# ---- sram_arbiter ----
**sram_arbiter: metal layers overlaid**

Scale bar: 20 µm. Two of the layers only.
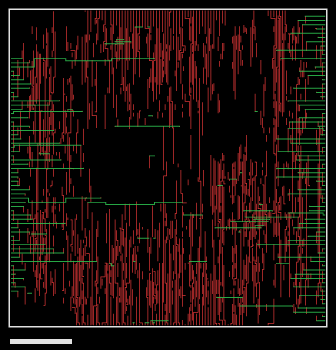

$ cat src/rtl/sram_arb_pkg.sv
`default_nettype none
// ============================================================================
// Module      : sram_arb_pkg
// Description : Shared types and constants for the two-port SRAM arbiter:
//               FSM state encoding, full byte-enable mask and port indices.
// Revision    : 1.0 - initial release
// ============================================================================
package sram_arb_pkg;

    typedef enum logic [1:0] {
        ST_IDLE  = 2'd0,
        ST_ISSUE = 2'd1,
        ST_WAIT  = 2'd2,
        ST_RESP  = 2'd3
    } arb_state_t;

    localparam logic [3:0] B_EN_ALL = 4'hF;

    // Port indices, also used as the last-granted pointer encoding
    localparam logic PORT_I = 1'b0;
    localparam logic PORT_D = 1'b1;

endpackage : sram_arb_pkg
`default_nettype wire

$ cat src/rtl/sram_arb_pick.sv
`default_nettype none
// ============================================================================
// Module      : sram_arb_pick
// Description : Two-way combinational tie-break between the fetch port and
//               the data port. Requests arriving here are already qualified
//               (arbiter idle, out of reset), so grants may be passed straight
//               to the ports.
//               Build option SRAM_ARB_RR_EN: ties go to the port that was not
//               granted last (i_last). Without it the data port always wins.
// Ports       : i_last  - last-granted port (SRAM_ARB_RR_EN builds only)
//               i_req_i - qualified fetch request
//               i_req_d - qualified data request
//               o_gnt_i - fetch grant
//               o_gnt_d - data grant
// Revision    : 1.0 - initial release
// ============================================================================
module sram_arb_pick (
`ifdef SRAM_ARB_RR_EN
    input  logic i_last,
`endif
    input  logic i_req_i,
    input  logic i_req_d,
    output logic o_gnt_i,
    output logic o_gnt_d
);

    always_comb begin
        o_gnt_i = 1'b0;
        o_gnt_d = 1'b0;
`ifdef SRAM_ARB_RR_EN
        if (i_req_i && i_req_d) begin
            o_gnt_d = (i_last == sram_arb_pkg::PORT_I);
            o_gnt_i = (i_last == sram_arb_pkg::PORT_D);
        end else begin
            o_gnt_i = i_req_i;
            o_gnt_d = i_req_d;
        end
`else
        o_gnt_d = i_req_d;
        o_gnt_i = i_req_i & ~i_req_d;
`endif
    end

endmodule : sram_arb_pick
`default_nettype wire

$ cat src/rtl/sram_arbiter.sv
`default_nettype none
// ============================================================================
// Module      : sram_arbiter
// Description : Arbitrates an instruction-fetch port and a data port onto a
//               single SRAM with one transaction outstanding. Reads take
//               RD_LAT+1 cycles from grant to rvalid, writes take 2. A data
//               request with all byte enables low completes with an error
//               without touching the SRAM.
//               Build option SRAM_ARB_RR_EN: round-robin tie-break instead of
//               fixed data-port priority.
// Ports       : gclk, resetn            - clock, async active-low reset
//               i_req/i_addr/i_gnt/i_rvalid          - fetch port
//               d_req/d_addr/d_wdata/d_b_en/d_w_en/
//               d_gnt/d_rvalid                       - data port
//               r_data/r_error          - shared response
//               m_addr/m_wdata/m_b_en/m_w_en         - SRAM request bus
//               m_rdata/m_stall/m_error - SRAM response
// Revision    : 1.0 - initial release
// ============================================================================
module sram_arbiter
    import sram_arb_pkg::*;
#(
    parameter int unsigned ADDR_W = 32,
    parameter int unsigned DATA_W = 32,
    parameter int unsigned RD_LAT = 2
) (
    input  logic              gclk,
    input  logic              resetn,
    input  logic              i_req,
    input  logic [ADDR_W-1:0] i_addr,
    output logic              i_gnt,
    output logic              i_rvalid,
    input  logic              d_req,
    input  logic [ADDR_W-1:0] d_addr,
    input  logic [DATA_W-1:0] d_wdata,
    input  logic [3:0]        d_b_en,
    input  logic              d_w_en,
    output logic              d_gnt,
    output logic              d_rvalid,
    output logic [DATA_W-1:0] r_data,
    output logic              r_error,
    output logic [ADDR_W-1:0] m_addr,
    output logic [DATA_W-1:0] m_wdata,
    output logic [3:0]        m_b_en,
    output logic              m_w_en,
    input  logic [DATA_W-1:0] m_rdata,
    input  logic              m_stall,
    input  logic              m_error
);

    localparam int unsigned CNT_W = (RD_LAT > 1) ? $clog2(RD_LAT) : 1;

    arb_state_t       r_state;
    arb_state_t       w_next;
    logic [CNT_W-1:0] r_cnt;
    logic             r_port;     // port owning the outstanding transaction
    logic             r_write;
    logic             r_berr;     // zero byte-enable request, no SRAM access
    logic             r_err_acc;  // m_error accumulated over ISSUE/WAIT
    logic             w_arb_en;
    logic             w_gnt_i;
    logic             w_gnt_d;
    logic             w_berr;

    // Reset is folded in so both grants read 0 while resetn is low
    assign w_arb_en = resetn && (r_state == ST_IDLE);
    assign w_berr   = w_gnt_d && (d_b_en == 4'h0);

`ifdef SRAM_ARB_RR_EN
    logic r_last;

    always_ff @(posedge gclk or negedge resetn) begin
        if (!resetn) begin
            r_last <= PORT_I;
        end else if (w_gnt_i) begin
            r_last <= PORT_I;
        end else if (w_gnt_d) begin
            r_last <= PORT_D;
        end
    end
`endif

    sram_arb_pick u_pick (
`ifdef SRAM_ARB_RR_EN
        .i_last  (r_last),
`endif
        .i_req_i (w_arb_en & i_req),
        .i_req_d (w_arb_en & d_req),
        .o_gnt_i (w_gnt_i),
        .o_gnt_d (w_gnt_d)
    );

    assign i_gnt = w_gnt_i;
    assign d_gnt = w_gnt_d;

    // ------------------------------------------------------------------------
    // FSM
    // ------------------------------------------------------------------------
    always_ff @(posedge gclk or negedge resetn) begin
        if (!resetn) begin
            r_state <= ST_IDLE;
        end else begin
            r_state <= w_next;
        end
    end

    always_comb begin
        w_next   = r_state;
        i_rvalid = 1'b0;
        d_rvalid = 1'b0;
        r_data   = '0;
        r_error  = 1'b0;
        case (r_state)
            ST_IDLE: begin
                if (w_berr) begin
                    w_next = ST_RESP;
                end else if (w_gnt_i || w_gnt_d) begin
                    w_next = ST_ISSUE;
                end
            end
            ST_ISSUE: begin
                if (!m_stall) begin
                    w_next = (r_write || (RD_LAT == 1)) ? ST_RESP : ST_WAIT;
                end
            end
            ST_WAIT: begin
                if (!m_stall && (r_cnt == CNT_W'(1))) begin
                    w_next = ST_RESP;
                end
            end
            ST_RESP: begin
                w_next   = ST_IDLE;
                i_rvalid = (r_port == PORT_I);
                d_rvalid = (r_port == PORT_D);
                r_error  = r_err_acc | m_error;
                if (!r_write && !r_berr) begin
                    r_data = m_rdata;
                end
            end
            default: w_next = ST_IDLE;
        endcase
    end

    // ------------------------------------------------------------------------
    // Request bus, wait counter and transaction attributes
    // ------------------------------------------------------------------------
    always_ff @(posedge gclk or negedge resetn) begin
        if (!resetn) begin
            m_addr    <= '0;
            m_wdata   <= '0;
            m_b_en    <= 4'h0;
            m_w_en    <= 1'b0;
            r_cnt     <= '0;
            r_port    <= PORT_I;
            r_write   <= 1'b0;
            r_berr    <= 1'b0;
            r_err_acc <= 1'b0;
        end else begin
            case (r_state)
                ST_IDLE: begin
                    if (w_gnt_i) begin
                        m_addr    <= i_addr;
                        m_wdata   <= '0;
                        m_b_en    <= B_EN_ALL;
                        m_w_en    <= 1'b0;
                        r_port    <= PORT_I;
                        r_write   <= 1'b0;
                        r_berr    <= 1'b0;
                        r_err_acc <= 1'b0;
                    end else if (w_gnt_d) begin
                        r_port  <= PORT_D;
                        r_write <= d_w_en;
                        if (w_berr) begin
                            // Bus left idle: the request is answered locally
                            r_berr    <= 1'b1;
                            r_err_acc <= 1'b1;
                        end else begin
                            m_addr    <= d_addr;
                            m_wdata   <= d_wdata;
                            m_b_en    <= d_b_en;
                            m_w_en    <= d_w_en;
                            r_berr    <= 1'b0;
                            r_err_acc <= 1'b0;
                        end
                    end
                end
                ST_ISSUE: begin
                    r_err_acc <= r_err_acc | m_error;
                    if (!m_stall) begin
                        m_w_en <= 1'b0;
                        if (w_next == ST_RESP) begin
                            m_b_en <= 4'h0;
                        end else begin
                            r_cnt <= CNT_W'(RD_LAT - 1);
                        end
                    end
                end
                ST_WAIT: begin
                    r_err_acc <= r_err_acc | m_error;
                    if (!m_stall) begin
                        if (r_cnt == CNT_W'(1)) begin
                            m_b_en <= 4'h0;
                        end else begin
                            r_cnt <= r_cnt - CNT_W'(1);
                        end
                    end
                end
                default: begin
                end
            endcase
        end
    end

endmodule : sram_arbiter
`default_nettype wire

$ cat config.mk
export PLATFORM = sky130hd
export DESIGN_NAME = sram_arbiter
export DESIGN_NICKNAME = d
export VERILOG_FILES = /design/src/rtl/sram_arb_pkg.sv /design/src/rtl/sram_arb_pick.sv /design/src/rtl/sram_arbiter.sv
export SDC_FILE = /design/constraint.sdc
export NUM_CORES = 1
export LEC_CHECK = 0
export ABC_AREA = 1
export CORE_MARGIN = 2
export CORE_UTILIZATION = 39
export DETAILED_ROUTE_END_ITERATION = 12
export PLACE_DENSITY = 0.89
export SLEW_MARGIN = 20
export SYNTH_ARGS = -nofsm -noshare
export SYNTH_HDL_FRONTEND = slang
export SYNTH_SLANG_ARGS = --single-unit
$ cat constraint.sdc
create_clock -name gclk -period 5.2 [get_ports gclk]
set_input_delay 1.04 -clock gclk [delete_from_list [all_inputs] [get_ports gclk]]
set_output_delay 1.04 -clock gclk [all_outputs]
set_load 0.05 [all_outputs]
# ---- axi_wr_burst_master ----
[config.mk]
export PLATFORM = sky130hd
export DESIGN_NAME = axi_wr_burst_master
export DESIGN_NICKNAME = d
export VERILOG_FILES = /design/src/rtl/axi_wr_burst_master.sv
export SDC_FILE = /design/constraint.sdc
export NUM_CORES = 1
export LEC_CHECK = 0
export CAP_MARGIN = 10
export CORE_ASPECT_RATIO = 1.4
export CORE_MARGIN = 3
export CORE_UTILIZATION = 41
export CTS_CLUSTER_SIZE = 12
export DETAILED_ROUTE_END_ITERATION = 12
export PLACE_DENSITY = 0.81
export SYNTH_ARGS = -nofsm -noshare
export SYNTH_HDL_FRONTEND = slang
export SYNTH_SLANG_ARGS = --single-unit
[constraint.sdc]
create_clock -name clk -period 3.7 [get_ports clk]
set_input_delay 0.74 -clock clk [delete_from_list [all_inputs] [get_ports clk]]
set_output_delay 0.74 -clock clk [all_outputs]
set_load 0.005 [all_outputs]
[src/rtl/axi_wr_burst_master.sv]
// -----------------------------------------------------------------------------
// axi_wr_burst_master
//
// Single-outstanding AXI4 write-burst master. Accepts one (address, length)
// command at a time, rejects bursts that would cross a 4 KB page, issues the
// AW handshake, passes write beats straight through from a valid/ready source
// to the W channel, collects the B response and reports status with a
// one-cycle done pulse.
//
// Ports:
//   clk, rst                      clock, asynchronous active-high reset
//   cmd_valid/cmd_ready           command handshake
//   cmd_addr, cmd_len             burst start byte address, beats - 1
//   in_valid/in_ready/in_data     write-data source (consumed only in W)
//   axi_aw*                       AXI4 write-address channel (INCR, full width)
//   axi_w*                        AXI4 write-data channel (all strobes set)
//   axi_b*                        AXI4 write-response channel
//   done, err                     completion pulse and status
//                                 (00 OK, 01 4KB reject, 10 SLVERR, 11 DECERR)
//   burst_cnt                     bursts completed with OK status (wraps)
// -----------------------------------------------------------------------------
module axi_wr_burst_master #(
  parameter int ID_W     = 4,
  parameter int AWID_VAL = 5,
  parameter int ADDR_W   = 32,
  parameter int DATA_W   = 32,
  parameter int LEN_W    = 8
) (
  input  logic                  clk,
  input  logic                  rst,
  // command
  input  logic                  cmd_valid,
  output logic                  cmd_ready,
  input  logic [ADDR_W-1:0]     cmd_addr,
  input  logic [LEN_W-1:0]      cmd_len,
  // write-data source
  input  logic                  in_valid,
  output logic                  in_ready,
  input  logic [DATA_W-1:0]     in_data,
  // AXI write address
  output logic [ID_W-1:0]       axi_awid,
  output logic [ADDR_W-1:0]     axi_awaddr,
  output logic [LEN_W-1:0]      axi_awlen,
  output logic [2:0]            axi_awsize,
  output logic [1:0]            axi_awburst,
  output logic                  axi_awvalid,
  input  logic                  axi_awready,
  // AXI write data
  output logic [DATA_W-1:0]     axi_wdata,
  output logic [DATA_W/8-1:0]   axi_wstrb,
  output logic                  axi_wlast,
  output logic                  axi_wvalid,
  input  logic                  axi_wready,
  // AXI write response
  input  logic [1:0]            axi_bresp,
  input  logic                  axi_bvalid,
  output logic                  axi_bready,
  // status
  output logic                  done,
  output logic [1:0]            err,
  output logic [15:0]           burst_cnt
);

  localparam int BYTES  = DATA_W / 8;
  localparam int SIZE_L = $clog2(BYTES);
  // Wide enough that page offset + burst bytes never overflows; 14 bits for
  // the default 8-bit length and 4-byte beats.
  localparam int CHK_W  = (LEN_W + 1 + SIZE_L > 13) ? (LEN_W + 2 + SIZE_L) : 14;

  localparam logic [1:0] ERR_OK    = 2'b00;
  localparam logic [1:0] ERR_4KB   = 2'b01;

  typedef enum logic [2:0] {
    S_IDLE,
    S_CHK,
    S_AW,
    S_W,
    S_B,
    S_RPT
  } state_e;

  state_e             state_q, state_d;
  logic [ADDR_W-1:0]  awaddr_q, awaddr_d;
  logic [LEN_W-1:0]   awlen_q, awlen_d;
  logic [LEN_W-1:0]   beat_q, beat_d;
  logic [1:0]         err_q, err_d;
  logic [15:0]        burst_cnt_q, burst_cnt_d;

  logic [CHK_W-1:0]   span;
  logic               w_hs;

  // End of the burst measured from the start of its 4 KB page, using the raw
  // (possibly unaligned) start address.
  assign span = CHK_W'(awaddr_q[11:0]) + ((CHK_W'(awlen_q) + CHK_W'(1)) << SIZE_L);
  assign w_hs = (state_q == S_W) && in_valid && axi_wready;

  // NOTE: every variable is given its hold value before the case statement, so
  // no path through this block leaves one unassigned and no latch is inferred.
  always_comb begin
    state_d     = state_q;
    awaddr_d    = awaddr_q;
    awlen_d     = awlen_q;
    beat_d      = beat_q;
    err_d       = err_q;
    burst_cnt_d = burst_cnt_q;

    case (state_q)
      S_IDLE: begin
        if (cmd_valid) begin
          awaddr_d = cmd_addr;
          awlen_d  = cmd_len;
          beat_d   = '0;
          state_d  = S_CHK;
        end
      end
      S_CHK: begin
        if (span > CHK_W'(4096)) begin
          err_d   = ERR_4KB;
          state_d = S_RPT;
        end else begin
          state_d = S_AW;
        end
      end
      S_AW: begin
        if (axi_awready) state_d = S_W;
      end
      S_W: begin
        if (w_hs) begin
          beat_d = beat_q + LEN_W'(1);
          if (beat_q == awlen_q) state_d = S_B;
        end
      end
      S_B: begin
        if (axi_bvalid) begin
          // OKAY and EXOKAY both report success; SLVERR/DECERR map one-to-one.
          err_d   = axi_bresp[1] ? axi_bresp : ERR_OK;
          state_d = S_RPT;
        end
      end
      S_RPT: begin
        if (err_q == ERR_OK) burst_cnt_d = burst_cnt_q + 16'd1;
        state_d = S_IDLE;
      end
      default: state_d = S_IDLE;
    endcase
  end

  // NOTE: state registers use non-blocking assignments so every flop samples
  // pre-edge values regardless of the order blocks are evaluated in.
  always_ff @(posedge clk or posedge rst) begin
    if (rst) begin
      state_q     <= S_IDLE;
      awaddr_q    <= '0;
      awlen_q     <= '0;
      beat_q      <= '0;
      err_q       <= ERR_OK;
      burst_cnt_q <= '0;
    end else begin
      state_q     <= state_d;
      awaddr_q    <= awaddr_d;
      awlen_q     <= awlen_d;
      beat_q      <= beat_d;
      err_q       <= err_d;
      burst_cnt_q <= burst_cnt_d;
    end
  end

  // Handshake outputs decode directly from the state register, so an
  // asynchronous reset drops them in the same cycle.
  assign cmd_ready   = (state_q == S_IDLE);

  assign axi_awid    = ID_W'(AWID_VAL);
  assign axi_awaddr  = awaddr_q;
  assign axi_awlen   = awlen_q;
  assign axi_awsize  = 3'(SIZE_L);
  assign axi_awburst = 2'b01;
  assign axi_awvalid = (state_q == S_AW);

  // W channel is a pure pass-through between the data source and the slave.
  assign axi_wdata   = in_data;
  assign axi_wstrb   = '1;
  assign axi_wvalid  = (state_q == S_W) && in_valid;
  assign in_ready    = (state_q == S_W) && axi_wready;
  assign axi_wlast   = (state_q == S_W) && (beat_q == awlen_q);

  assign axi_bready  = (state_q == S_B);

  assign done        = (state_q == S_RPT);
  assign err         = err_q;
  assign burst_cnt   = burst_cnt_q;

endmodule
# ---- mem_wb_pipe ----
[src/rtl/mem_wb_pkg.sv]
// Shared types and default widths for the MEM/WB pipeline register.
// The latched-op struct is sized for the widest supported configuration.
package mem_wb_pkg;

    localparam int unsigned DefDataW   = 8;
    localparam int unsigned DefRegAw   = 3;
    localparam int unsigned DefMaxWait = 15;
    localparam int unsigned DefCntW    = 16;

    // Upper limits on DATA_W / REG_AW; narrower configs leave the top bits zero.
    localparam int unsigned MaxDataW = 32;
    localparam int unsigned MaxRegAw = 5;

    typedef enum logic [0:0] {
        StIdle,
        StMem
    } state_e;

    typedef struct packed {
        logic                regwrite;
        logic                mem_to_reg;
        logic                we;
        logic [MaxDataW-1:0] addr;
        logic [MaxDataW-1:0] wdata;
        logic [MaxRegAw-1:0] rd;
    } mem_op_t;

endpackage

[src/rtl/mem_wait_timer.sv]
// Counts MEM cycles without ack; timeout_o fires on the cycle whose edge
// would bring the count to MAX_WAIT.
module mem_wait_timer #(
    parameter int unsigned MAX_WAIT = 15
) (
    input  logic clk_i,
    input  logic rst_i,
    input  logic clear_i,
    input  logic enable_i,
    output logic timeout_o
);

    localparam int unsigned CntW = $clog2(MAX_WAIT + 1);
    localparam logic [CntW-1:0] LastCnt = CntW'(MAX_WAIT - 1);
    localparam logic [CntW-1:0] MaxCnt  = CntW'(MAX_WAIT);

    logic [CntW-1:0] cnt_q, cnt_d;

    always_comb begin
        cnt_d = cnt_q;
        if (clear_i) begin
            cnt_d = '0;
        end else if (enable_i && (cnt_q != MaxCnt)) begin
            cnt_d = cnt_q + CntW'(1);
        end
    end

    assign timeout_o = enable_i && (cnt_q == LastCnt);

    always_ff @(posedge clk_i) begin
        if (rst_i) begin
            cnt_q <= '0;
        end else begin
            cnt_q <= cnt_d;
        end
    end

endmodule

[src/rtl/mem_wb_pipe.sv]
// MEM/WB pipeline register: owns the data-memory req/ack transaction, selects the
// write-back source, aborts on timeout and counts retired instructions.
module mem_wb_pipe
    import mem_wb_pkg::*;
#(
    parameter int unsigned DATA_W             = DefDataW,
    parameter int unsigned REG_AW             = DefRegAw,
    parameter int unsigned MAX_WAIT           = DefMaxWait,
    parameter int unsigned CNT_W              = DefCntW,
    parameter int unsigned ZERO_REG_HARDWIRED = 0
) (
    input  logic              clk,
    input  logic              rst,
    input  logic              ex_valid,
    output logic              ex_ready,
    input  logic              ex_regwrite,
    input  logic              ex_mem_read,
    input  logic              ex_mem_write,
    input  logic              ex_mem_to_reg,
    input  logic [DATA_W-1:0] ex_alu_result,
    input  logic [DATA_W-1:0] ex_store_data,
    input  logic [REG_AW-1:0] ex_rd,
    output logic              mem_req,
    output logic              mem_we,
    output logic [DATA_W-1:0] mem_addr,
    output logic [DATA_W-1:0] mem_wdata,
    input  logic              mem_ack,
    input  logic [DATA_W-1:0] mem_rdata,
    output logic              wb_regwrite,
    output logic [REG_AW-1:0] wb_rd,
    output logic [DATA_W-1:0] wb_data,
    output logic              mem_err,
    output logic [CNT_W-1:0]  retired_cnt
);

    state_e  state_q, state_d;
    mem_op_t op_q, op_d, new_op;

    logic              wb_regwrite_q, wb_regwrite_d;
    logic [REG_AW-1:0] wb_rd_q, wb_rd_d;
    logic [DATA_W-1:0] wb_data_q, wb_data_d;
    logic              mem_err_q, mem_err_d;
    logic [CNT_W-1:0]  retired_q, retired_d;

    // Holds a non-memory op accepted in an ack cycle; the port is busy with the load result.
    logic              pend_q, pend_d;
    logic              pend_regwrite_q, pend_regwrite_d;
    logic [REG_AW-1:0] pend_rd_q, pend_rd_d;
    logic [DATA_W-1:0] pend_data_q, pend_data_d;

    logic accept, is_mem, in_mem, timeout;

    function automatic logic wb_enable(input logic regwrite, input logic [REG_AW-1:0] rd);
        return regwrite && !((ZERO_REG_HARDWIRED != 0) && (rd == '0));
    endfunction

    assign in_mem   = (state_q == StMem);
    assign ex_ready = !rst && !pend_q && ((state_q == StIdle) || (in_mem && mem_ack));
    assign accept   = ex_valid && ex_ready;
    assign is_mem   = ex_mem_read || ex_mem_write;

    // A combined read+write is treated as a store that writes back the ALU result.
    always_comb begin
        new_op            = '0;
        new_op.regwrite   = ex_regwrite;
        new_op.mem_to_reg = ex_mem_to_reg && !ex_mem_write;
        new_op.we         = ex_mem_write;
        new_op.addr       = MaxDataW'(ex_alu_result);
        new_op.wdata      = MaxDataW'(ex_store_data);
        new_op.rd         = MaxRegAw'(ex_rd);
    end

    mem_wait_timer #(
        .MAX_WAIT (MAX_WAIT)
    ) u_wait_timer (
        .clk_i     (clk),
        .rst_i     (rst),
        .clear_i   (accept && is_mem),
        .enable_i  (in_mem && !mem_ack),
        .timeout_o (timeout)
    );

    always_comb begin
        state_d         = state_q;
        op_d            = op_q;
        wb_regwrite_d   = 1'b0;
        wb_rd_d         = wb_rd_q;
        wb_data_d       = wb_data_q;
        mem_err_d       = mem_err_q;
        retired_d       = retired_q;
        pend_d          = pend_q;
        pend_regwrite_d = pend_regwrite_q;
        pend_rd_d       = pend_rd_q;
        pend_data_d     = pend_data_q;

        unique case (state_q)
            StIdle: begin
                if (pend_q) begin
                    wb_regwrite_d = wb_enable(pend_regwrite_q, pend_rd_q);
                    wb_rd_d       = pend_rd_q;
                    wb_data_d     = pend_data_q;
                    retired_d     = retired_q + CNT_W'(1);
                    pend_d        = 1'b0;
                end else if (accept) begin
                    if (is_mem) begin
                        state_d = StMem;
                        op_d    = new_op;
                    end else begin
                        wb_regwrite_d = wb_enable(ex_regwrite, ex_rd);
                        wb_rd_d       = ex_rd;
                        wb_data_d     = ex_alu_result;
                        retired_d     = retired_q + CNT_W'(1);
                    end
                end
            end
            StMem: begin
                if (mem_ack) begin
                    wb_regwrite_d = wb_enable(op_q.regwrite, op_q.rd[REG_AW-1:0]);
                    wb_rd_d       = op_q.rd[REG_AW-1:0];
                    wb_data_d     = op_q.mem_to_reg ? mem_rdata : op_q.addr[DATA_W-1:0];
                    retired_d     = retired_q + CNT_W'(1);
                    state_d       = StIdle;
                    if (accept) begin
                        if (is_mem) begin
                            state_d = StMem;
                            op_d    = new_op;
                        end else begin
                            pend_d          = 1'b1;
                            pend_regwrite_d = ex_regwrite;
                            pend_rd_d       = ex_rd;
                            pend_data_d     = ex_alu_result;
                        end
                    end
                end else if (timeout) begin
                    state_d   = StIdle;
                    mem_err_d = 1'b1;
                end
            end
            default: state_d = StIdle;
        endcase
    end

    always_ff @(posedge clk) begin
        if (rst) begin
            state_q         <= StIdle;
            op_q            <= '0;
            wb_regwrite_q   <= 1'b0;
            wb_rd_q         <= '0;
            wb_data_q       <= '0;
            mem_err_q       <= 1'b0;
            retired_q       <= '0;
            pend_q          <= 1'b0;
            pend_regwrite_q <= 1'b0;
            pend_rd_q       <= '0;
            pend_data_q     <= '0;
        end else begin
            state_q         <= state_d;
            op_q            <= op_d;
            wb_regwrite_q   <= wb_regwrite_d;
            wb_rd_q         <= wb_rd_d;
            wb_data_q       <= wb_data_d;
            mem_err_q       <= mem_err_d;
            retired_q       <= retired_d;
            pend_q          <= pend_d;
            pend_regwrite_q <= pend_regwrite_d;
            pend_rd_q       <= pend_rd_d;
            pend_data_q     <= pend_data_d;
        end
    end

    assign mem_req     = in_mem;
    assign mem_we      = op_q.we;
    assign mem_addr    = op_q.addr[DATA_W-1:0];
    assign mem_wdata   = op_q.wdata[DATA_W-1:0];
    assign wb_regwrite = wb_regwrite_q;
    assign wb_rd       = wb_rd_q;
    assign wb_data     = wb_data_q;
    assign mem_err     = mem_err_q;
    assign retired_cnt = retired_q;

    // Bits above the configured widths are always zero.
    logic unused_op_bits;
    assign unused_op_bits = ^{op_q.addr, op_q.wdata, op_q.rd};

endmodule

[config.mk]
export PLATFORM = sky130hd
export DESIGN_NAME = mem_wb_pipe
export DESIGN_NICKNAME = d
export VERILOG_FILES = /design/src/rtl/mem_wb_pkg.sv /design/src/rtl/mem_wait_timer.sv /design/src/rtl/mem_wb_pipe.sv
export SDC_FILE = /design/constraint.sdc
export NUM_CORES = 1
export LEC_CHECK = 0
export CAP_MARGIN = 20
export CORE_ASPECT_RATIO = 0.7
export CORE_MARGIN = 1
export CORE_UTILIZATION = 53
export CTS_CLUSTER_DIAMETER = 30
export CTS_CLUSTER_SIZE = 30
export DETAILED_ROUTE_END_ITERATION = 6
export PLACE_DENSITY = 0.85
export SLEW_MARGIN = 20
export SYNTH_ARGS = -nofsm -noshare
export SYNTH_HDL_FRONTEND = slang
export SYNTH_SLANG_ARGS = --single-unit
[constraint.sdc]
create_clock -name clk -period 4.3 [get_ports clk]
set_input_delay 1.29 -clock clk [delete_from_list [all_inputs] [get_ports clk]]
set_output_delay 1.29 -clock clk [all_outputs]
set_load 0.02 [all_outputs]
**sram_arbiter: sequential cells grouped by signal name**

Scale bar: 20 µm.
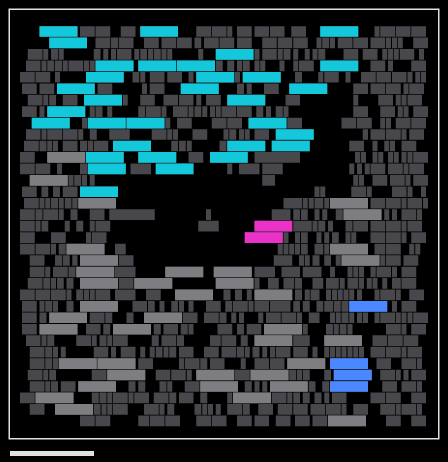
[`m_b_en`] blue | flops: 4 | where: bottom right
[`m_wdata`] cyan | flops: 32
[`r_state`] magenta | flops: 2

**sram_arbiter: local utilization**

The die is cut into 10 by 10 equal tiles; black is low, pale yellow is high, 0 to 100% covered.
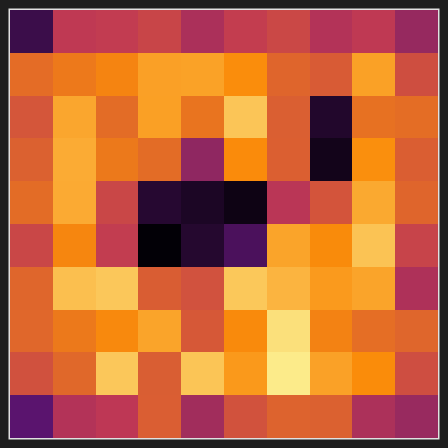
emptiest ninth of the die: middle
tiles over 75% full: 26%
mean over tiles: 61%
nearly empty tiles: 1.0%
fullest tile: 96%

Notes on 'metal layers overlaid' of sram_arbiter above:
[met3] green | wire length: 1120 µm
[met2] red | wire length: 6440 µm

==> flow_summary.toml, sram_arbiter <==
# flow metrics
[run_status]
status = "finished, final reports clean"

[sta]
drv_slew = 0
worst_pin_slew_ns = 1.04
min_period_over_period = 0.712

[cells_and_area]
regArea_um2 = 1900
signal_buffers = 248
diodes = 0

[detailed_routing]
ant_nets = 0

[floorplan]
die_w_um = 102

[synth]
synth.logic.top_family = "simple AND/OR/NAND/NOR gates"
syn_area_um2 = 3720
synthDistinctLibCells = 22

[placed_design]
io_buffer_count = 244
pre_cts_slack_ns = 1.50

[power]
ir_worst_vdd_v = 0.000344

[clocking]
root_buffer = "clkbuf_8"

[global_route]
grt_pass1_wl_um = 18500

[setup_path]
criticalPathCategory = "in -> out"
max_stage_delay_ns = 0.84
## sram_arbiter: final timing paths
path | slack, ns | start | to | depth (start not counted)
worst min-delay path | 0.48 | m_b_en[3] | m_b_en[3] | 2
min in group asynchronous | 0.52 | resetn | r_err_acc | 1
worst min register to register | 0.48 | m_b_en[3] | m_b_en[3] | 2
worst max-delay path | 1.50 | i_req | i_gnt | 4
worst max register to register | 2.40 | r_state[1] | m_addr[9] | 8
max in group asynchronous | 3.57 | resetn | m_addr[4] | 2
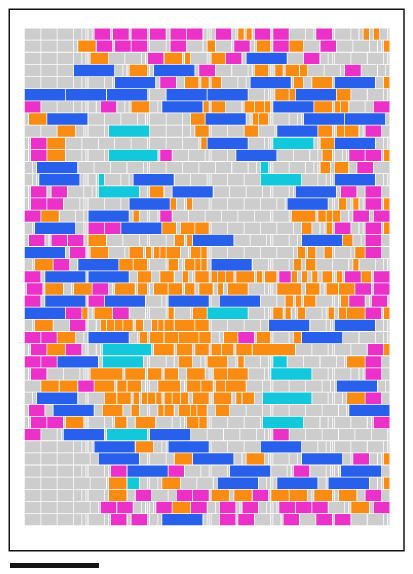
**Above:** axi_wr_burst_master (cell classes on the final placement).
Scale bar: 20 µm. Fill, decap, tap and diode cells in gray.
[other buffers and delay cells] magenta | cells: 116 | share of their area: 23%
[clock drivers and dummy loads] cyan | cells: 16 | share of their area: 6.8%
[flops] blue | cells: 69 | share of their area: 34%
[all other logic] orange | cells: 236 | share of their area: 36%

==> flow_summary.toml, axi_wr_burst_master <==
# flow metrics
[run_status]
status = "finished, final reports clean"

[global_route]
grt_max_degree = 48
use_met2 = 0.269
gr-usage-met1 = 0.198
grt_pass1_vias = 2881

[synth]
ys_seq_frac = 0.446
ys.flop_type = "dfrtp_1"
top_area_cell = "dfrtp_1"

[clocking]
cts_buffer_depth = 2
cts_tree = "yes"

[floorplan]
die_w_um = 88.1

[detailed_routing]
drtPass1Iterations = 4
highest_layer = "met4"
drc = 0

[cells_and_area]
n_all_inverters = 7
lay_top_count = "clkdlybuf4s50_1"
clock_area_frac = 0.0661
diodes = 0
regArea_um2 = 1730

[power]
clk-power_uw = 973
comb_power_uw = 1310
ir_worst_vdd_v = 0.000436

[sta]
drv_slew = 0
maxSlewHeadroom = 0.447
min_period_ns = 3.16

[setup_path]
timing.rr.end = "err[0]"
criticalPathCategory = "reg -> reg"

[worst_hold_path]
holdPathStages = 1
axi_wr_burst_master: worst max-delay path: stages, from the launching register on:
cell and delay [ns]:
dfrtp_1 0.43, ha_1 0.23, nand3_1 0.12, nor2_1 0.21, xor2_1 0.17, ha_1 0.31, nand2b_1 0.13, a311oi_1 0.06
a311o_1 0.34, or4_4 0.54, o311ai_4 0.36, o22ai_1 0.12
axi_wr_burst_master: sequential cells by signal (all words and copies together) (netlist names):
register / count
state_q: 3
err: 2
burst_cnt: 16
beat_q: 8
axi_awlen: 8
axi_awaddr: 32
**mem_wb_pipe: cell classes on the final placement**

Scale bar: 20 µm. Fill, decap, tap and diode cells in gray.
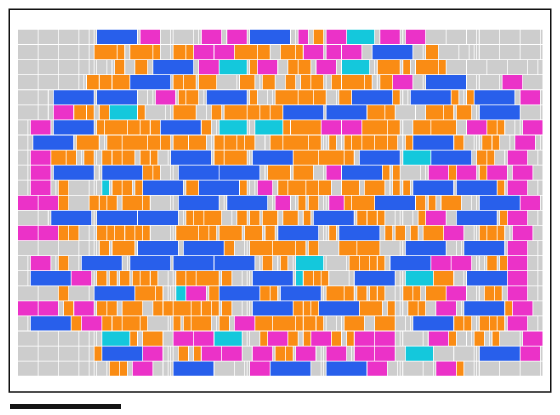
[all other logic] orange | cells: 291 | share of their area: 42%
[other buffers and delay cells] magenta | cells: 87 | share of their area: 21%
[flops] blue | cells: 69 | share of their area: 33%
[clock drivers and dummy loads] cyan | cells: 15 | share of their area: 4.3%

==> flow_summary.toml, mem_wb_pipe <==
# flow metrics
[synth]
ys_top_cells_by_area = "dfxtp_1, a21oi_1, nand2_1"
xor_share = 0.00259
syn_area_per_cell_um2 = 8.28
ys_seq_frac = 0.409
edf_count = 0

[power]
power_frac_seq = 0.508
p_comb_frac = 0.121

[cells_and_area]
nNetsFinal = 496
syn_to_final_growth_pct = 25.1

[clocking]
cts_hold_buf = 0

[worst_hold_path]
hold_path.class = "reg -> reg"

[setup_path]
crit_top_cell = "clkdlybuf4s50_1"
setup.worst_path.end = "ex_ready"
crit_required_ns = 3.01
path_depth = 4

[global_route]
grt_pass1_wl_um = 14100
grt_max_degree = 84
overflow = 0

[run_status]
status = "finished, final reports clean"
## mem_wb_pipe: cell type report
type | count | area share
sequential | 69 | 0.327
multi-input combinational | 288 | 0.404
inverter | 3 | 0.00267
clock inverter | 1 | 0.00118
tap | 75 | 0.0222
clock buffer | 14 | 0.0409
timing repair buffer | 87 | 0.202
## mem_wb_pipe: state kept, by name (all words and copies together), names as in the netlist, 3 cells and up
signal / flops
mem_addr: 8
mem_wdata: 8
op_q: 5
pend_data_q: 8
pend_rd_q: 3
retired_cnt: 16
u_wait_timer.cnt_q: 4
wb_data: 8
wb_rd: 3

# ---- fetch_prefetch_buffer_flat ----
===== src/rtl/fetch_pkg.sv =====
// Shared widths and the buffered fetch entry type for the fetch front end.
package fetch_pkg;

    localparam int XLEN = 64;
    localparam int ILEN = 32;
    localparam logic [XLEN-1:0] RESET_PC_DEF = '0;

    typedef struct packed {
        logic [XLEN-1:0] pc;
        logic [ILEN-1:0] inst;
        logic [XLEN-1:0] pc4;
    } fetch_entry_t;

    function automatic logic [XLEN-1:0] next_pc(input logic [XLEN-1:0] pc);
        return pc + XLEN'(4);
    endfunction

endpackage


===== src/rtl/fetch_prefetch_buffer_if.sv =====
// Redirect, IF/ID dequeue, instruction memory and head-entry signals
// of the fetch prefetch buffer.
interface fetch_prefetch_buffer_if;
    import fetch_pkg::*;

    logic            redirect;
    logic [XLEN-1:0] redirect_pc;
    logic            deq;
    logic            mem_req;
    logic [XLEN-1:0] mem_addr;
    logic            mem_rvalid;
    logic [ILEN-1:0] mem_rdata;
    logic            out_valid;
    logic [XLEN-1:0] out_pc;
    logic [ILEN-1:0] out_inst;
    logic [XLEN-1:0] out_pc4;

    modport master (
        input  redirect,
        input  redirect_pc,
        input  deq,
        input  mem_rvalid,
        input  mem_rdata,
        output mem_req,
        output mem_addr,
        output out_valid,
        output out_pc,
        output out_inst,
        output out_pc4
    );

    modport slave (
        output redirect,
        output redirect_pc,
        output deq,
        output mem_rvalid,
        output mem_rdata,
        input  mem_req,
        input  mem_addr,
        input  out_valid,
        input  out_pc,
        input  out_inst,
        input  out_pc4
    );

endinterface


===== src/rtl/sync_fifo.sv =====
// Synchronous FIFO with flush and occupancy count; any depth >= 2.
module sync_fifo #(
    parameter int WIDTH = 8,
    parameter int DEPTH = 4
) (
    input  logic                       clk,
    input  logic                       rst,
    input  logic                       flush,
    input  logic                       push,
    input  logic                       pop,
    input  logic [WIDTH-1:0]           din,
    output logic [WIDTH-1:0]           dout,
    output logic [$clog2(DEPTH+1)-1:0] count
);
    localparam int AW = (DEPTH > 1) ? $clog2(DEPTH) : 1;
    localparam int CW = $clog2(DEPTH + 1);

    logic [WIDTH-1:0] mem [DEPTH];
    logic [AW-1:0]    rd_ptr;
    logic [AW-1:0]    wr_ptr;
    logic             do_push;
    logic             do_pop;

    function automatic logic [AW-1:0] wrap_inc(input logic [AW-1:0] p);
        return (p == AW'(DEPTH - 1)) ? '0 : p + AW'(1);
    endfunction

    // A full FIFO still accepts a push when the head leaves this cycle.
    assign do_pop  = pop && (count != '0);
    assign do_push = push && ((count != CW'(DEPTH)) || do_pop);
    assign dout    = mem[rd_ptr];

    always_ff @(posedge clk) begin
        if (rst || flush) begin
            rd_ptr <= '0;
            wr_ptr <= '0;
            count  <= '0;
        end else begin
            if (do_push) wr_ptr <= wrap_inc(wr_ptr);
            if (do_pop)  rd_ptr <= wrap_inc(rd_ptr);
            case ({do_push, do_pop})
                2'b10:   count <= count + CW'(1);
                2'b01:   count <= count - CW'(1);
                default: ;
            endcase
        end
    end

    always_ff @(posedge clk) begin
        if (do_push) mem[wr_ptr] <= din;
    end

endmodule


===== src/rtl/fetch_prefetch_buffer.sv =====
// Fetch PC owner and prefetch buffer feeding IF/ID; flushes on redirect.
// Define PREFETCH_BYPASS_EN to forward a response into an empty buffer same-cycle.
module fetch_prefetch_buffer
    import fetch_pkg::*;
#(
    parameter int              DEPTH    = 4,
    parameter int              MEM_LAT  = 2,
    parameter logic [XLEN-1:0] RESET_PC = RESET_PC_DEF
) (
    input logic                     clk,
    input logic                     rst,
    fetch_prefetch_buffer_if.master bus
);
    localparam int CW = $clog2(DEPTH + 1);
    localparam int FD = MEM_LAT + 1;
    localparam int IW = $clog2(FD + 1);

    logic [XLEN-1:0] fetch_pc;
    logic [XLEN-1:0] rsp_pc;
    logic [IW-1:0]   inflight;
    logic [IW-1:0]   discard;
    logic [CW-1:0]   count;
    logic            empty;
    logic            credit;
    logic            rsp_ok;
    logic            q_push;
    logic            q_pop;
    logic            out_valid;
    fetch_entry_t    rsp_entry;
    fetch_entry_t    q_head;
    fetch_entry_t    head;

    // Stale in-flight fetches still hold credit until they return.
    assign empty        = (count == '0);
    assign credit       = (int'(count) + int'(inflight)) < DEPTH;
    assign bus.mem_req  = !rst && !bus.redirect && credit;
    assign bus.mem_addr = rst ? '0 : fetch_pc;

    assign rsp_ok    = !rst && bus.mem_rvalid && (discard == '0);
    assign rsp_entry = '{pc: rsp_pc, inst: bus.mem_rdata, pc4: next_pc(rsp_pc)};
    assign q_pop     = bus.deq && !empty && !bus.redirect;

`ifdef PREFETCH_BYPASS_EN
    logic bypass;

    assign bypass    = empty && rsp_ok;
    assign q_push    = rsp_ok && !bus.redirect && !(bypass && bus.deq);
    assign out_valid = !rst && (!empty || rsp_ok);
    assign head      = bypass ? rsp_entry : q_head;
`else
    assign q_push    = rsp_ok && !bus.redirect;
    assign out_valid = !rst && !empty;
    assign head      = q_head;
`endif

    assign bus.out_valid = out_valid;
    assign bus.out_pc    = out_valid ? head.pc   : '0;
    assign bus.out_inst  = out_valid ? head.inst : '0;
    assign bus.out_pc4   = out_valid ? head.pc4  : '0;

    // Every fetch still outstanding after a redirect cycle is stale.
    always_ff @(posedge clk) begin
        if (rst) begin
            fetch_pc <= RESET_PC;
            discard  <= '0;
        end else if (bus.redirect) begin
            fetch_pc <= bus.redirect_pc;
            discard  <= inflight - IW'(bus.mem_rvalid);
        end else begin
            if (bus.mem_req) begin
                fetch_pc <= next_pc(fetch_pc);
            end
            if (bus.mem_rvalid && (discard != '0)) begin
                discard <= discard - IW'(1);
            end
        end
    end

    sync_fifo #(
        .WIDTH (XLEN),
        .DEPTH (FD)
    ) u_pc_fifo (
        .clk   (clk),
        .rst   (rst),
        .flush (1'b0),
        .push  (bus.mem_req),
        .pop   (bus.mem_rvalid && !rst),
        .din   (fetch_pc),
        .dout  (rsp_pc),
        .count (inflight)
    );

    sync_fifo #(
        .WIDTH ($bits(fetch_entry_t)),
        .DEPTH (DEPTH)
    ) u_entry_fifo (
        .clk   (clk),
        .rst   (rst),
        .flush (bus.redirect),
        .push  (q_push),
        .pop   (q_pop),
        .din   (rsp_entry),
        .dout  (q_head),
        .count (count)
    );

endmodule


===== src/flat_wrapper.sv =====
// flat-port wrapper written by rule: the top's interface ports become plain ports
module fetch_prefetch_buffer_flat import fetch_pkg::*;
#(
    parameter int              DEPTH    = 4,
    parameter int              MEM_LAT  = 2,
    parameter logic [XLEN-1:0] RESET_PC = RESET_PC_DEF
)
  (clk, rst, bus_redirect, bus_redirect_pc, bus_deq, bus_mem_rvalid, bus_mem_rdata, bus_mem_req, bus_mem_addr, bus_out_valid, bus_out_pc, bus_out_inst, bus_out_pc4);
  fetch_prefetch_buffer_if bus_i ();
  input logic clk;
  input logic rst;
  input wire logic [$bits(bus_i.redirect)-1:0] bus_redirect;
  input wire logic [$bits(bus_i.redirect_pc)-1:0] bus_redirect_pc;
  input wire logic [$bits(bus_i.deq)-1:0] bus_deq;
  input wire logic [$bits(bus_i.mem_rvalid)-1:0] bus_mem_rvalid;
  input wire logic [$bits(bus_i.mem_rdata)-1:0] bus_mem_rdata;
  output wire logic [$bits(bus_i.mem_req)-1:0] bus_mem_req;
  output wire logic [$bits(bus_i.mem_addr)-1:0] bus_mem_addr;
  output wire logic [$bits(bus_i.out_valid)-1:0] bus_out_valid;
  output wire logic [$bits(bus_i.out_pc)-1:0] bus_out_pc;
  output wire logic [$bits(bus_i.out_inst)-1:0] bus_out_inst;
  output wire logic [$bits(bus_i.out_pc4)-1:0] bus_out_pc4;
  assign bus_i.redirect = bus_redirect;
  assign bus_i.redirect_pc = bus_redirect_pc;
  assign bus_i.deq = bus_deq;
  assign bus_i.mem_rvalid = bus_mem_rvalid;
  assign bus_i.mem_rdata = bus_mem_rdata;
  assign bus_mem_req = bus_i.mem_req;
  assign bus_mem_addr = bus_i.mem_addr;
  assign bus_out_valid = bus_i.out_valid;
  assign bus_out_pc = bus_i.out_pc;
  assign bus_out_inst = bus_i.out_inst;
  assign bus_out_pc4 = bus_i.out_pc4;
  fetch_prefetch_buffer #(.DEPTH(DEPTH), .MEM_LAT(MEM_LAT), .RESET_PC(RESET_PC)) u_core (.clk(clk), .rst(rst), .bus(bus_i));
endmodule

===== config.mk =====
export PLATFORM = sky130hd
export DESIGN_NAME = fetch_prefetch_buffer_flat
export DESIGN_NICKNAME = d
export VERILOG_FILES = /design/src/rtl/fetch_pkg.sv /design/src/rtl/fetch_prefetch_buffer_if.sv /design/src/rtl/sync_fifo.sv /design/src/rtl/fetch_prefetch_buffer.sv /design/src/flat_wrapper.sv
export SDC_FILE = /design/constraint.sdc
export NUM_CORES = 1
export LEC_CHECK = 0
export ABC_AREA = 1
export CORE_ASPECT_RATIO = 0.5
export CORE_MARGIN = 4
export CORE_UTILIZATION = 40
export CTS_BUF_LIST = sky130_fd_sc_hd__clkbuf_16
export CTS_CLUSTER_DIAMETER = 200
export DETAILED_ROUTE_END_ITERATION = 7
export GPL_TIMING_DRIVEN = 0
export HOLD_SLACK_MARGIN = 0.06
export PLACE_DENSITY = 0.72
export SYNTH_ARGS = -nofsm -noshare
export SYNTH_HDL_FRONTEND = slang
export SYNTH_SLANG_ARGS = --single-unit

===== constraint.sdc =====
create_clock -name clk -period 8.9 [get_ports clk]
set_input_delay 1.335 -clock clk [delete_from_list [all_inputs] [get_ports clk]]
set_output_delay 1.335 -clock clk [all_outputs]
set_load 0.02 [all_outputs]

# ---- num_sep_drain_ctrl ----
--- config.mk ---
export PLATFORM = sky130hd
export DESIGN_NAME = num_sep_drain_ctrl
export DESIGN_NICKNAME = d
export VERILOG_FILES = /design/src/rtl/num_sep_drain_ctrl_pkg.sv /design/src/rtl/num_sep_drain_ctrl_timeout_cnt.sv /design/src/rtl/num_sep_drain_ctrl.sv
export SDC_FILE = /design/constraint.sdc
export NUM_CORES = 1
export LEC_CHECK = 0
export CORE_UTILIZATION = 30
export CTS_CLUSTER_SIZE = 40
export DETAILED_ROUTE_END_ITERATION = 8
export PLACE_DENSITY = 0.65
export SKIP_LAST_GASP = 1
export SLEW_MARGIN = 20
export SYNTH_ARGS = -nofsm -noshare
export SYNTH_HDL_FRONTEND = slang
export SYNTH_SLANG_ARGS = --single-unit
--- constraint.sdc ---
create_clock -name clk -period 2.94 [get_ports clk]
set_input_delay 0.294 -clock clk [delete_from_list [all_inputs] [get_ports clk]]
set_output_delay 0.294 -clock clk [all_outputs]
set_load 0.01 [all_outputs]
--- src/rtl/num_sep_drain_ctrl_pkg.sv ---
// Shared types for the number-separator drain controller: FSM states and
// error codes reported to the command FSM.
package num_sep_ctrl_pkg;

  typedef enum logic [3:0] {
    IDLE,
    CLEAR,
    WAIT,
    CHECK,
    READ,
    LATCH,
    OUT,
    DONE,
    ERR
  } state_e;

  localparam logic [1:0] ERR_NONE    = 2'd0;
  localparam logic [1:0] ERR_INVALID = 2'd1;
  localparam logic [1:0] ERR_TIMEOUT = 2'd2;
  localparam logic [1:0] ERR_COUNT   = 2'd3;

  // Wide enough for any practical clear length or wait timeout.
  localparam int CNT_WIDTH = 32;

endpackage

--- src/rtl/num_sep_drain_ctrl_timeout_cnt.sv ---
// Loadable down-counter with enable; tc is high while the count sits at zero.
// Shared between the buffer-clear length and the separator wait timeout.
module num_sep_timeout_cnt #(
  parameter int WIDTH = 32
) (
  input  logic             clk,
  input  logic             rst,
  input  logic             load,
  input  logic [WIDTH-1:0] load_val,
  input  logic             en,
  output logic             tc
);

  logic [WIDTH-1:0] cnt_q, cnt_d;

  // Load wins over decrement; the count parks at zero instead of wrapping.
  always_comb begin
    cnt_d = cnt_q;
    if (load) begin
      cnt_d = load_val;
    end else if (en && (cnt_q != '0)) begin
      cnt_d = cnt_q - 1'b1;
    end
  end

  always_ff @(posedge clk or posedge rst) begin
    if (rst) begin
      cnt_q <= '0;
    end else begin
      cnt_q <= cnt_d;
    end
  end

  assign tc = (cnt_q == '0);

endmodule

--- src/rtl/num_sep_drain_ctrl.sv ---
// Session controller: clears the separator, waits for its verdict, then drains
// the parsed values from the result RAM as a valid/ready stream.
module num_sep_drain_ctrl
  import num_sep_ctrl_pkg::*;
#(
  parameter int DATA_WIDTH     = 32,
  parameter int ADDR_WIDTH     = 11,
  parameter int MAX_COUNT      = 2048,
  parameter int CLEAR_CYCLES   = 4,
  parameter int TIMEOUT_CYCLES = 1000000
) (
  input  logic                  clk,
  input  logic                  rst,
  input  logic                  start,
  input  logic                  abort,
  output logic                  sep_buf_clear,
  input  logic                  sep_done,
  input  logic                  sep_invalid,
  input  logic [ADDR_WIDTH:0]   sep_num_count,
  output logic [ADDR_WIDTH-1:0] sep_rd_addr,
  input  logic [DATA_WIDTH-1:0] sep_rd_data,
  output logic [DATA_WIDTH-1:0] out_data,
  output logic [ADDR_WIDTH-1:0] out_index,
  output logic                  out_valid,
  output logic                  out_last,
  input  logic                  out_ready,
  output logic                  busy,
  output logic                  ok_pulse,
  output logic                  err_pulse,
  output logic [1:0]            err_code
);

  localparam int CW = CNT_WIDTH;
  localparam logic [CW-1:0] CLEAR_LOAD   = CW'(CLEAR_CYCLES - 1);
  localparam logic [CW-1:0] TIMEOUT_LOAD =
    (TIMEOUT_CYCLES == 0) ? '0 : CW'(TIMEOUT_CYCLES - 1);
  localparam logic [ADDR_WIDTH:0] MAX_CNT = (ADDR_WIDTH + 1)'(MAX_COUNT);

  state_e                  state_q, state_d;
  logic [ADDR_WIDTH:0]     count_q, count_d;
  logic [ADDR_WIDTH:0]     idx_q, idx_d;
  logic [ADDR_WIDTH-1:0]   rd_addr_q, rd_addr_d;
  logic [DATA_WIDTH-1:0]   out_data_q, out_data_d;
  logic [ADDR_WIDTH-1:0]   out_index_q, out_index_d;
  logic                    out_valid_q, out_valid_d;
  logic                    out_last_q, out_last_d;
  logic [1:0]              err_code_q, err_code_d;

  logic                    tmr_load, tmr_en, tmr_tc;
  logic [CW-1:0]           tmr_val;

  num_sep_timeout_cnt #(
    .WIDTH(CW)
  ) u_timer (
    .clk     (clk),
    .rst     (rst),
    .load    (tmr_load),
    .load_val(tmr_val),
    .en      (tmr_en),
    .tc      (tmr_tc)
  );

  always_comb begin
    state_d     = state_q;
    count_d     = count_q;
    idx_d       = idx_q;
    rd_addr_d   = rd_addr_q;
    out_data_d  = out_data_q;
    out_index_d = out_index_q;
    out_valid_d = out_valid_q;
    out_last_d  = out_last_q;
    err_code_d  = err_code_q;
    tmr_load    = 1'b0;
    tmr_val     = CLEAR_LOAD;
    tmr_en      = 1'b0;

    unique case (state_q)
      IDLE: begin
        tmr_load = 1'b1;
        if (start && !abort) begin
          err_code_d = ERR_NONE;
          state_d    = CLEAR;
        end
      end
      CLEAR: begin
        tmr_en = 1'b1;
        if (tmr_tc) begin
          tmr_load = 1'b1;
          tmr_val  = TIMEOUT_LOAD;
          state_d  = WAIT;
        end
      end
      // Invalid outranks done so a malformed packet never gets drained.
      WAIT: begin
        tmr_en = (TIMEOUT_CYCLES != 0);
        if (sep_invalid) begin
          err_code_d = ERR_INVALID;
          state_d    = ERR;
        end else if (sep_done) begin
          count_d = sep_num_count;
          state_d = CHECK;
        end else if ((TIMEOUT_CYCLES != 0) && tmr_tc) begin
          err_code_d = ERR_TIMEOUT;
          state_d    = ERR;
        end
      end
      CHECK: begin
        if ((count_q == '0) || (count_q > MAX_CNT)) begin
          err_code_d = ERR_COUNT;
          state_d    = ERR;
        end else begin
          idx_d     = '0;
          rd_addr_d = '0;
          state_d   = READ;
        end
      end
      READ: begin
        state_d = LATCH;
      end
      // RAM data for the address presented in READ is valid this cycle.
      LATCH: begin
        out_data_d  = sep_rd_data;
        out_index_d = idx_q[ADDR_WIDTH-1:0];
        out_last_d  = (idx_q == (count_q - 1'b1));
        out_valid_d = 1'b1;
        state_d     = OUT;
      end
      OUT: begin
        if (out_ready) begin
          out_valid_d = 1'b0;
          if (out_last_q) begin
            state_d = DONE;
          end else begin
            idx_d     = idx_q + 1'b1;
            rd_addr_d = idx_d[ADDR_WIDTH-1:0];
            state_d   = READ;
          end
        end
      end
      DONE: begin
        state_d = IDLE;
      end
      ERR: begin
        state_d = IDLE;
      end
      default: begin
        state_d = IDLE;
      end
    endcase

    // Abort silently drops the session, including any pending verdict.
    if (abort) begin
      state_d     = IDLE;
      out_valid_d = 1'b0;
      err_code_d  = err_code_q;
    end
  end

  always_ff @(posedge clk or posedge rst) begin
    if (rst) begin
      state_q     <= IDLE;
      count_q     <= '0;
      idx_q       <= '0;
      rd_addr_q   <= '0;
      out_data_q  <= '0;
      out_index_q <= '0;
      out_valid_q <= 1'b0;
      out_last_q  <= 1'b0;
      err_code_q  <= ERR_NONE;
    end else begin
      state_q     <= state_d;
      count_q     <= count_d;
      idx_q       <= idx_d;
      rd_addr_q   <= rd_addr_d;
      out_data_q  <= out_data_d;
      out_index_q <= out_index_d;
      out_valid_q <= out_valid_d;
      out_last_q  <= out_last_d;
      err_code_q  <= err_code_d;
    end
  end

  assign sep_buf_clear = (state_q == CLEAR);
  assign busy          = (state_q != IDLE);
  assign ok_pulse      = (state_q == DONE);
  assign err_pulse     = (state_q == ERR);
  assign sep_rd_addr   = rd_addr_q;
  assign out_data      = out_data_q;
  assign out_index     = out_index_q;
  assign out_valid     = out_valid_q;
  assign out_last      = out_last_q;
  assign err_code      = err_code_q;

endmodule

# ---- spm_dma ----
===== src/rtl/spm_dma_pkg.sv =====
// Shared types and constants for the SPM block-transfer engine.
package spm_dma_pkg;

    typedef logic [11:0] SpmAddrBus;
    typedef logic [31:0] WordData;

    localparam int unsigned SPM_ADDR_W = $bits(SpmAddrBus);
    localparam int unsigned SPM_DATA_W = $bits(WordData);

    // SPM strobe and direction levels.
    localparam logic ENABLE_  = 1'b0;
    localparam logic DISABLE_ = 1'b1;
    localparam logic READ     = 1'b1;
    localparam logic WRITE    = 1'b0;

    typedef enum logic {
        MODE_COPY = 1'b0,
        MODE_FILL = 1'b1
    } mode_e;

    typedef enum logic [2:0] {
        ST_IDLE = 3'd0,
        ST_RD   = 3'd1,
        ST_LAT  = 3'd2,
        ST_WR   = 3'd3,
        ST_FILL = 3'd4,
        ST_DONE = 3'd5
    } state_e;

endpackage


===== src/rtl/spm_dma_ctr.sv =====
// Loadable address/count register that steps up or down with modulo-2^W wrap.
module spm_dma_ctr #(
    parameter int unsigned W = 12
) (
    input  logic         clk,
    input  logic         rst_n,
    input  logic         load_i,
    input  logic [W-1:0] load_val_i,
    input  logic         step_i,
    input  logic         dec_i,
    output logic [W-1:0] val_o
);

    logic [W-1:0] val_q;
    logic [W-1:0] val_d;

    // Load has priority over stepping; arithmetic wraps naturally at W bits.
    always_comb begin
        val_d = val_q;
        if (load_i) begin
            val_d = load_val_i;
        end else if (step_i) begin
            val_d = dec_i ? (val_q - W'(1)) : (val_q + W'(1));
        end
    end

    // Value register.
    always_ff @(posedge clk or negedge rst_n) begin
        if (!rst_n) begin
            val_q <= '0;
        end else begin
            val_q <= val_d;
        end
    end

    assign val_o = val_q;

endmodule


===== src/rtl/spm_dma.sv =====
// Single-channel SPM copy/fill engine acting as a second SPM master.
// Optional feature: SPM_DMA_CHECKSUM_EN adds a running sum of written words.
module spm_dma
    import spm_dma_pkg::*;
#(
    parameter int unsigned ADDR_W = SPM_ADDR_W,
    parameter int unsigned DATA_W = SPM_DATA_W
) (
    input  logic              clk,
    input  logic              rst_n,
    input  logic              start,
    input  logic              abort,
    input  logic              mode,
    input  logic [ADDR_W-1:0] src_addr,
    input  logic [ADDR_W-1:0] dst_addr,
    input  logic [ADDR_W-1:0] len,
    input  logic [DATA_W-1:0] fill_data,
    output logic              busy,
    output logic              done,
    output logic              aborted,
`ifdef SPM_DMA_CHECKSUM_EN
    output logic [DATA_W-1:0] checksum,
`endif
    output logic [ADDR_W-1:0] spm_addr,
    output logic              spm_as_,
    output logic              spm_rw,
    output logic [DATA_W-1:0] spm_wr_data,
    input  logic [DATA_W-1:0] spm_rd_data
);

    state_e            state_q;
    state_e            state_d;
    logic [ADDR_W-1:0] src_q;
    logic [ADDR_W-1:0] dst_q;
    logic [ADDR_W-1:0] cnt_q;
    logic [DATA_W-1:0] data_q;
    logic [DATA_W-1:0] data_d;
    logic              aborted_q;
    logic              start_acc;
    logic              is_wr;

    assign start_acc = start && (state_q == ST_IDLE);
    assign is_wr     = (state_q == ST_WR) || (state_q == ST_FILL);

    spm_dma_ctr #(.W(ADDR_W)) u_src (
        .clk        (clk),
        .rst_n      (rst_n),
        .load_i     (start_acc),
        .load_val_i (src_addr),
        .step_i     (state_q == ST_WR),
        .dec_i      (1'b0),
        .val_o      (src_q)
    );

    spm_dma_ctr #(.W(ADDR_W)) u_dst (
        .clk        (clk),
        .rst_n      (rst_n),
        .load_i     (start_acc),
        .load_val_i (dst_addr),
        .step_i     (is_wr),
        .dec_i      (1'b0),
        .val_o      (dst_q)
    );

    spm_dma_ctr #(.W(ADDR_W)) u_cnt (
        .clk        (clk),
        .rst_n      (rst_n),
        .load_i     (start_acc),
        .load_val_i (len),
        .step_i     (is_wr),
        .dec_i      (1'b1),
        .val_o      (cnt_q)
    );

    // State register.
    always_ff @(posedge clk or negedge rst_n) begin
        if (!rst_n) begin
            state_q <= ST_IDLE;
        end else begin
            state_q <= state_d;
        end
    end

    // Next-state logic; abort overrides every non-idle transition.
    always_comb begin
        state_d = state_q;
        case (state_q)
            ST_IDLE: begin
                if (start) begin
                    if (len == '0) begin
                        state_d = ST_DONE;
                    end else if (mode == MODE_FILL) begin
                        state_d = ST_FILL;
                    end else begin
                        state_d = ST_RD;
                    end
                end
            end
            ST_RD:   state_d = ST_LAT;
            ST_LAT:  state_d = ST_WR;
            ST_WR:   state_d = (cnt_q == ADDR_W'(1)) ? ST_DONE : ST_RD;
            ST_FILL: state_d = (cnt_q == ADDR_W'(1)) ? ST_DONE : ST_FILL;
            ST_DONE: state_d = ST_IDLE;
            default: state_d = ST_IDLE;
        endcase
        if (abort && (state_q != ST_IDLE)) begin
            state_d = ST_IDLE;
        end
    end

    // Output decode from the state register and datapath registers only.
    always_comb begin
        spm_as_     = DISABLE_;
        spm_rw      = READ;
        spm_addr    = '0;
        spm_wr_data = '0;
        busy        = (state_q != ST_IDLE);
        done        = (state_q == ST_DONE);
        aborted     = aborted_q;
        case (state_q)
            ST_RD: begin
                spm_as_  = ENABLE_;
                spm_rw   = READ;
                spm_addr = src_q;
            end
            ST_WR, ST_FILL: begin
                spm_as_     = ENABLE_;
                spm_rw      = WRITE;
                spm_addr    = dst_q;
                spm_wr_data = data_q;
            end
            default: ;
        endcase
    end

    // Data holding register: fill constant on start, read word in the latency cycle.
    always_comb begin
        data_d = data_q;
        if (start_acc) begin
            data_d = fill_data;
        end else if (state_q == ST_LAT) begin
            data_d = spm_rd_data;
        end
    end

    // Data and abort-pulse registers.
    always_ff @(posedge clk or negedge rst_n) begin
        if (!rst_n) begin
            data_q    <= '0;
            aborted_q <= 1'b0;
        end else begin
            data_q    <= data_d;
            aborted_q <= abort && (state_q != ST_IDLE);
        end
    end

`ifdef SPM_DMA_CHECKSUM_EN
    logic [DATA_W-1:0] checksum_q;
    logic [DATA_W-1:0] checksum_d;

    // Running sum of written words, cleared on each accepted start.
    always_comb begin
        checksum_d = checksum_q;
        if (start_acc) begin
            checksum_d = '0;
        end else if (is_wr) begin
            checksum_d = checksum_q + data_q;
        end
    end

    // Checksum register.
    always_ff @(posedge clk or negedge rst_n) begin
        if (!rst_n) begin
            checksum_q <= '0;
        end else begin
            checksum_q <= checksum_d;
        end
    end

    assign checksum = checksum_q;
`endif

endmodule


===== config.mk =====
export PLATFORM = sky130hd
export DESIGN_NAME = spm_dma
export DESIGN_NICKNAME = d
export VERILOG_FILES = /design/src/rtl/spm_dma_pkg.sv /design/src/rtl/spm_dma_ctr.sv /design/src/rtl/spm_dma.sv
export SDC_FILE = /design/constraint.sdc
export NUM_CORES = 1
export LEC_CHECK = 0
export CAP_MARGIN = 30
export CORE_UTILIZATION = 44
export DETAILED_ROUTE_END_ITERATION = 7
export PLACE_DENSITY = 0.74
export SLEW_MARGIN = 20
export SYNTH_ARGS = -nofsm -noshare
export SYNTH_HDL_FRONTEND = slang
export SYNTH_HIERARCHICAL = 1
export SYNTH_SLANG_ARGS = --single-unit

===== constraint.sdc =====
create_clock -name clk -period 2.06 [get_ports clk]
set_clock_uncertainty 0.1 [all_clocks]
set_input_delay 0.309 -clock clk [delete_from_list [all_inputs] [get_ports clk]]
set_output_delay 0.309 -clock clk [all_outputs]
set_load 0.02 [all_outputs]

**fetch_prefetch_buffer_flat: cell classes on the final placement**

Scale bar: 100 µm. Fill, decap, tap and diode cells in gray.
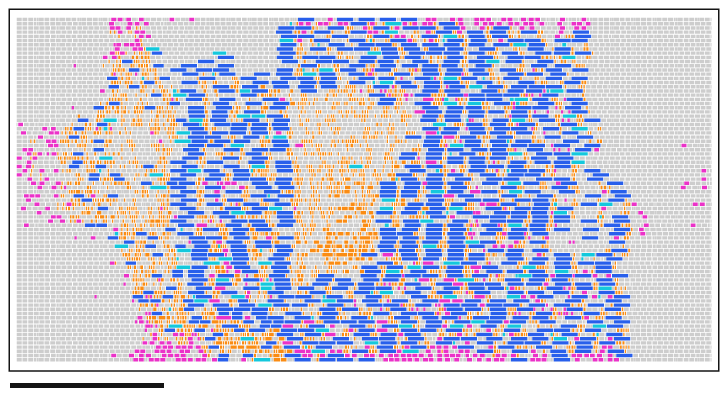
[all other logic] orange | cells: 2988 | share of their area: 28%
[clock drivers and dummy loads] cyan | cells: 152 | share of their area: 5.7%
[other buffers and delay cells] magenta | cells: 545 | share of their area: 10%
[flops] blue | cells: 907 | share of their area: 56%

**fetch_prefetch_buffer_flat: local utilization**

The die is cut into 23 by 12 equal tiles; black is low, pale yellow is high, 0 to 100% covered.
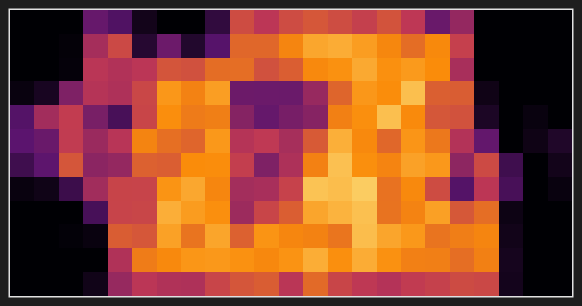
mean over tiles: 44%
emptiest ninth of the die: top left
densest ninth of the die: bottom middle
nearly empty tiles: 19%
tiles over 75% full: 18%
fullest tile: 89%

==> flow_summary.toml, fetch_prefetch_buffer_flat <==
# flow metrics
[detailed_routing]
highest_layer = "met5"
wl_met3_um = 11700
totalWireLength_um = 130000

[setup_path]
critPathBufInv = 4
r2r_cells = 12

[synth]
edf_count = 824
syn-num-nets = 4200
syn_area_per_cell_um2 = 9.94

[clocking]
cts_tree = "yes"
clk_latency_ns = 0.67
cts_buffers = 83

[sta]
final.setup.tns_ns = 0
min_period_over_period = 0.678
maxSlewHeadroom = 0.192
setup_viol = 0
min_period_ns = 6.03

[cells_and_area]
sh_comb_area = 0.256
clock_area_frac = 0.0552
clkbuf_count = 83
largest_register = "u_core.u_entry_fifo.mem"
layout.nonclk_buf_frac = 0.0968
fin_cells = 5937

[run_status]
status = "finished, final reports clean"

[floorplan]
io_pins = 327
initial_utilization = 0.404

[power]
p_comb_frac = 0.105

[global_route]
gr-usage-met1 = 0.311
busiest_layer = "met2"
fetch_prefetch_buffer_flat: power groups by stage:
stage / clock network (µW) / logic (µW) / registers, µW
after floorplan: 0 / 544 / 4960
after global placement: 0 / 940 / 4990
final: 3580 / 994 / 4890
after global routing: 3770 / 1060 / 4890
after detailed placement: 0 / 970 / 4980
after CTS: 3600 / 974 / 4890
fetch_prefetch_buffer_flat: cell families after synthesis:
group,count (synthesis),synth area share
AND/OR/NAND/NOR,2063,0.212
adder cells (fa/ha/maj),12,0.00388
buffers and inverters,411,0.0427
AND-OR/OR-AND,652,0.0817
flip-flops,907,0.650
XOR/XNOR,42,0.00906
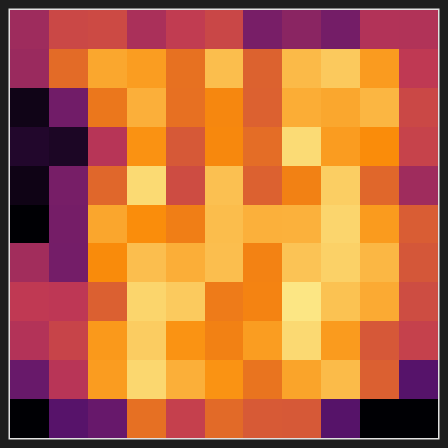
**Above:** spm_dma (local utilization).
The die is cut into 11 by 11 equal tiles; black is low, pale yellow is high, 0 to 100% covered.
mean over tiles: 62%
fullest tile: 95%
tiles over 75% full: 38%
nearly empty tiles: 3.3%

==> flow_summary.toml, spm_dma <==
# flow metrics
[sta]
rsz0062_at_grt = "true"
setup_viol = 46
fin_ws_ns = -0.163

[power]
pwr-share-clk = 0.133
power.largest_group = "combinational cells"

[detailed_routing]
drtPass1Iterations = 4
highest_layer = "met4"

[run_status]
violations = "negative setup slack"
status = "complete, but fails checks"

[cells_and_area]
layout.nonclk_buf_frac = 0.256
final_cell_mix = "clkdlybuf4s50_1, dfrtp_1, nand2_1, buf_4, mux2i_1"

[clocking]
htree_levels = 3

[global_route]
grt_pass1_wl_um = 27000

[worst_hold_path]
min_from = "fill_data[2]"

[synth]
top_area_frac = 0.327
-- spm_dma: cell families (layout without fill, tap and decap cells) --
family,after synthesis,in the layout,share of synthesized area
buffers and inverters,52,259,0.0513
AND-OR/OR-AND,176,177,0.212
AND/OR/NAND/NOR,206,206,0.202
adder cells (fa/ha/maj),33,33,0.0791
other,2,42,0.00136
XOR/XNOR,18,18,0.0286
flip-flops,72,72,0.327
multiplexers,53,53,0.0984
-- spm_dma: critical path: stages, from the launching register on --
cell     delay [ns]
dfrtp_2        0.44
and3b_2        0.27
a21o_4         0.25
buf_6          0.14
a22o_1         0.23
buf_6          0.14
**num_sep_drain_ctrl: routing congestion**

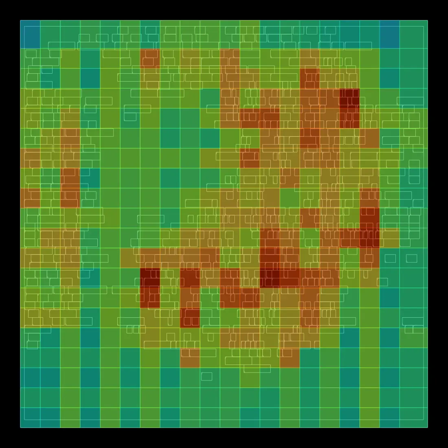
Avg WL per Cell: 16.3 µm
gr usage total: 0.156
Final Util: 0.400
most used routing layer: met2
met2 Resource Use GR: 0.236

**num_sep_drain_ctrl: local utilization**

The die is cut into 14 by 14 equal tiles; black is low, pale yellow is high, 0 to 100% covered.
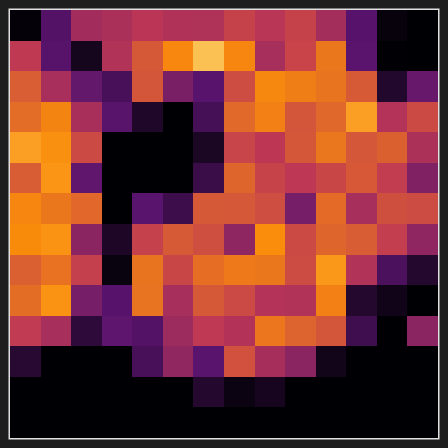
tiles over 75% full: 4.6%
nearly empty tiles: 24%
fullest tile: 87%

==> flow_summary.toml, num_sep_drain_ctrl <==
# flow metrics
[power]
p_comb_frac = 0.385
p_leak_uw = 0.00310
pwr-share-clk = 0.239
p_sw_uw = 1870
p_int_uw = 3450
p_sw_frac = 0.352

[sta]
fin_ws_ns = 0.154
min_period_ns = 2.79
whs_ns = 0.412

[synth]
top_area_cell = "dfrtp_1"
yosys_cells = 569
mux_share = 0.118
yosys_area_um2 = 5780
edf_count = 0

[detailed_routing]
highest_layer = "met4"
wl_met3_um = 848
drt_iter0_markers = 300

[cells_and_area]
syn_to_final_growth_pct = 29.8
clock_area_frac = 0.0414

[setup_path]
crit_top_cell = "or4_1"
path_delay_family = "simple AND/OR/NAND/NOR gates"

[global_route]
grt_max_degree = 108
gr-usage-met1 = 0.220

[floorplan]
chipArea_um2 = 19800

[clocking]
cts_setup_buffers = 0

[job]
maxCapViolations = 0

[run_status]
status = "finished, final reports clean"
-- num_sep_drain_ctrl: worst paths after layout --
path / start / end / slack, ns / cells after the start
max: u_timer.cnt_q[0] / u_timer.cnt_q[30] / 0.15 / 7
min reg2reg: out_data[12] / out_data[12] / 0.51 / 1
min in group clk: out_data[12] / out_data[12] / 0.51 / 1
max reg2reg: u_timer.cnt_q[0] / u_timer.cnt_q[30] / 0.15 / 7
min: rst / u_timer.cnt_q[3] / 0.41 / 3
max in group asynchronous: rst / out_data[16] / 2.02 / 3

# ---- uart_rx_buffered ----
**uart_rx_buffered: metal layers overlaid**

Scale bar: 20 µm. Two of the layers only.
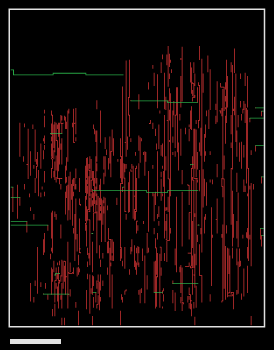

File: src/rtl/uart_pkg.sv
// Shared UART definitions: receiver FSM states and 8N1 frame constants.
// Imported by the receive FIFO and the buffered receiver top.
package uart_pkg;

    typedef enum logic [1:0] {
        IDLE,
        START,
        DATA,
        STOP
    } rx_state_e;

    // 12 MHz clock, 9600 baud
    localparam int BIT_PERIOD_DEFAULT = 1250;

    // start + 8 data + stop
    localparam int FRAME_BITS = 10;
    localparam int DATA_BITS  = 8;

endpackage

File: src/rtl/uart_fifo.sv
// Single-clock first-word-fall-through FIFO for received bytes.
// A push is accepted when full only if a pop happens in the same cycle.
module uart_fifo
    import uart_pkg::*;
#(
    parameter int DEPTH = 8,
    parameter int WIDTH = DATA_BITS
) (
    input  logic                   clk,
    input  logic                   rst,
    input  logic                   push,
    input  logic [WIDTH-1:0]       wdata,
    input  logic                   pop,
    output logic [WIDTH-1:0]       rdata,
    output logic [$clog2(DEPTH):0] count,
    output logic                   empty,
    output logic                   overflow
);

    localparam int AW = $clog2(DEPTH);
    localparam logic [AW:0] FULL_CNT = (AW+1)'(DEPTH);

    logic [WIDTH-1:0] mem [DEPTH];
    logic [AW-1:0]    wr_ptr;
    logic [AW-1:0]    rd_ptr;
    logic             full;
    logic             do_push;
    logic             do_pop;

    assign empty    = (count == '0);
    assign full     = (count == FULL_CNT);
    assign do_pop   = pop && !empty;
    assign do_push  = push && (!full || do_pop);
    assign overflow = push && full && !do_pop;

    // empty FIFO presents zero rather than stale storage
    assign rdata = empty ? '0 : mem[rd_ptr];

    // byte storage, written at the tail
    always_ff @(posedge clk) begin
        if (!rst && do_push) begin
            mem[wr_ptr] <= wdata;
        end
    end

    // pointers wrap naturally at the power-of-two depth
    always_ff @(posedge clk) begin
        if (rst) begin
            wr_ptr <= '0;
            rd_ptr <= '0;
            count  <= '0;
        end else begin
            if (do_push) begin
                wr_ptr <= wr_ptr + AW'(1);
            end
            if (do_pop) begin
                rd_ptr <= rd_ptr + AW'(1);
            end
            case ({do_push, do_pop})
                2'b10:   count <= count + (AW+1)'(1);
                2'b01:   count <= count - (AW+1)'(1);
                default: count <= count;
            endcase
        end
    end

endmodule

File: src/rtl/uart_rx_buffered.sv
// 8N1 UART receiver feeding a FWFT byte FIFO with overrun reporting.
// Define UART_RX_FRAME_CHECK_EN to drop bad-stop frames and wait out breaks.
module uart_rx_buffered
    import uart_pkg::*;
#(
    parameter int BIT_PERIOD = BIT_PERIOD_DEFAULT,
    parameter int FIFO_DEPTH = 8
) (
    input  logic                        clk,
    input  logic                        rst,
    input  logic                        rx_pin,
    input  logic                        ack,
    output logic                        ready,
    output logic [7:0]                  data,
    output logic [$clog2(FIFO_DEPTH):0] count,
    output logic                        overrun,
    output logic                        frame_err
);

    localparam int BW = $clog2(BIT_PERIOD);
    localparam logic [BW-1:0] HALF_M1 = BW'(BIT_PERIOD / 2 - 1);
    localparam logic [BW-1:0] FULL_M1 = BW'(BIT_PERIOD - 1);
    localparam logic [2:0]    LAST_IDX = 3'(DATA_BITS - 1);

    logic                 sync1;
    logic                 rx_s;
    rx_state_e            state, state_n;
    logic [BW-1:0]        bcnt, bcnt_n;
    logic [2:0]           idx, idx_n;
    logic [DATA_BITS-1:0] shreg, shreg_n;
    logic                 push_req;
    logic                 fe_raw;
    logic                 fifo_empty;
    logic                 fifo_ovf;
    logic                 armed;

`ifdef UART_RX_FRAME_CHECK_EN
    logic armed_n;
`else
    assign armed = 1'b1;
`endif

    // two-flop synchronizer, idles high like the line
    always_ff @(posedge clk) begin
        if (rst) begin
            sync1 <= 1'b1;
            rx_s  <= 1'b1;
        end else begin
            sync1 <= rx_pin;
            rx_s  <= sync1;
        end
    end

    // receiver state registers
    always_ff @(posedge clk) begin
        if (rst) begin
            state <= IDLE;
            bcnt  <= '0;
            idx   <= '0;
            shreg <= '0;
`ifdef UART_RX_FRAME_CHECK_EN
            armed <= 1'b1;
`endif
        end else begin
            state <= state_n;
            bcnt  <= bcnt_n;
            idx   <= idx_n;
            shreg <= shreg_n;
`ifdef UART_RX_FRAME_CHECK_EN
            armed <= armed_n;
`endif
        end
    end

    // next-state: mid-bit sampling from the start-bit centre
    always_comb begin
        state_n  = state;
        bcnt_n   = bcnt;
        idx_n    = idx;
        shreg_n  = shreg;
        push_req = 1'b0;
        fe_raw   = 1'b0;
`ifdef UART_RX_FRAME_CHECK_EN
        armed_n  = armed;
`endif
        unique case (state)
            IDLE: begin
                bcnt_n = '0;
`ifdef UART_RX_FRAME_CHECK_EN
                if (rx_s) begin
                    armed_n = 1'b1;
                end
`endif
                if (!rx_s && armed) begin
                    state_n = START;
                end
            end
            START: begin
                if (bcnt == HALF_M1) begin
                    bcnt_n = '0;
                    if (rx_s) begin
                        state_n = IDLE;
                    end else begin
                        state_n = DATA;
                        idx_n   = '0;
                    end
                end else begin
                    bcnt_n = bcnt + BW'(1);
                end
            end
            DATA: begin
                if (bcnt == FULL_M1) begin
                    bcnt_n       = '0;
                    shreg_n[idx] = rx_s;
                    if (idx == LAST_IDX) begin
                        state_n = STOP;
                    end else begin
                        idx_n = idx + 3'd1;
                    end
                end else begin
                    bcnt_n = bcnt + BW'(1);
                end
            end
            STOP: begin
                if (bcnt == FULL_M1) begin
                    bcnt_n  = '0;
                    state_n = IDLE;
`ifdef UART_RX_FRAME_CHECK_EN
                    if (rx_s) begin
                        push_req = 1'b1;
                    end else begin
                        fe_raw  = 1'b1;
                        armed_n = 1'b0;
                    end
`else
                    push_req = 1'b1;
`endif
                end else begin
                    bcnt_n = bcnt + BW'(1);
                end
            end
            default: begin
                state_n = IDLE;
                bcnt_n  = '0;
            end
        endcase
    end

    uart_fifo #(
        .DEPTH (FIFO_DEPTH),
        .WIDTH (DATA_BITS)
    ) u_fifo (
        .clk      (clk),
        .rst      (rst),
        .push     (push_req),
        .wdata    (shreg_n),
        .pop      (ack),
        .rdata    (data),
        .count    (count),
        .empty    (fifo_empty),
        .overflow (fifo_ovf)
    );

    assign ready     = !fifo_empty;
    assign overrun   = fifo_ovf && !rst;
    assign frame_err = fe_raw && !rst;

endmodule

File: config.mk
export PLATFORM = sky130hd
export DESIGN_NAME = uart_rx_buffered
export DESIGN_NICKNAME = d
export VERILOG_FILES = /design/src/rtl/uart_pkg.sv /design/src/rtl/uart_fifo.sv /design/src/rtl/uart_rx_buffered.sv
export SDC_FILE = /design/constraint.sdc
export NUM_CORES = 1
export LEC_CHECK = 0
export CAP_MARGIN = 10
export CORE_ASPECT_RATIO = 1.25
export CORE_UTILIZATION = 38
export DETAILED_ROUTE_END_ITERATION = 8
export SYNTH_ARGS = -nofsm -noshare
export SYNTH_HDL_FRONTEND = slang
export SYNTH_SLANG_ARGS = --single-unit
File: constraint.sdc
create_clock -name clk -period 3.2 [get_ports clk]
set_input_delay 0.64 -clock clk [delete_from_list [all_inputs] [get_ports clk]]
set_output_delay 0.64 -clock clk [all_outputs]
set_load 0.05 [all_outputs]
# ---- hazard_ctrl_flat ----
File: config.mk
export PLATFORM = sky130hd
export DESIGN_NAME = hazard_ctrl_flat
export DESIGN_NICKNAME = d
export VERILOG_FILES = /design/src/rtl/pipe_ctrl_pkg.sv /design/src/rtl/hazard_ctrl_if.sv /design/src/rtl/hazard_ctrl_fwd_unit.sv /design/src/rtl/hazard_ctrl.sv /design/src/flat_wrapper.sv
export SDC_FILE = /design/constraint.sdc
export NUM_CORES = 1
export LEC_CHECK = 0
export CAP_MARGIN = 5
export CORE_ASPECT_RATIO = 1.25
export CORE_MARGIN = 2
export CORE_UTILIZATION = 47
export CTS_CLUSTER_SIZE = 24
export DETAILED_ROUTE_END_ITERATION = 6
export GPL_TIMING_DRIVEN = 0
export PLACE_DENSITY = 0.92
export SYNTH_ARGS = -nofsm -noshare
export SYNTH_HDL_FRONTEND = slang
export SYNTH_SLANG_ARGS = --single-unit
File: constraint.sdc
create_clock -name clk -period 2.5 [get_ports clk]
set_input_delay 0.375 -clock clk [delete_from_list [all_inputs] [get_ports clk]]
set_output_delay 0.375 -clock clk [all_outputs]
set_load 0.02 [all_outputs]
File: src/rtl/pipe_ctrl_pkg.sv
// Shared pipeline-control definitions: forwarding selects, hazard FSM states,
// bubble control encoding and the forwarding compare helper.
package pipe_ctrl_pkg;

  localparam logic [1:0] FWD_RF  = 2'b00;
  localparam logic [1:0] FWD_WB  = 2'b01;
  localparam logic [1:0] FWD_MEM = 2'b10;

  typedef enum logic [1:0] {
    ST_RUN     = 2'd0,
    ST_LDSTALL = 2'd1,
    ST_MWAIT   = 2'd2
  } state_t;

  // Control bits carried by the ID/EX and later pipeline registers.
  typedef struct packed {
    logic regwrite;
    logic memread;
    logic memwrite;
    logic branch;
    logic jump;
  } pipe_ctl_t;

  // A bubble is an instruction with every control bit cleared.
  localparam pipe_ctl_t CTRL_NOP = '0;

  // Operand source for one ALU input; MEM is newer than WB, x0 is never forwarded.
  function automatic logic [1:0] fwd_sel(input logic       mem_we,
                                         input logic [4:0] mem_rd,
                                         input logic       wb_we,
                                         input logic [4:0] wb_rd,
                                         input logic [4:0] rs);
    logic [1:0] sel;
    sel = FWD_RF;
    if (mem_we && (mem_rd != 5'd0) && (mem_rd == rs)) begin
      sel = FWD_MEM;
    end else if (wb_we && (wb_rd != 5'd0) && (wb_rd == rs)) begin
      sel = FWD_WB;
    end
    return sel;
  endfunction

endpackage

File: src/rtl/hazard_ctrl_if.sv
// Bundle between the hazard controller and the pipeline it sequences.
// The master side is the controller: it observes stage indices/control bits
// and owns every stage enable, flush, forwarding select and counter.
// Data-memory handshake: dmem_req marks an outstanding MEM-stage access;
// the access completes in the cycle dmem_ready is 1. While dmem_req is 1 and
// dmem_ready is 0 the whole pipeline holds.
interface hazard_ctrl_if #(parameter int CNT_W = 32);
  import pipe_ctrl_pkg::*;

  logic [4:0]       id_rs1, id_rs2;
  logic             id_uses_rs1, id_uses_rs2;
  logic [4:0]       ex_rs1, ex_rs2, ex_rd;
  logic             ex_regwrite, ex_memread;
  logic [4:0]       mem_rd;
  logic             mem_regwrite;
  logic [4:0]       wb_rd;
  logic             wb_regwrite;
  logic             branch_taken;
  logic             dmem_req, dmem_ready;

  logic             pc_en, ifid_en, idex_en, exmem_en, memwb_en;
  logic             ifid_flush, idex_flush;
  logic [1:0]       fwd_a, fwd_b;
  logic             mem_timeout;
  logic [CNT_W-1:0] stall_cnt, flush_cnt;
  state_t           state_dbg;

  modport master (
    input  id_rs1, id_rs2, id_uses_rs1, id_uses_rs2,
    input  ex_rs1, ex_rs2, ex_rd, ex_regwrite, ex_memread,
    input  mem_rd, mem_regwrite, wb_rd, wb_regwrite,
    input  branch_taken, dmem_req, dmem_ready,
    output pc_en, ifid_en, idex_en, exmem_en, memwb_en,
    output ifid_flush, idex_flush, fwd_a, fwd_b,
    output mem_timeout, stall_cnt, flush_cnt, state_dbg
  );

  modport slave (
    output id_rs1, id_rs2, id_uses_rs1, id_uses_rs2,
    output ex_rs1, ex_rs2, ex_rd, ex_regwrite, ex_memread,
    output mem_rd, mem_regwrite, wb_rd, wb_regwrite,
    output branch_taken, dmem_req, dmem_ready,
    input  pc_en, ifid_en, idex_en, exmem_en, memwb_en,
    input  ifid_flush, idex_flush, fwd_a, fwd_b,
    input  mem_timeout, stall_cnt, flush_cnt, state_dbg
  );
endinterface

File: src/rtl/hazard_ctrl_fwd_unit.sv
// Purely combinational ALU operand forwarding for both EX-stage sources.
module fwd_unit
  import pipe_ctrl_pkg::*;
(
  input  logic       mem_regwrite,
  input  logic [4:0] mem_rd,
  input  logic       wb_regwrite,
  input  logic [4:0] wb_rd,
  input  logic [4:0] ex_rs1,
  input  logic [4:0] ex_rs2,
  output logic [1:0] fwd_a,
  output logic [1:0] fwd_b
);

  // Same priority compare applied independently to each operand.
  always_comb begin
    fwd_a = fwd_sel(mem_regwrite, mem_rd, wb_regwrite, wb_rd, ex_rs1);
    fwd_b = fwd_sel(mem_regwrite, mem_rd, wb_regwrite, wb_rd, ex_rs2);
  end

endmodule

File: src/rtl/hazard_ctrl.sv
// Pipeline hazard controller: load-use stalls, taken-branch flushes,
// data-memory wait freezes, operand forwarding and performance counters.
module hazard_ctrl
  import pipe_ctrl_pkg::*;
#(
  parameter int WAIT_TIMEOUT = 16,
  parameter int CNT_W        = 32
) (
  input  logic          clk,
  input  logic          reset,
  hazard_ctrl_if.master bus
);

  localparam int              WC_W   = $clog2(WAIT_TIMEOUT + 1);
  localparam logic [WC_W-1:0] WC_MAX = WC_W'(WAIT_TIMEOUT);

  state_t           state_q, state_d;
  logic [WC_W-1:0]  wait_cnt_q, wait_cnt_d;
  logic             at_to_q, mem_timeout_q;
  logic [CNT_W-1:0] stall_cnt_q, flush_cnt_q;
  logic             stall_inc, flush_inc;
  logic             fz, lu_raw, lu;
  logic             pc_en, ifid_en, idex_en, exmem_en, memwb_en;
  logic             ifid_flush, idex_flush;
  logic [1:0]       fwd_a_raw, fwd_b_raw;
  logic             unused_ex_regwrite;

  // Load-use is detected from the load's destination alone; ex_regwrite is redundant.
  assign unused_ex_regwrite = bus.ex_regwrite;

  assign fz     = bus.dmem_req && !bus.dmem_ready;
  assign lu_raw = bus.ex_memread && (bus.ex_rd != 5'd0) &&
                  ((bus.id_uses_rs1 && (bus.id_rs1 == bus.ex_rd)) ||
                   (bus.id_uses_rs2 && (bus.id_rs2 == bus.ex_rd)));
  // The stalled instruction sees the same load again once; that must not re-stall.
  assign lu     = lu_raw && (state_q != ST_LDSTALL);

  fwd_unit u_fwd (
    .mem_regwrite (bus.mem_regwrite),
    .mem_rd       (bus.mem_rd),
    .wb_regwrite  (bus.wb_regwrite),
    .wb_rd        (bus.wb_rd),
    .ex_rs1       (bus.ex_rs1),
    .ex_rs2       (bus.ex_rs2),
    .fwd_a        (fwd_a_raw),
    .fwd_b        (fwd_b_raw)
  );

  // Next state and stage controls, priority freeze > branch > load-use.
  always_comb begin
    state_d    = ST_RUN;
    wait_cnt_d = '0;
    pc_en      = 1'b1;
    ifid_en    = 1'b1;
    idex_en    = 1'b1;
    exmem_en   = 1'b1;
    memwb_en   = 1'b1;
    ifid_flush = 1'b0;
    idex_flush = 1'b0;
    stall_inc  = 1'b0;
    flush_inc  = 1'b0;
    if (reset) begin
      pc_en      = 1'b0;
      ifid_en    = 1'b0;
      idex_en    = 1'b0;
      exmem_en   = 1'b0;
      memwb_en   = 1'b0;
      ifid_flush = 1'b1;
      idex_flush = 1'b1;
    end else if (fz) begin
      pc_en    = 1'b0;
      ifid_en  = 1'b0;
      idex_en  = 1'b0;
      exmem_en = 1'b0;
      memwb_en = 1'b0;
      state_d  = ST_MWAIT;
      if (state_q == ST_MWAIT) begin
        wait_cnt_d = (wait_cnt_q == WC_MAX) ? wait_cnt_q : wait_cnt_q + 1'b1;
      end
    end else if (bus.branch_taken) begin
      ifid_flush = 1'b1;
      idex_flush = 1'b1;
      flush_inc  = 1'b1;
    end else if (lu) begin
      pc_en      = 1'b0;
      ifid_en    = 1'b0;
      idex_flush = 1'b1;
      stall_inc  = 1'b1;
      state_d    = ST_LDSTALL;
    end
  end

  // State, wait counter, timeout pulse and performance counters.
  always_ff @(posedge clk) begin
    if (reset) begin
      state_q       <= ST_RUN;
      wait_cnt_q    <= '0;
      at_to_q       <= 1'b0;
      mem_timeout_q <= 1'b0;
      stall_cnt_q   <= '0;
      flush_cnt_q   <= '0;
    end else begin
      state_q       <= state_d;
      wait_cnt_q    <= wait_cnt_d;
      // Rising edge of "counter saturated", delayed one cycle.
      at_to_q       <= (wait_cnt_q == WC_MAX);
      mem_timeout_q <= (wait_cnt_q == WC_MAX) && !at_to_q;
      if (stall_inc) stall_cnt_q <= stall_cnt_q + 1'b1;
      if (flush_inc) flush_cnt_q <= flush_cnt_q + 1'b1;
    end
  end

  assign bus.pc_en       = pc_en;
  assign bus.ifid_en     = ifid_en;
  assign bus.idex_en     = idex_en;
  assign bus.exmem_en    = exmem_en;
  assign bus.memwb_en    = memwb_en;
  assign bus.ifid_flush  = ifid_flush;
  assign bus.idex_flush  = idex_flush;
  assign bus.fwd_a       = reset ? FWD_RF : fwd_a_raw;
  assign bus.fwd_b       = reset ? FWD_RF : fwd_b_raw;
  assign bus.mem_timeout = mem_timeout_q && !reset;
  assign bus.stall_cnt   = stall_cnt_q;
  assign bus.flush_cnt   = flush_cnt_q;
  assign bus.state_dbg   = state_q;

endmodule

File: src/flat_wrapper.sv
// flat-port wrapper written by rule: the top's interface ports become plain ports
module hazard_ctrl_flat import pipe_ctrl_pkg::*;
#(
  parameter int WAIT_TIMEOUT = 16,
  parameter int CNT_W        = 32
)
  (clk, reset, bus_id_rs1, bus_id_rs2, bus_id_uses_rs1, bus_id_uses_rs2, bus_ex_rs1, bus_ex_rs2, bus_ex_rd, bus_ex_regwrite, bus_ex_memread, bus_mem_rd, bus_mem_regwrite, bus_wb_rd, bus_wb_regwrite, bus_branch_taken, bus_dmem_req, bus_dmem_ready, bus_pc_en, bus_ifid_en, bus_idex_en, bus_exmem_en, bus_memwb_en, bus_ifid_flush, bus_idex_flush, bus_fwd_a, bus_fwd_b, bus_mem_timeout, bus_stall_cnt, bus_flush_cnt, bus_state_dbg);
  hazard_ctrl_if #(.CNT_W(CNT_W)) bus_i ();
  input  logic clk;
  input  logic reset;
  input wire logic [$bits(bus_i.id_rs1)-1:0] bus_id_rs1;
  input wire logic [$bits(bus_i.id_rs2)-1:0] bus_id_rs2;
  input wire logic [$bits(bus_i.id_uses_rs1)-1:0] bus_id_uses_rs1;
  input wire logic [$bits(bus_i.id_uses_rs2)-1:0] bus_id_uses_rs2;
  input wire logic [$bits(bus_i.ex_rs1)-1:0] bus_ex_rs1;
  input wire logic [$bits(bus_i.ex_rs2)-1:0] bus_ex_rs2;
  input wire logic [$bits(bus_i.ex_rd)-1:0] bus_ex_rd;
  input wire logic [$bits(bus_i.ex_regwrite)-1:0] bus_ex_regwrite;
  input wire logic [$bits(bus_i.ex_memread)-1:0] bus_ex_memread;
  input wire logic [$bits(bus_i.mem_rd)-1:0] bus_mem_rd;
  input wire logic [$bits(bus_i.mem_regwrite)-1:0] bus_mem_regwrite;
  input wire logic [$bits(bus_i.wb_rd)-1:0] bus_wb_rd;
  input wire logic [$bits(bus_i.wb_regwrite)-1:0] bus_wb_regwrite;
  input wire logic [$bits(bus_i.branch_taken)-1:0] bus_branch_taken;
  input wire logic [$bits(bus_i.dmem_req)-1:0] bus_dmem_req;
  input wire logic [$bits(bus_i.dmem_ready)-1:0] bus_dmem_ready;
  output wire logic [$bits(bus_i.pc_en)-1:0] bus_pc_en;
  output wire logic [$bits(bus_i.ifid_en)-1:0] bus_ifid_en;
  output wire logic [$bits(bus_i.idex_en)-1:0] bus_idex_en;
  output wire logic [$bits(bus_i.exmem_en)-1:0] bus_exmem_en;
  output wire logic [$bits(bus_i.memwb_en)-1:0] bus_memwb_en;
  output wire logic [$bits(bus_i.ifid_flush)-1:0] bus_ifid_flush;
  output wire logic [$bits(bus_i.idex_flush)-1:0] bus_idex_flush;
  output wire logic [$bits(bus_i.fwd_a)-1:0] bus_fwd_a;
  output wire logic [$bits(bus_i.fwd_b)-1:0] bus_fwd_b;
  output wire logic [$bits(bus_i.mem_timeout)-1:0] bus_mem_timeout;
  output wire logic [$bits(bus_i.stall_cnt)-1:0] bus_stall_cnt;
  output wire logic [$bits(bus_i.flush_cnt)-1:0] bus_flush_cnt;
  output wire logic [$bits(bus_i.state_dbg)-1:0] bus_state_dbg;
  assign bus_i.id_rs1 = bus_id_rs1;
  assign bus_i.id_rs2 = bus_id_rs2;
  assign bus_i.id_uses_rs1 = bus_id_uses_rs1;
  assign bus_i.id_uses_rs2 = bus_id_uses_rs2;
  assign bus_i.ex_rs1 = bus_ex_rs1;
  assign bus_i.ex_rs2 = bus_ex_rs2;
  assign bus_i.ex_rd = bus_ex_rd;
  assign bus_i.ex_regwrite = bus_ex_regwrite;
  assign bus_i.ex_memread = bus_ex_memread;
  assign bus_i.mem_rd = bus_mem_rd;
  assign bus_i.mem_regwrite = bus_mem_regwrite;
  assign bus_i.wb_rd = bus_wb_rd;
  assign bus_i.wb_regwrite = bus_wb_regwrite;
  assign bus_i.branch_taken = bus_branch_taken;
  assign bus_i.dmem_req = bus_dmem_req;
  assign bus_i.dmem_ready = bus_dmem_ready;
  assign bus_pc_en = bus_i.pc_en;
  assign bus_ifid_en = bus_i.ifid_en;
  assign bus_idex_en = bus_i.idex_en;
  assign bus_exmem_en = bus_i.exmem_en;
  assign bus_memwb_en = bus_i.memwb_en;
  assign bus_ifid_flush = bus_i.ifid_flush;
  assign bus_idex_flush = bus_i.idex_flush;
  assign bus_fwd_a = bus_i.fwd_a;
  assign bus_fwd_b = bus_i.fwd_b;
  assign bus_mem_timeout = bus_i.mem_timeout;
  assign bus_stall_cnt = bus_i.stall_cnt;
  assign bus_flush_cnt = bus_i.flush_cnt;
  assign bus_state_dbg = bus_i.state_dbg;
  hazard_ctrl #(.WAIT_TIMEOUT(WAIT_TIMEOUT), .CNT_W(CNT_W)) u_core (.clk(clk), .reset(reset), .bus(bus_i));
endmodule
# ---- riscv_perf_uart_reporter ----
**config.mk**
```make
export PLATFORM = sky130hd
export DESIGN_NAME = riscv_perf_uart_reporter
export DESIGN_NICKNAME = d
export VERILOG_FILES = /design/src/rtl/riscv_perf_pkg.sv /design/src/rtl/riscv_perf_uart_reporter_uart_tx_byte.sv /design/src/rtl/riscv_perf_uart_reporter.sv
export SDC_FILE = /design/constraint.sdc
export NUM_CORES = 1
export LEC_CHECK = 0
export ABC_AREA = 1
export CORE_ASPECT_RATIO = 1.75
export CORE_UTILIZATION = 61
export CTS_CLUSTER_DIAMETER = 120
export CTS_CLUSTER_SIZE = 30
export DETAILED_ROUTE_END_ITERATION = 7
export PLACE_DENSITY = 0.83
export SLEW_MARGIN = 0
export SYNTH_ARGS = -nofsm -noshare
export SYNTH_HDL_FRONTEND = slang
export SYNTH_SLANG_ARGS = --single-unit
```
**constraint.sdc**
```tcl
create_clock -name clk_i -period 2.8 [get_ports clk_i]
set_input_delay 0.28 -clock clk_i [delete_from_list [all_inputs] [get_ports clk_i]]
set_output_delay 0.28 -clock clk_i [all_outputs]
set_load 0.02 [all_outputs]
```
**src/rtl/riscv_perf_pkg.sv**
```systemverilog
// Shared types and constants for the cycle-count UART reporter.
package riscv_perf_pkg;

  typedef enum logic [1:0] {ST_IDLE, ST_LOAD, ST_SEND, ST_FIN} rpt_state_t;
  typedef enum logic [1:0] {TX_IDLE, TX_START, TX_DATA, TX_STOP} tx_state_t;

  localparam logic [7:0] ASCII_CR = 8'h0D;
  localparam logic [7:0] ASCII_LF = 8'h0A;
  localparam int REPORT_BYTES = 10;

  // Uppercase hex digit: 0-9 -> '0'..'9', A-F -> 'A'..'F'.
  function automatic logic [7:0] nibble_to_ascii(input logic [3:0] nib);
    if (nib < 4'd10) return 8'h30 + {4'h0, nib};
    else return 8'h37 + {4'h0, nib};
  endfunction

endpackage

```
**src/rtl/riscv_perf_uart_reporter_uart_tx_byte.sv**
```systemverilog
// 8N1 UART transmitter for a single byte; start_i is ignored while a frame is in flight.
// state    | meaning
// TX_IDLE  | line high, waiting for start_i
// TX_START | start bit (0)
// TX_DATA  | 8 data bits, LSB first
// TX_STOP  | stop bit (1); done_o high in its last cycle
module uart_tx_byte
  import riscv_perf_pkg::*;
#(
  parameter int CLKS_PER_BIT = 868
) (
  input  logic       clk_i,
  input  logic       reset_i,
  input  logic       start_i,
  input  logic [7:0] data_i,
  output logic       tx_o,
  output logic       busy_o,
  output logic       done_o
);

  localparam int BW = $clog2(CLKS_PER_BIT);
  localparam logic [BW-1:0] BAUD_TC  = BW'(CLKS_PER_BIT - 1);
  localparam logic [BW-1:0] BAUD_ONE = BW'(1);

  tx_state_t   r_state;
  logic [BW-1:0] r_baud;
  logic [2:0]  r_bit;
  logic [7:0]  r_shift;
  logic        r_tx;
  logic        r_done;

  always_ff @(posedge clk_i) begin
    if (reset_i) begin
      r_state <= TX_IDLE;
      r_baud  <= '0;
      r_bit   <= '0;
      r_shift <= '0;
      r_tx    <= 1'b1;
      r_done  <= 1'b0;
    end else begin
      r_done <= 1'b0;
      case (r_state)
        TX_IDLE: begin
          if (start_i) begin
            r_shift <= data_i;
            r_tx    <= 1'b0;
            r_baud  <= BAUD_TC;
            r_state <= TX_START;
          end
        end
        TX_START: begin
          if (r_baud == '0) begin
            r_tx    <= r_shift[0];
            r_baud  <= BAUD_TC;
            r_bit   <= '0;
            r_state <= TX_DATA;
          end else begin
            r_baud <= r_baud - 1'b1;
          end
        end
        TX_DATA: begin
          if (r_baud == '0) begin
            r_baud <= BAUD_TC;
            if (r_bit == 3'd7) begin
              r_tx    <= 1'b1;
              r_state <= TX_STOP;
            end else begin
              r_bit   <= r_bit + 1'b1;
              r_shift <= {1'b0, r_shift[7:1]};
              r_tx    <= r_shift[1];
            end
          end else begin
            r_baud <= r_baud - 1'b1;
          end
        end
        TX_STOP: begin
          // Raise done one cycle early so the registered pulse lands in the last stop cycle.
          if (r_baud == BAUD_ONE) r_done <= 1'b1;
          if (r_baud == '0) r_state <= TX_IDLE;
          else r_baud <= r_baud - 1'b1;
        end
        default: r_state <= TX_IDLE;
      endcase
    end
  end

  assign tx_o   = r_tx;
  assign busy_o = (r_state != TX_IDLE);
  assign done_o = r_done;

endmodule

```
**src/rtl/riscv_perf_uart_reporter.sv**
```systemverilog
// Latches the cycle count on a rising measurement_done_i and prints it as 8 hex digits plus CR LF.
// state   | meaning
// ST_IDLE | waiting for a rising edge on measurement_done_i
// ST_LOAD | hand the current report byte to the transmitter
// ST_SEND | wait for the transmitter to finish that byte
// ST_FIN  | one-cycle report_done_o pulse, then back to idle
module riscv_perf_uart_reporter
  import riscv_perf_pkg::*;
#(
  parameter int CLKS_PER_BIT = 868
) (
  input  logic        clk_i,
  input  logic        reset_i,
  input  logic [31:0] cycle_count_i,
  input  logic        measurement_done_i,
  output logic        uart_tx_o,
  output logic        busy_o,
  output logic        report_done_o
);

  localparam int NUM_DIGITS = 8;

  rpt_state_t r_state;
  logic        r_done_q;
  logic [31:0] r_cnt;
  logic [3:0]  r_byte_idx;
  logic        r_busy;
  logic        r_report_done;
  logic        r_tx_start;
  logic [7:0]  r_tx_data;

  logic [7:0][3:0] w_nibs;
  logic [3:0]  w_nibble;
  logic [7:0]  w_byte;
  logic        w_trigger;
  logic        w_tx_busy;
  logic        w_tx_done;

  assign w_nibs    = r_cnt;
  assign w_nibble  = w_nibs[3'd7 - r_byte_idx[2:0]];
  assign w_trigger = measurement_done_i & ~r_done_q;

  always_comb begin
    w_byte = ASCII_LF;
    if (r_byte_idx < 4'(NUM_DIGITS)) w_byte = nibble_to_ascii(w_nibble);
    else if (r_byte_idx == 4'(NUM_DIGITS)) w_byte = ASCII_CR;
  end

  always_ff @(posedge clk_i) begin
    if (reset_i) begin
      r_state       <= ST_IDLE;
      r_done_q      <= 1'b0;
      r_cnt         <= '0;
      r_byte_idx    <= '0;
      r_busy        <= 1'b0;
      r_report_done <= 1'b0;
      r_tx_start    <= 1'b0;
      r_tx_data     <= '0;
    end else begin
      r_done_q      <= measurement_done_i;
      r_tx_start    <= 1'b0;
      r_report_done <= 1'b0;
      case (r_state)
        ST_IDLE: begin
          if (w_trigger) begin
            r_cnt      <= cycle_count_i;
            r_byte_idx <= '0;
            r_busy     <= 1'b1;
            r_state    <= ST_LOAD;
          end
        end
        ST_LOAD: begin
          if (!w_tx_busy) begin
            r_tx_data  <= w_byte;
            r_tx_start <= 1'b1;
            r_state    <= ST_SEND;
          end
        end
        ST_SEND: begin
          if (w_tx_done) begin
            if (r_byte_idx == 4'(REPORT_BYTES - 1)) begin
              r_report_done <= 1'b1;
              r_state       <= ST_FIN;
            end else begin
              r_byte_idx <= r_byte_idx + 1'b1;
              r_state    <= ST_LOAD;
            end
          end
        end
        ST_FIN: begin
          r_busy  <= 1'b0;
          r_state <= ST_IDLE;
        end
        default: r_state <= ST_IDLE;
      endcase
    end
  end

  uart_tx_byte #(
    .CLKS_PER_BIT(CLKS_PER_BIT)
  ) u_tx (
    .clk_i  (clk_i),
    .reset_i(reset_i),
    .start_i(r_tx_start),
    .data_i (r_tx_data),
    .tx_o   (uart_tx_o),
    .busy_o (w_tx_busy),
    .done_o (w_tx_done)
  );

  assign busy_o        = r_busy;
  assign report_done_o = r_report_done;

endmodule

```
# ---- mem_access_ctrl ----
<file path="config.mk">
export PLATFORM = sky130hd
export DESIGN_NAME = mem_access_ctrl
export DESIGN_NICKNAME = d
export VERILOG_FILES = /design/src/rtl/mem_access_ctrl.sv
export SDC_FILE = /design/constraint.sdc
export NUM_CORES = 1
export LEC_CHECK = 0
export ABC_AREA = 0
export CAP_MARGIN = 10
export CORE_MARGIN = 10
export CORE_UTILIZATION = 49
export CTS_CLUSTER_DIAMETER = 60
export DETAILED_ROUTE_END_ITERATION = 10
export PLACE_DENSITY = 0.86
export SLEW_MARGIN = 40
export SYNTH_ARGS = -nofsm -noshare
export SYNTH_HDL_FRONTEND = slang
export SYNTH_SLANG_ARGS = --single-unit
</file>
<file path="constraint.sdc">
create_clock -name clk -period 5.14 [get_ports clk]
set_input_delay 0.514 -clock clk [delete_from_list [all_inputs] [get_ports clk]]
set_output_delay 0.514 -clock clk [all_outputs]
set_load 0.05 [all_outputs]
</file>
<file path="src/rtl/mem_access_ctrl.sv">
// MEM-stage initiator for the byte-wide data memory: each 16-bit load or store
// is split into two little-endian byte accesses, and the pipeline is stalled meanwhile.
module mem_access_ctrl #(
    parameter int ADDR_W = 10,
    parameter int WORD_W = 16,
    parameter int BYTE_W = 8
) (
    input  logic              clk,
    input  logic              rst,
    input  logic              req_load,
    input  logic              req_store,
    input  logic [ADDR_W-1:0] req_adr,
    input  logic [WORD_W-1:0] store_data,
    output logic [WORD_W-1:0] load_data,
    output logic              done,
    output logic              stall,
    output logic              req_err,
    output logic              memRead,
    output logic              memWrite,
    output logic [ADDR_W-1:0] adr,
    output logic [BYTE_W-1:0] writeData,
    input  logic [BYTE_W-1:0] data
);

    typedef enum logic [1:0] {IDLE, LO, HI, RESP} state_t;

    state_t              state;
    state_t              next_state;
    logic                op_store;
    logic [ADDR_W-1:0]   adr_q;
    logic [WORD_W-1:0]   store_q;
    logic [BYTE_W-1:0]   lo_q;

    always_ff @(posedge clk) begin
        if (rst) begin
            state <= IDLE;
        end else begin
            state <= next_state;
        end
    end

    always_comb begin
        next_state = state;
        case (state)
            IDLE: if (req_load || req_store) next_state = LO;
            LO:   next_state = HI;
            HI:   next_state = RESP;
            RESP: next_state = IDLE;
            default: next_state = IDLE;
        endcase
    end

    // When both request lines are high the store wins and the conflict is flagged one cycle later.
    always_ff @(posedge clk) begin
        if (rst) begin
            op_store  <= 1'b0;
            adr_q     <= '0;
            store_q   <= '0;
            lo_q      <= '0;
            load_data <= '0;
            req_err   <= 1'b0;
        end else begin
            req_err <= 1'b0;
            case (state)
                IDLE: begin
                    if (req_load || req_store) begin
                        op_store <= req_store;
                        adr_q    <= req_adr;
                        store_q  <= store_data;
                        req_err  <= req_load & req_store;
                    end
                end
                LO: begin
                    if (!op_store) lo_q <= data;
                end
                HI: begin
                    if (!op_store) load_data <= {data, lo_q};
                end
                default: ;
            endcase
        end
    end

    // The write enable is gated by rst so that no byte commits on an edge that resets the controller.
    always_comb begin
        memRead   = 1'b0;
        memWrite  = 1'b0;
        adr       = '0;
        writeData = '0;
        done      = 1'b0;
        stall     = 1'b0;
        case (state)
            IDLE: begin
                stall = req_load | req_store;
            end
            LO: begin
                stall     = 1'b1;
                adr       = adr_q;
                memRead   = ~op_store;
                memWrite  = op_store & ~rst;
                writeData = op_store ? store_q[BYTE_W-1:0] : '0;
            end
            HI: begin
                stall     = 1'b1;
                adr       = adr_q + 1'b1;
                memRead   = ~op_store;
                memWrite  = op_store & ~rst;
                writeData = op_store ? store_q[WORD_W-1:BYTE_W] : '0;
            end
            RESP: begin
                done = 1'b1;
            end
            default: ;
        endcase
    end

endmodule

</file>
**hazard_ctrl_flat: sequential cells grouped by signal name**

Scale bar: 20 µm.
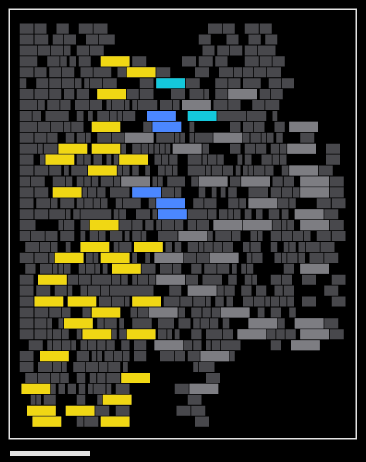
[`u_core.bus.flush_cnt`] yellow | flops: 32
[`u_core.wait_cnt_q`] blue | flops: 5 | where: middle
[`u_core.bus.state_dbg`] cyan | flops: 2
not colored: 34

==> flow_summary.toml, hazard_ctrl_flat <==
# flow metrics
[cells_and_area]
largest_class = "logic gates"
diodes = 0

[detailed_routing]
wl_met2_um = 6540

[sta]
fin_skew_ns = 0.0122
min_period_ns = 2.46

[setup_path]
path_delay_family = "buffers and inverters"
r2r_start = "u_core.bus.stall_cnt[4]"

[global_route]
grt_max_degree = 19
gr-usage-met1 = 0.300
overflow = 0

[power]
p_sw_frac = 0.261
ir_worst_vdd_v = 0.000347
power_frac_seq = 0.497

[synth]
yosysMostFrequentCell = "dfxtp_1"
ys_async_sr_fraction = 0
ys_seq_frac = 0.369

[run_status]
status = "finished, final reports clean"

[clocking]
cts_hold_buf = 0

[worst_hold_path]
holdPathStages = 1
[hazard_ctrl_flat: cell families (layout without fill, tap and decap cells)]
family | count (synthesis) | in the layout | synth area share
AND/OR/NAND/NOR | 219 | 219 | 0.308
AND-OR/OR-AND | 77 | 77 | 0.126
XOR/XNOR | 56 | 56 | 0.124
multiplexers | 7 | 7 | 0.0193
buffers and inverters | 38 | 180 | 0.0414
adder cells (fa/ha/maj) | 4 | 4 | 0.0126
flip-flops | 73 | 73 | 0.369
**uart_rx_buffered: cell classes on the final placement**

Scale bar: 20 µm. Fill, decap, tap and diode cells in gray.
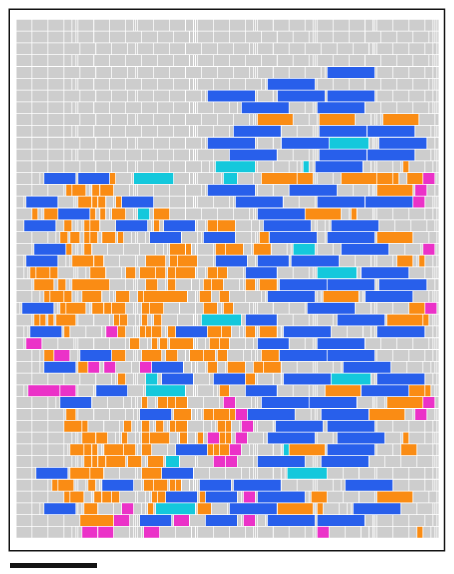
[other buffers and delay cells] magenta | cells: 32 | share of their area: 5.4%
[flops] blue | cells: 103 | share of their area: 54%
[clock drivers and dummy loads] cyan | cells: 16 | share of their area: 5.6%
[all other logic] orange | cells: 215 | share of their area: 35%

Notes on 'metal layers overlaid' of uart_rx_buffered above:
[met2] red | wire length: 4080 µm
[met3] green | wire length: 190 µm

==> flow_summary.toml, uart_rx_buffered <==
# flow metrics
[run_status]
status = "finished, final reports clean"

[synth]
edf_count = 64
top_area_frac = 0.421

[job]
maxCapViolations = 0

[placed_design]
pre_cts_slack_ns = 0.418

[global_route]
busiest_layer = "met2"
grt_usage = 0.142

[power]
p_sw_uw = 489
power.largest_group = "registers"
power_density_nw_per_um2 = 470

[worst_hold_path]
holdPathEnd = "rx_s"

[setup_path]
r2r_start = "bcnt[0]"
path_max_fanout = 12
setup.worst_path.end = "overrun"

[detailed_routing]
wl_met3_um = 189
wire_per_inst_um = 15.2

[floorplan]
dieHeight_um = 125
row_count = 44

[sta]
fin_ws_ns = 0.436

[cells_and_area]
stdcell_area_um2 = 5210
uart_rx_buffered: cell type report:
cell class | count | area, µm²
fillers | 1110 | 6460
flip-flops and latches | 103 | 2700
multi-input cells | 208 | 1730
repair buffers | 32 | 273
clock buffers | 12 | 246
well taps | 161 | 201
clock inverters | 4 | 32.5
inverters | 7 | 26.3
uart_rx_buffered: critical path, delay by kind of cell, from the launching register on:
family,cells,cell delay (ns)
flops,1,0.42
buf+inv,1,0.19
simple gates,3,0.99
fa+ha+maj,1,0.17
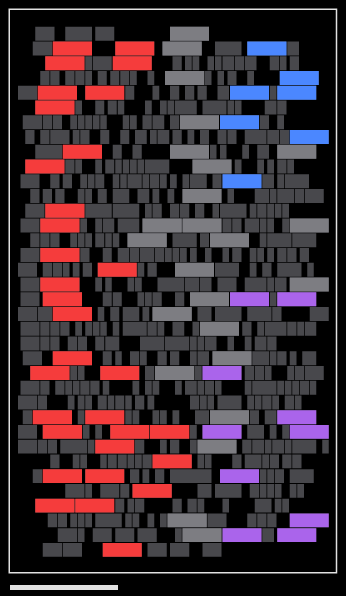
**Above:** riscv_perf_uart_reporter (sequential cells grouped by signal name).
Scale bar: 20 µm.
[`u_tx.r_shift`] blue | flops: 7 | where: top right
[`r_cnt`] red | flops: 32 | where: a vertical strip on the left
[`u_tx.r_baud`] purple | flops: 10
not colored: 24

**riscv_perf_uart_reporter: cell classes on the final placement**

Scale bar: 20 µm. Fill, decap, tap and diode cells in gray.
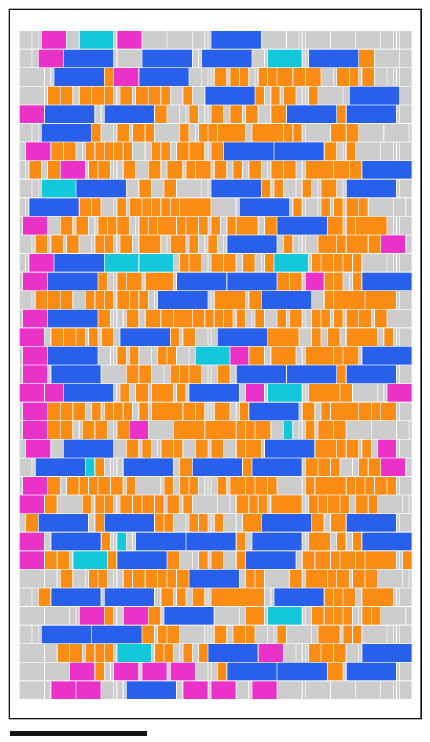
[flops] blue | cells: 73 | share of their area: 36%
[all other logic] orange | cells: 401 | share of their area: 50%
[other buffers and delay cells] magenta | cells: 43 | share of their area: 10%
[clock drivers and dummy loads] cyan | cells: 14 | share of their area: 4.0%

==> flow_summary.toml, riscv_perf_uart_reporter <==
# flow metrics
[run_status]
status = "finished, final reports clean"

[worst_hold_path]
min_from = "r_cnt[2]"
holdPathEnd = "r_cnt[2]"

[synth]
ys_sh_simple = 0.258
xor_share = 0.00729
yosys_cells = 494
syn_area_um2 = 3600

[sta]
fmaxAchievable_ghz = 0.509
maxSlewHeadroom = 0.496

[cells_and_area]
lay_top_count = "nand2_1"
multi_input_comb_cells = 340
fill_cells = 448
clkbuf_count = 14
final_cell_mix = "nand2_1, dfxtp_1, o21ai_0, inv_1, a21oi_1"

[setup_path]
setup.worst_path.end = "r_tx_data[1]"

[detailed_routing]
wirelength_met1_um = 2860
totalWireLength_um = 7460
ant_nets = 0
==> riscv_perf_uart_reporter: registers in the layout, summed over array words and instances, names as in the netlist <==
register	flops
u_tx.r_baud	10
r_state	2
r_done_q	1
r_byte_idx	4
u_tx.tx_o	1
busy_o	1
u_tx.done_o	1
u_tx.r_shift	7
u_tx.r_bit	3
r_cnt	32
r_tx_start	1
r_tx_data	7
u_tx.r_state	2
report_done_o	1
**mem_access_ctrl: local utilization**

The die is cut into 9 by 9 equal tiles; black is low, pale yellow is high, 0 to 100% covered.
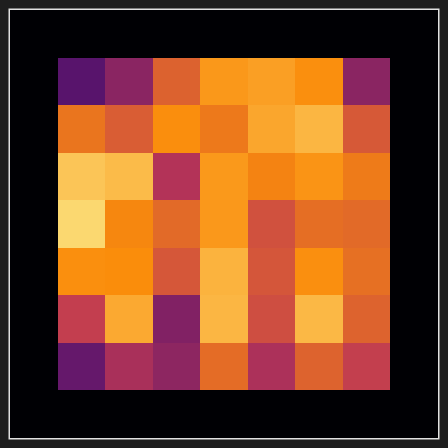
fullest tile: 91%
densest ninth of the die: middle
tiles over 75% full: 24%
nearly empty tiles: 40%
mean over tiles: 39%

==> flow_summary.toml, mem_access_ctrl <==
# flow metrics
[run_status]
status = "finished, final reports clean"

[setup_path]
cp-startpoint = "state[0]"
timing.rr.end = "load_data[8]"
path_cells = "inv_1, ha_1, nand2_1, or4_1, nand3_1, clkdlybuf4s50_1"
cp-end-kind = "output port"

[sta]
rsz0062_at_grt = "false"
setup_viol = 0
whs_ns = 0.461
min_period_ns = 3.63

[synth]
adder_share = 0.0268
synthDistinctLibCells = 32
syn_inst = 304
ys.flop_type = "dfxtp_1"
yosys-top-cells-count = "nand2_1, dfxtp_1, a21oi_1"
syn_area_um2 = 2340

[cells_and_area]
largest_class = "logic gates"
regArea_um2 = 1080
biggestRegsByFlops = "load_data (16), store_q (16), adr_q (10)"
syn_to_final_growth_pct = 36.7
seq_share = 0.338

[detailed_routing]
drtPass1Iterations = 4

[clocking]
cts_hold_buf = 0
clkSinkCount = 54
cts_buffers = 5

[worst_hold_path]
holdPathEnd = "load_data[1]"

[job]
warnings = 29

[power]
p_leak_uw = 0.00113

[floorplan]
row_count = 25
-- mem_access_ctrl: where the power goes --
group          internal (µW)  total, µW  switching [µW]
combinational            237        711             474
clock                    112        245             133
sequential               503        574            71.0
total                    851       1530             678
-- mem_access_ctrl: metal layers --
layer | track usage | share of wire | up-vias | wire (µm)
li1 | - | - | 1142 | -
met1 | 0.183 | 0.42 | 1037 | 2650
met2 | 0.259 | 0.47 | 68 | 2970
met3 | 0.0848 | 0.11 | 4 | 718
met4 | 0.0390 | 0.0055 | 0 | 35
met5 | 0 | 0 | - | 0

# ---- mem_arbiter ----
$ cat src/rtl/cpu_types_pkg.sv
// Shared CPU-side types: word type, arbiter state encoding and default
// RAM-access timeout.
package cpu_types_pkg;

  typedef logic [31:0] word_t;

  typedef enum logic [1:0] {
    IDLE  = 2'd0,
    D_ACC = 2'd1,
    I_ACC = 2'd2
  } arb_state_t;

  localparam int ARB_TIMEOUT_DEFAULT = 64;

endpackage

$ cat src/rtl/access_watchdog.sv
// Counts RAM wait cycles of the access in flight and pulses expire once the
// access has waited TIMEOUT_CYCLES cycles without ram_ready.
module access_watchdog
  import cpu_types_pkg::*;
#(
  parameter int TIMEOUT_CYCLES = ARB_TIMEOUT_DEFAULT
) (
  input  logic CLK,
  input  logic nRST,
  input  logic clear,
  input  logic ready,
  output logic expire
);

  localparam logic [7:0] LAST_CNT = 8'(TIMEOUT_CYCLES - 1);

  logic [7:0] cnt_q, cnt_d;

  always_comb begin
    cnt_d  = cnt_q;
    expire = 1'b0;
    if (clear) begin
      cnt_d = 8'd0;
    end else if (!ready) begin
      if (cnt_q == LAST_CNT) begin
        expire = 1'b1;
        cnt_d  = 8'd0;
      end else begin
        cnt_d = cnt_q + 8'd1;
      end
    end
  end

  always_ff @(posedge CLK or negedge nRST) begin
    if (!nRST) cnt_q <= 8'd0;
    else       cnt_q <= cnt_d;
  end

endmodule

$ cat src/rtl/mem_arbiter.sv
// Single-port RAM arbiter for instruction fetch and data access. Data wins
// arbitration except right after a data access when a fetch is waiting.
module mem_arbiter
  import cpu_types_pkg::*;
#(
  parameter int TIMEOUT_CYCLES = ARB_TIMEOUT_DEFAULT,
  parameter int ADDR_W         = 32
) (
  input  logic              CLK,
  input  logic              nRST,
  input  logic              iREN,
  input  logic [ADDR_W-1:0] iaddr,
  output logic [31:0]       iload,
  output logic              ihit,
  input  logic              dREN,
  input  logic              dWEN,
  input  logic [ADDR_W-1:0] daddr,
  input  logic [31:0]       dstore,
  output logic [31:0]       dload,
  output logic              dhit,
  output logic              ram_ren,
  output logic              ram_wen,
  output logic [ADDR_W-1:0] ram_addr,
  output logic [31:0]       ram_store,
  input  logic [31:0]       ram_load,
  input  logic              ram_ready,
  output logic              bus_err
);

  arb_state_t state_q, state_d;
  logic       last_was_d_q, last_was_d_d;
  logic       bus_err_q, bus_err_d;
  logic       wd_clear, wd_expire;
  logic       d_req;

  assign d_req    = dREN | dWEN;
  assign wd_clear = (state_q == IDLE);
  assign bus_err  = bus_err_q;

  access_watchdog #(
    .TIMEOUT_CYCLES(TIMEOUT_CYCLES)
  ) u_watchdog (
    .CLK    (CLK),
    .nRST   (nRST),
    .clear  (wd_clear),
    .ready  (ram_ready),
    .expire (wd_expire)
  );

  always_comb begin
    state_d      = state_q;
    last_was_d_d = last_was_d_q;
    bus_err_d    = bus_err_q;
    ram_ren      = 1'b0;
    ram_wen      = 1'b0;
    ram_addr     = '0;
    ram_store    = '0;
    ihit         = 1'b0;
    dhit         = 1'b0;
    iload        = '0;
    dload        = '0;

    unique case (state_q)
      IDLE: begin
        // A waiting fetch gets the slot right after a data access.
        if (d_req && !(last_was_d_q && iREN)) state_d = D_ACC;
        else if (iREN)                        state_d = I_ACC;
      end

      D_ACC: begin
        if (!d_req) begin
          state_d = IDLE;
        end else begin
          ram_addr  = daddr;
          ram_ren   = dREN & ~dWEN;
          ram_wen   = dWEN;
          ram_store = dstore;
          if (dREN && dWEN) bus_err_d = 1'b1;
          if (ram_ready) begin
            dhit         = 1'b1;
            dload        = ram_load;
            last_was_d_d = 1'b1;
            state_d      = IDLE;
          end else if (wd_expire) begin
            bus_err_d = 1'b1;
            state_d   = IDLE;
          end
        end
      end

      I_ACC: begin
        if (!iREN) begin
          state_d = IDLE;
        end else begin
          ram_addr = iaddr;
          ram_ren  = 1'b1;
          if (ram_ready) begin
            ihit         = 1'b1;
            iload        = ram_load;
            last_was_d_d = 1'b0;
            state_d      = IDLE;
          end else if (wd_expire) begin
            bus_err_d = 1'b1;
            state_d   = IDLE;
          end
        end
      end

      default: state_d = IDLE;
    endcase
  end

  always_ff @(posedge CLK or negedge nRST) begin
    if (!nRST) begin
      state_q      <= IDLE;
      last_was_d_q <= 1'b0;
      bus_err_q    <= 1'b0;
    end else begin
      state_q      <= state_d;
      last_was_d_q <= last_was_d_d;
      bus_err_q    <= bus_err_d;
    end
  end

endmodule

$ cat config.mk
export PLATFORM = sky130hd
export DESIGN_NAME = mem_arbiter
export DESIGN_NICKNAME = d
export VERILOG_FILES = /design/src/rtl/cpu_types_pkg.sv /design/src/rtl/access_watchdog.sv /design/src/rtl/mem_arbiter.sv
export SDC_FILE = /design/constraint.sdc
export NUM_CORES = 1
export LEC_CHECK = 0
export CAP_MARGIN = 25
export CORE_AREA = 2 2 105 107
export CTS_BUF_LIST = sky130_fd_sc_hd__clkbuf_4 sky130_fd_sc_hd__clkbuf_8
export DETAILED_ROUTE_END_ITERATION = 12
export DIE_AREA = 0 0 107 109
export GPL_TIMING_DRIVEN = 0
export PLACE_DENSITY = 0.6
export SYNTH_ARGS = -nofsm -noshare
export SYNTH_HDL_FRONTEND = slang
export SYNTH_SLANG_ARGS = --single-unit
$ cat constraint.sdc
create_clock -name CLK -period 3 [get_ports CLK]
set_input_delay 0.3 -clock CLK [delete_from_list [all_inputs] [get_ports CLK]]
set_output_delay 0.3 -clock CLK [all_outputs]
set_load 0.005 [all_outputs]
# ---- random_access_memory ----
--- config.mk ---
export PLATFORM = sky130hd
export DESIGN_NAME = random_access_memory
export DESIGN_NICKNAME = d
export VERILOG_FILES = /design/src/rtl/sap_pkg.sv /design/src/rtl/falling_edge_detect.sv /design/src/rtl/random_access_memory.sv
export SDC_FILE = /design/constraint.sdc
export NUM_CORES = 1
export LEC_CHECK = 0
export CORE_MARGIN = 5
export CORE_UTILIZATION = 51
export DETAILED_ROUTE_END_ITERATION = 7
export PLACE_DENSITY = 0.69
export SETUP_SLACK_MARGIN = 0.4
export SYNTH_ARGS = -nofsm -noshare
export SYNTH_HDL_FRONTEND = slang
export SYNTH_SLANG_ARGS = --single-unit
--- constraint.sdc ---
create_clock -name CLOCK -period 2.4 [get_ports CLOCK]
set_clock_uncertainty 0.1 [all_clocks]
set_input_delay 0.36 -clock CLOCK [delete_from_list [all_inputs] [get_ports CLOCK]]
set_output_delay 0.36 -clock CLOCK [all_outputs]
set_load 0.05 [all_outputs]
--- src/rtl/sap_pkg.sv ---
// Shared constants, RAM controller states and parity helper for the SAP panel blocks.
package sap_pkg;

    localparam int ADDR_W    = 4;
    localparam int DATA_W    = 8;
    localparam int RAM_DEPTH = 2 ** ADDR_W;

    typedef enum logic {
        IDLE  = 1'b0,
        CLEAR = 1'b1
    } ram_state_t;

    // Even parity bit: XOR of all data bits, so word plus parity has an even count of ones.
    function automatic logic even_parity(input logic [DATA_W-1:0] data);
        return ^data;
    endfunction

endpackage

--- src/rtl/falling_edge_detect.sv ---
// Registered-history falling-edge detector for active-low panel push-buttons.
module falling_edge_detect (
    input  logic CLOCK,
    input  logic _RESET,
    input  logic SIG,
    output logic FALL
);

    logic prev_reg;

    // History resets high so a button already held low at reset release counts as a press.
    always_ff @(posedge CLOCK) begin
        if (!_RESET) begin
            prev_reg <= 1'b1;
        end else begin
            prev_reg <= SIG;
        end
    end

    assign FALL = prev_reg & ~SIG;

endmodule

--- src/rtl/random_access_memory.sv ---
// 16x8 program/data RAM fed by the MAR, with post-reset clear sweep and W-bus output.
// Optional stored even parity per word when RAM_PARITY_EN is defined.
module random_access_memory
    import sap_pkg::ram_state_t;
    import sap_pkg::IDLE;
    import sap_pkg::CLEAR;
    import sap_pkg::even_parity;
#(
    parameter int ADDR_W         = sap_pkg::ADDR_W,
    parameter int DATA_W         = sap_pkg::DATA_W,
    parameter bit CLEAR_ON_RESET = 1'b1
) (
    input  logic              CLOCK,
    input  logic              _RESET,
    input  logic [ADDR_W-1:0] RAM_ADDR,
    input  logic [DATA_W-1:0] RAM_DATA_PROG,
    input  logic              _RAM_PROG,
    input  logic              _RAM_WE_PROG,
    input  logic              _EN_RAM_OUT,
    output logic [DATA_W-1:0] RAM_BUS,
    output logic              BUSY,
    output logic              WR_DONE,
    output logic              PARITY_ERR
);

    localparam int DEPTH = 2 ** ADDR_W;
`ifdef RAM_PARITY_EN
    localparam int WORD_W = DATA_W + 1;
`else
    localparam int WORD_W = DATA_W;
`endif

    logic [WORD_W-1:0] mem_reg [DEPTH];

    ram_state_t        state_reg, state_next;
    logic [ADDR_W-1:0] cnt_reg, cnt_next;
    logic [DATA_W-1:0] data_q_reg;
    logic              wr_done_reg;
    logic              we_fall;
    logic              wr_commit;
    logic              clr_we;
    logic [WORD_W-1:0] wr_word;
    logic [WORD_W-1:0] rd_word;
    logic              bus_en;

    falling_edge_detect u_we_edge (
        .CLOCK  (CLOCK),
        ._RESET (_RESET),
        .SIG    (_RAM_WE_PROG),
        .FALL   (we_fall)
    );

    always_ff @(posedge CLOCK) begin
        if (!_RESET) begin
            state_reg <= CLEAR_ON_RESET ? CLEAR : IDLE;
            cnt_reg   <= '0;
        end else begin
            state_reg <= state_next;
            cnt_reg   <= cnt_next;
        end
    end

    always_comb begin
        state_next = state_reg;
        cnt_next   = cnt_reg;
        clr_we     = 1'b0;
        case (state_reg)
            CLEAR: begin
                clr_we   = 1'b1;
                cnt_next = cnt_reg + ADDR_W'(1);
                if (cnt_reg == ADDR_W'(DEPTH - 1)) begin
                    state_next = IDLE;
                end
            end
            IDLE:    state_next = IDLE;
            default: state_next = IDLE;
        endcase
    end

    // Edges seen during the sweep or outside program mode are dropped, not queued.
    assign wr_commit = we_fall && !_RAM_PROG && (state_reg == IDLE);

`ifdef RAM_PARITY_EN
    assign wr_word = {even_parity(RAM_DATA_PROG), RAM_DATA_PROG};
`else
    assign wr_word = RAM_DATA_PROG;
`endif

    // Storage is left alone while reset is held; the sweep does the zeroing afterwards.
    always_ff @(posedge CLOCK) begin
        if (_RESET) begin
            if (clr_we) begin
                mem_reg[cnt_reg] <= '0;
            end else if (wr_commit) begin
                mem_reg[RAM_ADDR] <= wr_word;
            end
        end
    end

    assign rd_word = mem_reg[RAM_ADDR];

    always_ff @(posedge CLOCK) begin
        if (!_RESET) begin
            data_q_reg  <= '0;
            wr_done_reg <= 1'b0;
        end else begin
            wr_done_reg <= wr_commit;
            data_q_reg  <= (state_reg == IDLE) ? rd_word[DATA_W-1:0] : '0;
        end
    end

    assign BUSY    = (state_reg == CLEAR);
    assign WR_DONE = wr_done_reg;
    assign bus_en  = !_EN_RAM_OUT && !BUSY;
    assign RAM_BUS = bus_en ? data_q_reg : '0;

`ifdef RAM_PARITY_EN
    logic parity_err_reg;

    always_ff @(posedge CLOCK) begin
        if (!_RESET) begin
            parity_err_reg <= 1'b0;
        end else if (state_reg == IDLE) begin
            parity_err_reg <= rd_word[DATA_W] ^ even_parity(rd_word[DATA_W-1:0]);
        end else begin
            parity_err_reg <= 1'b0;
        end
    end

    assign PARITY_ERR = bus_en & parity_err_reg;
`else
    assign PARITY_ERR = 1'b0;
`endif

endmodule
# ---- int_request_ctrl ----
[src/rtl/int_request_ctrl.sv]
// Three-level interrupt request controller: edge capture, per-level IDLE/REQ/SERV FSM, one-hot arbitration.
// Ports: clk, clr (sync high) | irq_src/irq_mask/interrupt_running/interrupt_done [2:0] in | interrupt1..3, in_service, pending, lost_count out. Option: IRQ_SYNC_EN adds 2-flop input sync.
module int_request_ctrl (
  input  logic       clk,
  input  logic       clr,
  input  logic [2:0] irq_src,
  input  logic [2:0] irq_mask,
  input  logic [2:0] interrupt_running,
  input  logic [2:0] interrupt_done,
  output logic       interrupt1,
  output logic       interrupt2,
  output logic       interrupt3,
  output logic [2:0] in_service,
  output logic [2:0] pending,
  output logic [7:0] lost_count
);

  typedef enum logic [1:0] {
    IDLE = 2'd0,
    REQ  = 2'd1,
    SERV = 2'd2
  } lvl_state_t;

  lvl_state_t state [3];
  logic [2:0] repend;
  logic [2:0] src;
  logic [2:0] prev_src;
  logic [2:0] edges;
  logic [2:0] lost_ev;
  logic [2:0] serv_ge;
  logic [2:0] elig;
  logic [2:0] grant;
  logic [8:0] lost_sum;
  logic [7:0] lost_next;

`ifdef IRQ_SYNC_EN
  logic [2:0] sync1;
  logic [2:0] sync2;

  always_ff @(posedge clk) begin
    if (clr) begin
      sync1 <= '0;
      sync2 <= '0;
    end else begin
      sync1 <= irq_src;
      sync2 <= sync1;
    end
  end

  assign src = sync2;
`else
  assign src = irq_src;
`endif

  // Loaded on clr too, so a source already high at release is not an edge.
  always_ff @(posedge clk) begin
    prev_src <= src;
  end

  assign edges = src & ~prev_src & ~irq_mask;

  always_comb begin
    pending    = '0;
    in_service = '0;
    for (int i = 0; i < 3; i++) begin
      pending[i]    = (state[i] == REQ);
      in_service[i] = (state[i] == SERV);
    end
  end

  // Edge dropped: level already requesting, or a repeat is already queued.
  always_comb begin
    lost_ev = '0;
    for (int i = 0; i < 3; i++) begin
      lost_ev[i] = edges[i] &
                   (pending[i] | (in_service[i] & repend[i]));
    end
  end

  always_comb begin
    lost_sum = {1'b0, lost_count}
             + 9'(lost_ev[0])
             + 9'(lost_ev[1])
             + 9'(lost_ev[2]);
    lost_next = (lost_sum > 9'd255) ? 8'd255 : lost_sum[7:0];
  end

  always_ff @(posedge clk) begin
    if (clr) begin
      for (int i = 0; i < 3; i++) begin
        state[i] <= IDLE;
      end
      repend <= '0;
    end else begin
      for (int i = 0; i < 3; i++) begin
        unique case (state[i])
          IDLE: begin
            if (edges[i]) state[i] <= REQ;
          end
          REQ: begin
            if (interrupt_running[i]) state[i] <= SERV;
          end
          SERV: begin
            if (interrupt_done[i]) begin
              state[i]  <= (repend[i] | edges[i]) ? REQ : IDLE;
              repend[i] <= 1'b0;
            end else if (edges[i]) begin
              repend[i] <= 1'b1;
            end
          end
          default: begin
            state[i]  <= IDLE;
            repend[i] <= 1'b0;
          end
        endcase
      end
    end
  end

  always_ff @(posedge clk) begin
    if (clr) begin
      lost_count <= '0;
    end else begin
      lost_count <= lost_next;
    end
  end

  // A level is blocked by service at its own level or above.
  assign serv_ge[2] = in_service[2];
  assign serv_ge[1] = in_service[2] | in_service[1];
  assign serv_ge[0] = |in_service;

  // A level being accepted this cycle must not re-raise its line.
  assign elig = pending & ~irq_mask & ~serv_ge
              & ~interrupt_running;

  always_comb begin
    grant = '0;
    priority case (1'b1)
      elig[2]: grant = 3'b100;
      elig[1]: grant = 3'b010;
      elig[0]: grant = 3'b001;
      default: grant = 3'b000;
    endcase
  end

  always_ff @(posedge clk) begin
    if (clr) begin
      interrupt1 <= 1'b0;
      interrupt2 <= 1'b0;
      interrupt3 <= 1'b0;
    end else begin
      interrupt1 <= grant[0];
      interrupt2 <= grant[1];
      interrupt3 <= grant[2];
    end
  end

endmodule

[config.mk]
export PLATFORM = sky130hd
export DESIGN_NAME = int_request_ctrl
export DESIGN_NICKNAME = d
export VERILOG_FILES = /design/src/rtl/int_request_ctrl.sv
export SDC_FILE = /design/constraint.sdc
export NUM_CORES = 1
export LEC_CHECK = 0
export CAP_MARGIN = 20
export CELL_PAD_IN_SITES_DETAIL_PLACEMENT = 0
export CELL_PAD_IN_SITES_GLOBAL_PLACEMENT = 2
export CORE_MARGIN = 2
export CORE_UTILIZATION = 30
export CTS_BUF_LIST = sky130_fd_sc_hd__clkbuf_4 sky130_fd_sc_hd__clkbuf_8
export CTS_CLUSTER_SIZE = 30
export DETAILED_ROUTE_END_ITERATION = 10
export PLACE_DENSITY = 0.83
export SYNTH_ARGS = -nofsm -noshare
export SYNTH_HDL_FRONTEND = slang
export SYNTH_SLANG_ARGS = --single-unit
export TNS_END_PERCENT = 30
[constraint.sdc]
create_clock -name clk -period 3.2 [get_ports clk]
set_clock_uncertainty 0.2 [all_clocks]
set_input_delay 0.48 -clock clk [delete_from_list [all_inputs] [get_ports clk]]
set_output_delay 0.48 -clock clk [all_outputs]
set_load 0.01 [all_outputs]
# ---- microcode_sequencer_flat ----
`config.mk`:
```
export PLATFORM = sky130hd
export DESIGN_NAME = microcode_sequencer_flat
export DESIGN_NICKNAME = d
export VERILOG_FILES = /design/src/rtl/microcode_sequencer_if.sv /design/src/rtl/microcode_sequencer.sv /design/src/flat_wrapper.sv
export SDC_FILE = /design/constraint.sdc
export NUM_CORES = 2
export LEC_CHECK = 0
export ABC_AREA = 1
export CAP_MARGIN = 20
export CORE_ASPECT_RATIO = 0.9
export CORE_MARGIN = 3
export CORE_UTILIZATION = 63
export CTS_CLUSTER_DIAMETER = 120
export CTS_CLUSTER_SIZE = 25
export DETAILED_ROUTE_END_ITERATION = 16
export GPL_ROUTABILITY_DRIVEN = 0
export PLACE_DENSITY = 0.88
export SYNTH_ARGS = -nofsm -noshare
export SYNTH_HDL_FRONTEND = slang
export SYNTH_SLANG_ARGS = --single-unit
```
`constraint.sdc`:
```
create_clock -name clk -period 4.64 [get_ports clk]
set_clock_uncertainty 0.1 [all_clocks]
set_input_delay 0.928 -clock clk [delete_from_list [all_inputs] [get_ports clk]]
set_output_delay 0.928 -clock clk [all_outputs]
set_load 0.05 [all_outputs]
```
`src/rtl/microcode_sequencer_if.sv`:
```
// Bus bundle for microcode_sequencer: control inputs, microcode loader port and status outputs.
interface microcode_sequencer_if #(
  parameter int OPCODE_W = 4,
  parameter int CTRL_W   = 15,
  parameter int T_STATES = 8
);
  localparam int SW = $clog2(T_STATES);

  logic [OPCODE_W-1:0]    opcode;
  logic                   run;
  logic                   uc_we;
  logic [OPCODE_W+SW:0]   uc_addr;
  logic [CTRL_W+1:0]      uc_wdata;
  logic                   step_mode;
  logic                   step;
  logic [CTRL_W-1:0]      ctrl_out;
  logic [SW-1:0]          stage_out;
  logic                   ready;
  logic                   halted;

  modport slave (
    input  opcode, run, uc_we, uc_addr, uc_wdata, step_mode, step,
    output ctrl_out, stage_out, ready, halted
  );

  modport master (
    output opcode, run, uc_we, uc_addr, uc_wdata, step_mode, step,
    input  ctrl_out, stage_out, ready, halted
  );
endinterface

```
`src/rtl/microcode_sequencer.sv`:
```
// Writable-table microcode sequencer: common fetch row plus one row per opcode, IDLE/RUN/HALT FSM.
// Optional single-step gating enabled by defining SINGLE_STEP_EN.
module microcode_sequencer #(
  parameter int                 OPCODE_W  = 4,
  parameter int                 CTRL_W    = 15,
  parameter int                 T_STATES  = 8,
  parameter int                 FETCH_LEN = 3,
  parameter logic [CTRL_W-1:0]  CTRL_IDLE = 15'b000111111100011
) (
  input  logic                  clk,
  input  logic                  resetn,
  microcode_sequencer_if.slave  bus
);
  localparam int SW   = $clog2(T_STATES);
  localparam int RW   = OPCODE_W + 1;
  localparam int ROWS = (1 << OPCODE_W) + 1;
  localparam logic [RW-1:0] FETCH_ROW = RW'(1 << OPCODE_W);

  typedef enum logic [1:0] {IDLE, RUN, HALT} state_t;

  state_t              state_q, state_d;
  logic [CTRL_W-1:0]   ctrl_q, ctrl_d;
  logic [SW-1:0]       stage_q, stage_d;
  logic                ready_q, ready_d;

  logic [CTRL_W+1:0]   ucode_mem [ROWS][T_STATES];
  logic [RW-1:0]       wr_row, rd_row;
  logic [SW-1:0]       wr_stage;
  logic [CTRL_W+1:0]   w;
  logic                in_fetch, w_hlt, w_end, exec;

  // Table has no reset so a loaded program survives resetn.
  assign wr_row   = bus.uc_addr[OPCODE_W+SW] ? FETCH_ROW : {1'b0, bus.uc_addr[OPCODE_W+SW-1:SW]};
  assign wr_stage = bus.uc_addr[SW-1:0];

  always_ff @(posedge clk) begin
    if (bus.uc_we) ucode_mem[wr_row][wr_stage] <= bus.uc_wdata;
  end

  assign in_fetch = stage_q < SW'(FETCH_LEN);
  assign rd_row   = in_fetch ? FETCH_ROW : {1'b0, bus.opcode};
  assign w        = ucode_mem[rd_row][stage_q];
  // Sequencing flags in the fetch row are deliberately inert.
  assign w_hlt    = !in_fetch && w[CTRL_W+1];
  assign w_end    = !in_fetch && w[CTRL_W];

`ifdef SINGLE_STEP_EN
  assign exec = (state_q == RUN) && (!bus.step_mode || bus.step);
`else
  logic unused_step;
  assign exec        = (state_q == RUN);
  assign unused_step = bus.step_mode ^ bus.step;
`endif

  always_ff @(posedge clk or negedge resetn) begin
    if (!resetn) begin
      state_q <= IDLE;
      ctrl_q  <= CTRL_IDLE;
      stage_q <= '0;
      ready_q <= 1'b0;
    end else begin
      state_q <= state_d;
      ctrl_q  <= ctrl_d;
      stage_q <= stage_d;
      ready_q <= ready_d;
    end
  end

  always_comb begin
    state_d = state_q;
    unique case (state_q)
      IDLE:    if (bus.run) state_d = RUN;
      RUN:     if (exec && w_hlt) state_d = HALT;
      HALT:    state_d = HALT;
      default: state_d = IDLE;
    endcase
  end

  // HLT wins over END: stage freezes where the halting word was issued.
  always_comb begin
    ctrl_d  = CTRL_IDLE;
    ready_d = 1'b0;
    stage_d = stage_q;
    if (exec) begin
      ctrl_d  = w[CTRL_W-1:0];
      ready_d = (stage_q == '0);
      if (!w_hlt)
        stage_d = (w_end || stage_q == SW'(T_STATES-1)) ? '0 : stage_q + 1'b1;
    end
  end

  assign bus.ctrl_out  = ctrl_q;
  assign bus.stage_out = stage_q;
  assign bus.ready     = ready_q;
  assign bus.halted    = (state_q == HALT);
endmodule

```
`src/flat_wrapper.sv`:
```
// flat-port wrapper written by rule: the top's interface ports become plain ports
module microcode_sequencer_flat 
#(
  parameter int                 OPCODE_W  = 4,
  parameter int                 CTRL_W    = 15,
  parameter int                 T_STATES  = 8,
  parameter int                 FETCH_LEN = 3,
  parameter logic [CTRL_W-1:0]  CTRL_IDLE = 15'b000111111100011
)
  (clk, resetn, bus_opcode, bus_run, bus_uc_we, bus_uc_addr, bus_uc_wdata, bus_step_mode, bus_step, bus_ctrl_out, bus_stage_out, bus_ready, bus_halted);
  microcode_sequencer_if #(.OPCODE_W(OPCODE_W), .CTRL_W(CTRL_W), .T_STATES(T_STATES)) bus_i ();
  input  logic clk;
  input  logic resetn;
  input wire logic [$bits(bus_i.opcode)-1:0] bus_opcode;
  input wire logic [$bits(bus_i.run)-1:0] bus_run;
  input wire logic [$bits(bus_i.uc_we)-1:0] bus_uc_we;
  input wire logic [$bits(bus_i.uc_addr)-1:0] bus_uc_addr;
  input wire logic [$bits(bus_i.uc_wdata)-1:0] bus_uc_wdata;
  input wire logic [$bits(bus_i.step_mode)-1:0] bus_step_mode;
  input wire logic [$bits(bus_i.step)-1:0] bus_step;
  output wire logic [$bits(bus_i.ctrl_out)-1:0] bus_ctrl_out;
  output wire logic [$bits(bus_i.stage_out)-1:0] bus_stage_out;
  output wire logic [$bits(bus_i.ready)-1:0] bus_ready;
  output wire logic [$bits(bus_i.halted)-1:0] bus_halted;
  assign bus_i.opcode = bus_opcode;
  assign bus_i.run = bus_run;
  assign bus_i.uc_we = bus_uc_we;
  assign bus_i.uc_addr = bus_uc_addr;
  assign bus_i.uc_wdata = bus_uc_wdata;
  assign bus_i.step_mode = bus_step_mode;
  assign bus_i.step = bus_step;
  assign bus_ctrl_out = bus_i.ctrl_out;
  assign bus_stage_out = bus_i.stage_out;
  assign bus_ready = bus_i.ready;
  assign bus_halted = bus_i.halted;
  microcode_sequencer #(.OPCODE_W(OPCODE_W), .CTRL_W(CTRL_W), .T_STATES(T_STATES), .FETCH_LEN(FETCH_LEN), .CTRL_IDLE(CTRL_IDLE)) u_core (.clk(clk), .resetn(resetn), .bus(bus_i));
endmodule
```
**int_request_ctrl: routing congestion**

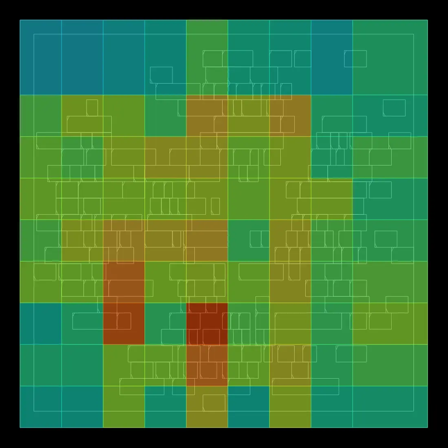
GR Layer Usage met3: 0.0283
met1 Usage GRT: 0.165
met2 Resource Use GR: 0.243

**int_request_ctrl: local utilization**

The die is cut into 7 by 7 equal tiles; black is low, pale yellow is high, 0 to 100% covered.
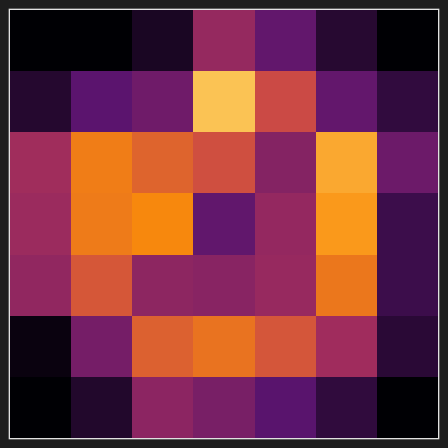
fullest tile: 87%
tiles over 75% full: 6.1%
nearly empty tiles: 10%
densest ninth of the die: left middle

==> flow_summary.toml, int_request_ctrl <==
# flow metrics
[setup_path]
cp-start-kind = "input pin"
critPathBufInv = 5
path_delay_family = "adder cells"

[power]
total_power_uw = 694

[cells_and_area]
syn_to_final_growth_pct = 39.9

[synth]
ys_seq_frac = 0.428
top_area_cell = "dfxtp_1"
edf_count = 6
ys_warn_count = 0
adder_share = 0.0536

[placed_design]
place_area_um2 = 1650
pre_cts_slack_ns = -0.160

[clocking]
htree_levels = 1
root_buffer = "clkbuf_8"

[floorplan]
io_pins = 31
dieHeight_um = 67.6
initial_utilization = 0.308

[detailed_routing]
drtPass1Iterations = 5

[sta]
min_period_over_period = 0.960
whs_ns = 0.322
rsz0062_at_grt = "false"
final.setup.tns_ns = 0

[run_status]
status = "finished, final reports clean"

[global_route]
antenna_found_initial = 0
busiest_layer = "met2"

[worst_hold_path]
holdPathStages = 2
==> int_request_ctrl: cell type report <==
type	instances	share of cell area
Inverter	12	0.0265
Clock inverter	1	0.00295
Tap cell	50	0.0368
Clock buffer	3	0.0243
Timing Repair Buffer	42	0.230
Multi-Input combinational cell	94	0.373
Sequential cell	23	0.306
==> int_request_ctrl: power by group <==
group          total (µW)  internal (µW)  switching (µW)
Clock                 185           87.0            97.8
Sequential            339            321            17.7
Combinational         170           88.7            81.0
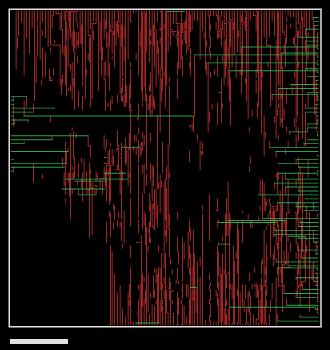
**Above:** mem_arbiter (metal layers overlaid).
Scale bar: 20 µm. Two of the layers only.
[met2] red | wire length: 5890 µm
[met3] green | wire length: 980 µm

==> flow_summary.toml, mem_arbiter <==
# flow metrics
[run_status]
status = "finished, final reports clean"

[floorplan]
die_w_um = 107

[clocking]
clk_pin_slew_worst_paths_ns = 0.06

[synth]
ys_sh_simple = 0.510
syn_inst = 272

[power]
pwr-share-clk = 0.075
p_sw_uw = 786

[sta]
fin_skew_ns = 0.00716

[cells_and_area]
sh_comb_area = 0.313
clock_area_frac = 0.00855
regArea_um2 = 300

[global_route]
grt_max_degree = 13

[placed_design]
dpl.hpwl_um = 10600
io_buffer_count = 266

[setup_path]
criticalPathCategory = "reg -> out"
crit_required_ns = 2.70

[detailed_routing]
drc = 0
==> mem_arbiter: metal layers <==
layer	wire length, µm	vias to the layer above
met5	0	-
met2	5890	121
li1	-	1485
met1	5530	1399
met4	32	0
met3	980	5
==> mem_arbiter: worst min path at each step <==
stage | slack, ns | endpoint | cells past startpoint | from
floorplan | 0.004 | bus_err | 0 | nRST
global placement | 0.45 | bus_err | 1 | bus_err
detailed placement | 0.45 | bus_err | 1 | bus_err
CTS | 0.44 | u_watchdog.cnt_q[5] | 1 | nRST
global route | 0.49 | u_watchdog.cnt_q[0] | 1 | nRST
finish | 0.42 | u_watchdog.cnt_q[0] | 1 | nRST
**random_access_memory: sequential cells grouped by signal name**

Scale bar: 20 µm.
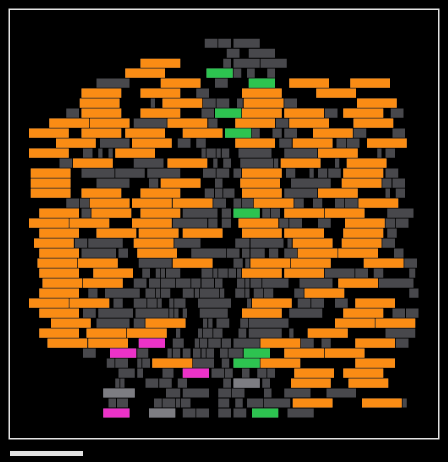
[`mem_reg`] orange | flops: 128
[`cnt_reg`] magenta | flops: 4
[`data_q_reg`] green | flops: 8
not colored: 3

**random_access_memory: cell classes on the final placement**

Scale bar: 20 µm. Fill, decap, tap and diode cells in gray.
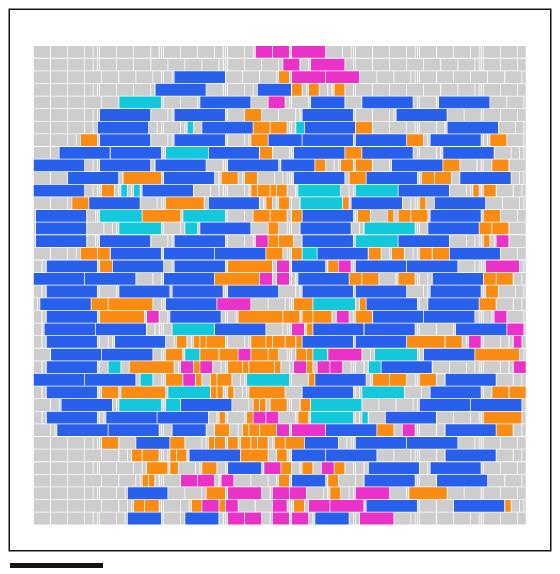
[other buffers and delay cells] magenta | cells: 56 | share of their area: 8.9%
[clock drivers and dummy loads] cyan | cells: 32 | share of their area: 8.3%
[all other logic] orange | cells: 174 | share of their area: 23%
[flops] blue | cells: 143 | share of their area: 60%

==> flow_summary.toml, random_access_memory <==
# flow metrics
[global_route]
gr-usage-met1 = 0.244
grt_usage = 0.191
overflow = 0

[setup_path]
setup.worst_path.end = "mem_reg[2][0]"
cp-startpoint = "_RESET"

[worst_hold_path]
min_from = "BUSY"

[placed_design]
dp_cells = 510

[synth]
yosys_cells = 334
ys_seq_frac = 0.717
yosys-top-cells-count = "edfxtp_1, mux2i_1, nor2_1"
syn_area_per_cell_um2 = 17.3
mux_share = 0.144
xor_share = 0.00454

[cells_and_area]
regArea_um2 = 4150
fill_cells = 749
lay_top_count = "edfxtp_1"
nNetsFinal = 410
stdcell_area_um2 = 7050

[power]
p_sw_uw = 1120

[floorplan]
row_count = 38
core-area_um2 = 11000
io_pins = 28

[sta]
maxSlewHeadroom = 0.526

[run_status]
status = "finished, final reports clean"

[clocking]
root_buffer = "clkbuf_16"

[detailed_routing]
wire_per_inst_um = 21.9

[job]
warnings = 29
-- random_access_memory: critical path, stage by stage --
cell	delay, ns
clkdlybuf4s50_1	0.41
nor2b_2	0.16
and3_4	0.17
buf_12	0.14
a32oi_1	0.52
nor2_1	0.09
buf_4	0.20
-- random_access_memory: cell type report --
| cell class | instances | area share |
|---|---|---|
| sequential | 143 | 0.588 |
| multi-input combinational | 171 | 0.218 |
| timing repair buffer | 56 | 0.0867 |
| clock buffer | 20 | 0.0619 |
| tap | 140 | 0.0248 |
| clock inverter | 12 | 0.0190 |
| inverter | 3 | 0.00160 |
**microcode_sequencer_flat: local utilization**

The die is cut into 32 by 29 equal tiles; black is low, pale yellow is high, 0 to 100% covered.
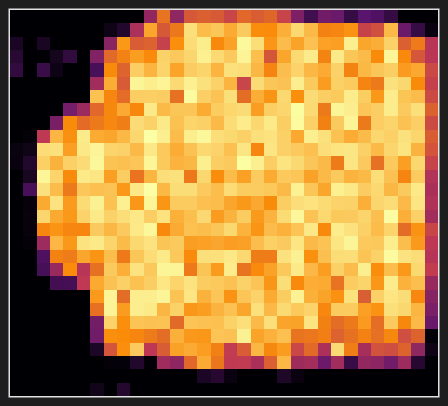
mean over tiles: 63%
tiles over 75% full: 58%
fullest tile: 100%
nearly empty tiles: 18%

==> flow_summary.toml, microcode_sequencer_flat <==
# flow metrics
[floorplan]
dieHeight_um = 291

[power]
pwr-share-clk = 0.233
p_comb_frac = 0.263
power_density_nw_per_um2 = 465

[cells_and_area]
fin_cells = 5453
seq_share = 0.699

[sta]
setup_viol = 0
drv_slew = 0

[synth]
syn-num-nets = 4317
ys.flop_type = "edfxtp_1"

[worst_hold_path]
hold_path.class = "reg -> reg"

[clocking]
cts_buffer_depth = 3
cts_hold_buf = 0
cts_setup_buffers = 0

[setup_path]
critPathBufInv = 4

[detailed_routing]
drc = 0
wire_per_inst_um = 27.2
wl_met3_um = 23200

[run_status]
status = "finished, final reports clean"
microcode_sequencer_flat: final timing paths:
check                                         from                       to  slack (ns)  depth (start not counted)
setup / recovery           u_core.bus.stage_out[1]        u_core.state_q[0]        0.55                         19
hold / removal                   u_core.state_q[1]        u_core.state_q[1]        0.45                          2
setup reg to reg           u_core.bus.stage_out[1]        u_core.state_q[0]        0.55                         19
hold reg to reg                  u_core.state_q[1]        u_core.state_q[1]        0.45                          2
max in group asynchronous                   resetn   u_core.bus.ctrl_out[5]        3.29                          2
min in group asynchronous                   resetn  u_core.bus.stage_out[2]        0.56                          1

# ---- cmd_queue_loader_flat ----
**cmd_queue_loader_flat: cell classes on the final placement**

Scale bar: 50 µm. Fill, decap, tap and diode cells in gray.
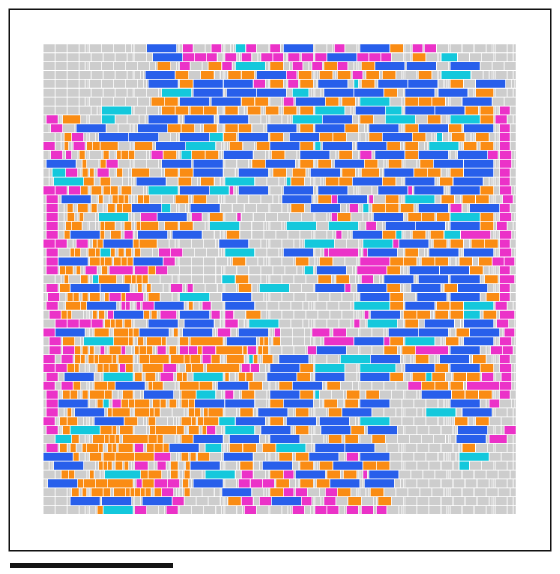

### src/rtl/cmd_queue_loader_pkg.sv
// Shared types for the command queue loader.
// Command layout, memory word width and loader FSM states.
package cmd_queue_loader_pkg;

  localparam int CMD_LOADER_WORD_W = 32;

  typedef struct packed {
    logic [7:0]  opcode;
    logic [23:0] arg;
    logic [31:0] payload;
  } cmd_t;

  typedef enum logic [1:0] {
    IDLE,
    FETCH,
    DRAIN,
    DONE
  } loader_state_t;

endpackage

### src/rtl/cmd_queue_loader_if.sv
// Memory-read and queue-write bus of the loader.
// master = loader side, slave = memory/FIFO side.
interface cmd_queue_loader_if
  import cmd_queue_loader_pkg::*;
#(
  parameter int CMD_W  = $bits(cmd_t),
  parameter int WORD_W = CMD_LOADER_WORD_W,
  parameter int ADDR_W = 18
);
  logic              o_mem_rd;
  logic [ADDR_W-1:0] o_mem_addr;
  logic [WORD_W-1:0] i_mem_data;
  logic              o_queue_write;
  logic [CMD_W-1:0]  o_queue_data;
  logic              i_queue_full;

  modport master (
    output o_mem_rd, o_mem_addr,
    output o_queue_write, o_queue_data,
    input  i_mem_data, i_queue_full
  );

  modport slave (
    input  o_mem_rd, o_mem_addr,
    input  o_queue_write, o_queue_data,
    output i_mem_data, i_queue_full
  );
endinterface

### src/rtl/cmd_queue_loader_skid.sv
// cmd_skid_buf: 2-entry output FIFO of assembled commands.
// The parent's credit check guarantees no push into a full buffer.
module cmd_skid_buf #(
  parameter int CMD_W = 64
) (
  input  logic             i_clk,
  input  logic             i_rstn,
  input  logic             i_push,
  input  logic [CMD_W-1:0] i_data,
  input  logic             i_pop,
  output logic [CMD_W-1:0] o_head,
  output logic [1:0]       o_count
);
  logic [CMD_W-1:0] mem_q [2];
  logic             wp_q, rp_q;
  logic [1:0]       cnt_q, cnt_d;

  assign cnt_d   = cnt_q + {1'b0, i_push} - {1'b0, i_pop};
  assign o_head  = mem_q[rp_q];
  assign o_count = cnt_q;

  // storage, pointers and occupancy
  always_ff @(posedge i_clk or negedge i_rstn) begin
    if (!i_rstn) begin
      mem_q[0] <= '0;
      mem_q[1] <= '0;
      wp_q     <= 1'b0;
      rp_q     <= 1'b0;
      cnt_q    <= 2'd0;
    end else begin
      if (i_push) begin
        mem_q[wp_q] <= i_data;
        wp_q        <= ~wp_q;
      end
      if (i_pop) rp_q <= ~rp_q;
      cnt_q <= cnt_d;
    end
  end
endmodule

### src/rtl/cmd_queue_loader.sv
// Walks a command image in word memory and fills the command FIFO.
// Beat 0 of each command lands in the MSBs; reads are credit-limited.
module cmd_queue_loader
  import cmd_queue_loader_pkg::*;
#(
  parameter int CMD_W  = $bits(cmd_t),
  parameter int WORD_W = CMD_LOADER_WORD_W,
  parameter int ADDR_W = 18,
  parameter int CNT_W  = 18
) (
  input  logic              i_clk,
  input  logic              i_rstn,
  input  logic              i_start,
  input  logic [ADDR_W-1:0] i_base_addr,
  input  logic [CNT_W-1:0]  i_num_cmds,
  output logic              o_busy,
  output logic              o_done,
  cmd_queue_loader_if.master bus
);
  localparam int BEATS = CMD_W / WORD_W;
  localparam int BW    = (BEATS > 1) ? $clog2(BEATS) : 1;

  if (CMD_W % WORD_W != 0) begin : g_bad_width
    $error("CMD_W must be a multiple of WORD_W");
  end

  loader_state_t     state_q, state_d;
  logic [ADDR_W-1:0] addr_q, addr_d;
  logic [CNT_W-1:0]  cmds_q, cmds_d;
  logic [BW-1:0]     beat_q, beat_d;
  logic              rd_vld_q, rd_last_q;
  logic [CMD_W-1:0]  asm_d;
  logic [1:0]        cnt;
  logic [2:0]        occ;
  logic              last_beat, issue, push, pop;

  assign last_beat = (beat_q == BW'(BEATS - 1));
  assign push      = rd_vld_q && rd_last_q;
  assign pop       = (cnt != 2'd0) && !bus.i_queue_full;
  // occupancy the buffer will have after this edge
  assign occ       = {1'b0, cnt} + {2'b0, push} - {2'b0, pop};
  assign issue     = (state_q == FETCH) && (!last_beat || occ < 3'd2);

  assign bus.o_mem_rd      = issue;
  assign bus.o_mem_addr    = addr_q;
  assign bus.o_queue_write = pop;
  assign o_busy            = (state_q == FETCH) || (state_q == DRAIN);
  assign o_done            = (state_q == DONE);

  // next-state, address walk and command countdown
  always_comb begin
    state_d = state_q;
    addr_d  = addr_q;
    cmds_d  = cmds_q;
    beat_d  = beat_q;
    unique case (state_q)
      IDLE: begin
        if (i_start) begin
          addr_d  = i_base_addr;
          cmds_d  = i_num_cmds;
          beat_d  = '0;
          state_d = (i_num_cmds == '0) ? DONE : FETCH;
        end
      end
      FETCH: begin
        if (issue) begin
          addr_d = addr_q + ADDR_W'(1);
          beat_d = last_beat ? '0 : beat_q + BW'(1);
          if (last_beat) begin
            cmds_d = cmds_q - CNT_W'(1);
            if (cmds_q == CNT_W'(1)) state_d = DRAIN;
          end
        end
      end
      DRAIN: begin
        if (!rd_vld_q && occ == 3'd0) state_d = DONE;
      end
      DONE:    state_d = IDLE;
      default: state_d = IDLE;
    endcase
  end

  // FSM and read-pipeline registers
  always_ff @(posedge i_clk or negedge i_rstn) begin
    if (!i_rstn) begin
      state_q   <= IDLE;
      addr_q    <= '0;
      cmds_q    <= '0;
      beat_q    <= '0;
      rd_vld_q  <= 1'b0;
      rd_last_q <= 1'b0;
    end else begin
      state_q   <= state_d;
      addr_q    <= addr_d;
      cmds_q    <= cmds_d;
      beat_q    <= beat_d;
      rd_vld_q  <= issue;
      rd_last_q <= issue && last_beat;
    end
  end

  if (BEATS > 1) begin : g_shift
    logic [CMD_W-1:0] asm_q;
    assign asm_d = {asm_q[CMD_W-WORD_W-1:0], bus.i_mem_data};
    // shift returning beats in from the LSB end
    always_ff @(posedge i_clk or negedge i_rstn) begin
      if (!i_rstn) asm_q <= '0;
      else if (rd_vld_q) asm_q <= asm_d;
    end
  end else begin : g_word
    assign asm_d = bus.i_mem_data;
  end

  cmd_skid_buf #(.CMD_W(CMD_W)) u_buf (
    .i_clk  (i_clk),
    .i_rstn (i_rstn),
    .i_push (push),
    .i_data (asm_d),
    .i_pop  (pop),
    .o_head (bus.o_queue_data),
    .o_count(cnt)
  );
endmodule

### src/flat_wrapper.sv
// flat-port wrapper written by rule: the top's interface ports become plain ports
module cmd_queue_loader_flat import cmd_queue_loader_pkg::*;
#(
  parameter int CMD_W  = $bits(cmd_t),
  parameter int WORD_W = CMD_LOADER_WORD_W,
  parameter int ADDR_W = 18,
  parameter int CNT_W  = 18
)
  (i_clk, i_rstn, i_start, i_base_addr, i_num_cmds, o_busy, o_done, bus_o_mem_rd, bus_o_mem_addr, bus_o_queue_write, bus_o_queue_data, bus_i_mem_data, bus_i_queue_full);
  cmd_queue_loader_if #(.CMD_W(CMD_W), .WORD_W(WORD_W), .ADDR_W(ADDR_W)) bus_i ();
  input  logic i_clk;
  input  logic i_rstn;
  input  logic i_start;
  input  logic [ADDR_W-1:0] i_base_addr;
  input  logic [CNT_W-1:0] i_num_cmds;
  output logic o_busy;
  output logic o_done;
  output wire logic [$bits(bus_i.o_mem_rd)-1:0] bus_o_mem_rd;
  output wire logic [$bits(bus_i.o_mem_addr)-1:0] bus_o_mem_addr;
  output wire logic [$bits(bus_i.o_queue_write)-1:0] bus_o_queue_write;
  output wire logic [$bits(bus_i.o_queue_data)-1:0] bus_o_queue_data;
  input wire logic [$bits(bus_i.i_mem_data)-1:0] bus_i_mem_data;
  input wire logic [$bits(bus_i.i_queue_full)-1:0] bus_i_queue_full;
  assign bus_o_mem_rd = bus_i.o_mem_rd;
  assign bus_o_mem_addr = bus_i.o_mem_addr;
  assign bus_o_queue_write = bus_i.o_queue_write;
  assign bus_o_queue_data = bus_i.o_queue_data;
  assign bus_i.i_mem_data = bus_i_mem_data;
  assign bus_i.i_queue_full = bus_i_queue_full;
  cmd_queue_loader #(.CMD_W(CMD_W), .WORD_W(WORD_W), .ADDR_W(ADDR_W), .CNT_W(CNT_W)) u_core (.i_clk(i_clk), .i_rstn(i_rstn), .i_start(i_start), .i_base_addr(i_base_addr), .i_num_cmds(i_num_cmds), .o_busy(o_busy), .o_done(o_done), .bus(bus_i));
endmodule
### config.mk
export PLATFORM = sky130hd
export DESIGN_NAME = cmd_queue_loader_flat
export DESIGN_NICKNAME = d
export VERILOG_FILES = /design/src/rtl/cmd_queue_loader_pkg.sv /design/src/rtl/cmd_queue_loader_if.sv /design/src/rtl/cmd_queue_loader_skid.sv /design/src/rtl/cmd_queue_loader.sv /design/src/flat_wrapper.sv
export SDC_FILE = /design/constraint.sdc
export NUM_CORES = 1
export LEC_CHECK = 0
export CAP_MARGIN = 15
export CORE_MARGIN = 10
export CORE_UTILIZATION = 45
export CTS_CLUSTER_DIAMETER = 30
export DETAILED_ROUTE_END_ITERATION = 6
export GPL_TIMING_DRIVEN = 0
export PLACE_DENSITY = 0.8
export SLEW_MARGIN = 20
export SYNTH_ARGS = -nofsm -noshare
export SYNTH_HDL_FRONTEND = slang
export SYNTH_SLANG_ARGS = --single-unit
export TNS_END_PERCENT = 50
### constraint.sdc
create_clock -name i_clk -period 2.48 [get_ports i_clk]
set_input_delay 0.496 -clock i_clk [delete_from_list [all_inputs] [get_ports i_clk]]
set_output_delay 0.496 -clock i_clk [all_outputs]
set_load 0.005 [all_outputs]
# ---- hazard_ctrl ----
`config.mk`:
```
export PLATFORM = sky130hd
export DESIGN_NAME = hazard_ctrl
export DESIGN_NICKNAME = d
export VERILOG_FILES = /design/src/rtl/hazard_ctrl.sv
export SDC_FILE = /design/constraint.sdc
export NUM_CORES = 1
export LEC_CHECK = 0
export CORE_AREA = 4 4 99 101
export CTS_CLUSTER_SIZE = 25
export DETAILED_ROUTE_END_ITERATION = 8
export DIE_AREA = 0 0 103 105
export GPL_ROUTABILITY_DRIVEN = 0
export GPL_TIMING_DRIVEN = 0
export PLACE_DENSITY = 0.72
export SYNTH_ARGS = -nofsm -noshare
export SYNTH_HDL_FRONTEND = slang
export SYNTH_SLANG_ARGS = --single-unit
```
`constraint.sdc`:
```
create_clock -name clk -period 2.45 [get_ports clk]
set_clock_uncertainty 0.1 [all_clocks]
set_input_delay 0.245 -clock clk [delete_from_list [all_inputs] [get_ports clk]]
set_output_delay 0.245 -clock clk [all_outputs]
set_load 0.1 [all_outputs]
```
`src/rtl/hazard_ctrl.sv`:
```
// Stall/flush generator for the 5-stage pipeline: load-use, redirect,
// fetch wait and D-mem wait with timeout, plus two saturating counters.
module hazard_ctrl #(
    parameter int unsigned DMEM_TIMEOUT = 255,
    parameter int unsigned TO_W         = 8
) (
    input  logic        clk,
    input  logic        rst,
    input  logic [4:0]  id_r1,
    input  logic [4:0]  id_r2,
    input  logic        id_r1_used,
    input  logic        id_r2_used,
    input  logic [4:0]  ex_rd,
    input  logic        ex_mem_re,
    input  logic        ex_redirect,
    input  logic        if_valid,
    input  logic        mem_req,
    input  logic        dmem_ack,
    output logic [4:0]  stall_o,
    output logic [4:0]  flush_o,
    output logic        dmem_err,
    output logic [31:0] perf_stall_cnt,
    output logic [31:0] perf_redirect_cnt
);

    typedef enum logic {
        IDLE,
        WAIT
    } state_t;

    localparam logic [TO_W-1:0] TO_VAL = TO_W'(DMEM_TIMEOUT);

    state_t          state;
    state_t          state_nxt;
    logic [TO_W-1:0] wcnt;
    logic [TO_W-1:0] wcnt_nxt;
    logic            timeout;
    logic            dm_wait;
    logic            load_use;
    logic            redir_sel;

    always_comb begin
        timeout = (state == WAIT) && mem_req && !dmem_ack
                  && (wcnt == TO_VAL);
        dm_wait = mem_req && !dmem_ack && !timeout;
        load_use = ex_mem_re && (ex_rd != 5'd0)
                   && ((id_r1_used && (id_r1 == ex_rd))
                    || (id_r2_used && (id_r2 == ex_rd)));
    end

    // Priority chain: only the highest active hazard drives the buses
    always_comb begin
        stall_o   = 5'b00000;
        flush_o   = 5'b00000;
        redir_sel = 1'b0;
        dmem_err  = 1'b0;
        if (rst) begin
            dmem_err = timeout;
            if (dm_wait) begin
                stall_o = 5'b01111;
                flush_o = 5'b10000;
            end else if (ex_redirect) begin
                flush_o   = 5'b00110;
                redir_sel = 1'b1;
            end else if (load_use) begin
                stall_o = 5'b00011;
                flush_o = 5'b00100;
            end else if (!if_valid) begin
                stall_o = 5'b00001;
                flush_o = 5'b00010;
            end
        end
    end

    always_comb begin
        state_nxt = state;
        wcnt_nxt  = wcnt;
        unique case (state)
            IDLE: begin
                if (mem_req && !dmem_ack) begin
                    state_nxt = WAIT;
                    wcnt_nxt  = TO_W'(1);
                end
            end
            WAIT: begin
                if (dm_wait) begin
                    wcnt_nxt = wcnt + TO_W'(1);
                end else begin
                    state_nxt = IDLE;
                    wcnt_nxt  = '0;
                end
            end
        endcase
    end

    always_ff @(posedge clk) begin
        if (!rst) begin
            state             <= IDLE;
            wcnt              <= '0;
            perf_stall_cnt    <= '0;
            perf_redirect_cnt <= '0;
        end else begin
            state <= state_nxt;
            wcnt  <= wcnt_nxt;
            if ((stall_o != 5'b00000) && (perf_stall_cnt != '1))
                perf_stall_cnt <= perf_stall_cnt + 32'd1;
            if (redir_sel && (perf_redirect_cnt != '1))
                perf_redirect_cnt <= perf_redirect_cnt + 32'd1;
        end
    end

endmodule

```
# ---- lc4_divider_iter ----
--- config.mk ---
export PLATFORM = sky130hd
export DESIGN_NAME = lc4_divider_iter
export DESIGN_NICKNAME = d
export VERILOG_FILES = /design/src/rtl/lc4_divider_iter.sv
export SDC_FILE = /design/constraint.sdc
export NUM_CORES = 1
export LEC_CHECK = 0
export CORE_MARGIN = 2
export CORE_UTILIZATION = 35
export DETAILED_ROUTE_END_ITERATION = 12
export PLACE_DENSITY = 0.52
export SKIP_CTS_REPAIR_TIMING = 1
export SYNTH_ARGS = -nofsm -noshare
export SYNTH_HDL_FRONTEND = slang
export SYNTH_SLANG_ARGS = --single-unit
--- constraint.sdc ---
create_clock -name clk -period 2.7 [get_ports clk]
set_clock_uncertainty 0.05 [all_clocks]
set_input_delay 0.81 -clock clk [delete_from_list [all_inputs] [get_ports clk]]
set_output_delay 0.81 -clock clk [all_outputs]
set_load 0.01 [all_outputs]
--- src/rtl/lc4_divider_iter.sv ---
// Iterative restoring unsigned divider for the LC4 execute stage (DIV/MOD).
// Resolves BITS_PER_CYCLE quotient bits per clock; results held until the next completion.
module lc4_divider_iter #(
   parameter int W              = 16,
   parameter int BITS_PER_CYCLE = 1
) (
   input  logic         clk,
   input  logic         rst_n,
   input  logic         start,
   input  logic [W-1:0] dividend,
   input  logic [W-1:0] divisor,
   output logic         busy,
   output logic         valid,
   output logic [W-1:0] quotient,
   output logic [W-1:0] remainder,
   output logic [1:0]   state_o
);

   localparam int ITERS = W / BITS_PER_CYCLE;
   localparam int CW    = (ITERS > 1) ? $clog2(ITERS) : 1;

   // Handshake: start is taken on any rising edge where the state is IDLE or DONE
   // and ignored otherwise; valid is a one-cycle pulse with no backpressure.
   typedef enum logic [1:0] {
      S_IDLE = 2'd0,
      S_RUN  = 2'd1,
      S_DONE = 2'd2
   } state_t;

   state_t        state_q, state_d;
   logic [W-1:0]  q_q, q_d;
   logic [W-1:0]  d_q, d_d;
   logic [W:0]    r_q, r_d;
   logic [CW-1:0] cnt_q, cnt_d;
   logic [W-1:0]  quotient_q, quotient_d;
   logic [W-1:0]  remainder_q, remainder_d;

   logic [W:0]    r_t;
   logic [W-1:0]  q_t;
   logic          last;

   // R stays below D after each restore, so dropping R[W] on the shift loses nothing.
   always_comb begin
      r_t = r_q;
      q_t = q_q;
      for (int i = 0; i < BITS_PER_CYCLE; i++) begin
         r_t = {r_t[W-1:0], q_t[W-1]};
         q_t = {q_t[W-2:0], 1'b0};
         if (r_t >= {1'b0, d_q}) begin
            r_t    = r_t - {1'b0, d_q};
            q_t[0] = 1'b1;
         end
      end
   end

   assign last = (cnt_q == CW'(ITERS - 1));

   always_comb begin
      state_d     = state_q;
      q_d         = q_q;
      d_d         = d_q;
      r_d         = r_q;
      cnt_d       = cnt_q;
      quotient_d  = quotient_q;
      remainder_d = remainder_q;
      case (state_q)
         S_IDLE, S_DONE: begin
            state_d = S_IDLE;
            if (start) begin
               q_d     = dividend;
               d_d     = divisor;
               r_d     = '0;
               cnt_d   = '0;
               state_d = S_RUN;
            end
         end
         S_RUN: begin
            q_d   = q_t;
            r_d   = r_t;
            cnt_d = cnt_q + 1'b1;
            if (last) begin
               state_d = S_DONE;
               // Divide by zero yields 0/0 to match LC4 DIV/MOD.
               if (d_q == '0) begin
                  quotient_d  = '0;
                  remainder_d = '0;
               end else begin
                  quotient_d  = q_t;
                  remainder_d = r_t[W-1:0];
               end
            end
         end
         default: state_d = S_IDLE;
      endcase
   end

   always_ff @(posedge clk or negedge rst_n) begin
      if (!rst_n) begin
         state_q     <= S_IDLE;
         q_q         <= '0;
         d_q         <= '0;
         r_q         <= '0;
         cnt_q       <= '0;
         quotient_q  <= '0;
         remainder_q <= '0;
      end else begin
         state_q     <= state_d;
         q_q         <= q_d;
         d_q         <= d_d;
         r_q         <= r_d;
         cnt_q       <= cnt_d;
         quotient_q  <= quotient_d;
         remainder_q <= remainder_d;
      end
   end

   assign busy      = (state_q == S_RUN);
   assign valid     = (state_q == S_DONE);
   assign quotient  = quotient_q;
   assign remainder = remainder_q;
   assign state_o   = state_q;

endmodule

# ---- mux4_sel_arbiter ----
==> src/rtl/mux4_arb_pkg.sv <==
// Shared types and constants for the 4-channel round-robin select arbiter.
package mux4_arb_pkg;

  localparam int N_CH  = 4;
  localparam int SEL_W = 2;

  typedef enum logic {
    IDLE  = 1'b0,
    GRANT = 1'b1
  } arb_state_t;

endpackage

==> src/rtl/rr_pick4.sv <==
// Combinational round-robin picker: first set request starting at ptr,
// searching upwards and wrapping 3 -> 0.
module rr_pick4
  import mux4_arb_pkg::*;
(
  input  logic [N_CH-1:0]  req,
  input  logic [SEL_W-1:0] ptr,
  output logic [SEL_W-1:0] idx,
  output logic             found
);

  logic [SEL_W-1:0] cand;

  // Walk the search order from lowest priority to highest so the last hit wins.
  always_comb begin
    found = |req;
    idx   = ptr;
    cand  = ptr;
    for (int i = N_CH - 1; i >= 0; i--) begin
      cand = ptr + SEL_W'(i);
      if (req[cand]) begin
        idx = cand;
      end
    end
  end

endmodule

==> src/rtl/mux4_sel_arbiter.sv <==
// Round-robin arbiter driving the select lines of a 4:1 mux, with a
// per-grant hold limit so no channel can own the mux indefinitely.
module mux4_sel_arbiter
  import mux4_arb_pkg::*;
#(
  parameter int MAX_HOLD = 8
) (
  input  logic             clk,
  input  logic             rst,
  input  logic             en,
  input  logic [N_CH-1:0]  req,
  output logic [SEL_W-1:0] sel,
  output logic [N_CH-1:0]  gnt,
  output logic             gnt_valid
);

  localparam int HOLD_W = (MAX_HOLD > 1) ? $clog2(MAX_HOLD) : 1;
  localparam logic [HOLD_W-1:0] HOLD_LAST = HOLD_W'(MAX_HOLD - 1);

  arb_state_t        state_q, state_d;
  logic [SEL_W-1:0]  ptr_q, ptr_d;
  logic [HOLD_W-1:0] hold_cnt_q, hold_cnt_d;
  logic [SEL_W-1:0]  sel_q, sel_d;
  logic [N_CH-1:0]   gnt_q, gnt_d;
  logic              gnt_valid_q, gnt_valid_d;

  logic [SEL_W-1:0]  pick_ptr;
  logic [SEL_W-1:0]  pick_idx;
  logic              pick_found;
  logic              rel_grant;

  // During a grant the search starts just past the current owner, which makes
  // the owner lowest priority for the handover; when idle it starts at ptr.
  assign pick_ptr = (state_q == GRANT) ? (sel_q + SEL_W'(1)) : ptr_q;

  rr_pick4 u_pick (
    .req   (req),
    .ptr   (pick_ptr),
    .idx   (pick_idx),
    .found (pick_found)
  );

  // Next-state logic: start, hold, release and back-to-back handover of grants.
  always_comb begin
    state_d     = state_q;
    ptr_d       = ptr_q;
    hold_cnt_d  = hold_cnt_q;
    sel_d       = sel_q;
    gnt_d       = gnt_q;
    gnt_valid_d = gnt_valid_q;
    rel_grant   = 1'b0;

    case (state_q)
      IDLE: begin
        hold_cnt_d  = '0;
        gnt_d       = '0;
        gnt_valid_d = 1'b0;
        if (en && pick_found) begin
          state_d     = GRANT;
          sel_d       = pick_idx;
          gnt_d       = N_CH'(1) << pick_idx;
          gnt_valid_d = 1'b1;
        end
      end
      GRANT: begin
        rel_grant = !req[sel_q] || (hold_cnt_q == HOLD_LAST);
        if (rel_grant) begin
          ptr_d      = sel_q + SEL_W'(1);
          hold_cnt_d = '0;
          if (en && pick_found) begin
            sel_d       = pick_idx;
            gnt_d       = N_CH'(1) << pick_idx;
            gnt_valid_d = 1'b1;
          end else begin
            state_d     = IDLE;
            gnt_d       = '0;
            gnt_valid_d = 1'b0;
          end
        end else begin
          hold_cnt_d = hold_cnt_q + HOLD_W'(1);
        end
      end
      default: begin
        state_d     = IDLE;
        gnt_d       = '0;
        gnt_valid_d = 1'b0;
        hold_cnt_d  = '0;
      end
    endcase
  end

  // State, pointer, hold counter and output registers with synchronous reset.
  always_ff @(posedge clk) begin
    if (rst) begin
      state_q     <= IDLE;
      ptr_q       <= '0;
      hold_cnt_q  <= '0;
      sel_q       <= '0;
      gnt_q       <= '0;
      gnt_valid_q <= 1'b0;
    end else begin
      state_q     <= state_d;
      ptr_q       <= ptr_d;
      hold_cnt_q  <= hold_cnt_d;
      sel_q       <= sel_d;
      gnt_q       <= gnt_d;
      gnt_valid_q <= gnt_valid_d;
    end
  end

  assign sel       = sel_q;
  assign gnt       = gnt_q;
  assign gnt_valid = gnt_valid_q;

endmodule

==> config.mk <==
export PLATFORM = sky130hd
export DESIGN_NAME = mux4_sel_arbiter
export DESIGN_NICKNAME = d
export VERILOG_FILES = /design/src/rtl/mux4_arb_pkg.sv /design/src/rtl/rr_pick4.sv /design/src/rtl/mux4_sel_arbiter.sv
export SDC_FILE = /design/constraint.sdc
export NUM_CORES = 1
export LEC_CHECK = 0
export CORE_MARGIN = 2
export CORE_UTILIZATION = 40
export CTS_CLUSTER_DIAMETER = 40
export DETAILED_ROUTE_END_ITERATION = 7
export GPL_TIMING_DRIVEN = 0
export PLACE_DENSITY_LB_ADDON = 0.2
export SYNTH_ARGS = -nofsm -noshare
export SYNTH_HDL_FRONTEND = slang
export SYNTH_SLANG_ARGS = --single-unit
==> constraint.sdc <==
create_clock -name clk -period 4 [get_ports clk]
set_input_delay 0.6 -clock clk [delete_from_list [all_inputs] [get_ports clk]]
set_output_delay 0.6 -clock clk [all_outputs]
set_load 0.01 [all_outputs]
**lc4_divider_iter: routing congestion**

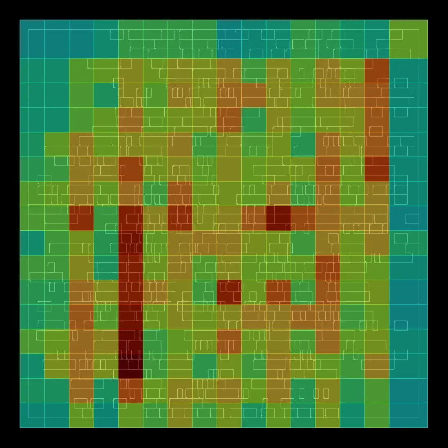
met2 Resource Use GR: 0.292
gr usage total: 0.185
most used routing layer: met2
met1 Usage GRT: 0.252
GR Layer Usage met3: 0.0392

==> flow_summary.toml, lc4_divider_iter <==
# flow metrics
[cells_and_area]
sh_comb_area = 0.359
fin_util = 0.479
nNetsFinal = 576

[setup_path]
max_stage_delay_ns = 0.36
slowest_stage = "dfrtp_1"
setup.worst_path.end = "remainder[7]"
r2r_cells = 10

[sta]
whs_ns = 0.280
maxSlewHeadroom = 0.358
drv_slew = 0

[power]
p_int_uw = 5570
p_leak_uw = 0.00249
power_density_nw_per_um2 = 1650
power_frac_seq = 0.259

[global_route]
antenna_found_initial = 0

[worst_hold_path]
hold_path.class = "in -> async"

[clocking]
cts_buffers = 9
root_buffer = "clkbuf_16"

[placed_design]
place_area_um2 = 5220

[job]
warnings = 27

[run_status]
status = "finished, final reports clean"
## lc4_divider_iter: registers in the layout, summed over array words and instances (netlist names)
register / flops
cnt_q: 4
d_q: 16
q_q: 16
quotient: 16
r_q: 16
remainder: 16
state_o: 2
## lc4_divider_iter: power by group through the flow
stage	Clock (µW)	Combinational, µW	Sequential (µW)
floorplan	0	3240	2430
global placement	0	4830	2420
detailed placement	0	4890	2430
CTS	1370	4920	2410
global route	1420	6240	2530
finish	1340	5650	2440
**mux4_sel_arbiter: cell classes on the final placement**

Scale bar: 10 µm. Fill, decap, tap and diode cells in gray.
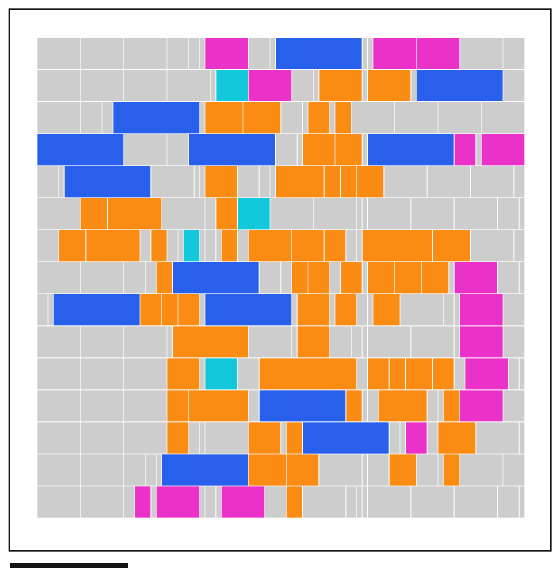
[all other logic] orange | cells: 60 | share of their area: 50%
[other buffers and delay cells] magenta | cells: 15 | share of their area: 16%
[clock drivers and dummy loads] cyan | cells: 4 | share of their area: 3.1%
[flops] blue | cells: 13 | share of their area: 31%

**mux4_sel_arbiter: local utilization**

The die is cut into 9 by 9 equal tiles; black is low, pale yellow is high, 0 to 100% covered.
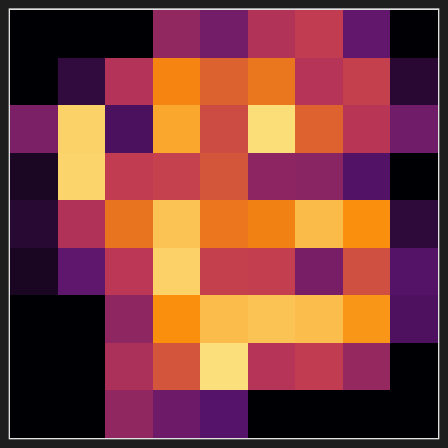
tiles over 75% full: 17%
emptiest ninth of the die: bottom left
mean over tiles: 40%
fullest tile: 93%
nearly empty tiles: 21%

==> flow_summary.toml, mux4_sel_arbiter <==
# flow metrics
[cells_and_area]
nNetsFinal = 102
ff_count = 13
diodes = 0

[floorplan]
die_w_um = 45.9

[power]
p_leak_uw = 0.000329

[detailed_routing]
wirelength_met1_um = 694

[clocking]
cts.repair.resized = 0
cts_buffers = 3

[setup_path]
path_max_fanout = 7
cp-start-kind = "input pin"

[placed_design]
place_area_um2 = 842

[synth]
syn-num-nets = 85
synth.logic.top_family = "AND-OR/OR-AND gates"

[global_route]
use_met2 = 0.225
busiest_layer = "met2"

[run_status]
status = "finished, final reports clean"

[sta]
fin_skew_ns = 0.00142
## mux4_sel_arbiter: worst paths after layout
path | from | to | slack [ns] | cells after the start
min | hold_cnt_q[0] | hold_cnt_q[0] | 0.44 | 1
min reg2reg | hold_cnt_q[0] | hold_cnt_q[0] | 0.44 | 1
max | req[3] | gnt[1] | 1.78 | 6
max reg2reg | sel[1] | gnt[1] | 2.20 | 5
## mux4_sel_arbiter: registers in the layout, indices dropped and copies added (netlist names)
name / flops
ptr_q: 2
state_q: 1
gnt: 4
gnt_valid: 1
hold_cnt_q: 3
sel: 2
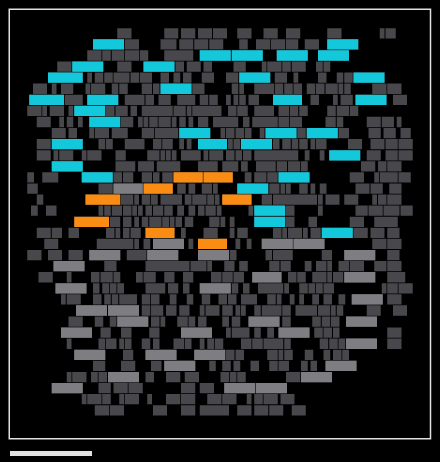
**Above:** hazard_ctrl (sequential cells grouped by signal name).
Scale bar: 20 µm.
[`wcnt`] orange | flops: 8
[`perf_redirect_cnt`] cyan | flops: 32
not colored: 33

==> flow_summary.toml, hazard_ctrl <==
# flow metrics
[run_status]
status = "finished, final reports clean"

[setup_path]
r2r_start = "wcnt[1]"
critPathBufInv = 2
path_delay_family = "simple AND/OR/NAND/NOR gates"

[job]
maxCapViolations = 0

[floorplan]
io_pins = 99
taps = 111
chipArea_um2 = 10800

[cells_and_area]
fin_util = 0.626
fill_cells = 786
seq_share = 0.275
lay_top_count = "clkdlybuf4s50_1"
diodes = 0
combGateArea_um2 = 2430

[power]
power_density_nw_per_um2 = 489
ir_worst_vdd_v = 0.000327

[synth]
ys.flop_type = "dfxtp_1"
synthDistinctLibCells = 54
ys_top_cells_by_area = "dfxtp_1, xnor2_1, nand4_1"
yosys_cells = 474
yosysMostFrequentCell = "dfxtp_1"
ys_async_sr_fraction = 0

[sta]
worst_pin_slew_ns = 0.990
min_period_ns = 2.42

[worst_hold_path]
holdPathEnd = "perf_stall_cnt[4]"

[clocking]
htree_levels = 3
clk_pin_slew_worst_paths_ns = 0.07

[global_route]
use_met2 = 0.332

[detailed_routing]
ant_nets = 0
hazard_ctrl: cell families after synthesis:
kind of cell,after synthesis,synth area share
AOI/OAI and AO/OA,90,0.145
xor gates and xnor gates,23,0.0510
adders and majority gates,3,0.00951
buffers and inverters,36,0.0434
DFF,73,0.370
muxes,17,0.0431
other,1,0.000950
and+or+nand+nor,231,0.337
hazard_ctrl: sequential cells by signal (all words and copies together), names as in the netlist:
signal             flops
perf_redirect_cnt     32
state                  1
wcnt                   8
perf_stall_cnt        32
hazard_ctrl: power breakdown:
part	internal, µW	switching [µW]	total, µW
clock	760	459	1220
sequential	1190	10.8	1200
combinational	119	220	339
**cmd_queue_loader_flat: local utilization**

The die is cut into 17 by 17 equal tiles; black is low, pale yellow is high, 0 to 100% covered.
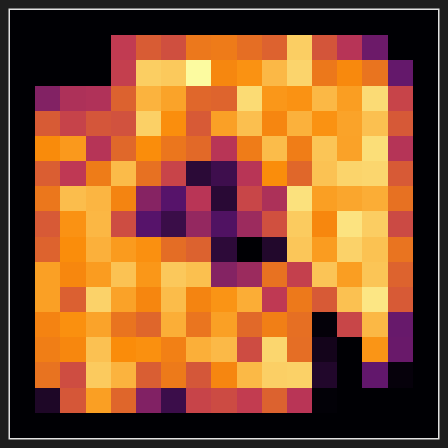
emptiest ninth of the die: bottom right
mean over tiles: 48%
fullest tile: 99%

## Picture notes: 'cell classes on the final placement' of cmd_queue_loader_flat
[flops] blue | cells: 205 | share of their area: 39%
[clock drivers and dummy loads] cyan | cells: 76 | share of their area: 11%
[all other logic] orange | cells: 500 | share of their area: 34%
[other buffers and delay cells] magenta | cells: 224 | share of their area: 16%

==> flow_summary.toml, cmd_queue_loader_flat <==
# flow metrics
[cells_and_area]
largest_register = "u_core.u_buf.mem_q"
fin_cells = 1280
nNetsFinal = 1055

[power]
p_leak_uw = 0.00606
p_sw_frac = 0.333
ir_worst_vdd_v = 0.000808

[run_status]
status = "complete, but fails checks"
violations = "negative setup slack"

[synth]
edf_count = 0
ys_warn_count = 0

[clocking]
clkSinkCount = 205

[setup_path]
setup.worst_path.end = "bus_o_mem_rd"

[sta]
fin_ws_ns = -0.621
setup_viol = 39
rsz0062_at_grt = "true"

[floorplan]
die_w_um = 165
==> cmd_queue_loader_flat: final cells by class <==
class,instances,area [µm²],area share
clock inverters,22,253,0.0187
well taps,275,344,0.0254
clock buffers,54,1180,0.0870
multi-input cells,488,4420,0.327
plain buffers,40,367,0.0271
flip-flops and latches,205,5130,0.379
repair buffers,184,1790,0.132
inverters,12,45.0,0.00333
==> cmd_queue_loader_flat: what timing repair did <==
item / CTS / global route
cloned: 0 / 1
pin swaps: 7 / 16
endpoints found under the hold margin: 45 / 0
endpoints found under the setup margin: 104 / 60
buffers inserted: 8 / 15
resized: 106 / 61
hold buffers: 1 / 0

# ---- adf_spi_receiver ----
===== src/rtl/adf_pkg.sv =====
// Shared constants for the ADF-style 3-wire PLL programming bus receiver:
// register addresses, R0 field positions and the receive FSM encoding.
package adf_pkg;

    localparam logic [2:0] ADDR_R0 = 3'd0;
    localparam logic [2:0] ADDR_R1 = 3'd1;
    localparam logic [2:0] ADDR_R2 = 3'd2;
    localparam logic [2:0] ADDR_R3 = 3'd3;
    localparam logic [2:0] ADDR_R4 = 3'd4;
    localparam logic [2:0] ADDR_R5 = 3'd5;

    localparam int CTRL_W   = 3;
    localparam int INT_MSB  = 30;
    localparam int INT_LSB  = 15;
    localparam int FRAC_MSB = 14;
    localparam int FRAC_LSB = 3;

    typedef enum logic [1:0] {
        S_IDLE  = 2'd0,
        S_SHIFT = 2'd1,
        S_LATCH = 2'd2
    } adf_state_e;

endpackage


===== src/rtl/adf_sync_edge.sv =====
// N-stage synchroniser for one asynchronous input, with a one-flop edge
// detector behind it producing single-cycle rise/fall strobes.
module adf_sync_edge #(
    parameter int   STAGES  = 2,
    parameter logic RST_VAL = 1'b0
) (
    input  logic clk,
    input  logic rst_n,
    input  logic i_d,
    output logic o_q,
    output logic o_rise,
    output logic o_fall
);

    logic [STAGES-1:0] r_sync;
    logic              r_prev;

    always_ff @(posedge clk) begin
        if (!rst_n) begin
            r_sync <= {STAGES{RST_VAL}};
            r_prev <= RST_VAL;
        end else begin
            r_sync <= {r_sync[STAGES-2:0], i_d};
            r_prev <= r_sync[STAGES-1];
        end
    end

    assign o_q    = r_sync[STAGES-1];
    assign o_rise = o_q & ~r_prev;
    assign o_fall = ~o_q & r_prev;

endmodule


===== src/rtl/adf_spi_receiver.sv =====
// Receive side of the ADF 3-wire PLL bus: deserialises latched 32-bit words,
// keeps a shadow register file and rebuilds the R0 frequency code.
module adf_spi_receiver
    import adf_pkg::*;
#(
    parameter int SYNC_STAGES = 2,
    parameter int MIN_BITS    = 32,
    parameter int MOD         = 100,
    parameter int NREGS       = 6
) (
    input  logic        clk,
    input  logic        rst_n,
    input  logic        sclk,
    input  logic        sdata,
    input  logic        le,
    input  logic [2:0]  rd_addr,
    output logic [31:0] rd_data,
    output logic        busy,
    output logic        frame_valid,
    output logic [2:0]  frame_addr,
    output logic [31:0] frame_word,
    output logic        err_short,
    output logic        err_addr,
    output logic [15:0] r0_int,
    output logic [11:0] r0_frac,
    output logic [22:0] freq_code,
    output logic        freq_valid,
    output logic [15:0] frame_count
);

    localparam logic [5:0] MIN_BITS_C = 6'(MIN_BITS);
    localparam logic [3:0] NREGS_C    = 4'(NREGS);

    logic w_sclk_s, w_sclk_rise, w_sclk_fall;
    logic w_sdata_s, w_sdata_rise, w_sdata_fall;
    logic w_le_s, w_le_rise, w_le_fall;
    logic w_unused;

    adf_sync_edge #(.STAGES(SYNC_STAGES), .RST_VAL(1'b0)) u_sync_sclk (
        .clk(clk), .rst_n(rst_n), .i_d(sclk),
        .o_q(w_sclk_s), .o_rise(w_sclk_rise), .o_fall(w_sclk_fall)
    );

    adf_sync_edge #(.STAGES(SYNC_STAGES), .RST_VAL(1'b0)) u_sync_sdata (
        .clk(clk), .rst_n(rst_n), .i_d(sdata),
        .o_q(w_sdata_s), .o_rise(w_sdata_rise), .o_fall(w_sdata_fall)
    );

    // le idles high, so its synchroniser resets high: no false frame start.
    adf_sync_edge #(.STAGES(SYNC_STAGES), .RST_VAL(1'b1)) u_sync_le (
        .clk(clk), .rst_n(rst_n), .i_d(le),
        .o_q(w_le_s), .o_rise(w_le_rise), .o_fall(w_le_fall)
    );

    assign w_unused = &{1'b0, w_sclk_s, w_sclk_fall, w_sdata_rise, w_sdata_fall};

    adf_state_e  r_state, w_state_next;
    logic [31:0] r_shift;
    logic [5:0]  r_bit_cnt;
    logic [31:0] r_regfile [NREGS];
    logic [31:0] r_rd_data;
    logic [2:0]  r_frame_addr;
    logic [31:0] r_frame_word;
    logic [15:0] r_frame_count;
    logic [15:0] r_r0_int;
    logic [11:0] r_r0_frac;
    logic        r_r0_load;
    logic [22:0] r_freq_code;
    logic        r_freq_valid;

    logic w_latch, w_short, w_bad_addr, w_accept;

    always_comb begin
        w_state_next = r_state;
        case (r_state)
            S_IDLE:  if (w_le_fall) w_state_next = S_SHIFT;
            S_SHIFT: if (w_le_rise) w_state_next = S_LATCH;
            S_LATCH: w_state_next = S_IDLE;
            default: w_state_next = S_IDLE;
        endcase
    end

    assign w_latch    = (r_state == S_LATCH);
    assign w_short    = (r_bit_cnt < MIN_BITS_C);
    assign w_bad_addr = ({1'b0, r_shift[CTRL_W-1:0]} >= NREGS_C);
    assign w_accept   = w_latch & ~w_short & ~w_bad_addr;

    always_ff @(posedge clk) begin
        if (!rst_n) begin
            r_state       <= S_IDLE;
            r_shift       <= '0;
            r_bit_cnt     <= '0;
            r_rd_data     <= '0;
            r_frame_addr  <= '0;
            r_frame_word  <= '0;
            r_frame_count <= '0;
            r_r0_int      <= '0;
            r_r0_frac     <= '0;
            r_r0_load     <= 1'b0;
            r_freq_code   <= '0;
            r_freq_valid  <= 1'b0;
            for (int i = 0; i < NREGS; i++) r_regfile[i] <= '0;
        end else begin
            r_state <= w_state_next;

            // A clock edge coinciding with the latch edge is not part of the word.
            if (r_state == S_IDLE && w_le_fall) begin
                r_bit_cnt <= '0;
            end else if (r_state == S_SHIFT && w_sclk_rise && !w_le_rise) begin
                r_shift <= {r_shift[30:0], w_sdata_s};
                if (r_bit_cnt != 6'd63) r_bit_cnt <= r_bit_cnt + 6'd1;
            end

            if (w_accept) begin
                r_regfile[r_shift[CTRL_W-1:0]] <= r_shift;
                r_frame_word <= r_shift;
                r_frame_addr <= r_shift[CTRL_W-1:0];
                if (r_frame_count != 16'hFFFF) r_frame_count <= r_frame_count + 16'd1;
                if (r_shift[CTRL_W-1:0] == ADDR_R0) begin
                    r_r0_int  <= r_shift[INT_MSB:INT_LSB];
                    r_r0_frac <= r_shift[FRAC_MSB:FRAC_LSB];
                end
            end
            r_r0_load <= w_accept && (r_shift[CTRL_W-1:0] == ADDR_R0);

            r_freq_valid <= r_r0_load;
            if (r_r0_load) r_freq_code <= 23'(r_r0_int) * 23'(MOD) + 23'(r_r0_frac);

            if ({1'b0, rd_addr} < NREGS_C) r_rd_data <= r_regfile[rd_addr];
            else                           r_rd_data <= '0;
        end
    end

    assign rd_data     = r_rd_data;
    assign busy        = ~w_le_s;
    assign frame_valid = w_accept;
    assign err_short   = w_latch & w_short;
    assign err_addr    = w_latch & ~w_short & w_bad_addr;
    assign frame_addr  = r_frame_addr;
    assign frame_word  = r_frame_word;
    assign frame_count = r_frame_count;
    assign r0_int      = r_r0_int;
    assign r0_frac     = r_r0_frac;
    assign freq_code   = r_freq_code;
    assign freq_valid  = r_freq_valid;

endmodule


===== config.mk =====
export PLATFORM = sky130hd
export DESIGN_NAME = adf_spi_receiver
export DESIGN_NICKNAME = d
export VERILOG_FILES = /design/src/rtl/adf_pkg.sv /design/src/rtl/adf_sync_edge.sv /design/src/rtl/adf_spi_receiver.sv
export SDC_FILE = /design/constraint.sdc
export NUM_CORES = 1
export LEC_CHECK = 0
export ABC_AREA = 1
export ABC_CLOCK_PERIOD_IN_PS = 7600
export CAP_MARGIN = 20
export CORE_MARGIN = 5
export CORE_UTILIZATION = 45
export DETAILED_ROUTE_END_ITERATION = 8
export SYNTH_ARGS = -nofsm -noshare
export SYNTH_HDL_FRONTEND = slang
export SYNTH_SLANG_ARGS = --single-unit

===== constraint.sdc =====
create_clock -name clk -period 7.6 [get_ports clk]
set_input_delay 1.52 -clock clk [delete_from_list [all_inputs] [get_ports clk]]
set_output_delay 1.52 -clock clk [all_outputs]
set_load 0.005 [all_outputs]

# ---- fmps_test_packet_gen ----
===== config.mk =====
export PLATFORM = sky130hd
export DESIGN_NAME = fmps_test_packet_gen
export DESIGN_NICKNAME = d
export VERILOG_FILES = /design/src/rtl/fmps_test_pkg.sv /design/src/rtl/fmps_test_lfsr.sv /design/src/rtl/fmps_test_packet_gen.sv
export SDC_FILE = /design/constraint.sdc
export NUM_CORES = 1
export LEC_CHECK = 0
export CORE_MARGIN = 2
export CORE_UTILIZATION = 45
export CTS_CLUSTER_SIZE = 14
export DETAILED_ROUTE_END_ITERATION = 7
export PLACE_DENSITY_LB_ADDON = 0.08
export SLEW_MARGIN = 20
export SYNTH_ARGS = -nofsm -noshare
export SYNTH_HDL_FRONTEND = slang
export SYNTH_SLANG_ARGS = --single-unit
export TNS_END_PERCENT = 5

===== constraint.sdc =====
create_clock -name auroraUserClk -period 3.02 [get_ports auroraUserClk]
set_input_delay 0.302 -clock auroraUserClk [delete_from_list [all_inputs] [get_ports auroraUserClk]]
set_output_delay 0.302 -clock auroraUserClk [all_outputs]
set_load 0.03 [all_outputs]

===== src/rtl/fmps_test_pkg.sv =====
// ----------------------------------------------------------------------------
// fmps_test_pkg
// Shared definitions for the FMPS test packet generator: default header magic,
// header/payload field positions, the stream FSM state type and the payload
// LFSR seed/taps together with its single-step function.
// ----------------------------------------------------------------------------
package fmps_test_pkg;

  localparam logic [15:0] MAGIC_DEFAULT = 16'hB6CF;

  // Header word: {magic[31:16], 0-padded index starting at bit 10, seq[9:0]}
  localparam int HDR_MAGIC_LSB = 16;
  localparam int HDR_INDEX_LSB = 10;
  localparam int HDR_SEQ_W     = 10;

  // Counter payload word: {seq[7:0], index[7:0], word number[15:0]}
  localparam int PAY_SEQ_LSB   = 24;
  localparam int PAY_INDEX_LSB = 16;

  typedef enum logic [1:0] {
    ST_IDLE,
    ST_HEADER,
    ST_DATA
  } state_e;

  // x^32 + x^22 + x^2 + x + 1, Fibonacci form shifting towards the MSB
  localparam logic [31:0] LFSR_TAPS    = 32'h8020_0003;
  localparam logic [15:0] LFSR_SEED_LO = 16'h0001;

  function automatic logic [31:0] lfsr_next(input logic [31:0] cur);
    return {cur[30:0], ^(cur & LFSR_TAPS)};
  endfunction

endpackage


===== src/rtl/fmps_test_lfsr.sv =====
// ----------------------------------------------------------------------------
// fmps_test_lfsr
// 32-bit payload pattern generator. Loads SEED on reset and advances one step
// for every cycle adv is high.
//   clk   in   rising-edge clock
//   rst   in   synchronous active-high reset
//   adv   in   advance one step
//   state out  current LFSR value
// ----------------------------------------------------------------------------
module fmps_test_lfsr
  import fmps_test_pkg::*;
#(
  parameter logic [31:0] SEED = {MAGIC_DEFAULT, LFSR_SEED_LO}
) (
  input  logic        clk,
  input  logic        rst,
  input  logic        adv,
  output logic [31:0] state
);

  logic [31:0] state_q;
  logic [31:0] state_d;

  always_comb begin
    state_d = adv ? lfsr_next(state_q) : state_q;
  end

  always_ff @(posedge clk) begin
    if (rst) state_q <= SEED;
    else     state_q <= state_d;
  end

  assign state = state_q;

endmodule


===== src/rtl/fmps_test_packet_gen.sv =====
// ----------------------------------------------------------------------------
// fmps_test_packet_gen
// Queues one-cycle packet requests and emits each as an AXI-Stream packet:
// one header word followed by NUM_DATA_WORDS payload words.
//   auroraUserClk/auroraReset   clock, synchronous active-high reset
//   auroraChannelUp             link up; gates request acceptance and starts
//   auroraFAstrobe              FA cycle marker: reloads index, bumps seq
//   genPacketStrobe             packet request
//   cfgIndexBase                index loaded on reset and on every FA strobe
//   cfgPacketsPerCycle          accepted requests per FA cycle (0 = no limit)
//   cfgLfsrMode                 payload pattern select (LFSR builds only)
//   FMPS_TEST_AXI_STREAM_TX_*   AXI-Stream master (tdata/tvalid/tlast/tready)
//   droppedCount                saturating count of rejected requests
//   packetCount                 wrapping count of completed packets
// Build option: define FMPS_TEST_LFSR_EN to add the LFSR payload pattern;
// without it the counter pattern is always used and cfgLfsrMode is ignored.
// ----------------------------------------------------------------------------
module fmps_test_packet_gen
  import fmps_test_pkg::*;
#(
  parameter logic [15:0] MAGIC          = MAGIC_DEFAULT,
  parameter int          INDEX_WIDTH    = 5,
  parameter int          NUM_DATA_WORDS = 1,
  parameter int          PENDING_DEPTH  = 8
) (
  input  logic                   auroraUserClk,
  input  logic                   auroraReset,
  input  logic                   auroraChannelUp,
  input  logic                   auroraFAstrobe,
  input  logic                   genPacketStrobe,
  input  logic [INDEX_WIDTH-1:0] cfgIndexBase,
  input  logic [7:0]             cfgPacketsPerCycle,
  input  logic                   cfgLfsrMode,
  output logic [31:0]            FMPS_TEST_AXI_STREAM_TX_tdata,
  output logic                   FMPS_TEST_AXI_STREAM_TX_tvalid,
  output logic                   FMPS_TEST_AXI_STREAM_TX_tlast,
  input  logic                   FMPS_TEST_AXI_STREAM_TX_tready,
  output logic [15:0]            droppedCount,
  output logic [15:0]            packetCount
);

  localparam int                PEND_W    = $clog2(PENDING_DEPTH + 1);
  localparam logic [PEND_W-1:0] PEND_MAX  = PEND_W'(PENDING_DEPTH);
  localparam logic [4:0]        LAST_WORD = 5'(NUM_DATA_WORDS - 1);

  state_e                 state_q, state_d;
  logic [PEND_W-1:0]      pending_q, pending_d;
  logic [INDEX_WIDTH-1:0] index_q, index_d;
  logic [INDEX_WIDTH-1:0] pkt_index_q, pkt_index_d;
  logic [HDR_SEQ_W-1:0]   seq_q, seq_d;
  logic [HDR_SEQ_W-1:0]   pkt_seq_q, pkt_seq_d;
  logic [7:0]             accepted_q, accepted_d;
  logic [15:0]            dropped_q, dropped_d;
  logic [15:0]            packets_q, packets_d;
  logic [4:0]             word_q, word_d;
  logic [31:0]            tdata_q, tdata_d;
  logic                   tvalid_q, tvalid_d;
  logic                   tlast_q, tlast_d;

  logic        handshake, limit_hit, accept, start;
  logic [4:0]  next_word;
  logic [31:0] header_word, cnt_word, pay_word;

  assign handshake = tvalid_q && FMPS_TEST_AXI_STREAM_TX_tready;
  assign limit_hit = (cfgPacketsPerCycle != 8'd0) && (accepted_q == cfgPacketsPerCycle);
  assign accept    = genPacketStrobe && auroraChannelUp && (pending_q < PEND_MAX) && !limit_hit;
  // A request accepted while idle starts immediately, so a lone request costs
  // one cycle of latency and never sits in the pending count.
  assign start     = (state_q == ST_IDLE) && auroraChannelUp && ((pending_q != '0) || accept);

  // The word about to be loaded: payload 0 after the header, else the next one.
  assign next_word   = (state_q == ST_HEADER) ? 5'd0 : word_q + 5'd1;
  assign header_word = {MAGIC, 6'(index_q), seq_q};
  assign cnt_word    = {pkt_seq_q[7:0], 8'(pkt_index_q), 11'd0, next_word};

`ifdef FMPS_TEST_LFSR_EN
  logic [31:0] lfsr_state;
  logic        lfsr_adv;

  assign lfsr_adv = handshake && (state_q == ST_DATA);

  fmps_test_lfsr #(
    .SEED({MAGIC, LFSR_SEED_LO})
  ) u_lfsr (
    .clk  (auroraUserClk),
    .rst  (auroraReset),
    .adv  (lfsr_adv),
    .state(lfsr_state)
  );

  // tdata is registered, so a payload handshake must load the value the LFSR
  // takes after this cycle's step.
  always_comb begin
    pay_word = cnt_word;
    if (cfgLfsrMode) pay_word = (state_q == ST_DATA) ? lfsr_next(lfsr_state) : lfsr_state;
  end
`else
  logic unused_lfsr_mode;
  assign unused_lfsr_mode = cfgLfsrMode;
  assign pay_word         = cnt_word;
`endif

  // NOTE: every always_comb output gets a default first so no path leaves it
  // unassigned; an unassigned path would infer a latch.
  always_comb begin
    state_d     = state_q;
    tdata_d     = tdata_q;
    tvalid_d    = tvalid_q;
    tlast_d     = tlast_q;
    word_d      = word_q;
    pkt_index_d = pkt_index_q;
    pkt_seq_d   = pkt_seq_q;

    unique case (state_q)
      ST_IDLE: begin
        if (start) begin
          state_d     = ST_HEADER;
          tvalid_d    = 1'b1;
          tlast_d     = 1'b0;
          tdata_d     = header_word;
          pkt_index_d = index_q;
          pkt_seq_d   = seq_q;
        end
      end
      ST_HEADER, ST_DATA: begin
        if (handshake) begin
          if (state_q == ST_DATA && tlast_q) begin
            state_d  = ST_IDLE;
            tvalid_d = 1'b0;
            tlast_d  = 1'b0;
            tdata_d  = '0;
          end else begin
            state_d = ST_DATA;
            word_d  = next_word;
            tdata_d = pay_word;
            tlast_d = (next_word == LAST_WORD);
          end
        end
      end
      default: state_d = ST_IDLE;
    endcase
  end

  always_comb begin
    pending_d = pending_q;
    if (accept && !start)      pending_d = pending_q + PEND_W'(1);
    else if (!accept && start) pending_d = pending_q - PEND_W'(1);

    // The header already took index_q this cycle, so an FA reload overrides
    // the post-start increment and applies from the next packet on.
    index_d = index_q;
    if (auroraFAstrobe) index_d = cfgIndexBase;
    else if (start)     index_d = index_q + INDEX_WIDTH'(1);

    seq_d      = seq_q + HDR_SEQ_W'(auroraFAstrobe);
    accepted_d = (auroraFAstrobe ? 8'd0 : accepted_q) + 8'(accept);

    dropped_d = dropped_q;
    if (genPacketStrobe && !accept && dropped_q != 16'hFFFF) dropped_d = dropped_q + 16'd1;

    packets_d = packets_q + 16'((state_q == ST_DATA) && handshake && tlast_q);
  end

  // NOTE: sequential state is written only with non-blocking assignments so
  // every flop samples pre-edge values regardless of statement order.
  always_ff @(posedge auroraUserClk) begin
    if (auroraReset) begin
      state_q     <= ST_IDLE;
      pending_q   <= '0;
      index_q     <= cfgIndexBase;
      pkt_index_q <= '0;
      seq_q       <= '0;
      pkt_seq_q   <= '0;
      accepted_q  <= '0;
      dropped_q   <= '0;
      packets_q   <= '0;
      word_q      <= '0;
      tdata_q     <= '0;
      tvalid_q    <= 1'b0;
      tlast_q     <= 1'b0;
    end else begin
      state_q     <= state_d;
      pending_q   <= pending_d;
      index_q     <= index_d;
      pkt_index_q <= pkt_index_d;
      seq_q       <= seq_d;
      pkt_seq_q   <= pkt_seq_d;
      accepted_q  <= accepted_d;
      dropped_q   <= dropped_d;
      packets_q   <= packets_d;
      word_q      <= word_d;
      tdata_q     <= tdata_d;
      tvalid_q    <= tvalid_d;
      tlast_q     <= tlast_d;
    end
  end

  assign FMPS_TEST_AXI_STREAM_TX_tdata  = tdata_q;
  assign FMPS_TEST_AXI_STREAM_TX_tvalid = tvalid_q;
  assign FMPS_TEST_AXI_STREAM_TX_tlast  = tlast_q;
  assign droppedCount                   = dropped_q;
  assign packetCount                    = packets_q;

endmodule


# ---- pwm_capture ----
### config.mk
export PLATFORM = sky130hd
export DESIGN_NAME = pwm_capture
export DESIGN_NICKNAME = d
export VERILOG_FILES = /design/src/rtl/pwm_cap_pkg.sv /design/src/rtl/pwm_sync_edge.sv /design/src/rtl/pwm_capture.sv
export SDC_FILE = /design/constraint.sdc
export NUM_CORES = 1
export LEC_CHECK = 0
export CAP_MARGIN = 20
export CORE_MARGIN = 10
export CORE_UTILIZATION = 50
export DETAILED_ROUTE_END_ITERATION = 8
export GPL_TIMING_DRIVEN = 0
export HOLD_SLACK_MARGIN = 0.06
export PLACE_DENSITY = 0.8
export REMOVE_ABC_BUFFERS = 1
export SETUP_SLACK_MARGIN = 0.15
export SYNTH_ARGS = -nofsm -noshare
export SYNTH_HDL_FRONTEND = slang
export SYNTH_SLANG_ARGS = --single-unit
### constraint.sdc
create_clock -name clk -period 2.8 [get_ports clk]
set_input_delay 0.84 -clock clk [delete_from_list [all_inputs] [get_ports clk]]
set_output_delay 0.84 -clock clk [all_outputs]
set_load 0.01 [all_outputs]
### src/rtl/pwm_cap_pkg.sv
// Shared types and constants for the PWM capture block.
package pwm_cap_pkg;

   localparam int unsigned CntWDefault = 12;

   typedef enum logic [1:0] {
      StIdle,
      StArmed,
      StHigh,
      StLow
   } state_e;

endpackage

### src/rtl/pwm_sync_edge.sv
// Two-flop synchronizer for an asynchronous level, with rise/fall detection
// against the registered previous synchronized value.
module pwm_sync_edge (
   input  logic clk,
   input  logic rst,
   input  logic async_i,
   output logic level_o,
   output logic rise_o,
   output logic fall_o
);

   logic meta_q, meta_d;
   logic sync_q, sync_d;
   logic prev_q, prev_d;

   always_comb begin
      meta_d = async_i;
      sync_d = meta_q;
      prev_d = sync_q;
   end

   always_ff @(posedge clk or posedge rst) begin
      if (rst) begin
         meta_q <= 1'b0;
         sync_q <= 1'b0;
         prev_q <= 1'b0;
      end else begin
         meta_q <= meta_d;
         sync_q <= sync_d;
         prev_q <= prev_d;
      end
   end

   assign level_o = sync_q;
   assign rise_o  = sync_q & ~prev_q;
   assign fall_o  = ~sync_q & prev_q;

endmodule

### src/rtl/pwm_capture.sv
// Measures high time and period of a PWM input in clk cycles, flags a stuck
// input via timeout, and latches shoot-through between the two drives.
module pwm_capture
   import pwm_cap_pkg::*;
#(
   parameter int unsigned CNT_W = CntWDefault
) (
   input  logic             clk,
   input  logic             rst,
   input  logic             en,
   input  logic             pwm_in,
   input  logic             pwm_comp_in,
   input  logic             clear_fault,
   output logic [CNT_W-1:0] high_time,
   output logic [CNT_W-1:0] period,
   output logic             meas_valid,
   output logic             timeout,
   output logic             stuck_level,
   output logic             overlap_fault
);

   localparam logic [CNT_W-1:0] CntMax = '1;
   localparam logic [CNT_W-1:0] CntOne = CNT_W'(1);

   logic pwm_lvl, pwm_rise, pwm_fall;
   logic comp_lvl;
   logic overlap;

   state_e           state_q, state_d;
   logic [CNT_W-1:0] cnt_q, cnt_d;
   logic [CNT_W-1:0] hi_cap_q, hi_cap_d;
   logic [CNT_W-1:0] high_time_q, high_time_d;
   logic [CNT_W-1:0] period_q, period_d;
   logic             meas_valid_q, meas_valid_d;
   logic             timeout_q, timeout_d;
   logic             stuck_q, stuck_d;
   logic             fault_q, fault_d;

   pwm_sync_edge u_sync_pwm (
      .clk     (clk),
      .rst     (rst),
      .async_i (pwm_in),
      .level_o (pwm_lvl),
      .rise_o  (pwm_rise),
      .fall_o  (pwm_fall)
   );

   pwm_sync_edge u_sync_comp (
      .clk     (clk),
      .rst     (rst),
      .async_i (pwm_comp_in),
      .level_o (comp_lvl),
      .rise_o  (),
      .fall_o  ()
   );

   assign overlap = pwm_lvl & comp_lvl;

   always_comb begin
      state_d      = state_q;
      cnt_d        = cnt_q;
      hi_cap_d     = hi_cap_q;
      high_time_d  = high_time_q;
      period_d     = period_q;
      meas_valid_d = 1'b0;
      timeout_d    = timeout_q;
      stuck_d      = stuck_q;
      fault_d      = fault_q;

      if (!en) begin
         // Disabled: idle and discard the partial count, keep last results.
         state_d   = StIdle;
         cnt_d     = '0;
         timeout_d = 1'b0;
      end else begin
         if (pwm_rise) begin
            cnt_d = CntOne;
         end else if (cnt_q != CntMax) begin
            cnt_d = cnt_q + CntOne;
         end

         unique case (state_q)
            StIdle: state_d = StArmed;
            StArmed: begin
               if (pwm_rise) begin
                  state_d   = StHigh;
                  timeout_d = 1'b0;
               end
            end
            StHigh: begin
               if (cnt_q == CntMax) begin
                  state_d   = StArmed;
                  timeout_d = 1'b1;
                  stuck_d   = pwm_lvl;
               end else if (pwm_fall) begin
                  state_d  = StLow;
                  hi_cap_d = cnt_q;
               end
            end
            StLow: begin
               if (cnt_q == CntMax) begin
                  state_d   = StArmed;
                  timeout_d = 1'b1;
                  stuck_d   = pwm_lvl;
               end else if (pwm_rise) begin
                  state_d      = StHigh;
                  period_d     = cnt_q;
                  high_time_d  = hi_cap_q;
                  meas_valid_d = 1'b1;
               end
            end
            default: state_d = StIdle;
         endcase

         // Set has priority so a clear cannot hide an ongoing shoot-through.
         if (overlap) begin
            fault_d = 1'b1;
         end else if (clear_fault) begin
            fault_d = 1'b0;
         end
      end
   end

   always_ff @(posedge clk or posedge rst) begin
      if (rst) begin
         state_q      <= StIdle;
         cnt_q        <= '0;
         hi_cap_q     <= '0;
         high_time_q  <= '0;
         period_q     <= '0;
         meas_valid_q <= 1'b0;
         timeout_q    <= 1'b0;
         stuck_q      <= 1'b0;
         fault_q      <= 1'b0;
      end else begin
         state_q      <= state_d;
         cnt_q        <= cnt_d;
         hi_cap_q     <= hi_cap_d;
         high_time_q  <= high_time_d;
         period_q     <= period_d;
         meas_valid_q <= meas_valid_d;
         timeout_q    <= timeout_d;
         stuck_q      <= stuck_d;
         fault_q      <= fault_d;
      end
   end

   assign high_time     = high_time_q;
   assign period        = period_q;
   assign meas_valid    = meas_valid_q;
   assign timeout       = timeout_q;
   assign stuck_level   = stuck_q;
   assign overlap_fault = fault_q;

endmodule


==> screenshots <==
Metal layers overlaid.
shot_01.png
Scale bar: 20 µm. Two of the layers only.
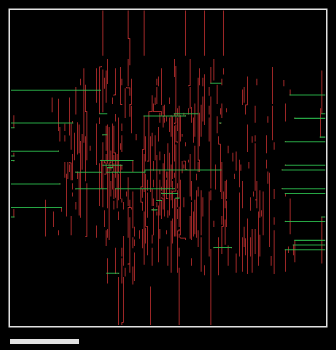
shot_02.png
Scale bar: 50 µm. Two of the layers only.
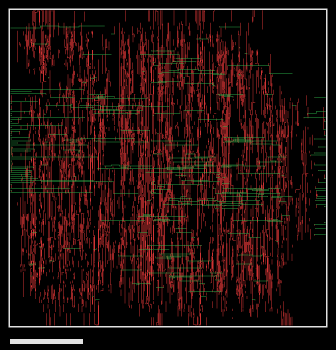
shot_03.png
Scale bar: 20 µm. Two of the layers only.
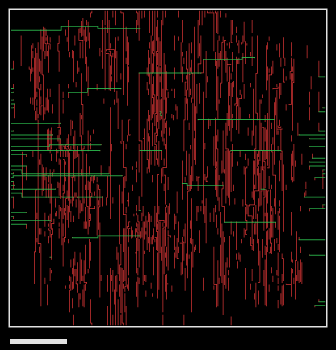
For adf_spi_receiver, see shot_02.png.
For fmps_test_packet_gen, see shot_03.png.
For pwm_capture, see shot_01.png.

**pwm_capture: local utilization**

The die is cut into 9 by 9 equal tiles; black is low, pale yellow is high, 0 to 100% covered.
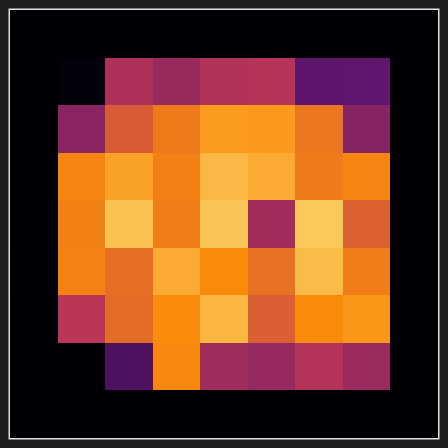
tiles over 75% full: 15%
densest ninth of the die: middle
fullest tile: 88%
mean over tiles: 37%
nearly empty tiles: 42%

==> flow_summary.toml, pwm_capture <==
# flow metrics
[run_status]
status = "finished, final reports clean"

[floorplan]
chipArea_um2 = 8390
die_w_um = 91.6
dieHeight_um = 91.6
io_pins = 34

[cells_and_area]
clock_area_frac = 0.0660
sh_comb_area = 0.308
signal_buffers = 39
stdcell_area_um2 = 3170

[synth]
ys_async_sr_fraction = 1.00
mux_share = 0.217
syn_area_per_cell_um2 = 14.4

[sta]
whs_ns = 0.357
worst_pin_slew_ns = 0.710
setup_viol = 0

[global_route]
grt_pass1_wl_um = 8410

[clocking]
clk_latency_ns = 0.34
cts.repair.resized = 1

[setup_path]
crit_arrival_ns = 2.63
reg2reg_slack_ns = 0.59
[pwm_capture: flip-flops by register name (all words and copies together), names as in the netlist]
signal and cells:
u_sync_pwm.level_o 1, stuck_level 1, period 12, overlap_fault 1
timeout 1, u_sync_comp.meta_q 1, u_sync_pwm.meta_q 1, meas_valid 1
high_time 12, cnt_q 12, u_sync_pwm.prev_q 1, hi_cap_q 12
state_q 2, u_sync_comp.level_o 1
[pwm_capture: stage by stage]
step / std cells / utilization
finish: 291 / 0.653
CTS: 287 / 0.646
detailed placement: 271 / 0.603
global placement: 269 / 0.593
floorplan: 169 / -
global route: 291 / 0.653
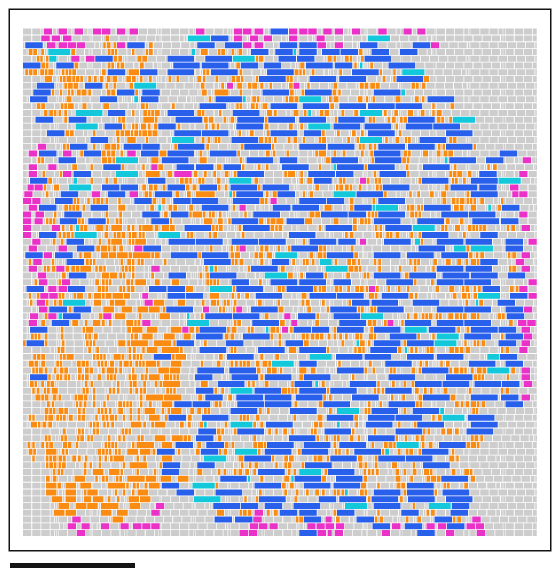
**Above:** adf_spi_receiver (cell classes on the final placement).
Scale bar: 50 µm. Fill, decap, tap and diode cells in gray.
[clock drivers and dummy loads] cyan | cells: 86 | share of their area: 6.6%
[other buffers and delay cells] magenta | cells: 165 | share of their area: 7.2%
[all other logic] orange | cells: 1575 | share of their area: 35%
[flops] blue | cells: 437 | share of their area: 51%

==> flow_summary.toml, adf_spi_receiver <==
# flow metrics
[run_status]
status = "finished, final reports clean"

[synth]
yosysMostFrequentCell = "nor2_1"
yosys_area_um2 = 19200
ys_warn_count = 0
syn_area_per_cell_um2 = 9.42

[setup_path]
criticalPathCategory = "in -> reg"
timing.rr.end = "freq_code[19]"

[sta]
finalHoldViolCount = 0
whs_ns = 0.411
final.setup.tns_ns = 0

[floorplan]
initial_utilization = 0.457
io_pins = 147
core-area_um2 = 42100

[detailed_routing]
drt_iter0_markers = 1108
drc = 0

[cells_and_area]
seq_share = 0.495
fin_cells = 2802
fill_cells = 3823
fin_util = 0.542
stdcell_area_um2 = 22800

[clocking]
cts.repair.resized = 0
cts_tree = "yes"
htree_levels = 2

[placed_design]
place_area_um2 = 21400
dp_cells = 2715

[power]
clk-power_uw = 2190

[global_route]
grt_pass1_vias = 14364
antenna_found_initial = 1
overflow = 0
[adf_spi_receiver: flip-flops by register name, indices dropped and copies added (netlist names), 2 cells and up]
signal and count:
r_regfile 256, r_shift 32, rd_data 32, frame_word 30, freq_code 23, frame_count 16, r0_int 16, r0_frac 12
r_bit_cnt 6, frame_addr 2, r_state 2, u_sync_le.r_sync 2, u_sync_sclk.r_sync 2, u_sync_sdata.r_sync 2
[adf_spi_receiver: worst max-delay path, stage by stage]
cell,delay (ns)
buf_4,0.52
inv_2,0.36
nor2_4,0.21
nand3_2,0.66
nand2_1,0.86
buf_4,0.48
**fmps_test_packet_gen: local utilization**

The die is cut into 11 by 11 equal tiles; black is low, pale yellow is high, 0 to 100% covered.
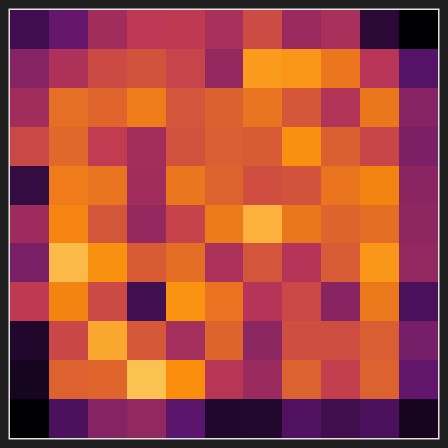
mean over tiles: 50%
tiles over 75% full: 9.1%
nearly empty tiles: 1.7%
fullest tile: 87%

**fmps_test_packet_gen: cell classes on the final placement**

Scale bar: 20 µm. Fill, decap, tap and diode cells in gray.
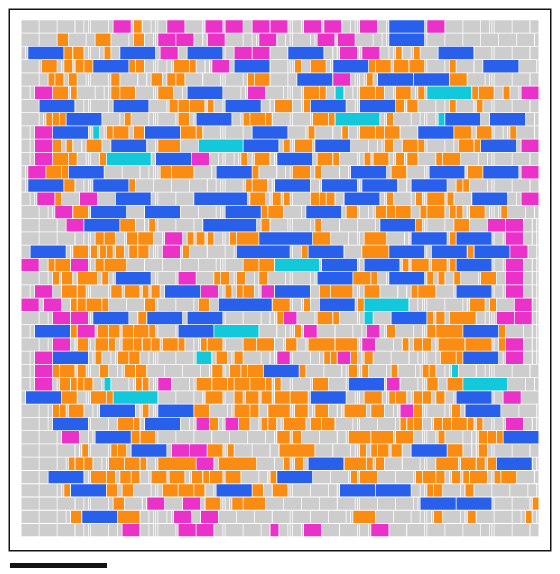
[all other logic] orange | cells: 436 | share of their area: 45%
[other buffers and delay cells] magenta | cells: 94 | share of their area: 15%
[clock drivers and dummy loads] cyan | cells: 16 | share of their area: 4.2%
[flops] blue | cells: 110 | share of their area: 36%

==> flow_summary.toml, fmps_test_packet_gen <==
# flow metrics
[run_status]
status = "finished, final reports clean"

[synth]
yosys_area_um2 = 5130
ys_async_sr_fraction = 0
ys_top_cells_by_area = "dfxtp_1, xor2_1, nor2_1"

[floorplan]
initial_utilization = 0.456
chipArea_um2 = 12300

[placed_design]
dpl.hpwl_um = 8190
io_buffer_count = 82

[setup_path]
r2r_cells = 10
path_delay_family = "simple AND/OR/NAND/NOR gates"

[clocking]
htree_levels = 3
cts_buffers = 9

[worst_hold_path]
holdPathStages = 4

[sta]
fin_ws_ns = 0.536
whs_ns = 0.453
fin_skew_ns = 0.00646

[cells_and_area]
lay_top_count = "dfxtp_1"
drive_above_1_share = 0.0625
stdcell_area_um2 = 6350

[detailed_routing]
vias = 4245
drtPass1Iterations = 4

[global_route]
busiest_layer = "met2"

[power]
power.largest_group = "registers"
fmps_test_packet_gen: kinds of logic after synthesis:
family	count (synthesis)	share of synthesized area
other	1	0.000730
AOI/OAI and AO/OA	83	0.121
buffers and inverters	54	0.0448
DFF	110	0.439
and+or+nand+nor	236	0.225
xor gates and xnor gates	56	0.0955
adders and majority gates	17	0.0429
muxes	16	0.0312
fmps_test_packet_gen: area by class of cell:
type / count / area share
multi-input cells: 410 / 0.418
flip-flops and latches: 110 / 0.355
repair buffers: 94 / 0.143
clock buffers: 11 / 0.0367
well taps: 143 / 0.0282
inverters: 26 / 0.0154
clock inverters: 5 / 0.00414

# ---- rx_destuff ----
**rx_destuff: metal layers overlaid**

Scale bar: 10 µm. Two of the layers only.
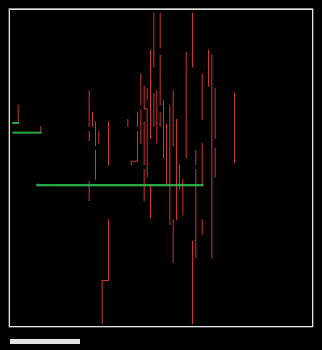

<file path="config.mk">
export PLATFORM = sky130hd
export DESIGN_NAME = rx_destuff
export DESIGN_NICKNAME = d
export VERILOG_FILES = /design/src/rtl/rx_fcs_pkg.sv /design/src/rtl/rx_destuff.sv
export SDC_FILE = /design/constraint.sdc
export NUM_CORES = 1
export LEC_CHECK = 0
export ABC_AREA = 1
export CAP_MARGIN = 10
export CORE_AREA = 3 3 40 42
export DETAILED_ROUTE_END_ITERATION = 10
export DIE_AREA = 0 0 43 45
export GPL_ROUTABILITY_DRIVEN = 0
export GPL_TIMING_DRIVEN = 0
export SLEW_MARGIN = 0
export SYNTH_ARGS = -nofsm -noshare
export SYNTH_HDL_FRONTEND = slang
export SYNTH_SLANG_ARGS = --single-unit
</file>
<file path="constraint.sdc">
create_clock -name i_Clk -period 1.3 [get_ports i_Clk]
set_clock_uncertainty 0.2 [all_clocks]
set_input_delay 0.325 -clock i_Clk [delete_from_list [all_inputs] [get_ports i_Clk]]
set_output_delay 0.325 -clock i_Clk [all_outputs]
set_load 0.05 [all_outputs]
</file>
<file path="src/rtl/rx_fcs_pkg.sv">
// Shared types and CRC helpers for the receive FCS checker.
// The generic bit step is written for widths up to 32 bits.
package rx_fcs_pkg;

  typedef enum logic {
    IDLE = 1'b0,
    RUN  = 1'b1
  } fcs_state_t;

  localparam logic [15:0] CRC16_CCITT_POLY = 16'h1021;
  localparam logic [31:0] CRC32_POLY       = 32'h04C11DB7;

  // Non-premultiplied serial step: the incoming bit is folded in at the MSB feedback tap.
  function automatic logic [31:0] crc_step(
    input logic [31:0] crc,
    input logic        b,
    input logic [31:0] poly,
    input int unsigned w
  );
    logic        fb;
    logic [31:0] mask;
    mask = (w >= 32) ? 32'hFFFF_FFFF : ((32'd1 << w) - 32'd1);
    fb   = crc[5'(w - 1)] ^ b;
    return ((crc << 1) ^ (fb ? poly : 32'd0)) & mask;
  endfunction

endpackage

</file>
<file path="src/rtl/rx_destuff.sv">
// Tracks runs of raw ones and suppresses the stuffed zero that follows
// STUFF_RUN consecutive ones; o_BitAcc marks bits the CRC should consume.
module rx_destuff
  import rx_fcs_pkg::*;
#(
  parameter int unsigned STUFF_RUN = 5
) (
  input  logic i_Clk,
  input  logic i_Rst,
  input  logic i_Rx,
  input  logic i_BitEn,
  input  logic i_Start,
  input  logic i_Run,
  output logic o_BitAcc
);

  localparam int unsigned   CW      = (STUFF_RUN == 0) ? 1 : $clog2(STUFF_RUN + 1);
  localparam logic [CW-1:0] RUN_MAX = CW'(STUFF_RUN);

  logic [CW-1:0] r_cnt;
  logic          w_stuffHit;

  assign w_stuffHit = (STUFF_RUN != 0) && (r_cnt == RUN_MAX);

  // The first bit of a frame is never a stuffed bit, whatever the old count was.
  assign o_BitAcc = i_BitEn & (i_Start | (i_Run & ~w_stuffHit));

  always_ff @(posedge i_Clk or posedge i_Rst) begin
    if (i_Rst) begin
      r_cnt <= '0;
    end else if (i_Start) begin
      r_cnt <= (STUFF_RUN != 0) ? CW'(i_BitEn & i_Rx) : '0;
    end else if (i_Run) begin
      if (i_BitEn) begin
        if (w_stuffHit) begin
          r_cnt <= '0;
        end else if (i_Rx) begin
          if (r_cnt != RUN_MAX) begin
            r_cnt <= r_cnt + CW'(1);
          end
        end else begin
          r_cnt <= '0;
        end
      end
    end else begin
      r_cnt <= '0;
    end
  end

endmodule

</file>
# ---- tdm_frame_rx ----
==> src/rtl/tdm_frame_rx.sv <==
// ----------------------------------------------------------------------------
// tdm_frame_rx
// Receiving end of a NUM_CH-slot time-division link. Serial DW-bit words arrive
// one per accepted cycle, slot 0 flagged by in_sof. Words are collected in a
// shadow buffer and out_data is updated atomically once per complete frame,
// with slot k landing in out_data[k*DW +: DW].
//
// Optional feature: define TDM_RX_PARITY_EN to add in_par (even parity over
// {in_data, in_par}). A bad-parity word flags frame_err and aborts the frame.
//
// Ports
//   clk         in   system clock, all state on rising edge
//   rst_n       in   asynchronous active-low reset
//   enable      in   low = inputs ignored, all state frozen
//   in_valid    in   in_data / in_sof valid this cycle
//   in_sof      in   this word is slot 0
//   in_data     in   DW-bit slot word
//   in_par      in   parity bit (TDM_RX_PARITY_EN builds only)
//   err_clr     in   clears frame_err (an error event in the same cycle wins)
//   out_data    out  last complete frame, registered
//   frame_done  out  one-cycle pulse: out_data updated this cycle
//   frame_err   out  sticky frame error flag
//   slot_idx    out  next expected slot (0 in IDLE)
// ----------------------------------------------------------------------------
module tdm_frame_rx #(
    parameter int NUM_CH = 4,
    parameter int DW     = 4,
    localparam int SLOT_W = $clog2(NUM_CH)
) (
    input  logic                   clk,
    input  logic                   rst_n,
    input  logic                   enable,
    input  logic                   in_valid,
    input  logic                   in_sof,
    input  logic [DW-1:0]          in_data,
`ifdef TDM_RX_PARITY_EN
    input  logic                   in_par,
`endif
    input  logic                   err_clr,
    output logic [NUM_CH*DW-1:0]   out_data,
    output logic                   frame_done,
    output logic                   frame_err,
    output logic [SLOT_W-1:0]      slot_idx
);

    typedef enum logic {IDLE, RECV} state_t;

    localparam logic [SLOT_W-1:0] LAST_SLOT = SLOT_W'(NUM_CH - 1);

    state_t                 state_q, state_d;
    logic [SLOT_W-1:0]      slot_q, slot_d;
    logic [NUM_CH*DW-1:0]   shadow_q, shadow_d;
    logic [NUM_CH*DW-1:0]   out_q, out_d;
    logic                   done_q, done_d;
    logic                   err_q, err_d;

    logic accept;
    logic par_ok;

    assign accept = enable & in_valid;

`ifdef TDM_RX_PARITY_EN
    assign par_ok = ~(^{in_data, in_par});
`else
    assign par_ok = 1'b1;
`endif

    always_ff @(posedge clk or negedge rst_n) begin
        if (!rst_n) begin
            state_q  <= IDLE;
            slot_q   <= '0;
            shadow_q <= '0;
            out_q    <= '0;
            done_q   <= 1'b0;
            err_q    <= 1'b0;
        end else begin
            state_q  <= state_d;
            slot_q   <= slot_d;
            shadow_q <= shadow_d;
            out_q    <= out_d;
            done_q   <= done_d;
            err_q    <= err_d;
        end
    end

    always_comb begin
        state_d  = state_q;
        slot_d   = slot_q;
        shadow_d = shadow_q;
        out_d    = out_q;
        done_d   = 1'b0;
        // Clear first so that any error event below overrides it.
        err_d    = err_q & ~(enable & err_clr);

        if (accept) begin
            if (!par_ok) begin
                // Corrupt word: abandon whatever was in progress, no resync.
                err_d   = 1'b1;
                slot_d  = '0;
                state_d = IDLE;
            end else begin
                unique case (state_q)
                    IDLE: begin
                        // Words outside a frame are silently dropped.
                        if (in_sof) begin
                            shadow_d[DW-1:0] = in_data;
                            slot_d           = SLOT_W'(1);
                            state_d          = RECV;
                        end
                    end
                    RECV: begin
                        if (in_sof) begin
                            // Early start: discard partial frame and resync on this word.
                            err_d            = 1'b1;
                            shadow_d[DW-1:0] = in_data;
                            slot_d           = SLOT_W'(1);
                        end else if (slot_q == LAST_SLOT) begin
                            // Last word bypasses the shadow straight into the output.
                            out_d = shadow_q;
                            out_d[(NUM_CH-1)*DW +: DW] = in_data;
                            done_d  = 1'b1;
                            slot_d  = '0;
                            state_d = IDLE;
                        end else begin
                            for (int k = 0; k < NUM_CH; k++) begin
                                if (slot_q == SLOT_W'(k)) begin
                                    shadow_d[k*DW +: DW] = in_data;
                                end
                            end
                            slot_d = slot_q + SLOT_W'(1);
                        end
                    end
                    default: state_d = IDLE;
                endcase
            end
        end
    end

    assign out_data   = out_q;
    assign frame_done = done_q;
    assign frame_err  = err_q;
    assign slot_idx   = slot_q;

endmodule

==> config.mk <==
export PLATFORM = sky130hd
export DESIGN_NAME = tdm_frame_rx
export DESIGN_NICKNAME = d
export VERILOG_FILES = /design/src/rtl/tdm_frame_rx.sv
export SDC_FILE = /design/constraint.sdc
export NUM_CORES = 1
export LEC_CHECK = 0
export ABC_AREA = 1
export CELL_PAD_IN_SITES_DETAIL_PLACEMENT = 0
export CELL_PAD_IN_SITES_GLOBAL_PLACEMENT = 1
export CORE_ASPECT_RATIO = 1.5
export CORE_MARGIN = 2
export CORE_UTILIZATION = 37
export DETAILED_ROUTE_END_ITERATION = 6
export GPL_TIMING_DRIVEN = 1
export PLACE_DENSITY_LB_ADDON = 0.1
export RECOVER_POWER = 25
export SLEW_MARGIN = 20
export SYNTH_ARGS = -nofsm -noshare
export SYNTH_HDL_FRONTEND = slang
export SYNTH_SLANG_ARGS = --single-unit
==> constraint.sdc <==
create_clock -name clk -period 1.6 [get_ports clk]
set_input_delay 0.24 -clock clk [delete_from_list [all_inputs] [get_ports clk]]
set_output_delay 0.24 -clock clk [all_outputs]
set_load 0.01 [all_outputs]
# ---- pcl_branch_flat ----
File: config.mk
export PLATFORM = sky130hd
export DESIGN_NAME = pcl_branch_flat
export DESIGN_NICKNAME = d
export VERILOG_FILES = /design/src/rtl/pcl_branch_if.sv /design/src/rtl/pcl_branch.sv /design/src/flat_wrapper.sv
export SDC_FILE = /design/constraint.sdc
export NUM_CORES = 1
export LEC_CHECK = 0
export CAP_MARGIN = 10
export CELL_PAD_IN_SITES_DETAIL_PLACEMENT = 0
export CELL_PAD_IN_SITES_GLOBAL_PLACEMENT = 1
export CORE_MARGIN = 1
export CORE_UTILIZATION = 30
export CTS_CLUSTER_DIAMETER = 150
export DETAILED_ROUTE_END_ITERATION = 8
export PLACE_DENSITY = 0.77
export SLEW_MARGIN = 20
export SYNTH_ARGS = -nofsm -noshare
export SYNTH_HDL_FRONTEND = slang
export SYNTH_SLANG_ARGS = --single-unit
File: constraint.sdc
create_clock -name i_clk -period 4.3 [get_ports i_clk]
set_input_delay 1.29 -clock i_clk [delete_from_list [all_inputs] [get_ports i_clk]]
set_output_delay 1.29 -clock i_clk [all_outputs]
set_load 0.01 [all_outputs]
File: src/rtl/pcl_branch_if.sv
// 6502 PCL stage bus: PC-low select/increment controls, branch request, PCL outputs to PCH/control.
// Pure wiring; the slave modport is the PCL stage, the master modport is the control/PCH side.
interface pcl_branch_if;
  logic       i_pcl_pcl;
  logic       i_adl_pcl;
  logic [7:0] i_adl;
  logic       i_i_pc;
  logic       i_branch;
  logic [7:0] i_offset;
  logic [7:0] o_pcl;
  logic       o_pclc;
  logic       o_pch_borrow;
  logic       o_busy;

  modport slave (
    input  i_pcl_pcl, i_adl_pcl, i_adl, i_i_pc, i_branch, i_offset,
    output o_pcl, o_pclc, o_pch_borrow, o_busy
  );

  modport master (
    output i_pcl_pcl, i_adl_pcl, i_adl, i_i_pc, i_branch, i_offset,
    input  o_pcl, o_pclc, o_pch_borrow, o_busy
  );
endinterface

File: src/rtl/pcl_branch.sv
// PCL select/increment/register with taken-branch ADD/FIX sequencer (compiled in by PCL_BRANCH_FIXUP_EN).
// Latency: PCL transparent in phi2, latched on falling i_clk; branch takes 1 cycle, 2 on page cross.
// Backpressure: none; o_busy flags the branch sequence, during which selects and i_branch are ignored.
module pcl_branch (
  input  logic          i_clk,
  input  logic          i_reset_n,
  pcl_branch_if.slave   bus
);

  logic [7:0] r_pcl;
  logic [7:0] pcls;
  logic [7:0] inc_sum;
  logic       inc_c;
  logic [7:0] pcl_nxt;
  logic       pclc;
  logic       borrow;
  logic       busy;

  always_comb begin
    pcls = 8'h00;
    if (bus.i_pcl_pcl)
      pcls = r_pcl;
    else if (bus.i_adl_pcl)
      pcls = bus.i_adl;
  end

  // Carry out of the increment is exactly i_i_pc & (pcls == 8'hFF).
  assign {inc_c, inc_sum} = {1'b0, pcls} + {8'h00, bus.i_i_pc};

`ifdef PCL_BRANCH_FIXUP_EN
  typedef enum logic [1:0] {
    IDLE = 2'd0,
    ADD  = 2'd1,
    FIX  = 2'd2
  } state_t;

  state_t     state;
  state_t     state_nxt;
  logic [7:0] r_off;
  logic       r_fwd;
  logic [8:0] br_sum;
  logic       cross;

  assign br_sum = {1'b0, r_pcl} + {1'b0, r_off};
  // Forward (!off[7] & c) or backward (off[7] & !c) page crossing.
  assign cross  = r_off[7] ^ br_sum[8];

  always_ff @(negedge i_clk or negedge i_reset_n) begin
    if (!i_reset_n) begin
      state <= IDLE;
      r_off <= 8'h00;
      r_fwd <= 1'b0;
    end else begin
      state <= state_nxt;
      if (state == IDLE && bus.i_branch)
        r_off <= bus.i_offset;
      if (state == ADD && cross)
        r_fwd <= !r_off[7];
    end
  end

  always_comb begin
    state_nxt = state;
    pcl_nxt   = inc_sum;
    pclc      = inc_c;
    borrow    = 1'b0;
    busy      = 1'b0;
    case (state)
      IDLE: begin
        if (bus.i_branch)
          state_nxt = ADD;
      end
      ADD: begin
        pcl_nxt   = br_sum[7:0];
        pclc      = 1'b0;
        busy      = 1'b1;
        state_nxt = cross ? FIX : IDLE;
      end
      FIX: begin
        pcl_nxt   = r_pcl;
        pclc      = r_fwd;
        borrow    = !r_fwd;
        busy      = 1'b1;
        state_nxt = IDLE;
      end
      default: state_nxt = IDLE;
    endcase
  end
`else
  logic unused_branch;
  assign unused_branch = &{1'b0, bus.i_branch, bus.i_offset};

  assign pcl_nxt = inc_sum;
  assign pclc    = inc_c;
  assign borrow  = 1'b0;
  assign busy    = 1'b0;
`endif

  always_ff @(negedge i_clk or negedge i_reset_n) begin
    if (!i_reset_n)
      r_pcl <= 8'h00;
    else
      r_pcl <= pcl_nxt;
  end

  // Transparent in phi2, held in phi1; forced low throughout reset.
  assign bus.o_pcl        = !i_reset_n ? 8'h00 : (i_clk ? pcl_nxt : r_pcl);
  assign bus.o_pclc       = i_reset_n & pclc;
  assign bus.o_pch_borrow = i_reset_n & borrow;
  assign bus.o_busy       = i_reset_n & busy;

endmodule

File: src/flat_wrapper.sv
// flat-port wrapper written by rule: the top's interface ports become plain ports
module pcl_branch_flat 
  (i_clk, i_reset_n, bus_i_pcl_pcl, bus_i_adl_pcl, bus_i_adl, bus_i_i_pc, bus_i_branch, bus_i_offset, bus_o_pcl, bus_o_pclc, bus_o_pch_borrow, bus_o_busy);
  pcl_branch_if bus_i ();
  input  logic i_clk;
  input  logic i_reset_n;
  input wire logic [$bits(bus_i.i_pcl_pcl)-1:0] bus_i_pcl_pcl;
  input wire logic [$bits(bus_i.i_adl_pcl)-1:0] bus_i_adl_pcl;
  input wire logic [$bits(bus_i.i_adl)-1:0] bus_i_adl;
  input wire logic [$bits(bus_i.i_i_pc)-1:0] bus_i_i_pc;
  input wire logic [$bits(bus_i.i_branch)-1:0] bus_i_branch;
  input wire logic [$bits(bus_i.i_offset)-1:0] bus_i_offset;
  output wire logic [$bits(bus_i.o_pcl)-1:0] bus_o_pcl;
  output wire logic [$bits(bus_i.o_pclc)-1:0] bus_o_pclc;
  output wire logic [$bits(bus_i.o_pch_borrow)-1:0] bus_o_pch_borrow;
  output wire logic [$bits(bus_i.o_busy)-1:0] bus_o_busy;
  assign bus_i.i_pcl_pcl = bus_i_pcl_pcl;
  assign bus_i.i_adl_pcl = bus_i_adl_pcl;
  assign bus_i.i_adl = bus_i_adl;
  assign bus_i.i_i_pc = bus_i_i_pc;
  assign bus_i.i_branch = bus_i_branch;
  assign bus_i.i_offset = bus_i_offset;
  assign bus_o_pcl = bus_i.o_pcl;
  assign bus_o_pclc = bus_i.o_pclc;
  assign bus_o_pch_borrow = bus_i.o_pch_borrow;
  assign bus_o_busy = bus_i.o_busy;
  pcl_branch u_core (.i_clk(i_clk), .i_reset_n(i_reset_n), .bus(bus_i));
endmodule
**rx_destuff: signal wires on met2**

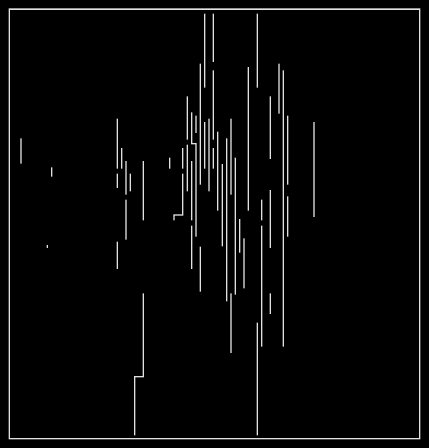
share of all routed wire: 55%
nets with wire on the layer: 42

Notes on 'metal layers overlaid' of rx_destuff above:
[met2] red | wire length: 329 µm
[met3] green | wire length: 28.1 µm

==> flow_summary.toml, rx_destuff <==
# flow metrics
[run_status]
status = "complete, but fails checks"
violations = "negative setup slack"

[synth]
ys_sh_simple = 0.259
ys_async_sr_fraction = 1.00
synthAoiAreaFrac = 0.136
edf_count = 0
synth_flops = 3
yosysMostFrequentCell = "inv_1"
ys_seq_frac = 0.370

[setup_path]
timing.rr.end = "r_cnt[2]"
crit_top_cell = "nand2_4"

[sta]
fin_ws_ns = -0.494
setup_viol = 2

[worst_hold_path]
hold_path.class = "in -> async"

[cells_and_area]
multi_input_comb_cells = 18
regArea_um2 = 75.1
largest_register_ffs = 3

[global_route]
grt_usage = 0.0684
antenna_found_initial = 0
overflow = 0
grt_pass1_vias = 244

[floorplan]
io_pins = 7

[placed_design]
pre_cts_slack_ns = -1.15
## rx_destuff: kinds of logic after synthesis
logic type	after synthesis
AOI/OAI and AO/OA	5
adders and majority gates	2
buffers and inverters	6
DFF	3
and+or+nand+nor	11
## rx_destuff: timing repair
item	4_1_cts	5_1_grt
buffers inserted	4	2
endpoints found under the setup margin	1	4
hold buffers	0	0
gates resized	9	14
pin swaps	2	5
## rx_destuff: metal layers
layer  global-route usage  vias up  wire length (µm)
li1                     -      114                 -
met1               0.0607      100               238
met2                0.108        5               329
met3               0.0478        0                28
met4               0.0542        0                 0
met5                    0        -                 0
**pcl_branch_flat: cell classes on the final placement**

Scale bar: 20 µm. Fill, decap, tap and diode cells in gray.
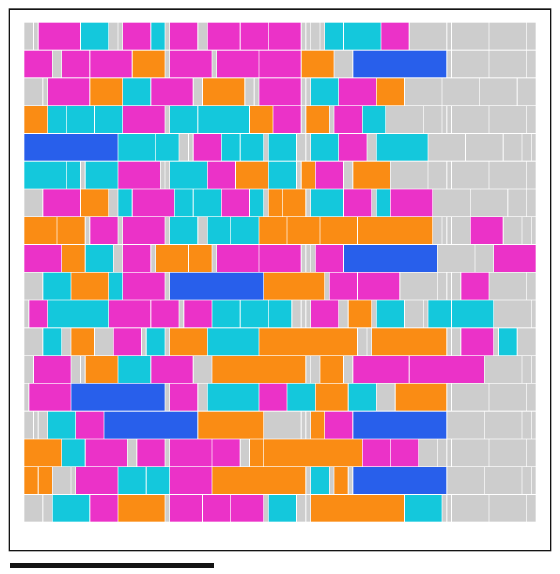
[all other logic] orange | cells: 46 | share of their area: 27%
[flops] blue | cells: 8 | share of their area: 11%
[clock drivers and dummy loads] cyan | cells: 59 | share of their area: 25%
[other buffers and delay cells] magenta | cells: 71 | share of their area: 37%

==> flow_summary.toml, pcl_branch_flat <==
# flow metrics
[run_status]
status = "complete, but fails checks"
violations = "negative setup slack"

[cells_and_area]
n_all_inverters = 2
layout.nonclk_buf_frac = 0.362
largest_class = "logic gates"
largest_register_ffs = 8
seq_share = 0.109

[detailed_routing]
drt_iter0_markers = 42
ant_nets = 0

[global_route]
overflow = 0
grt_max_degree = 13

[clocking]
cts.repair.resized = 83
cts_setup_buffers = 22

[sta]
setup_viol = 40
fin_ws_ns = -1.25

[floorplan]
dieHeight_um = 52.9
chipArea_um2 = 2800

[worst_hold_path]
holdPathStages = 2

[synth]
ys.flop_type = "dfrtn_1"
syn_area_per_cell_um2 = 8.93

[setup_path]
criticalPathCategory = "reg -> out"

[power]
power_frac_seq = 0.130
p_leak_uw = 0.000907
[pcl_branch_flat: per-stage QoR]
step,utilization,hold WS (ns),cells,instance area (µm²)
CTS,0.669,0.657,200,1640
detailed placement,0.497,0.622,155,1220
global placement,0.497,0.616,155,1220
finish,0.746,0.649,215,1830
global route,0.746,0.665,215,1830
floorplan,-,0.545,88,856
[pcl_branch_flat: worst max-delay path, stage by stage, from the launching register on]
cell	delay (ns)
dfrtn_1	0.44
nand3_2	0.16
a222oi_1	0.42
buf_4	0.20
buf_6	0.09
nand4_1	0.11
o311ai_2	0.10
buf_2	0.17
**tdm_frame_rx: metal layers overlaid**

Scale bar: 20 µm. Two of the layers only.
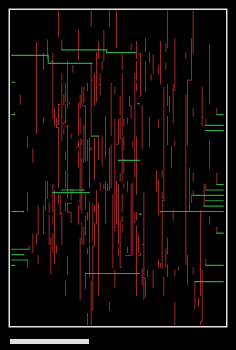
[met3] green | wire length: 156 µm
[met2] red | wire length: 1490 µm

==> flow_summary.toml, tdm_frame_rx <==
# flow metrics
[floorplan]
initial_utilization = 0.385
io_pins = 30

[power]
p_leak_uw = 0.000952
pg_seq_uw = 1340
comb_power_uw = 998

[run_status]
status = "finished, final reports clean"

[cells_and_area]
seq_share = 0.439
fill_cells = 350

[worst_hold_path]
min_from = "shadow_q[3]"

[synth]
yosys_cells = 153
syn_inst = 153
top_area_cell = "dfrtp_1"

[detailed_routing]
drtPass1Iterations = 4

[setup_path]
path_max_fanout = 5
cp-startpoint = "slot_idx[0]"

[sta]
final.setup.tns_ns = 0

[clocking]
root_buffer = "clkbuf_8"
htree_levels = 2
## tdm_frame_rx: cell usage after synthesis, types with 2 or more instances
library cell   n
ha_1           4
dfrtp_1       33
inv_2          2
nor2_4         4
o21ai_0        3
inv_1          4
nand3_1       11
nand4_1        8
nand2_1       75
## tdm_frame_rx: repair_timing
action / in CTS / in global routing
buffers inserted: 0 / 0
endpoints found under the setup margin: 0 / 12
resized: 0 / 2
## tdm_frame_rx: cells by family after synthesis
family          share of synthesized area
buf+inv                            0.0415
compound gates                     0.0203
flops                               0.583
fa+ha+maj                          0.0353
simple gates                        0.320

# ---- led_matrix_scan ----
**led_matrix_scan: local utilization**

The die is cut into 7 by 7 equal tiles; black is low, pale yellow is high, 0 to 100% covered.
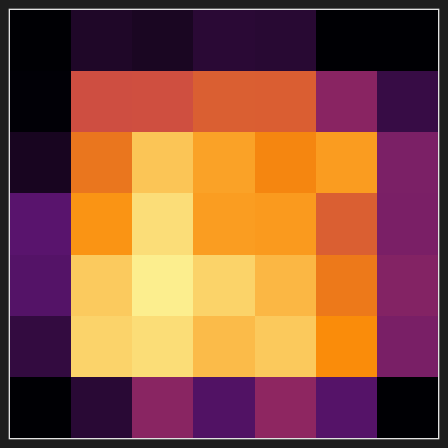

$ cat src/rtl/led_matrix_scan.sv
// Row-scanning red/green dot-matrix driver: shows a captured water level as a bottom-up bar,
// with blink, beeper and acknowledge-to-mute while the level is at alarm.
module led_matrix_scan #(
  parameter int unsigned ROWS        = 8,
  parameter int unsigned COLS        = 8,
  parameter int unsigned LVL_W       = 3,
  parameter int unsigned WARN_LEVEL  = 4,
  parameter int unsigned ALARM_LEVEL = 7,
  parameter int unsigned SCAN_DIV    = 4,
  parameter int unsigned BLINK_FR    = 16,
  parameter int unsigned BEEP_DIV    = 2,
  parameter bit          ROW_ACT_LOW = 1'b1
) (
  input  logic             clk,
  input  logic             rst,
  input  logic [LVL_W-1:0] state,
  input  logic             btn_ack,
  output logic [ROWS-1:0]  row,
  output logic [COLS-1:0]  red_led,
  output logic [COLS-1:0]  green_led,
  output logic             beeper,
  output logic             alarm
);

  localparam int unsigned ROW_W   = $clog2(ROWS);
  localparam int unsigned SLOT_W  = (SCAN_DIV > 1) ? $clog2(SCAN_DIV) : 1;
  localparam int unsigned FRAME_W = (BLINK_FR > 1) ? $clog2(BLINK_FR) : 1;
  localparam int unsigned BEEP_W  = (BEEP_DIV > 1) ? $clog2(BEEP_DIV) : 1;
  localparam int unsigned FILL_W  = LVL_W + $clog2(ROWS + 1);

  localparam logic [ROWS-1:0]   ROW_IDLE  = {ROWS{ROW_ACT_LOW}};
  localparam logic [LVL_W-1:0]  LVL_WARN  = LVL_W'(WARN_LEVEL);
  localparam logic [LVL_W-1:0]  LVL_ALARM = LVL_W'(ALARM_LEVEL);

  typedef enum logic [1:0] {
    S_NORMAL,
    S_ALARM,
    S_MUTED
  } alarm_state_t;

  alarm_state_t       alarm_st;
  alarm_state_t       alarm_nxt;

  logic [SLOT_W-1:0]  slot;
  logic [ROW_W-1:0]   row_idx;
  logic [LVL_W-1:0]   lvl_q;
  logic [1:0]         ack_sync;
  logic               ack_prev;
  logic [FRAME_W-1:0] frame_cnt;
  logic               dark;
  logic [BEEP_W-1:0]  beep_cnt;

  logic               slot_last;
  logic               row_last;
  logic               frame_wrap;
  logic               ack_pulse;
  logic               lvl_alarm;
  logic               red_on;
  logic               green_on;
  logic [FILL_W-1:0]  fill;
  logic [FILL_W-1:0]  row_height;
  logic               row_lit;
  logic               col_en;
  logic [ROWS-1:0]    row_onehot;

  assign slot_last  = (slot == SLOT_W'(SCAN_DIV - 1));
  assign row_last   = (row_idx == ROW_W'(ROWS - 1));
  assign frame_wrap = slot_last && row_last;
  assign ack_pulse  = ack_sync[1] && !ack_prev;
  assign lvl_alarm  = (lvl_q >= LVL_ALARM);
  assign red_on     = (lvl_q >= LVL_WARN);
  assign green_on   = !lvl_alarm;

  // Bar height in rows; row 0 is the top, so a row is lit when its height from the bottom is below fill.
  assign fill       = (FILL_W'(lvl_q) * FILL_W'(ROWS)) >> LVL_W;
  assign row_height = FILL_W'(ROWS - 1) - FILL_W'(row_idx);
  assign row_lit    = (row_height < fill);
  assign col_en     = (slot != '0) && row_lit && !dark;
  assign row_onehot = ROWS'(1) << row_idx;

  // Scan position and frame-synchronous level capture
  always_ff @(posedge clk or posedge rst) begin
    if (rst) begin
      slot    <= '0;
      row_idx <= '0;
      lvl_q   <= '0;
    end else begin
      slot <= slot_last ? '0 : slot + SLOT_W'(1);
      if (slot_last) begin
        row_idx <= row_last ? '0 : row_idx + ROW_W'(1);
      end
      if (frame_wrap) begin
        lvl_q <= state;
      end
    end
  end

  // Button synchroniser and rising-edge detect
  always_ff @(posedge clk or posedge rst) begin
    if (rst) begin
      ack_sync <= '0;
      ack_prev <= 1'b0;
    end else begin
      ack_sync <= {ack_sync[0], btn_ack};
      ack_prev <= ack_sync[1];
    end
  end

  // Alarm FSM state register
  always_ff @(posedge clk or posedge rst) begin
    if (rst) begin
      alarm_st <= S_NORMAL;
      alarm    <= 1'b0;
    end else begin
      alarm_st <= alarm_nxt;
      alarm    <= (alarm_nxt != S_NORMAL);
    end
  end

  // Alarm FSM next state; a level drop takes priority over a simultaneous ack
  always_comb begin
    alarm_nxt = alarm_st;
    case (alarm_st)
      S_NORMAL: if (lvl_alarm) alarm_nxt = S_ALARM;
      S_ALARM: begin
        if (!lvl_alarm)     alarm_nxt = S_NORMAL;
        else if (ack_pulse) alarm_nxt = S_MUTED;
      end
      S_MUTED: begin
        if (!lvl_alarm)     alarm_nxt = S_NORMAL;
        else if (ack_pulse) alarm_nxt = S_ALARM;
      end
      default: alarm_nxt = S_NORMAL;
    endcase
  end

  // Blink phase: held lit in NORMAL so every fresh alarm starts lit
  always_ff @(posedge clk or posedge rst) begin
    if (rst) begin
      frame_cnt <= '0;
      dark      <= 1'b0;
    end else if (alarm_st == S_NORMAL) begin
      frame_cnt <= '0;
      dark      <= 1'b0;
    end else if (frame_wrap) begin
      if (frame_cnt == FRAME_W'(BLINK_FR - 1)) begin
        frame_cnt <= '0;
        dark      <= !dark;
      end else begin
        frame_cnt <= frame_cnt + FRAME_W'(1);
      end
    end
  end

  // Beeper square wave, restarted from zero on every entry to ALARM
  always_ff @(posedge clk or posedge rst) begin
    if (rst) begin
      beep_cnt <= '0;
      beeper   <= 1'b0;
    end else if (alarm_st != S_ALARM) begin
      beep_cnt <= '0;
      beeper   <= 1'b0;
    end else if (beep_cnt == BEEP_W'(BEEP_DIV - 1)) begin
      beep_cnt <= '0;
      beeper   <= !beeper;
    end else begin
      beep_cnt <= beep_cnt + BEEP_W'(1);
    end
  end

  // Registered matrix drive; slot 0 of each row is blanked against ghosting
  always_ff @(posedge clk or posedge rst) begin
    if (rst) begin
      row       <= ROW_IDLE;
      red_led   <= '0;
      green_led <= '0;
    end else begin
      row       <= ROW_ACT_LOW ? ~row_onehot : row_onehot;
      red_led   <= {COLS{col_en && red_on}};
      green_led <= {COLS{col_en && green_on}};
    end
  end

endmodule

$ cat config.mk
export PLATFORM = sky130hd
export DESIGN_NAME = led_matrix_scan
export DESIGN_NICKNAME = d
export VERILOG_FILES = /design/src/rtl/led_matrix_scan.sv
export SDC_FILE = /design/constraint.sdc
export NUM_CORES = 1
export LEC_CHECK = 0
export ABC_AREA = 1
export CAP_MARGIN = 15
export CORE_MARGIN = 5
export CORE_UTILIZATION = 44
export CTS_BUF_LIST = sky130_fd_sc_hd__clkbuf_8 sky130_fd_sc_hd__clkbuf_16
export DETAILED_ROUTE_END_ITERATION = 8
export GPL_TIMING_DRIVEN = 1
export HOLD_SLACK_MARGIN = 0.06
export PLACE_DENSITY = 0.71
export SKIP_CTS_REPAIR_TIMING = 1
export SLEW_MARGIN = 20
export SYNTH_ARGS = -nofsm -noshare
export SYNTH_HDL_FRONTEND = slang
export SYNTH_SLANG_ARGS = --single-unit
$ cat constraint.sdc
create_clock -name clk -period 1.25 [get_ports clk]
set_input_delay 0.25 -clock clk [delete_from_list [all_inputs] [get_ports clk]]
set_output_delay 0.25 -clock clk [all_outputs]
set_load 0.1 [all_outputs]
# ---- pmem_arbiter ----
## config.mk

```make
export PLATFORM = sky130hd
export DESIGN_NAME = pmem_arbiter
export DESIGN_NICKNAME = d
export VERILOG_FILES = /design/src/rtl/pmem_arbiter.sv
export SDC_FILE = /design/constraint.sdc
export NUM_CORES = 1
export LEC_CHECK = 0
export ABC_AREA = 1
export CAP_MARGIN = 10
export CORE_AREA = 2 2 281 283
export CTS_CLUSTER_DIAMETER = 200
export CTS_CLUSTER_SIZE = 30
export DETAILED_ROUTE_END_ITERATION = 7
export DIE_AREA = 0 0 283 285
export PLACE_DENSITY = 0.43
export SYNTH_ARGS = -nofsm -noshare
export SYNTH_HDL_FRONTEND = slang
export SYNTH_SLANG_ARGS = --single-unit
```

## constraint.sdc

```tcl
create_clock -name clk -period 6.8 [get_ports clk]
set_input_delay 1.36 -clock clk [delete_from_list [all_inputs] [get_ports clk]]
set_output_delay 1.36 -clock clk [all_outputs]
set_load 0.01 [all_outputs]
```

## src/rtl/pmem_arbiter.sv

```systemverilog
// -----------------------------------------------------------------------------
// pmem_arbiter
//
// Shares one physical-memory line port between the I-cache miss path and the
// D-cache miss/writeback path. One requester is served at a time. When both
// request together, the side that was not granted last wins (round robin). The
// winning command is latched so the memory-side signals stay stable for the
// whole transaction. The completion pulse is routed only to the granted cache.
// Read data is passed straight through to both caches.
//
// Handshake: a cache raises its read/write request and holds it until its
// *_pmem_resp pulse. Memory sees registered strobes that stay high until the
// single-cycle pmem_resp. Each side has a saturating grant counter.
//
// Ports:
//   clk, reset                     clock, asynchronous active-high reset
//   icache_pmem_read/address       I-cache fill request and line address
//   icache_pmem_rdata/resp         fill data and completion pulse to I-cache
//   dcache_pmem_read/write         D-cache fill / writeback request
//   dcache_pmem_address/wdata      D-cache line address and writeback data
//   dcache_pmem_rdata/resp         fill data and completion pulse to D-cache
//   pmem_read/write/address/wdata  registered command to memory
//   pmem_rdata/resp                memory read data and completion pulse
//   icache_grants, dcache_grants   saturating grant counters
//   o_dbg_state                    FSM state: 0 IDLE, 1 SERVE_I, 2 SERVE_D
// -----------------------------------------------------------------------------
module pmem_arbiter #(
    parameter int ADDR_WIDTH = 16,
    parameter int LINE_WIDTH = 128,
    parameter int CNT_WIDTH  = 16
) (
    input  logic                  clk,
    input  logic                  reset,
    input  logic                  icache_pmem_read,
    input  logic [ADDR_WIDTH-1:0] icache_pmem_address,
    output logic [LINE_WIDTH-1:0] icache_pmem_rdata,
    output logic                  icache_pmem_resp,
    input  logic                  dcache_pmem_read,
    input  logic                  dcache_pmem_write,
    input  logic [ADDR_WIDTH-1:0] dcache_pmem_address,
    input  logic [LINE_WIDTH-1:0] dcache_pmem_wdata,
    output logic [LINE_WIDTH-1:0] dcache_pmem_rdata,
    output logic                  dcache_pmem_resp,
    output logic                  pmem_read,
    output logic                  pmem_write,
    output logic [ADDR_WIDTH-1:0] pmem_address,
    output logic [LINE_WIDTH-1:0] pmem_wdata,
    input  logic [LINE_WIDTH-1:0] pmem_rdata,
    input  logic                  pmem_resp,
    output logic [CNT_WIDTH-1:0]  icache_grants,
    output logic [CNT_WIDTH-1:0]  dcache_grants,
    output logic [1:0]            o_dbg_state
);

    typedef enum logic [1:0] {
        IDLE    = 2'd0,
        SERVE_I = 2'd1,
        SERVE_D = 2'd2
    } state_t;

    state_t                r_state;
    state_t                w_next_state;
    logic                  r_last_d;      // 1 when the most recent grant went to D
    logic                  r_pmem_read;
    logic                  r_pmem_write;
    logic [ADDR_WIDTH-1:0] r_pmem_address;
    logic [LINE_WIDTH-1:0] r_pmem_wdata;
    logic [CNT_WIDTH-1:0]  r_icache_grants;
    logic [CNT_WIDTH-1:0]  r_dcache_grants;

    logic w_ireq;
    logic w_dreq;
    logic w_grant_i;
    logic w_grant_d;
    logic w_done;

    // State register.
    always_ff @(posedge clk or posedge reset) begin
        if (reset) begin
            r_state <= IDLE;
        end else begin
            r_state <= w_next_state;
        end
    end

    // Next-state and grant decode.
    always_comb begin
        w_ireq       = icache_pmem_read;
        w_dreq       = dcache_pmem_read | dcache_pmem_write;
        w_grant_i    = 1'b0;
        w_grant_d    = 1'b0;
        w_done       = 1'b0;
        w_next_state = r_state;
        case (r_state)
            IDLE: begin
                // On a tie D wins unless D was the last side granted.
                w_grant_d = w_dreq & (~w_ireq | ~r_last_d);
                w_grant_i = w_ireq & ~w_grant_d;
                if (w_grant_i) begin
                    w_next_state = SERVE_I;
                end else if (w_grant_d) begin
                    w_next_state = SERVE_D;
                end
            end
            SERVE_I, SERVE_D: begin
                // Always return through IDLE: the bubble cycle lets the served
                // cache drop its held request before it can be re-granted.
                if (pmem_resp) begin
                    w_done       = 1'b1;
                    w_next_state = IDLE;
                end
            end
            default: begin
                w_next_state = IDLE;
            end
        endcase
    end

    // Latched memory command, round-robin pointer and grant counters.
    always_ff @(posedge clk or posedge reset) begin
        if (reset) begin
            r_last_d        <= 1'b0;
            r_pmem_read     <= 1'b0;
            r_pmem_write    <= 1'b0;
            r_pmem_address  <= '0;
            r_pmem_wdata    <= '0;
            r_icache_grants <= '0;
            r_dcache_grants <= '0;
        end else if (w_grant_d) begin
            r_last_d       <= 1'b1;
            r_pmem_address <= dcache_pmem_address;
            r_pmem_wdata   <= dcache_pmem_wdata;
            // Read and write together is illegal; treat it as a writeback.
            r_pmem_write   <= dcache_pmem_write;
            r_pmem_read    <= dcache_pmem_read & ~dcache_pmem_write;
            if (r_dcache_grants != {CNT_WIDTH{1'b1}}) begin
                r_dcache_grants <= r_dcache_grants + 1'b1;
            end
        end else if (w_grant_i) begin
            r_last_d       <= 1'b0;
            r_pmem_address <= icache_pmem_address;
            r_pmem_read    <= 1'b1;
            r_pmem_write   <= 1'b0;
            if (r_icache_grants != {CNT_WIDTH{1'b1}}) begin
                r_icache_grants <= r_icache_grants + 1'b1;
            end
        end else if (w_done) begin
            r_pmem_read  <= 1'b0;
            r_pmem_write <= 1'b0;
        end
    end

    // Response routing; a pmem_resp seen while IDLE reaches neither cache.
    assign icache_pmem_resp  = (r_state == SERVE_I) & pmem_resp;
    assign dcache_pmem_resp  = (r_state == SERVE_D) & pmem_resp;
    assign icache_pmem_rdata = pmem_rdata;
    assign dcache_pmem_rdata = pmem_rdata;

    assign pmem_read     = r_pmem_read;
    assign pmem_write    = r_pmem_write;
    assign pmem_address  = r_pmem_address;
    assign pmem_wdata    = r_pmem_wdata;
    assign icache_grants = r_icache_grants;
    assign dcache_grants = r_dcache_grants;
    assign o_dbg_state   = r_state;

endmodule

```

**led_matrix_scan: routing congestion**

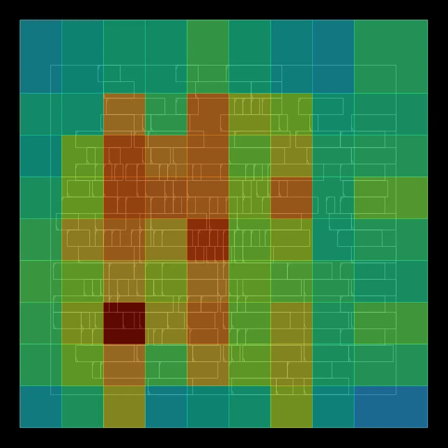
met1 Usage GRT: 0.141
met2 Resource Use GR: 0.222
GR Layer Usage met3: 0.0532
most used routing layer: met2

**led_matrix_scan: cell classes on the final placement**

Scale bar: 20 µm. Fill, decap, tap and diode cells in gray.
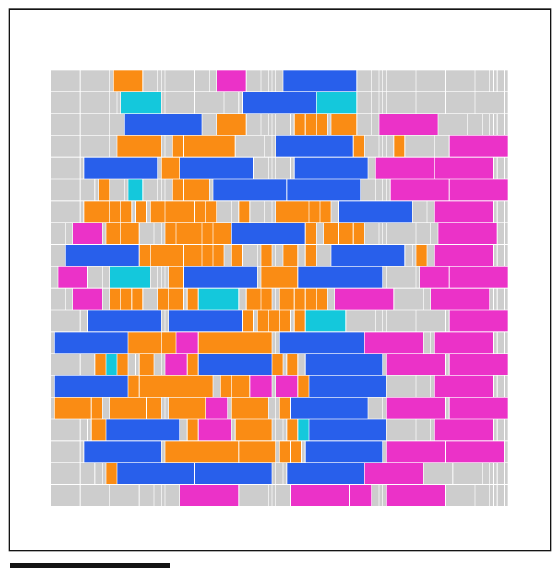
[all other logic] orange | cells: 96 | share of their area: 28%
[flops] blue | cells: 31 | share of their area: 37%
[other buffers and delay cells] magenta | cells: 39 | share of their area: 30%
[clock drivers and dummy loads] cyan | cells: 8 | share of their area: 3.8%

About 'local utilization' of led_matrix_scan:
tiles over 75% full: 33%
nearly empty tiles: 12%
mean over tiles: 47%
densest ninth of the die: middle
fullest tile: 96%

==> flow_summary.toml, led_matrix_scan <==
# flow metrics
[run_status]
status = "complete, but fails checks"
violations = "negative setup slack"

[detailed_routing]
drtPass1Iterations = 4
vias_per_cell = 4.64
wire_per_inst_um = 12.4

[synth]
yosys-top-cells-count = "nand2_1, dfrtp_1, inv_1"
yosys_cells = 142
ys.flop_type = "dfrtp_1"
synthAoiAreaFrac = 0.0494
ys_warn_count = 0
ys_top_cells_by_area = "dfrtp_1, dfstp_2, ha_1"

[sta]
setup_viol = 16
fin_skew_ns = 0.00514
fin_ws_ns = -0.0729

[cells_and_area]
regArea_um2 = 797
largest_class = "flip-flops and latches"
clkbuf_count = 5
combGateArea_um2 = 515
signal_buffers = 39
diodes = 0

[power]
total_power_uw = 1850
p_leak_uw = 0.00102
power_density_nw_per_um2 = 849

[clocking]
htree_levels = 2

[setup_path]
crit_required_ns = 1.00
r2r_start = "row_idx[1]"
timing.rr.end = "frame_cnt[0]"
path_delay_family = "flip-flops"

[floorplan]
initial_utilization = 0.466

[worst_hold_path]
hold_path.class = "in -> async"
-- led_matrix_scan: worst register-to-register path: stages, from the launching register on --
cell and delay, ns:
dfrtp_1 0.42, ha_4 0.19, ha_4 0.16, nand2_4 0.10, nand2_2 0.10, inv_2 0.06
nand2_1 0.05, o21ai_2 0.06
-- led_matrix_scan: layer usage --
layer  share of wire  routed length (µm)  vias to the layer above
met5               0                   0                        -
met4           0.019                  51                        0
met3           0.080                 216                        4
met2            0.51                1390                       33
met1            0.39                1040                      487
li1                -                   -                      487
**pmem_arbiter: routing congestion**

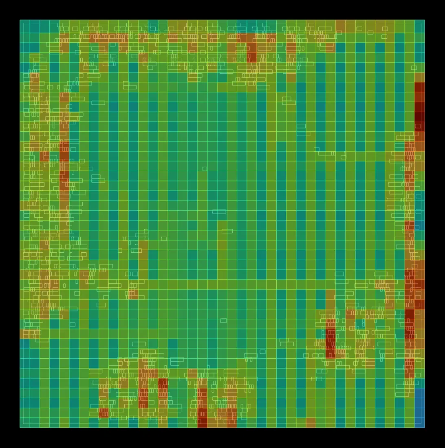
met1 Usage GRT: 0.0870
Final Util: 0.170
met2 Resource Use GR: 0.123
gr usage total: 0.0816

==> flow_summary.toml, pmem_arbiter <==
# flow metrics
[run_status]
status = "finished, final reports clean"

[sta]
fmaxAchievable_ghz = 0.252
maxSlewHeadroom = 0.322
setup_viol = 0

[cells_and_area]
layout.nonclk_buf_frac = 0.266
seq_share = 0.343
largest_class = "flip-flops and latches"
combGateArea_um2 = 3040

[setup_path]
crit_arrival_ns = 2.61

[power]
pwr-share-clk = 0.201
p_sw_frac = 0.401
ir_worst_vdd_v = 0.000128

[global_route]
antenna_found_initial = 2

[floorplan]
row_count = 103
taps = 1050

[detailed_routing]
drc = 0
ant_nets = 0

[placed_design]
place_area_um2 = 12600

[clocking]
cts.repair.resized = 0

[synth]
yosysMostFrequentCell = "nand2_1"
[pmem_arbiter: layer usage]
metal	up-vias	part of all wire	GRT usage
met2	402	0.44	0.123
met3	96	0.12	0.0507
met5	-	0.0050	0.0145
met1	3514	0.39	0.0870
met4	4	0.041	0.0445
li1	3698	-	-
[pmem_arbiter: worst max-delay path, stage by stage]
cell and delay [ns]:
clkdlybuf4s50_1 0.55, nand2_1 0.07, inv_1 0.08, clkdlybuf4s50_1 0.55


==> layout pictures side by side <==
Cell classes on the final placement.
Plate I
Scale bar: 20 µm. Fill, decap, tap and diode cells in gray.
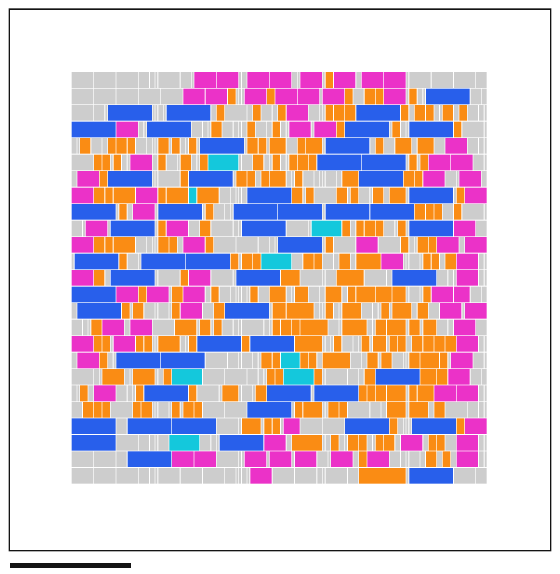
Plate II
Scale bar: 20 µm. Fill, decap, tap and diode cells in gray.
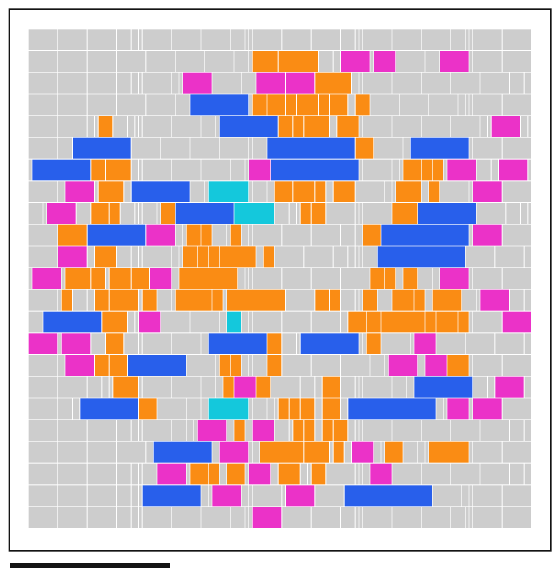
Plate III
Scale bar: 20 µm. Fill, decap, tap and diode cells in gray.
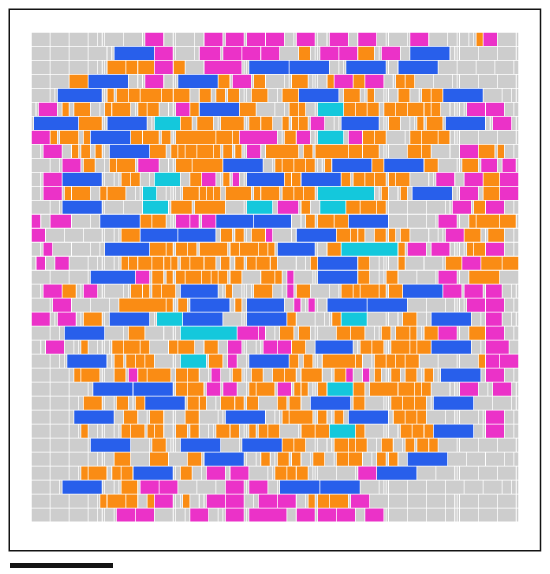
Plate IV
Scale bar: 100 µm. Fill, decap, tap and diode cells in gray.
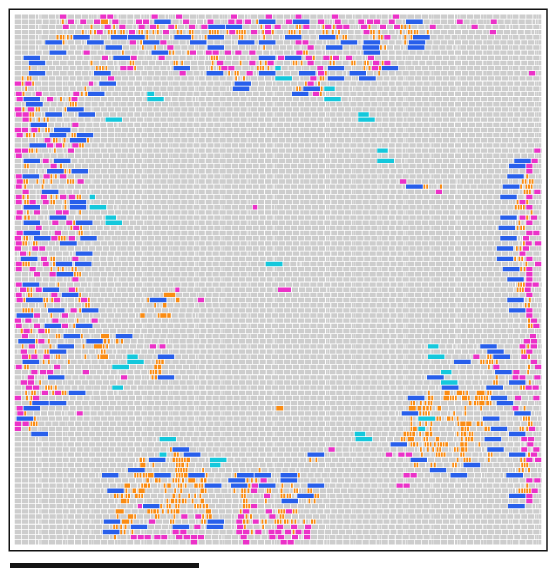
Plate V
Scale bar: 20 µm. Fill, decap, tap and diode cells in gray.
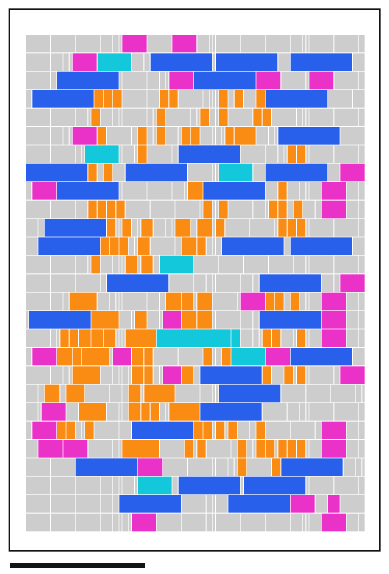
Plate VI
Scale bar: 20 µm. Fill, decap, tap and diode cells in gray.
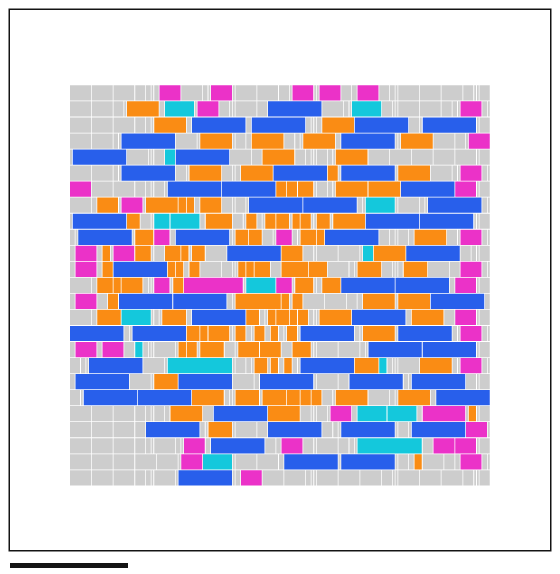
- Plate III = hazard_ctrl
- Plate V = tdm_frame_rx
- Plate I = mem_access_ctrl
- Plate VI = pwm_capture
- Plate II = int_request_ctrl
- Plate IV = pmem_arbiter
- most cells: Plate IV
- largest die: Plate IV

Key to Plate II:
[other buffers and delay cells] magenta | cells: 42 | share of their area: 24%
[all other logic] orange | cells: 106 | share of their area: 42%
[clock drivers and dummy loads] cyan | cells: 4 | share of their area: 2.8%
[flops] blue | cells: 23 | share of their area: 32%


==> notes/layouts.md <==
Pictures saved along the way, in no particular order.

Routing congestion.
(a)
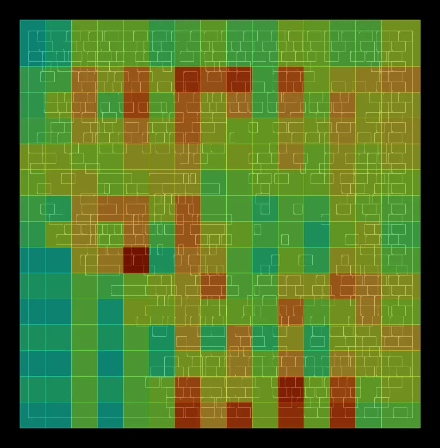
(b)
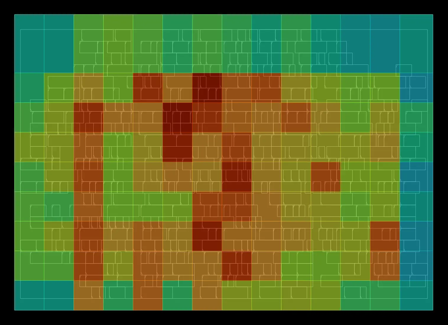
(c)
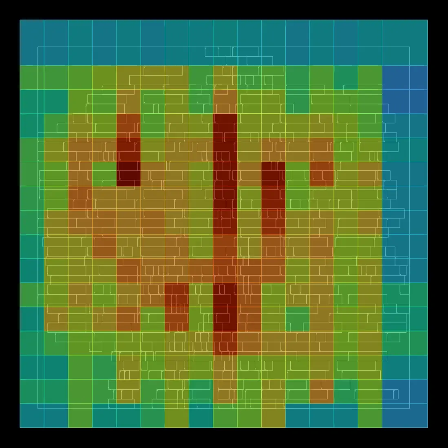
(d)
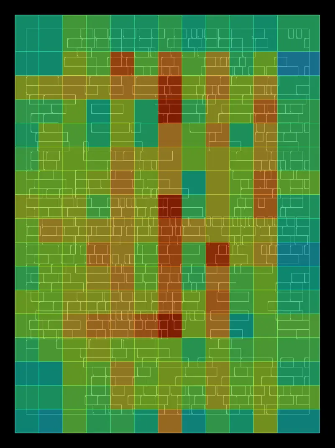
(e)
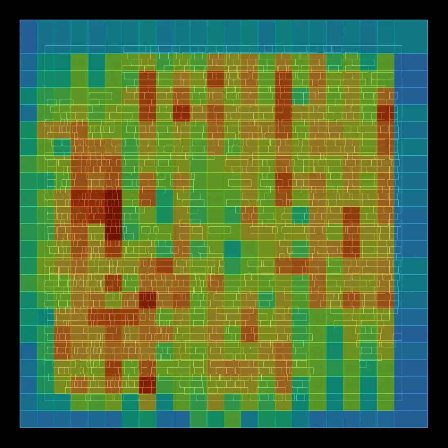
(f)
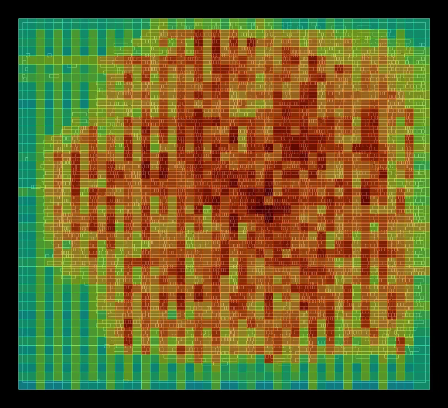
(d) comes from axi_wr_burst_master.
(b) comes from mem_wb_pipe.
(e) comes from cmd_queue_loader_flat.
(a) comes from mem_arbiter.
(f) comes from microcode_sequencer_flat.
(c) comes from random_access_memory.

No activity file was given, so power comes from the tool's default toggle rates.
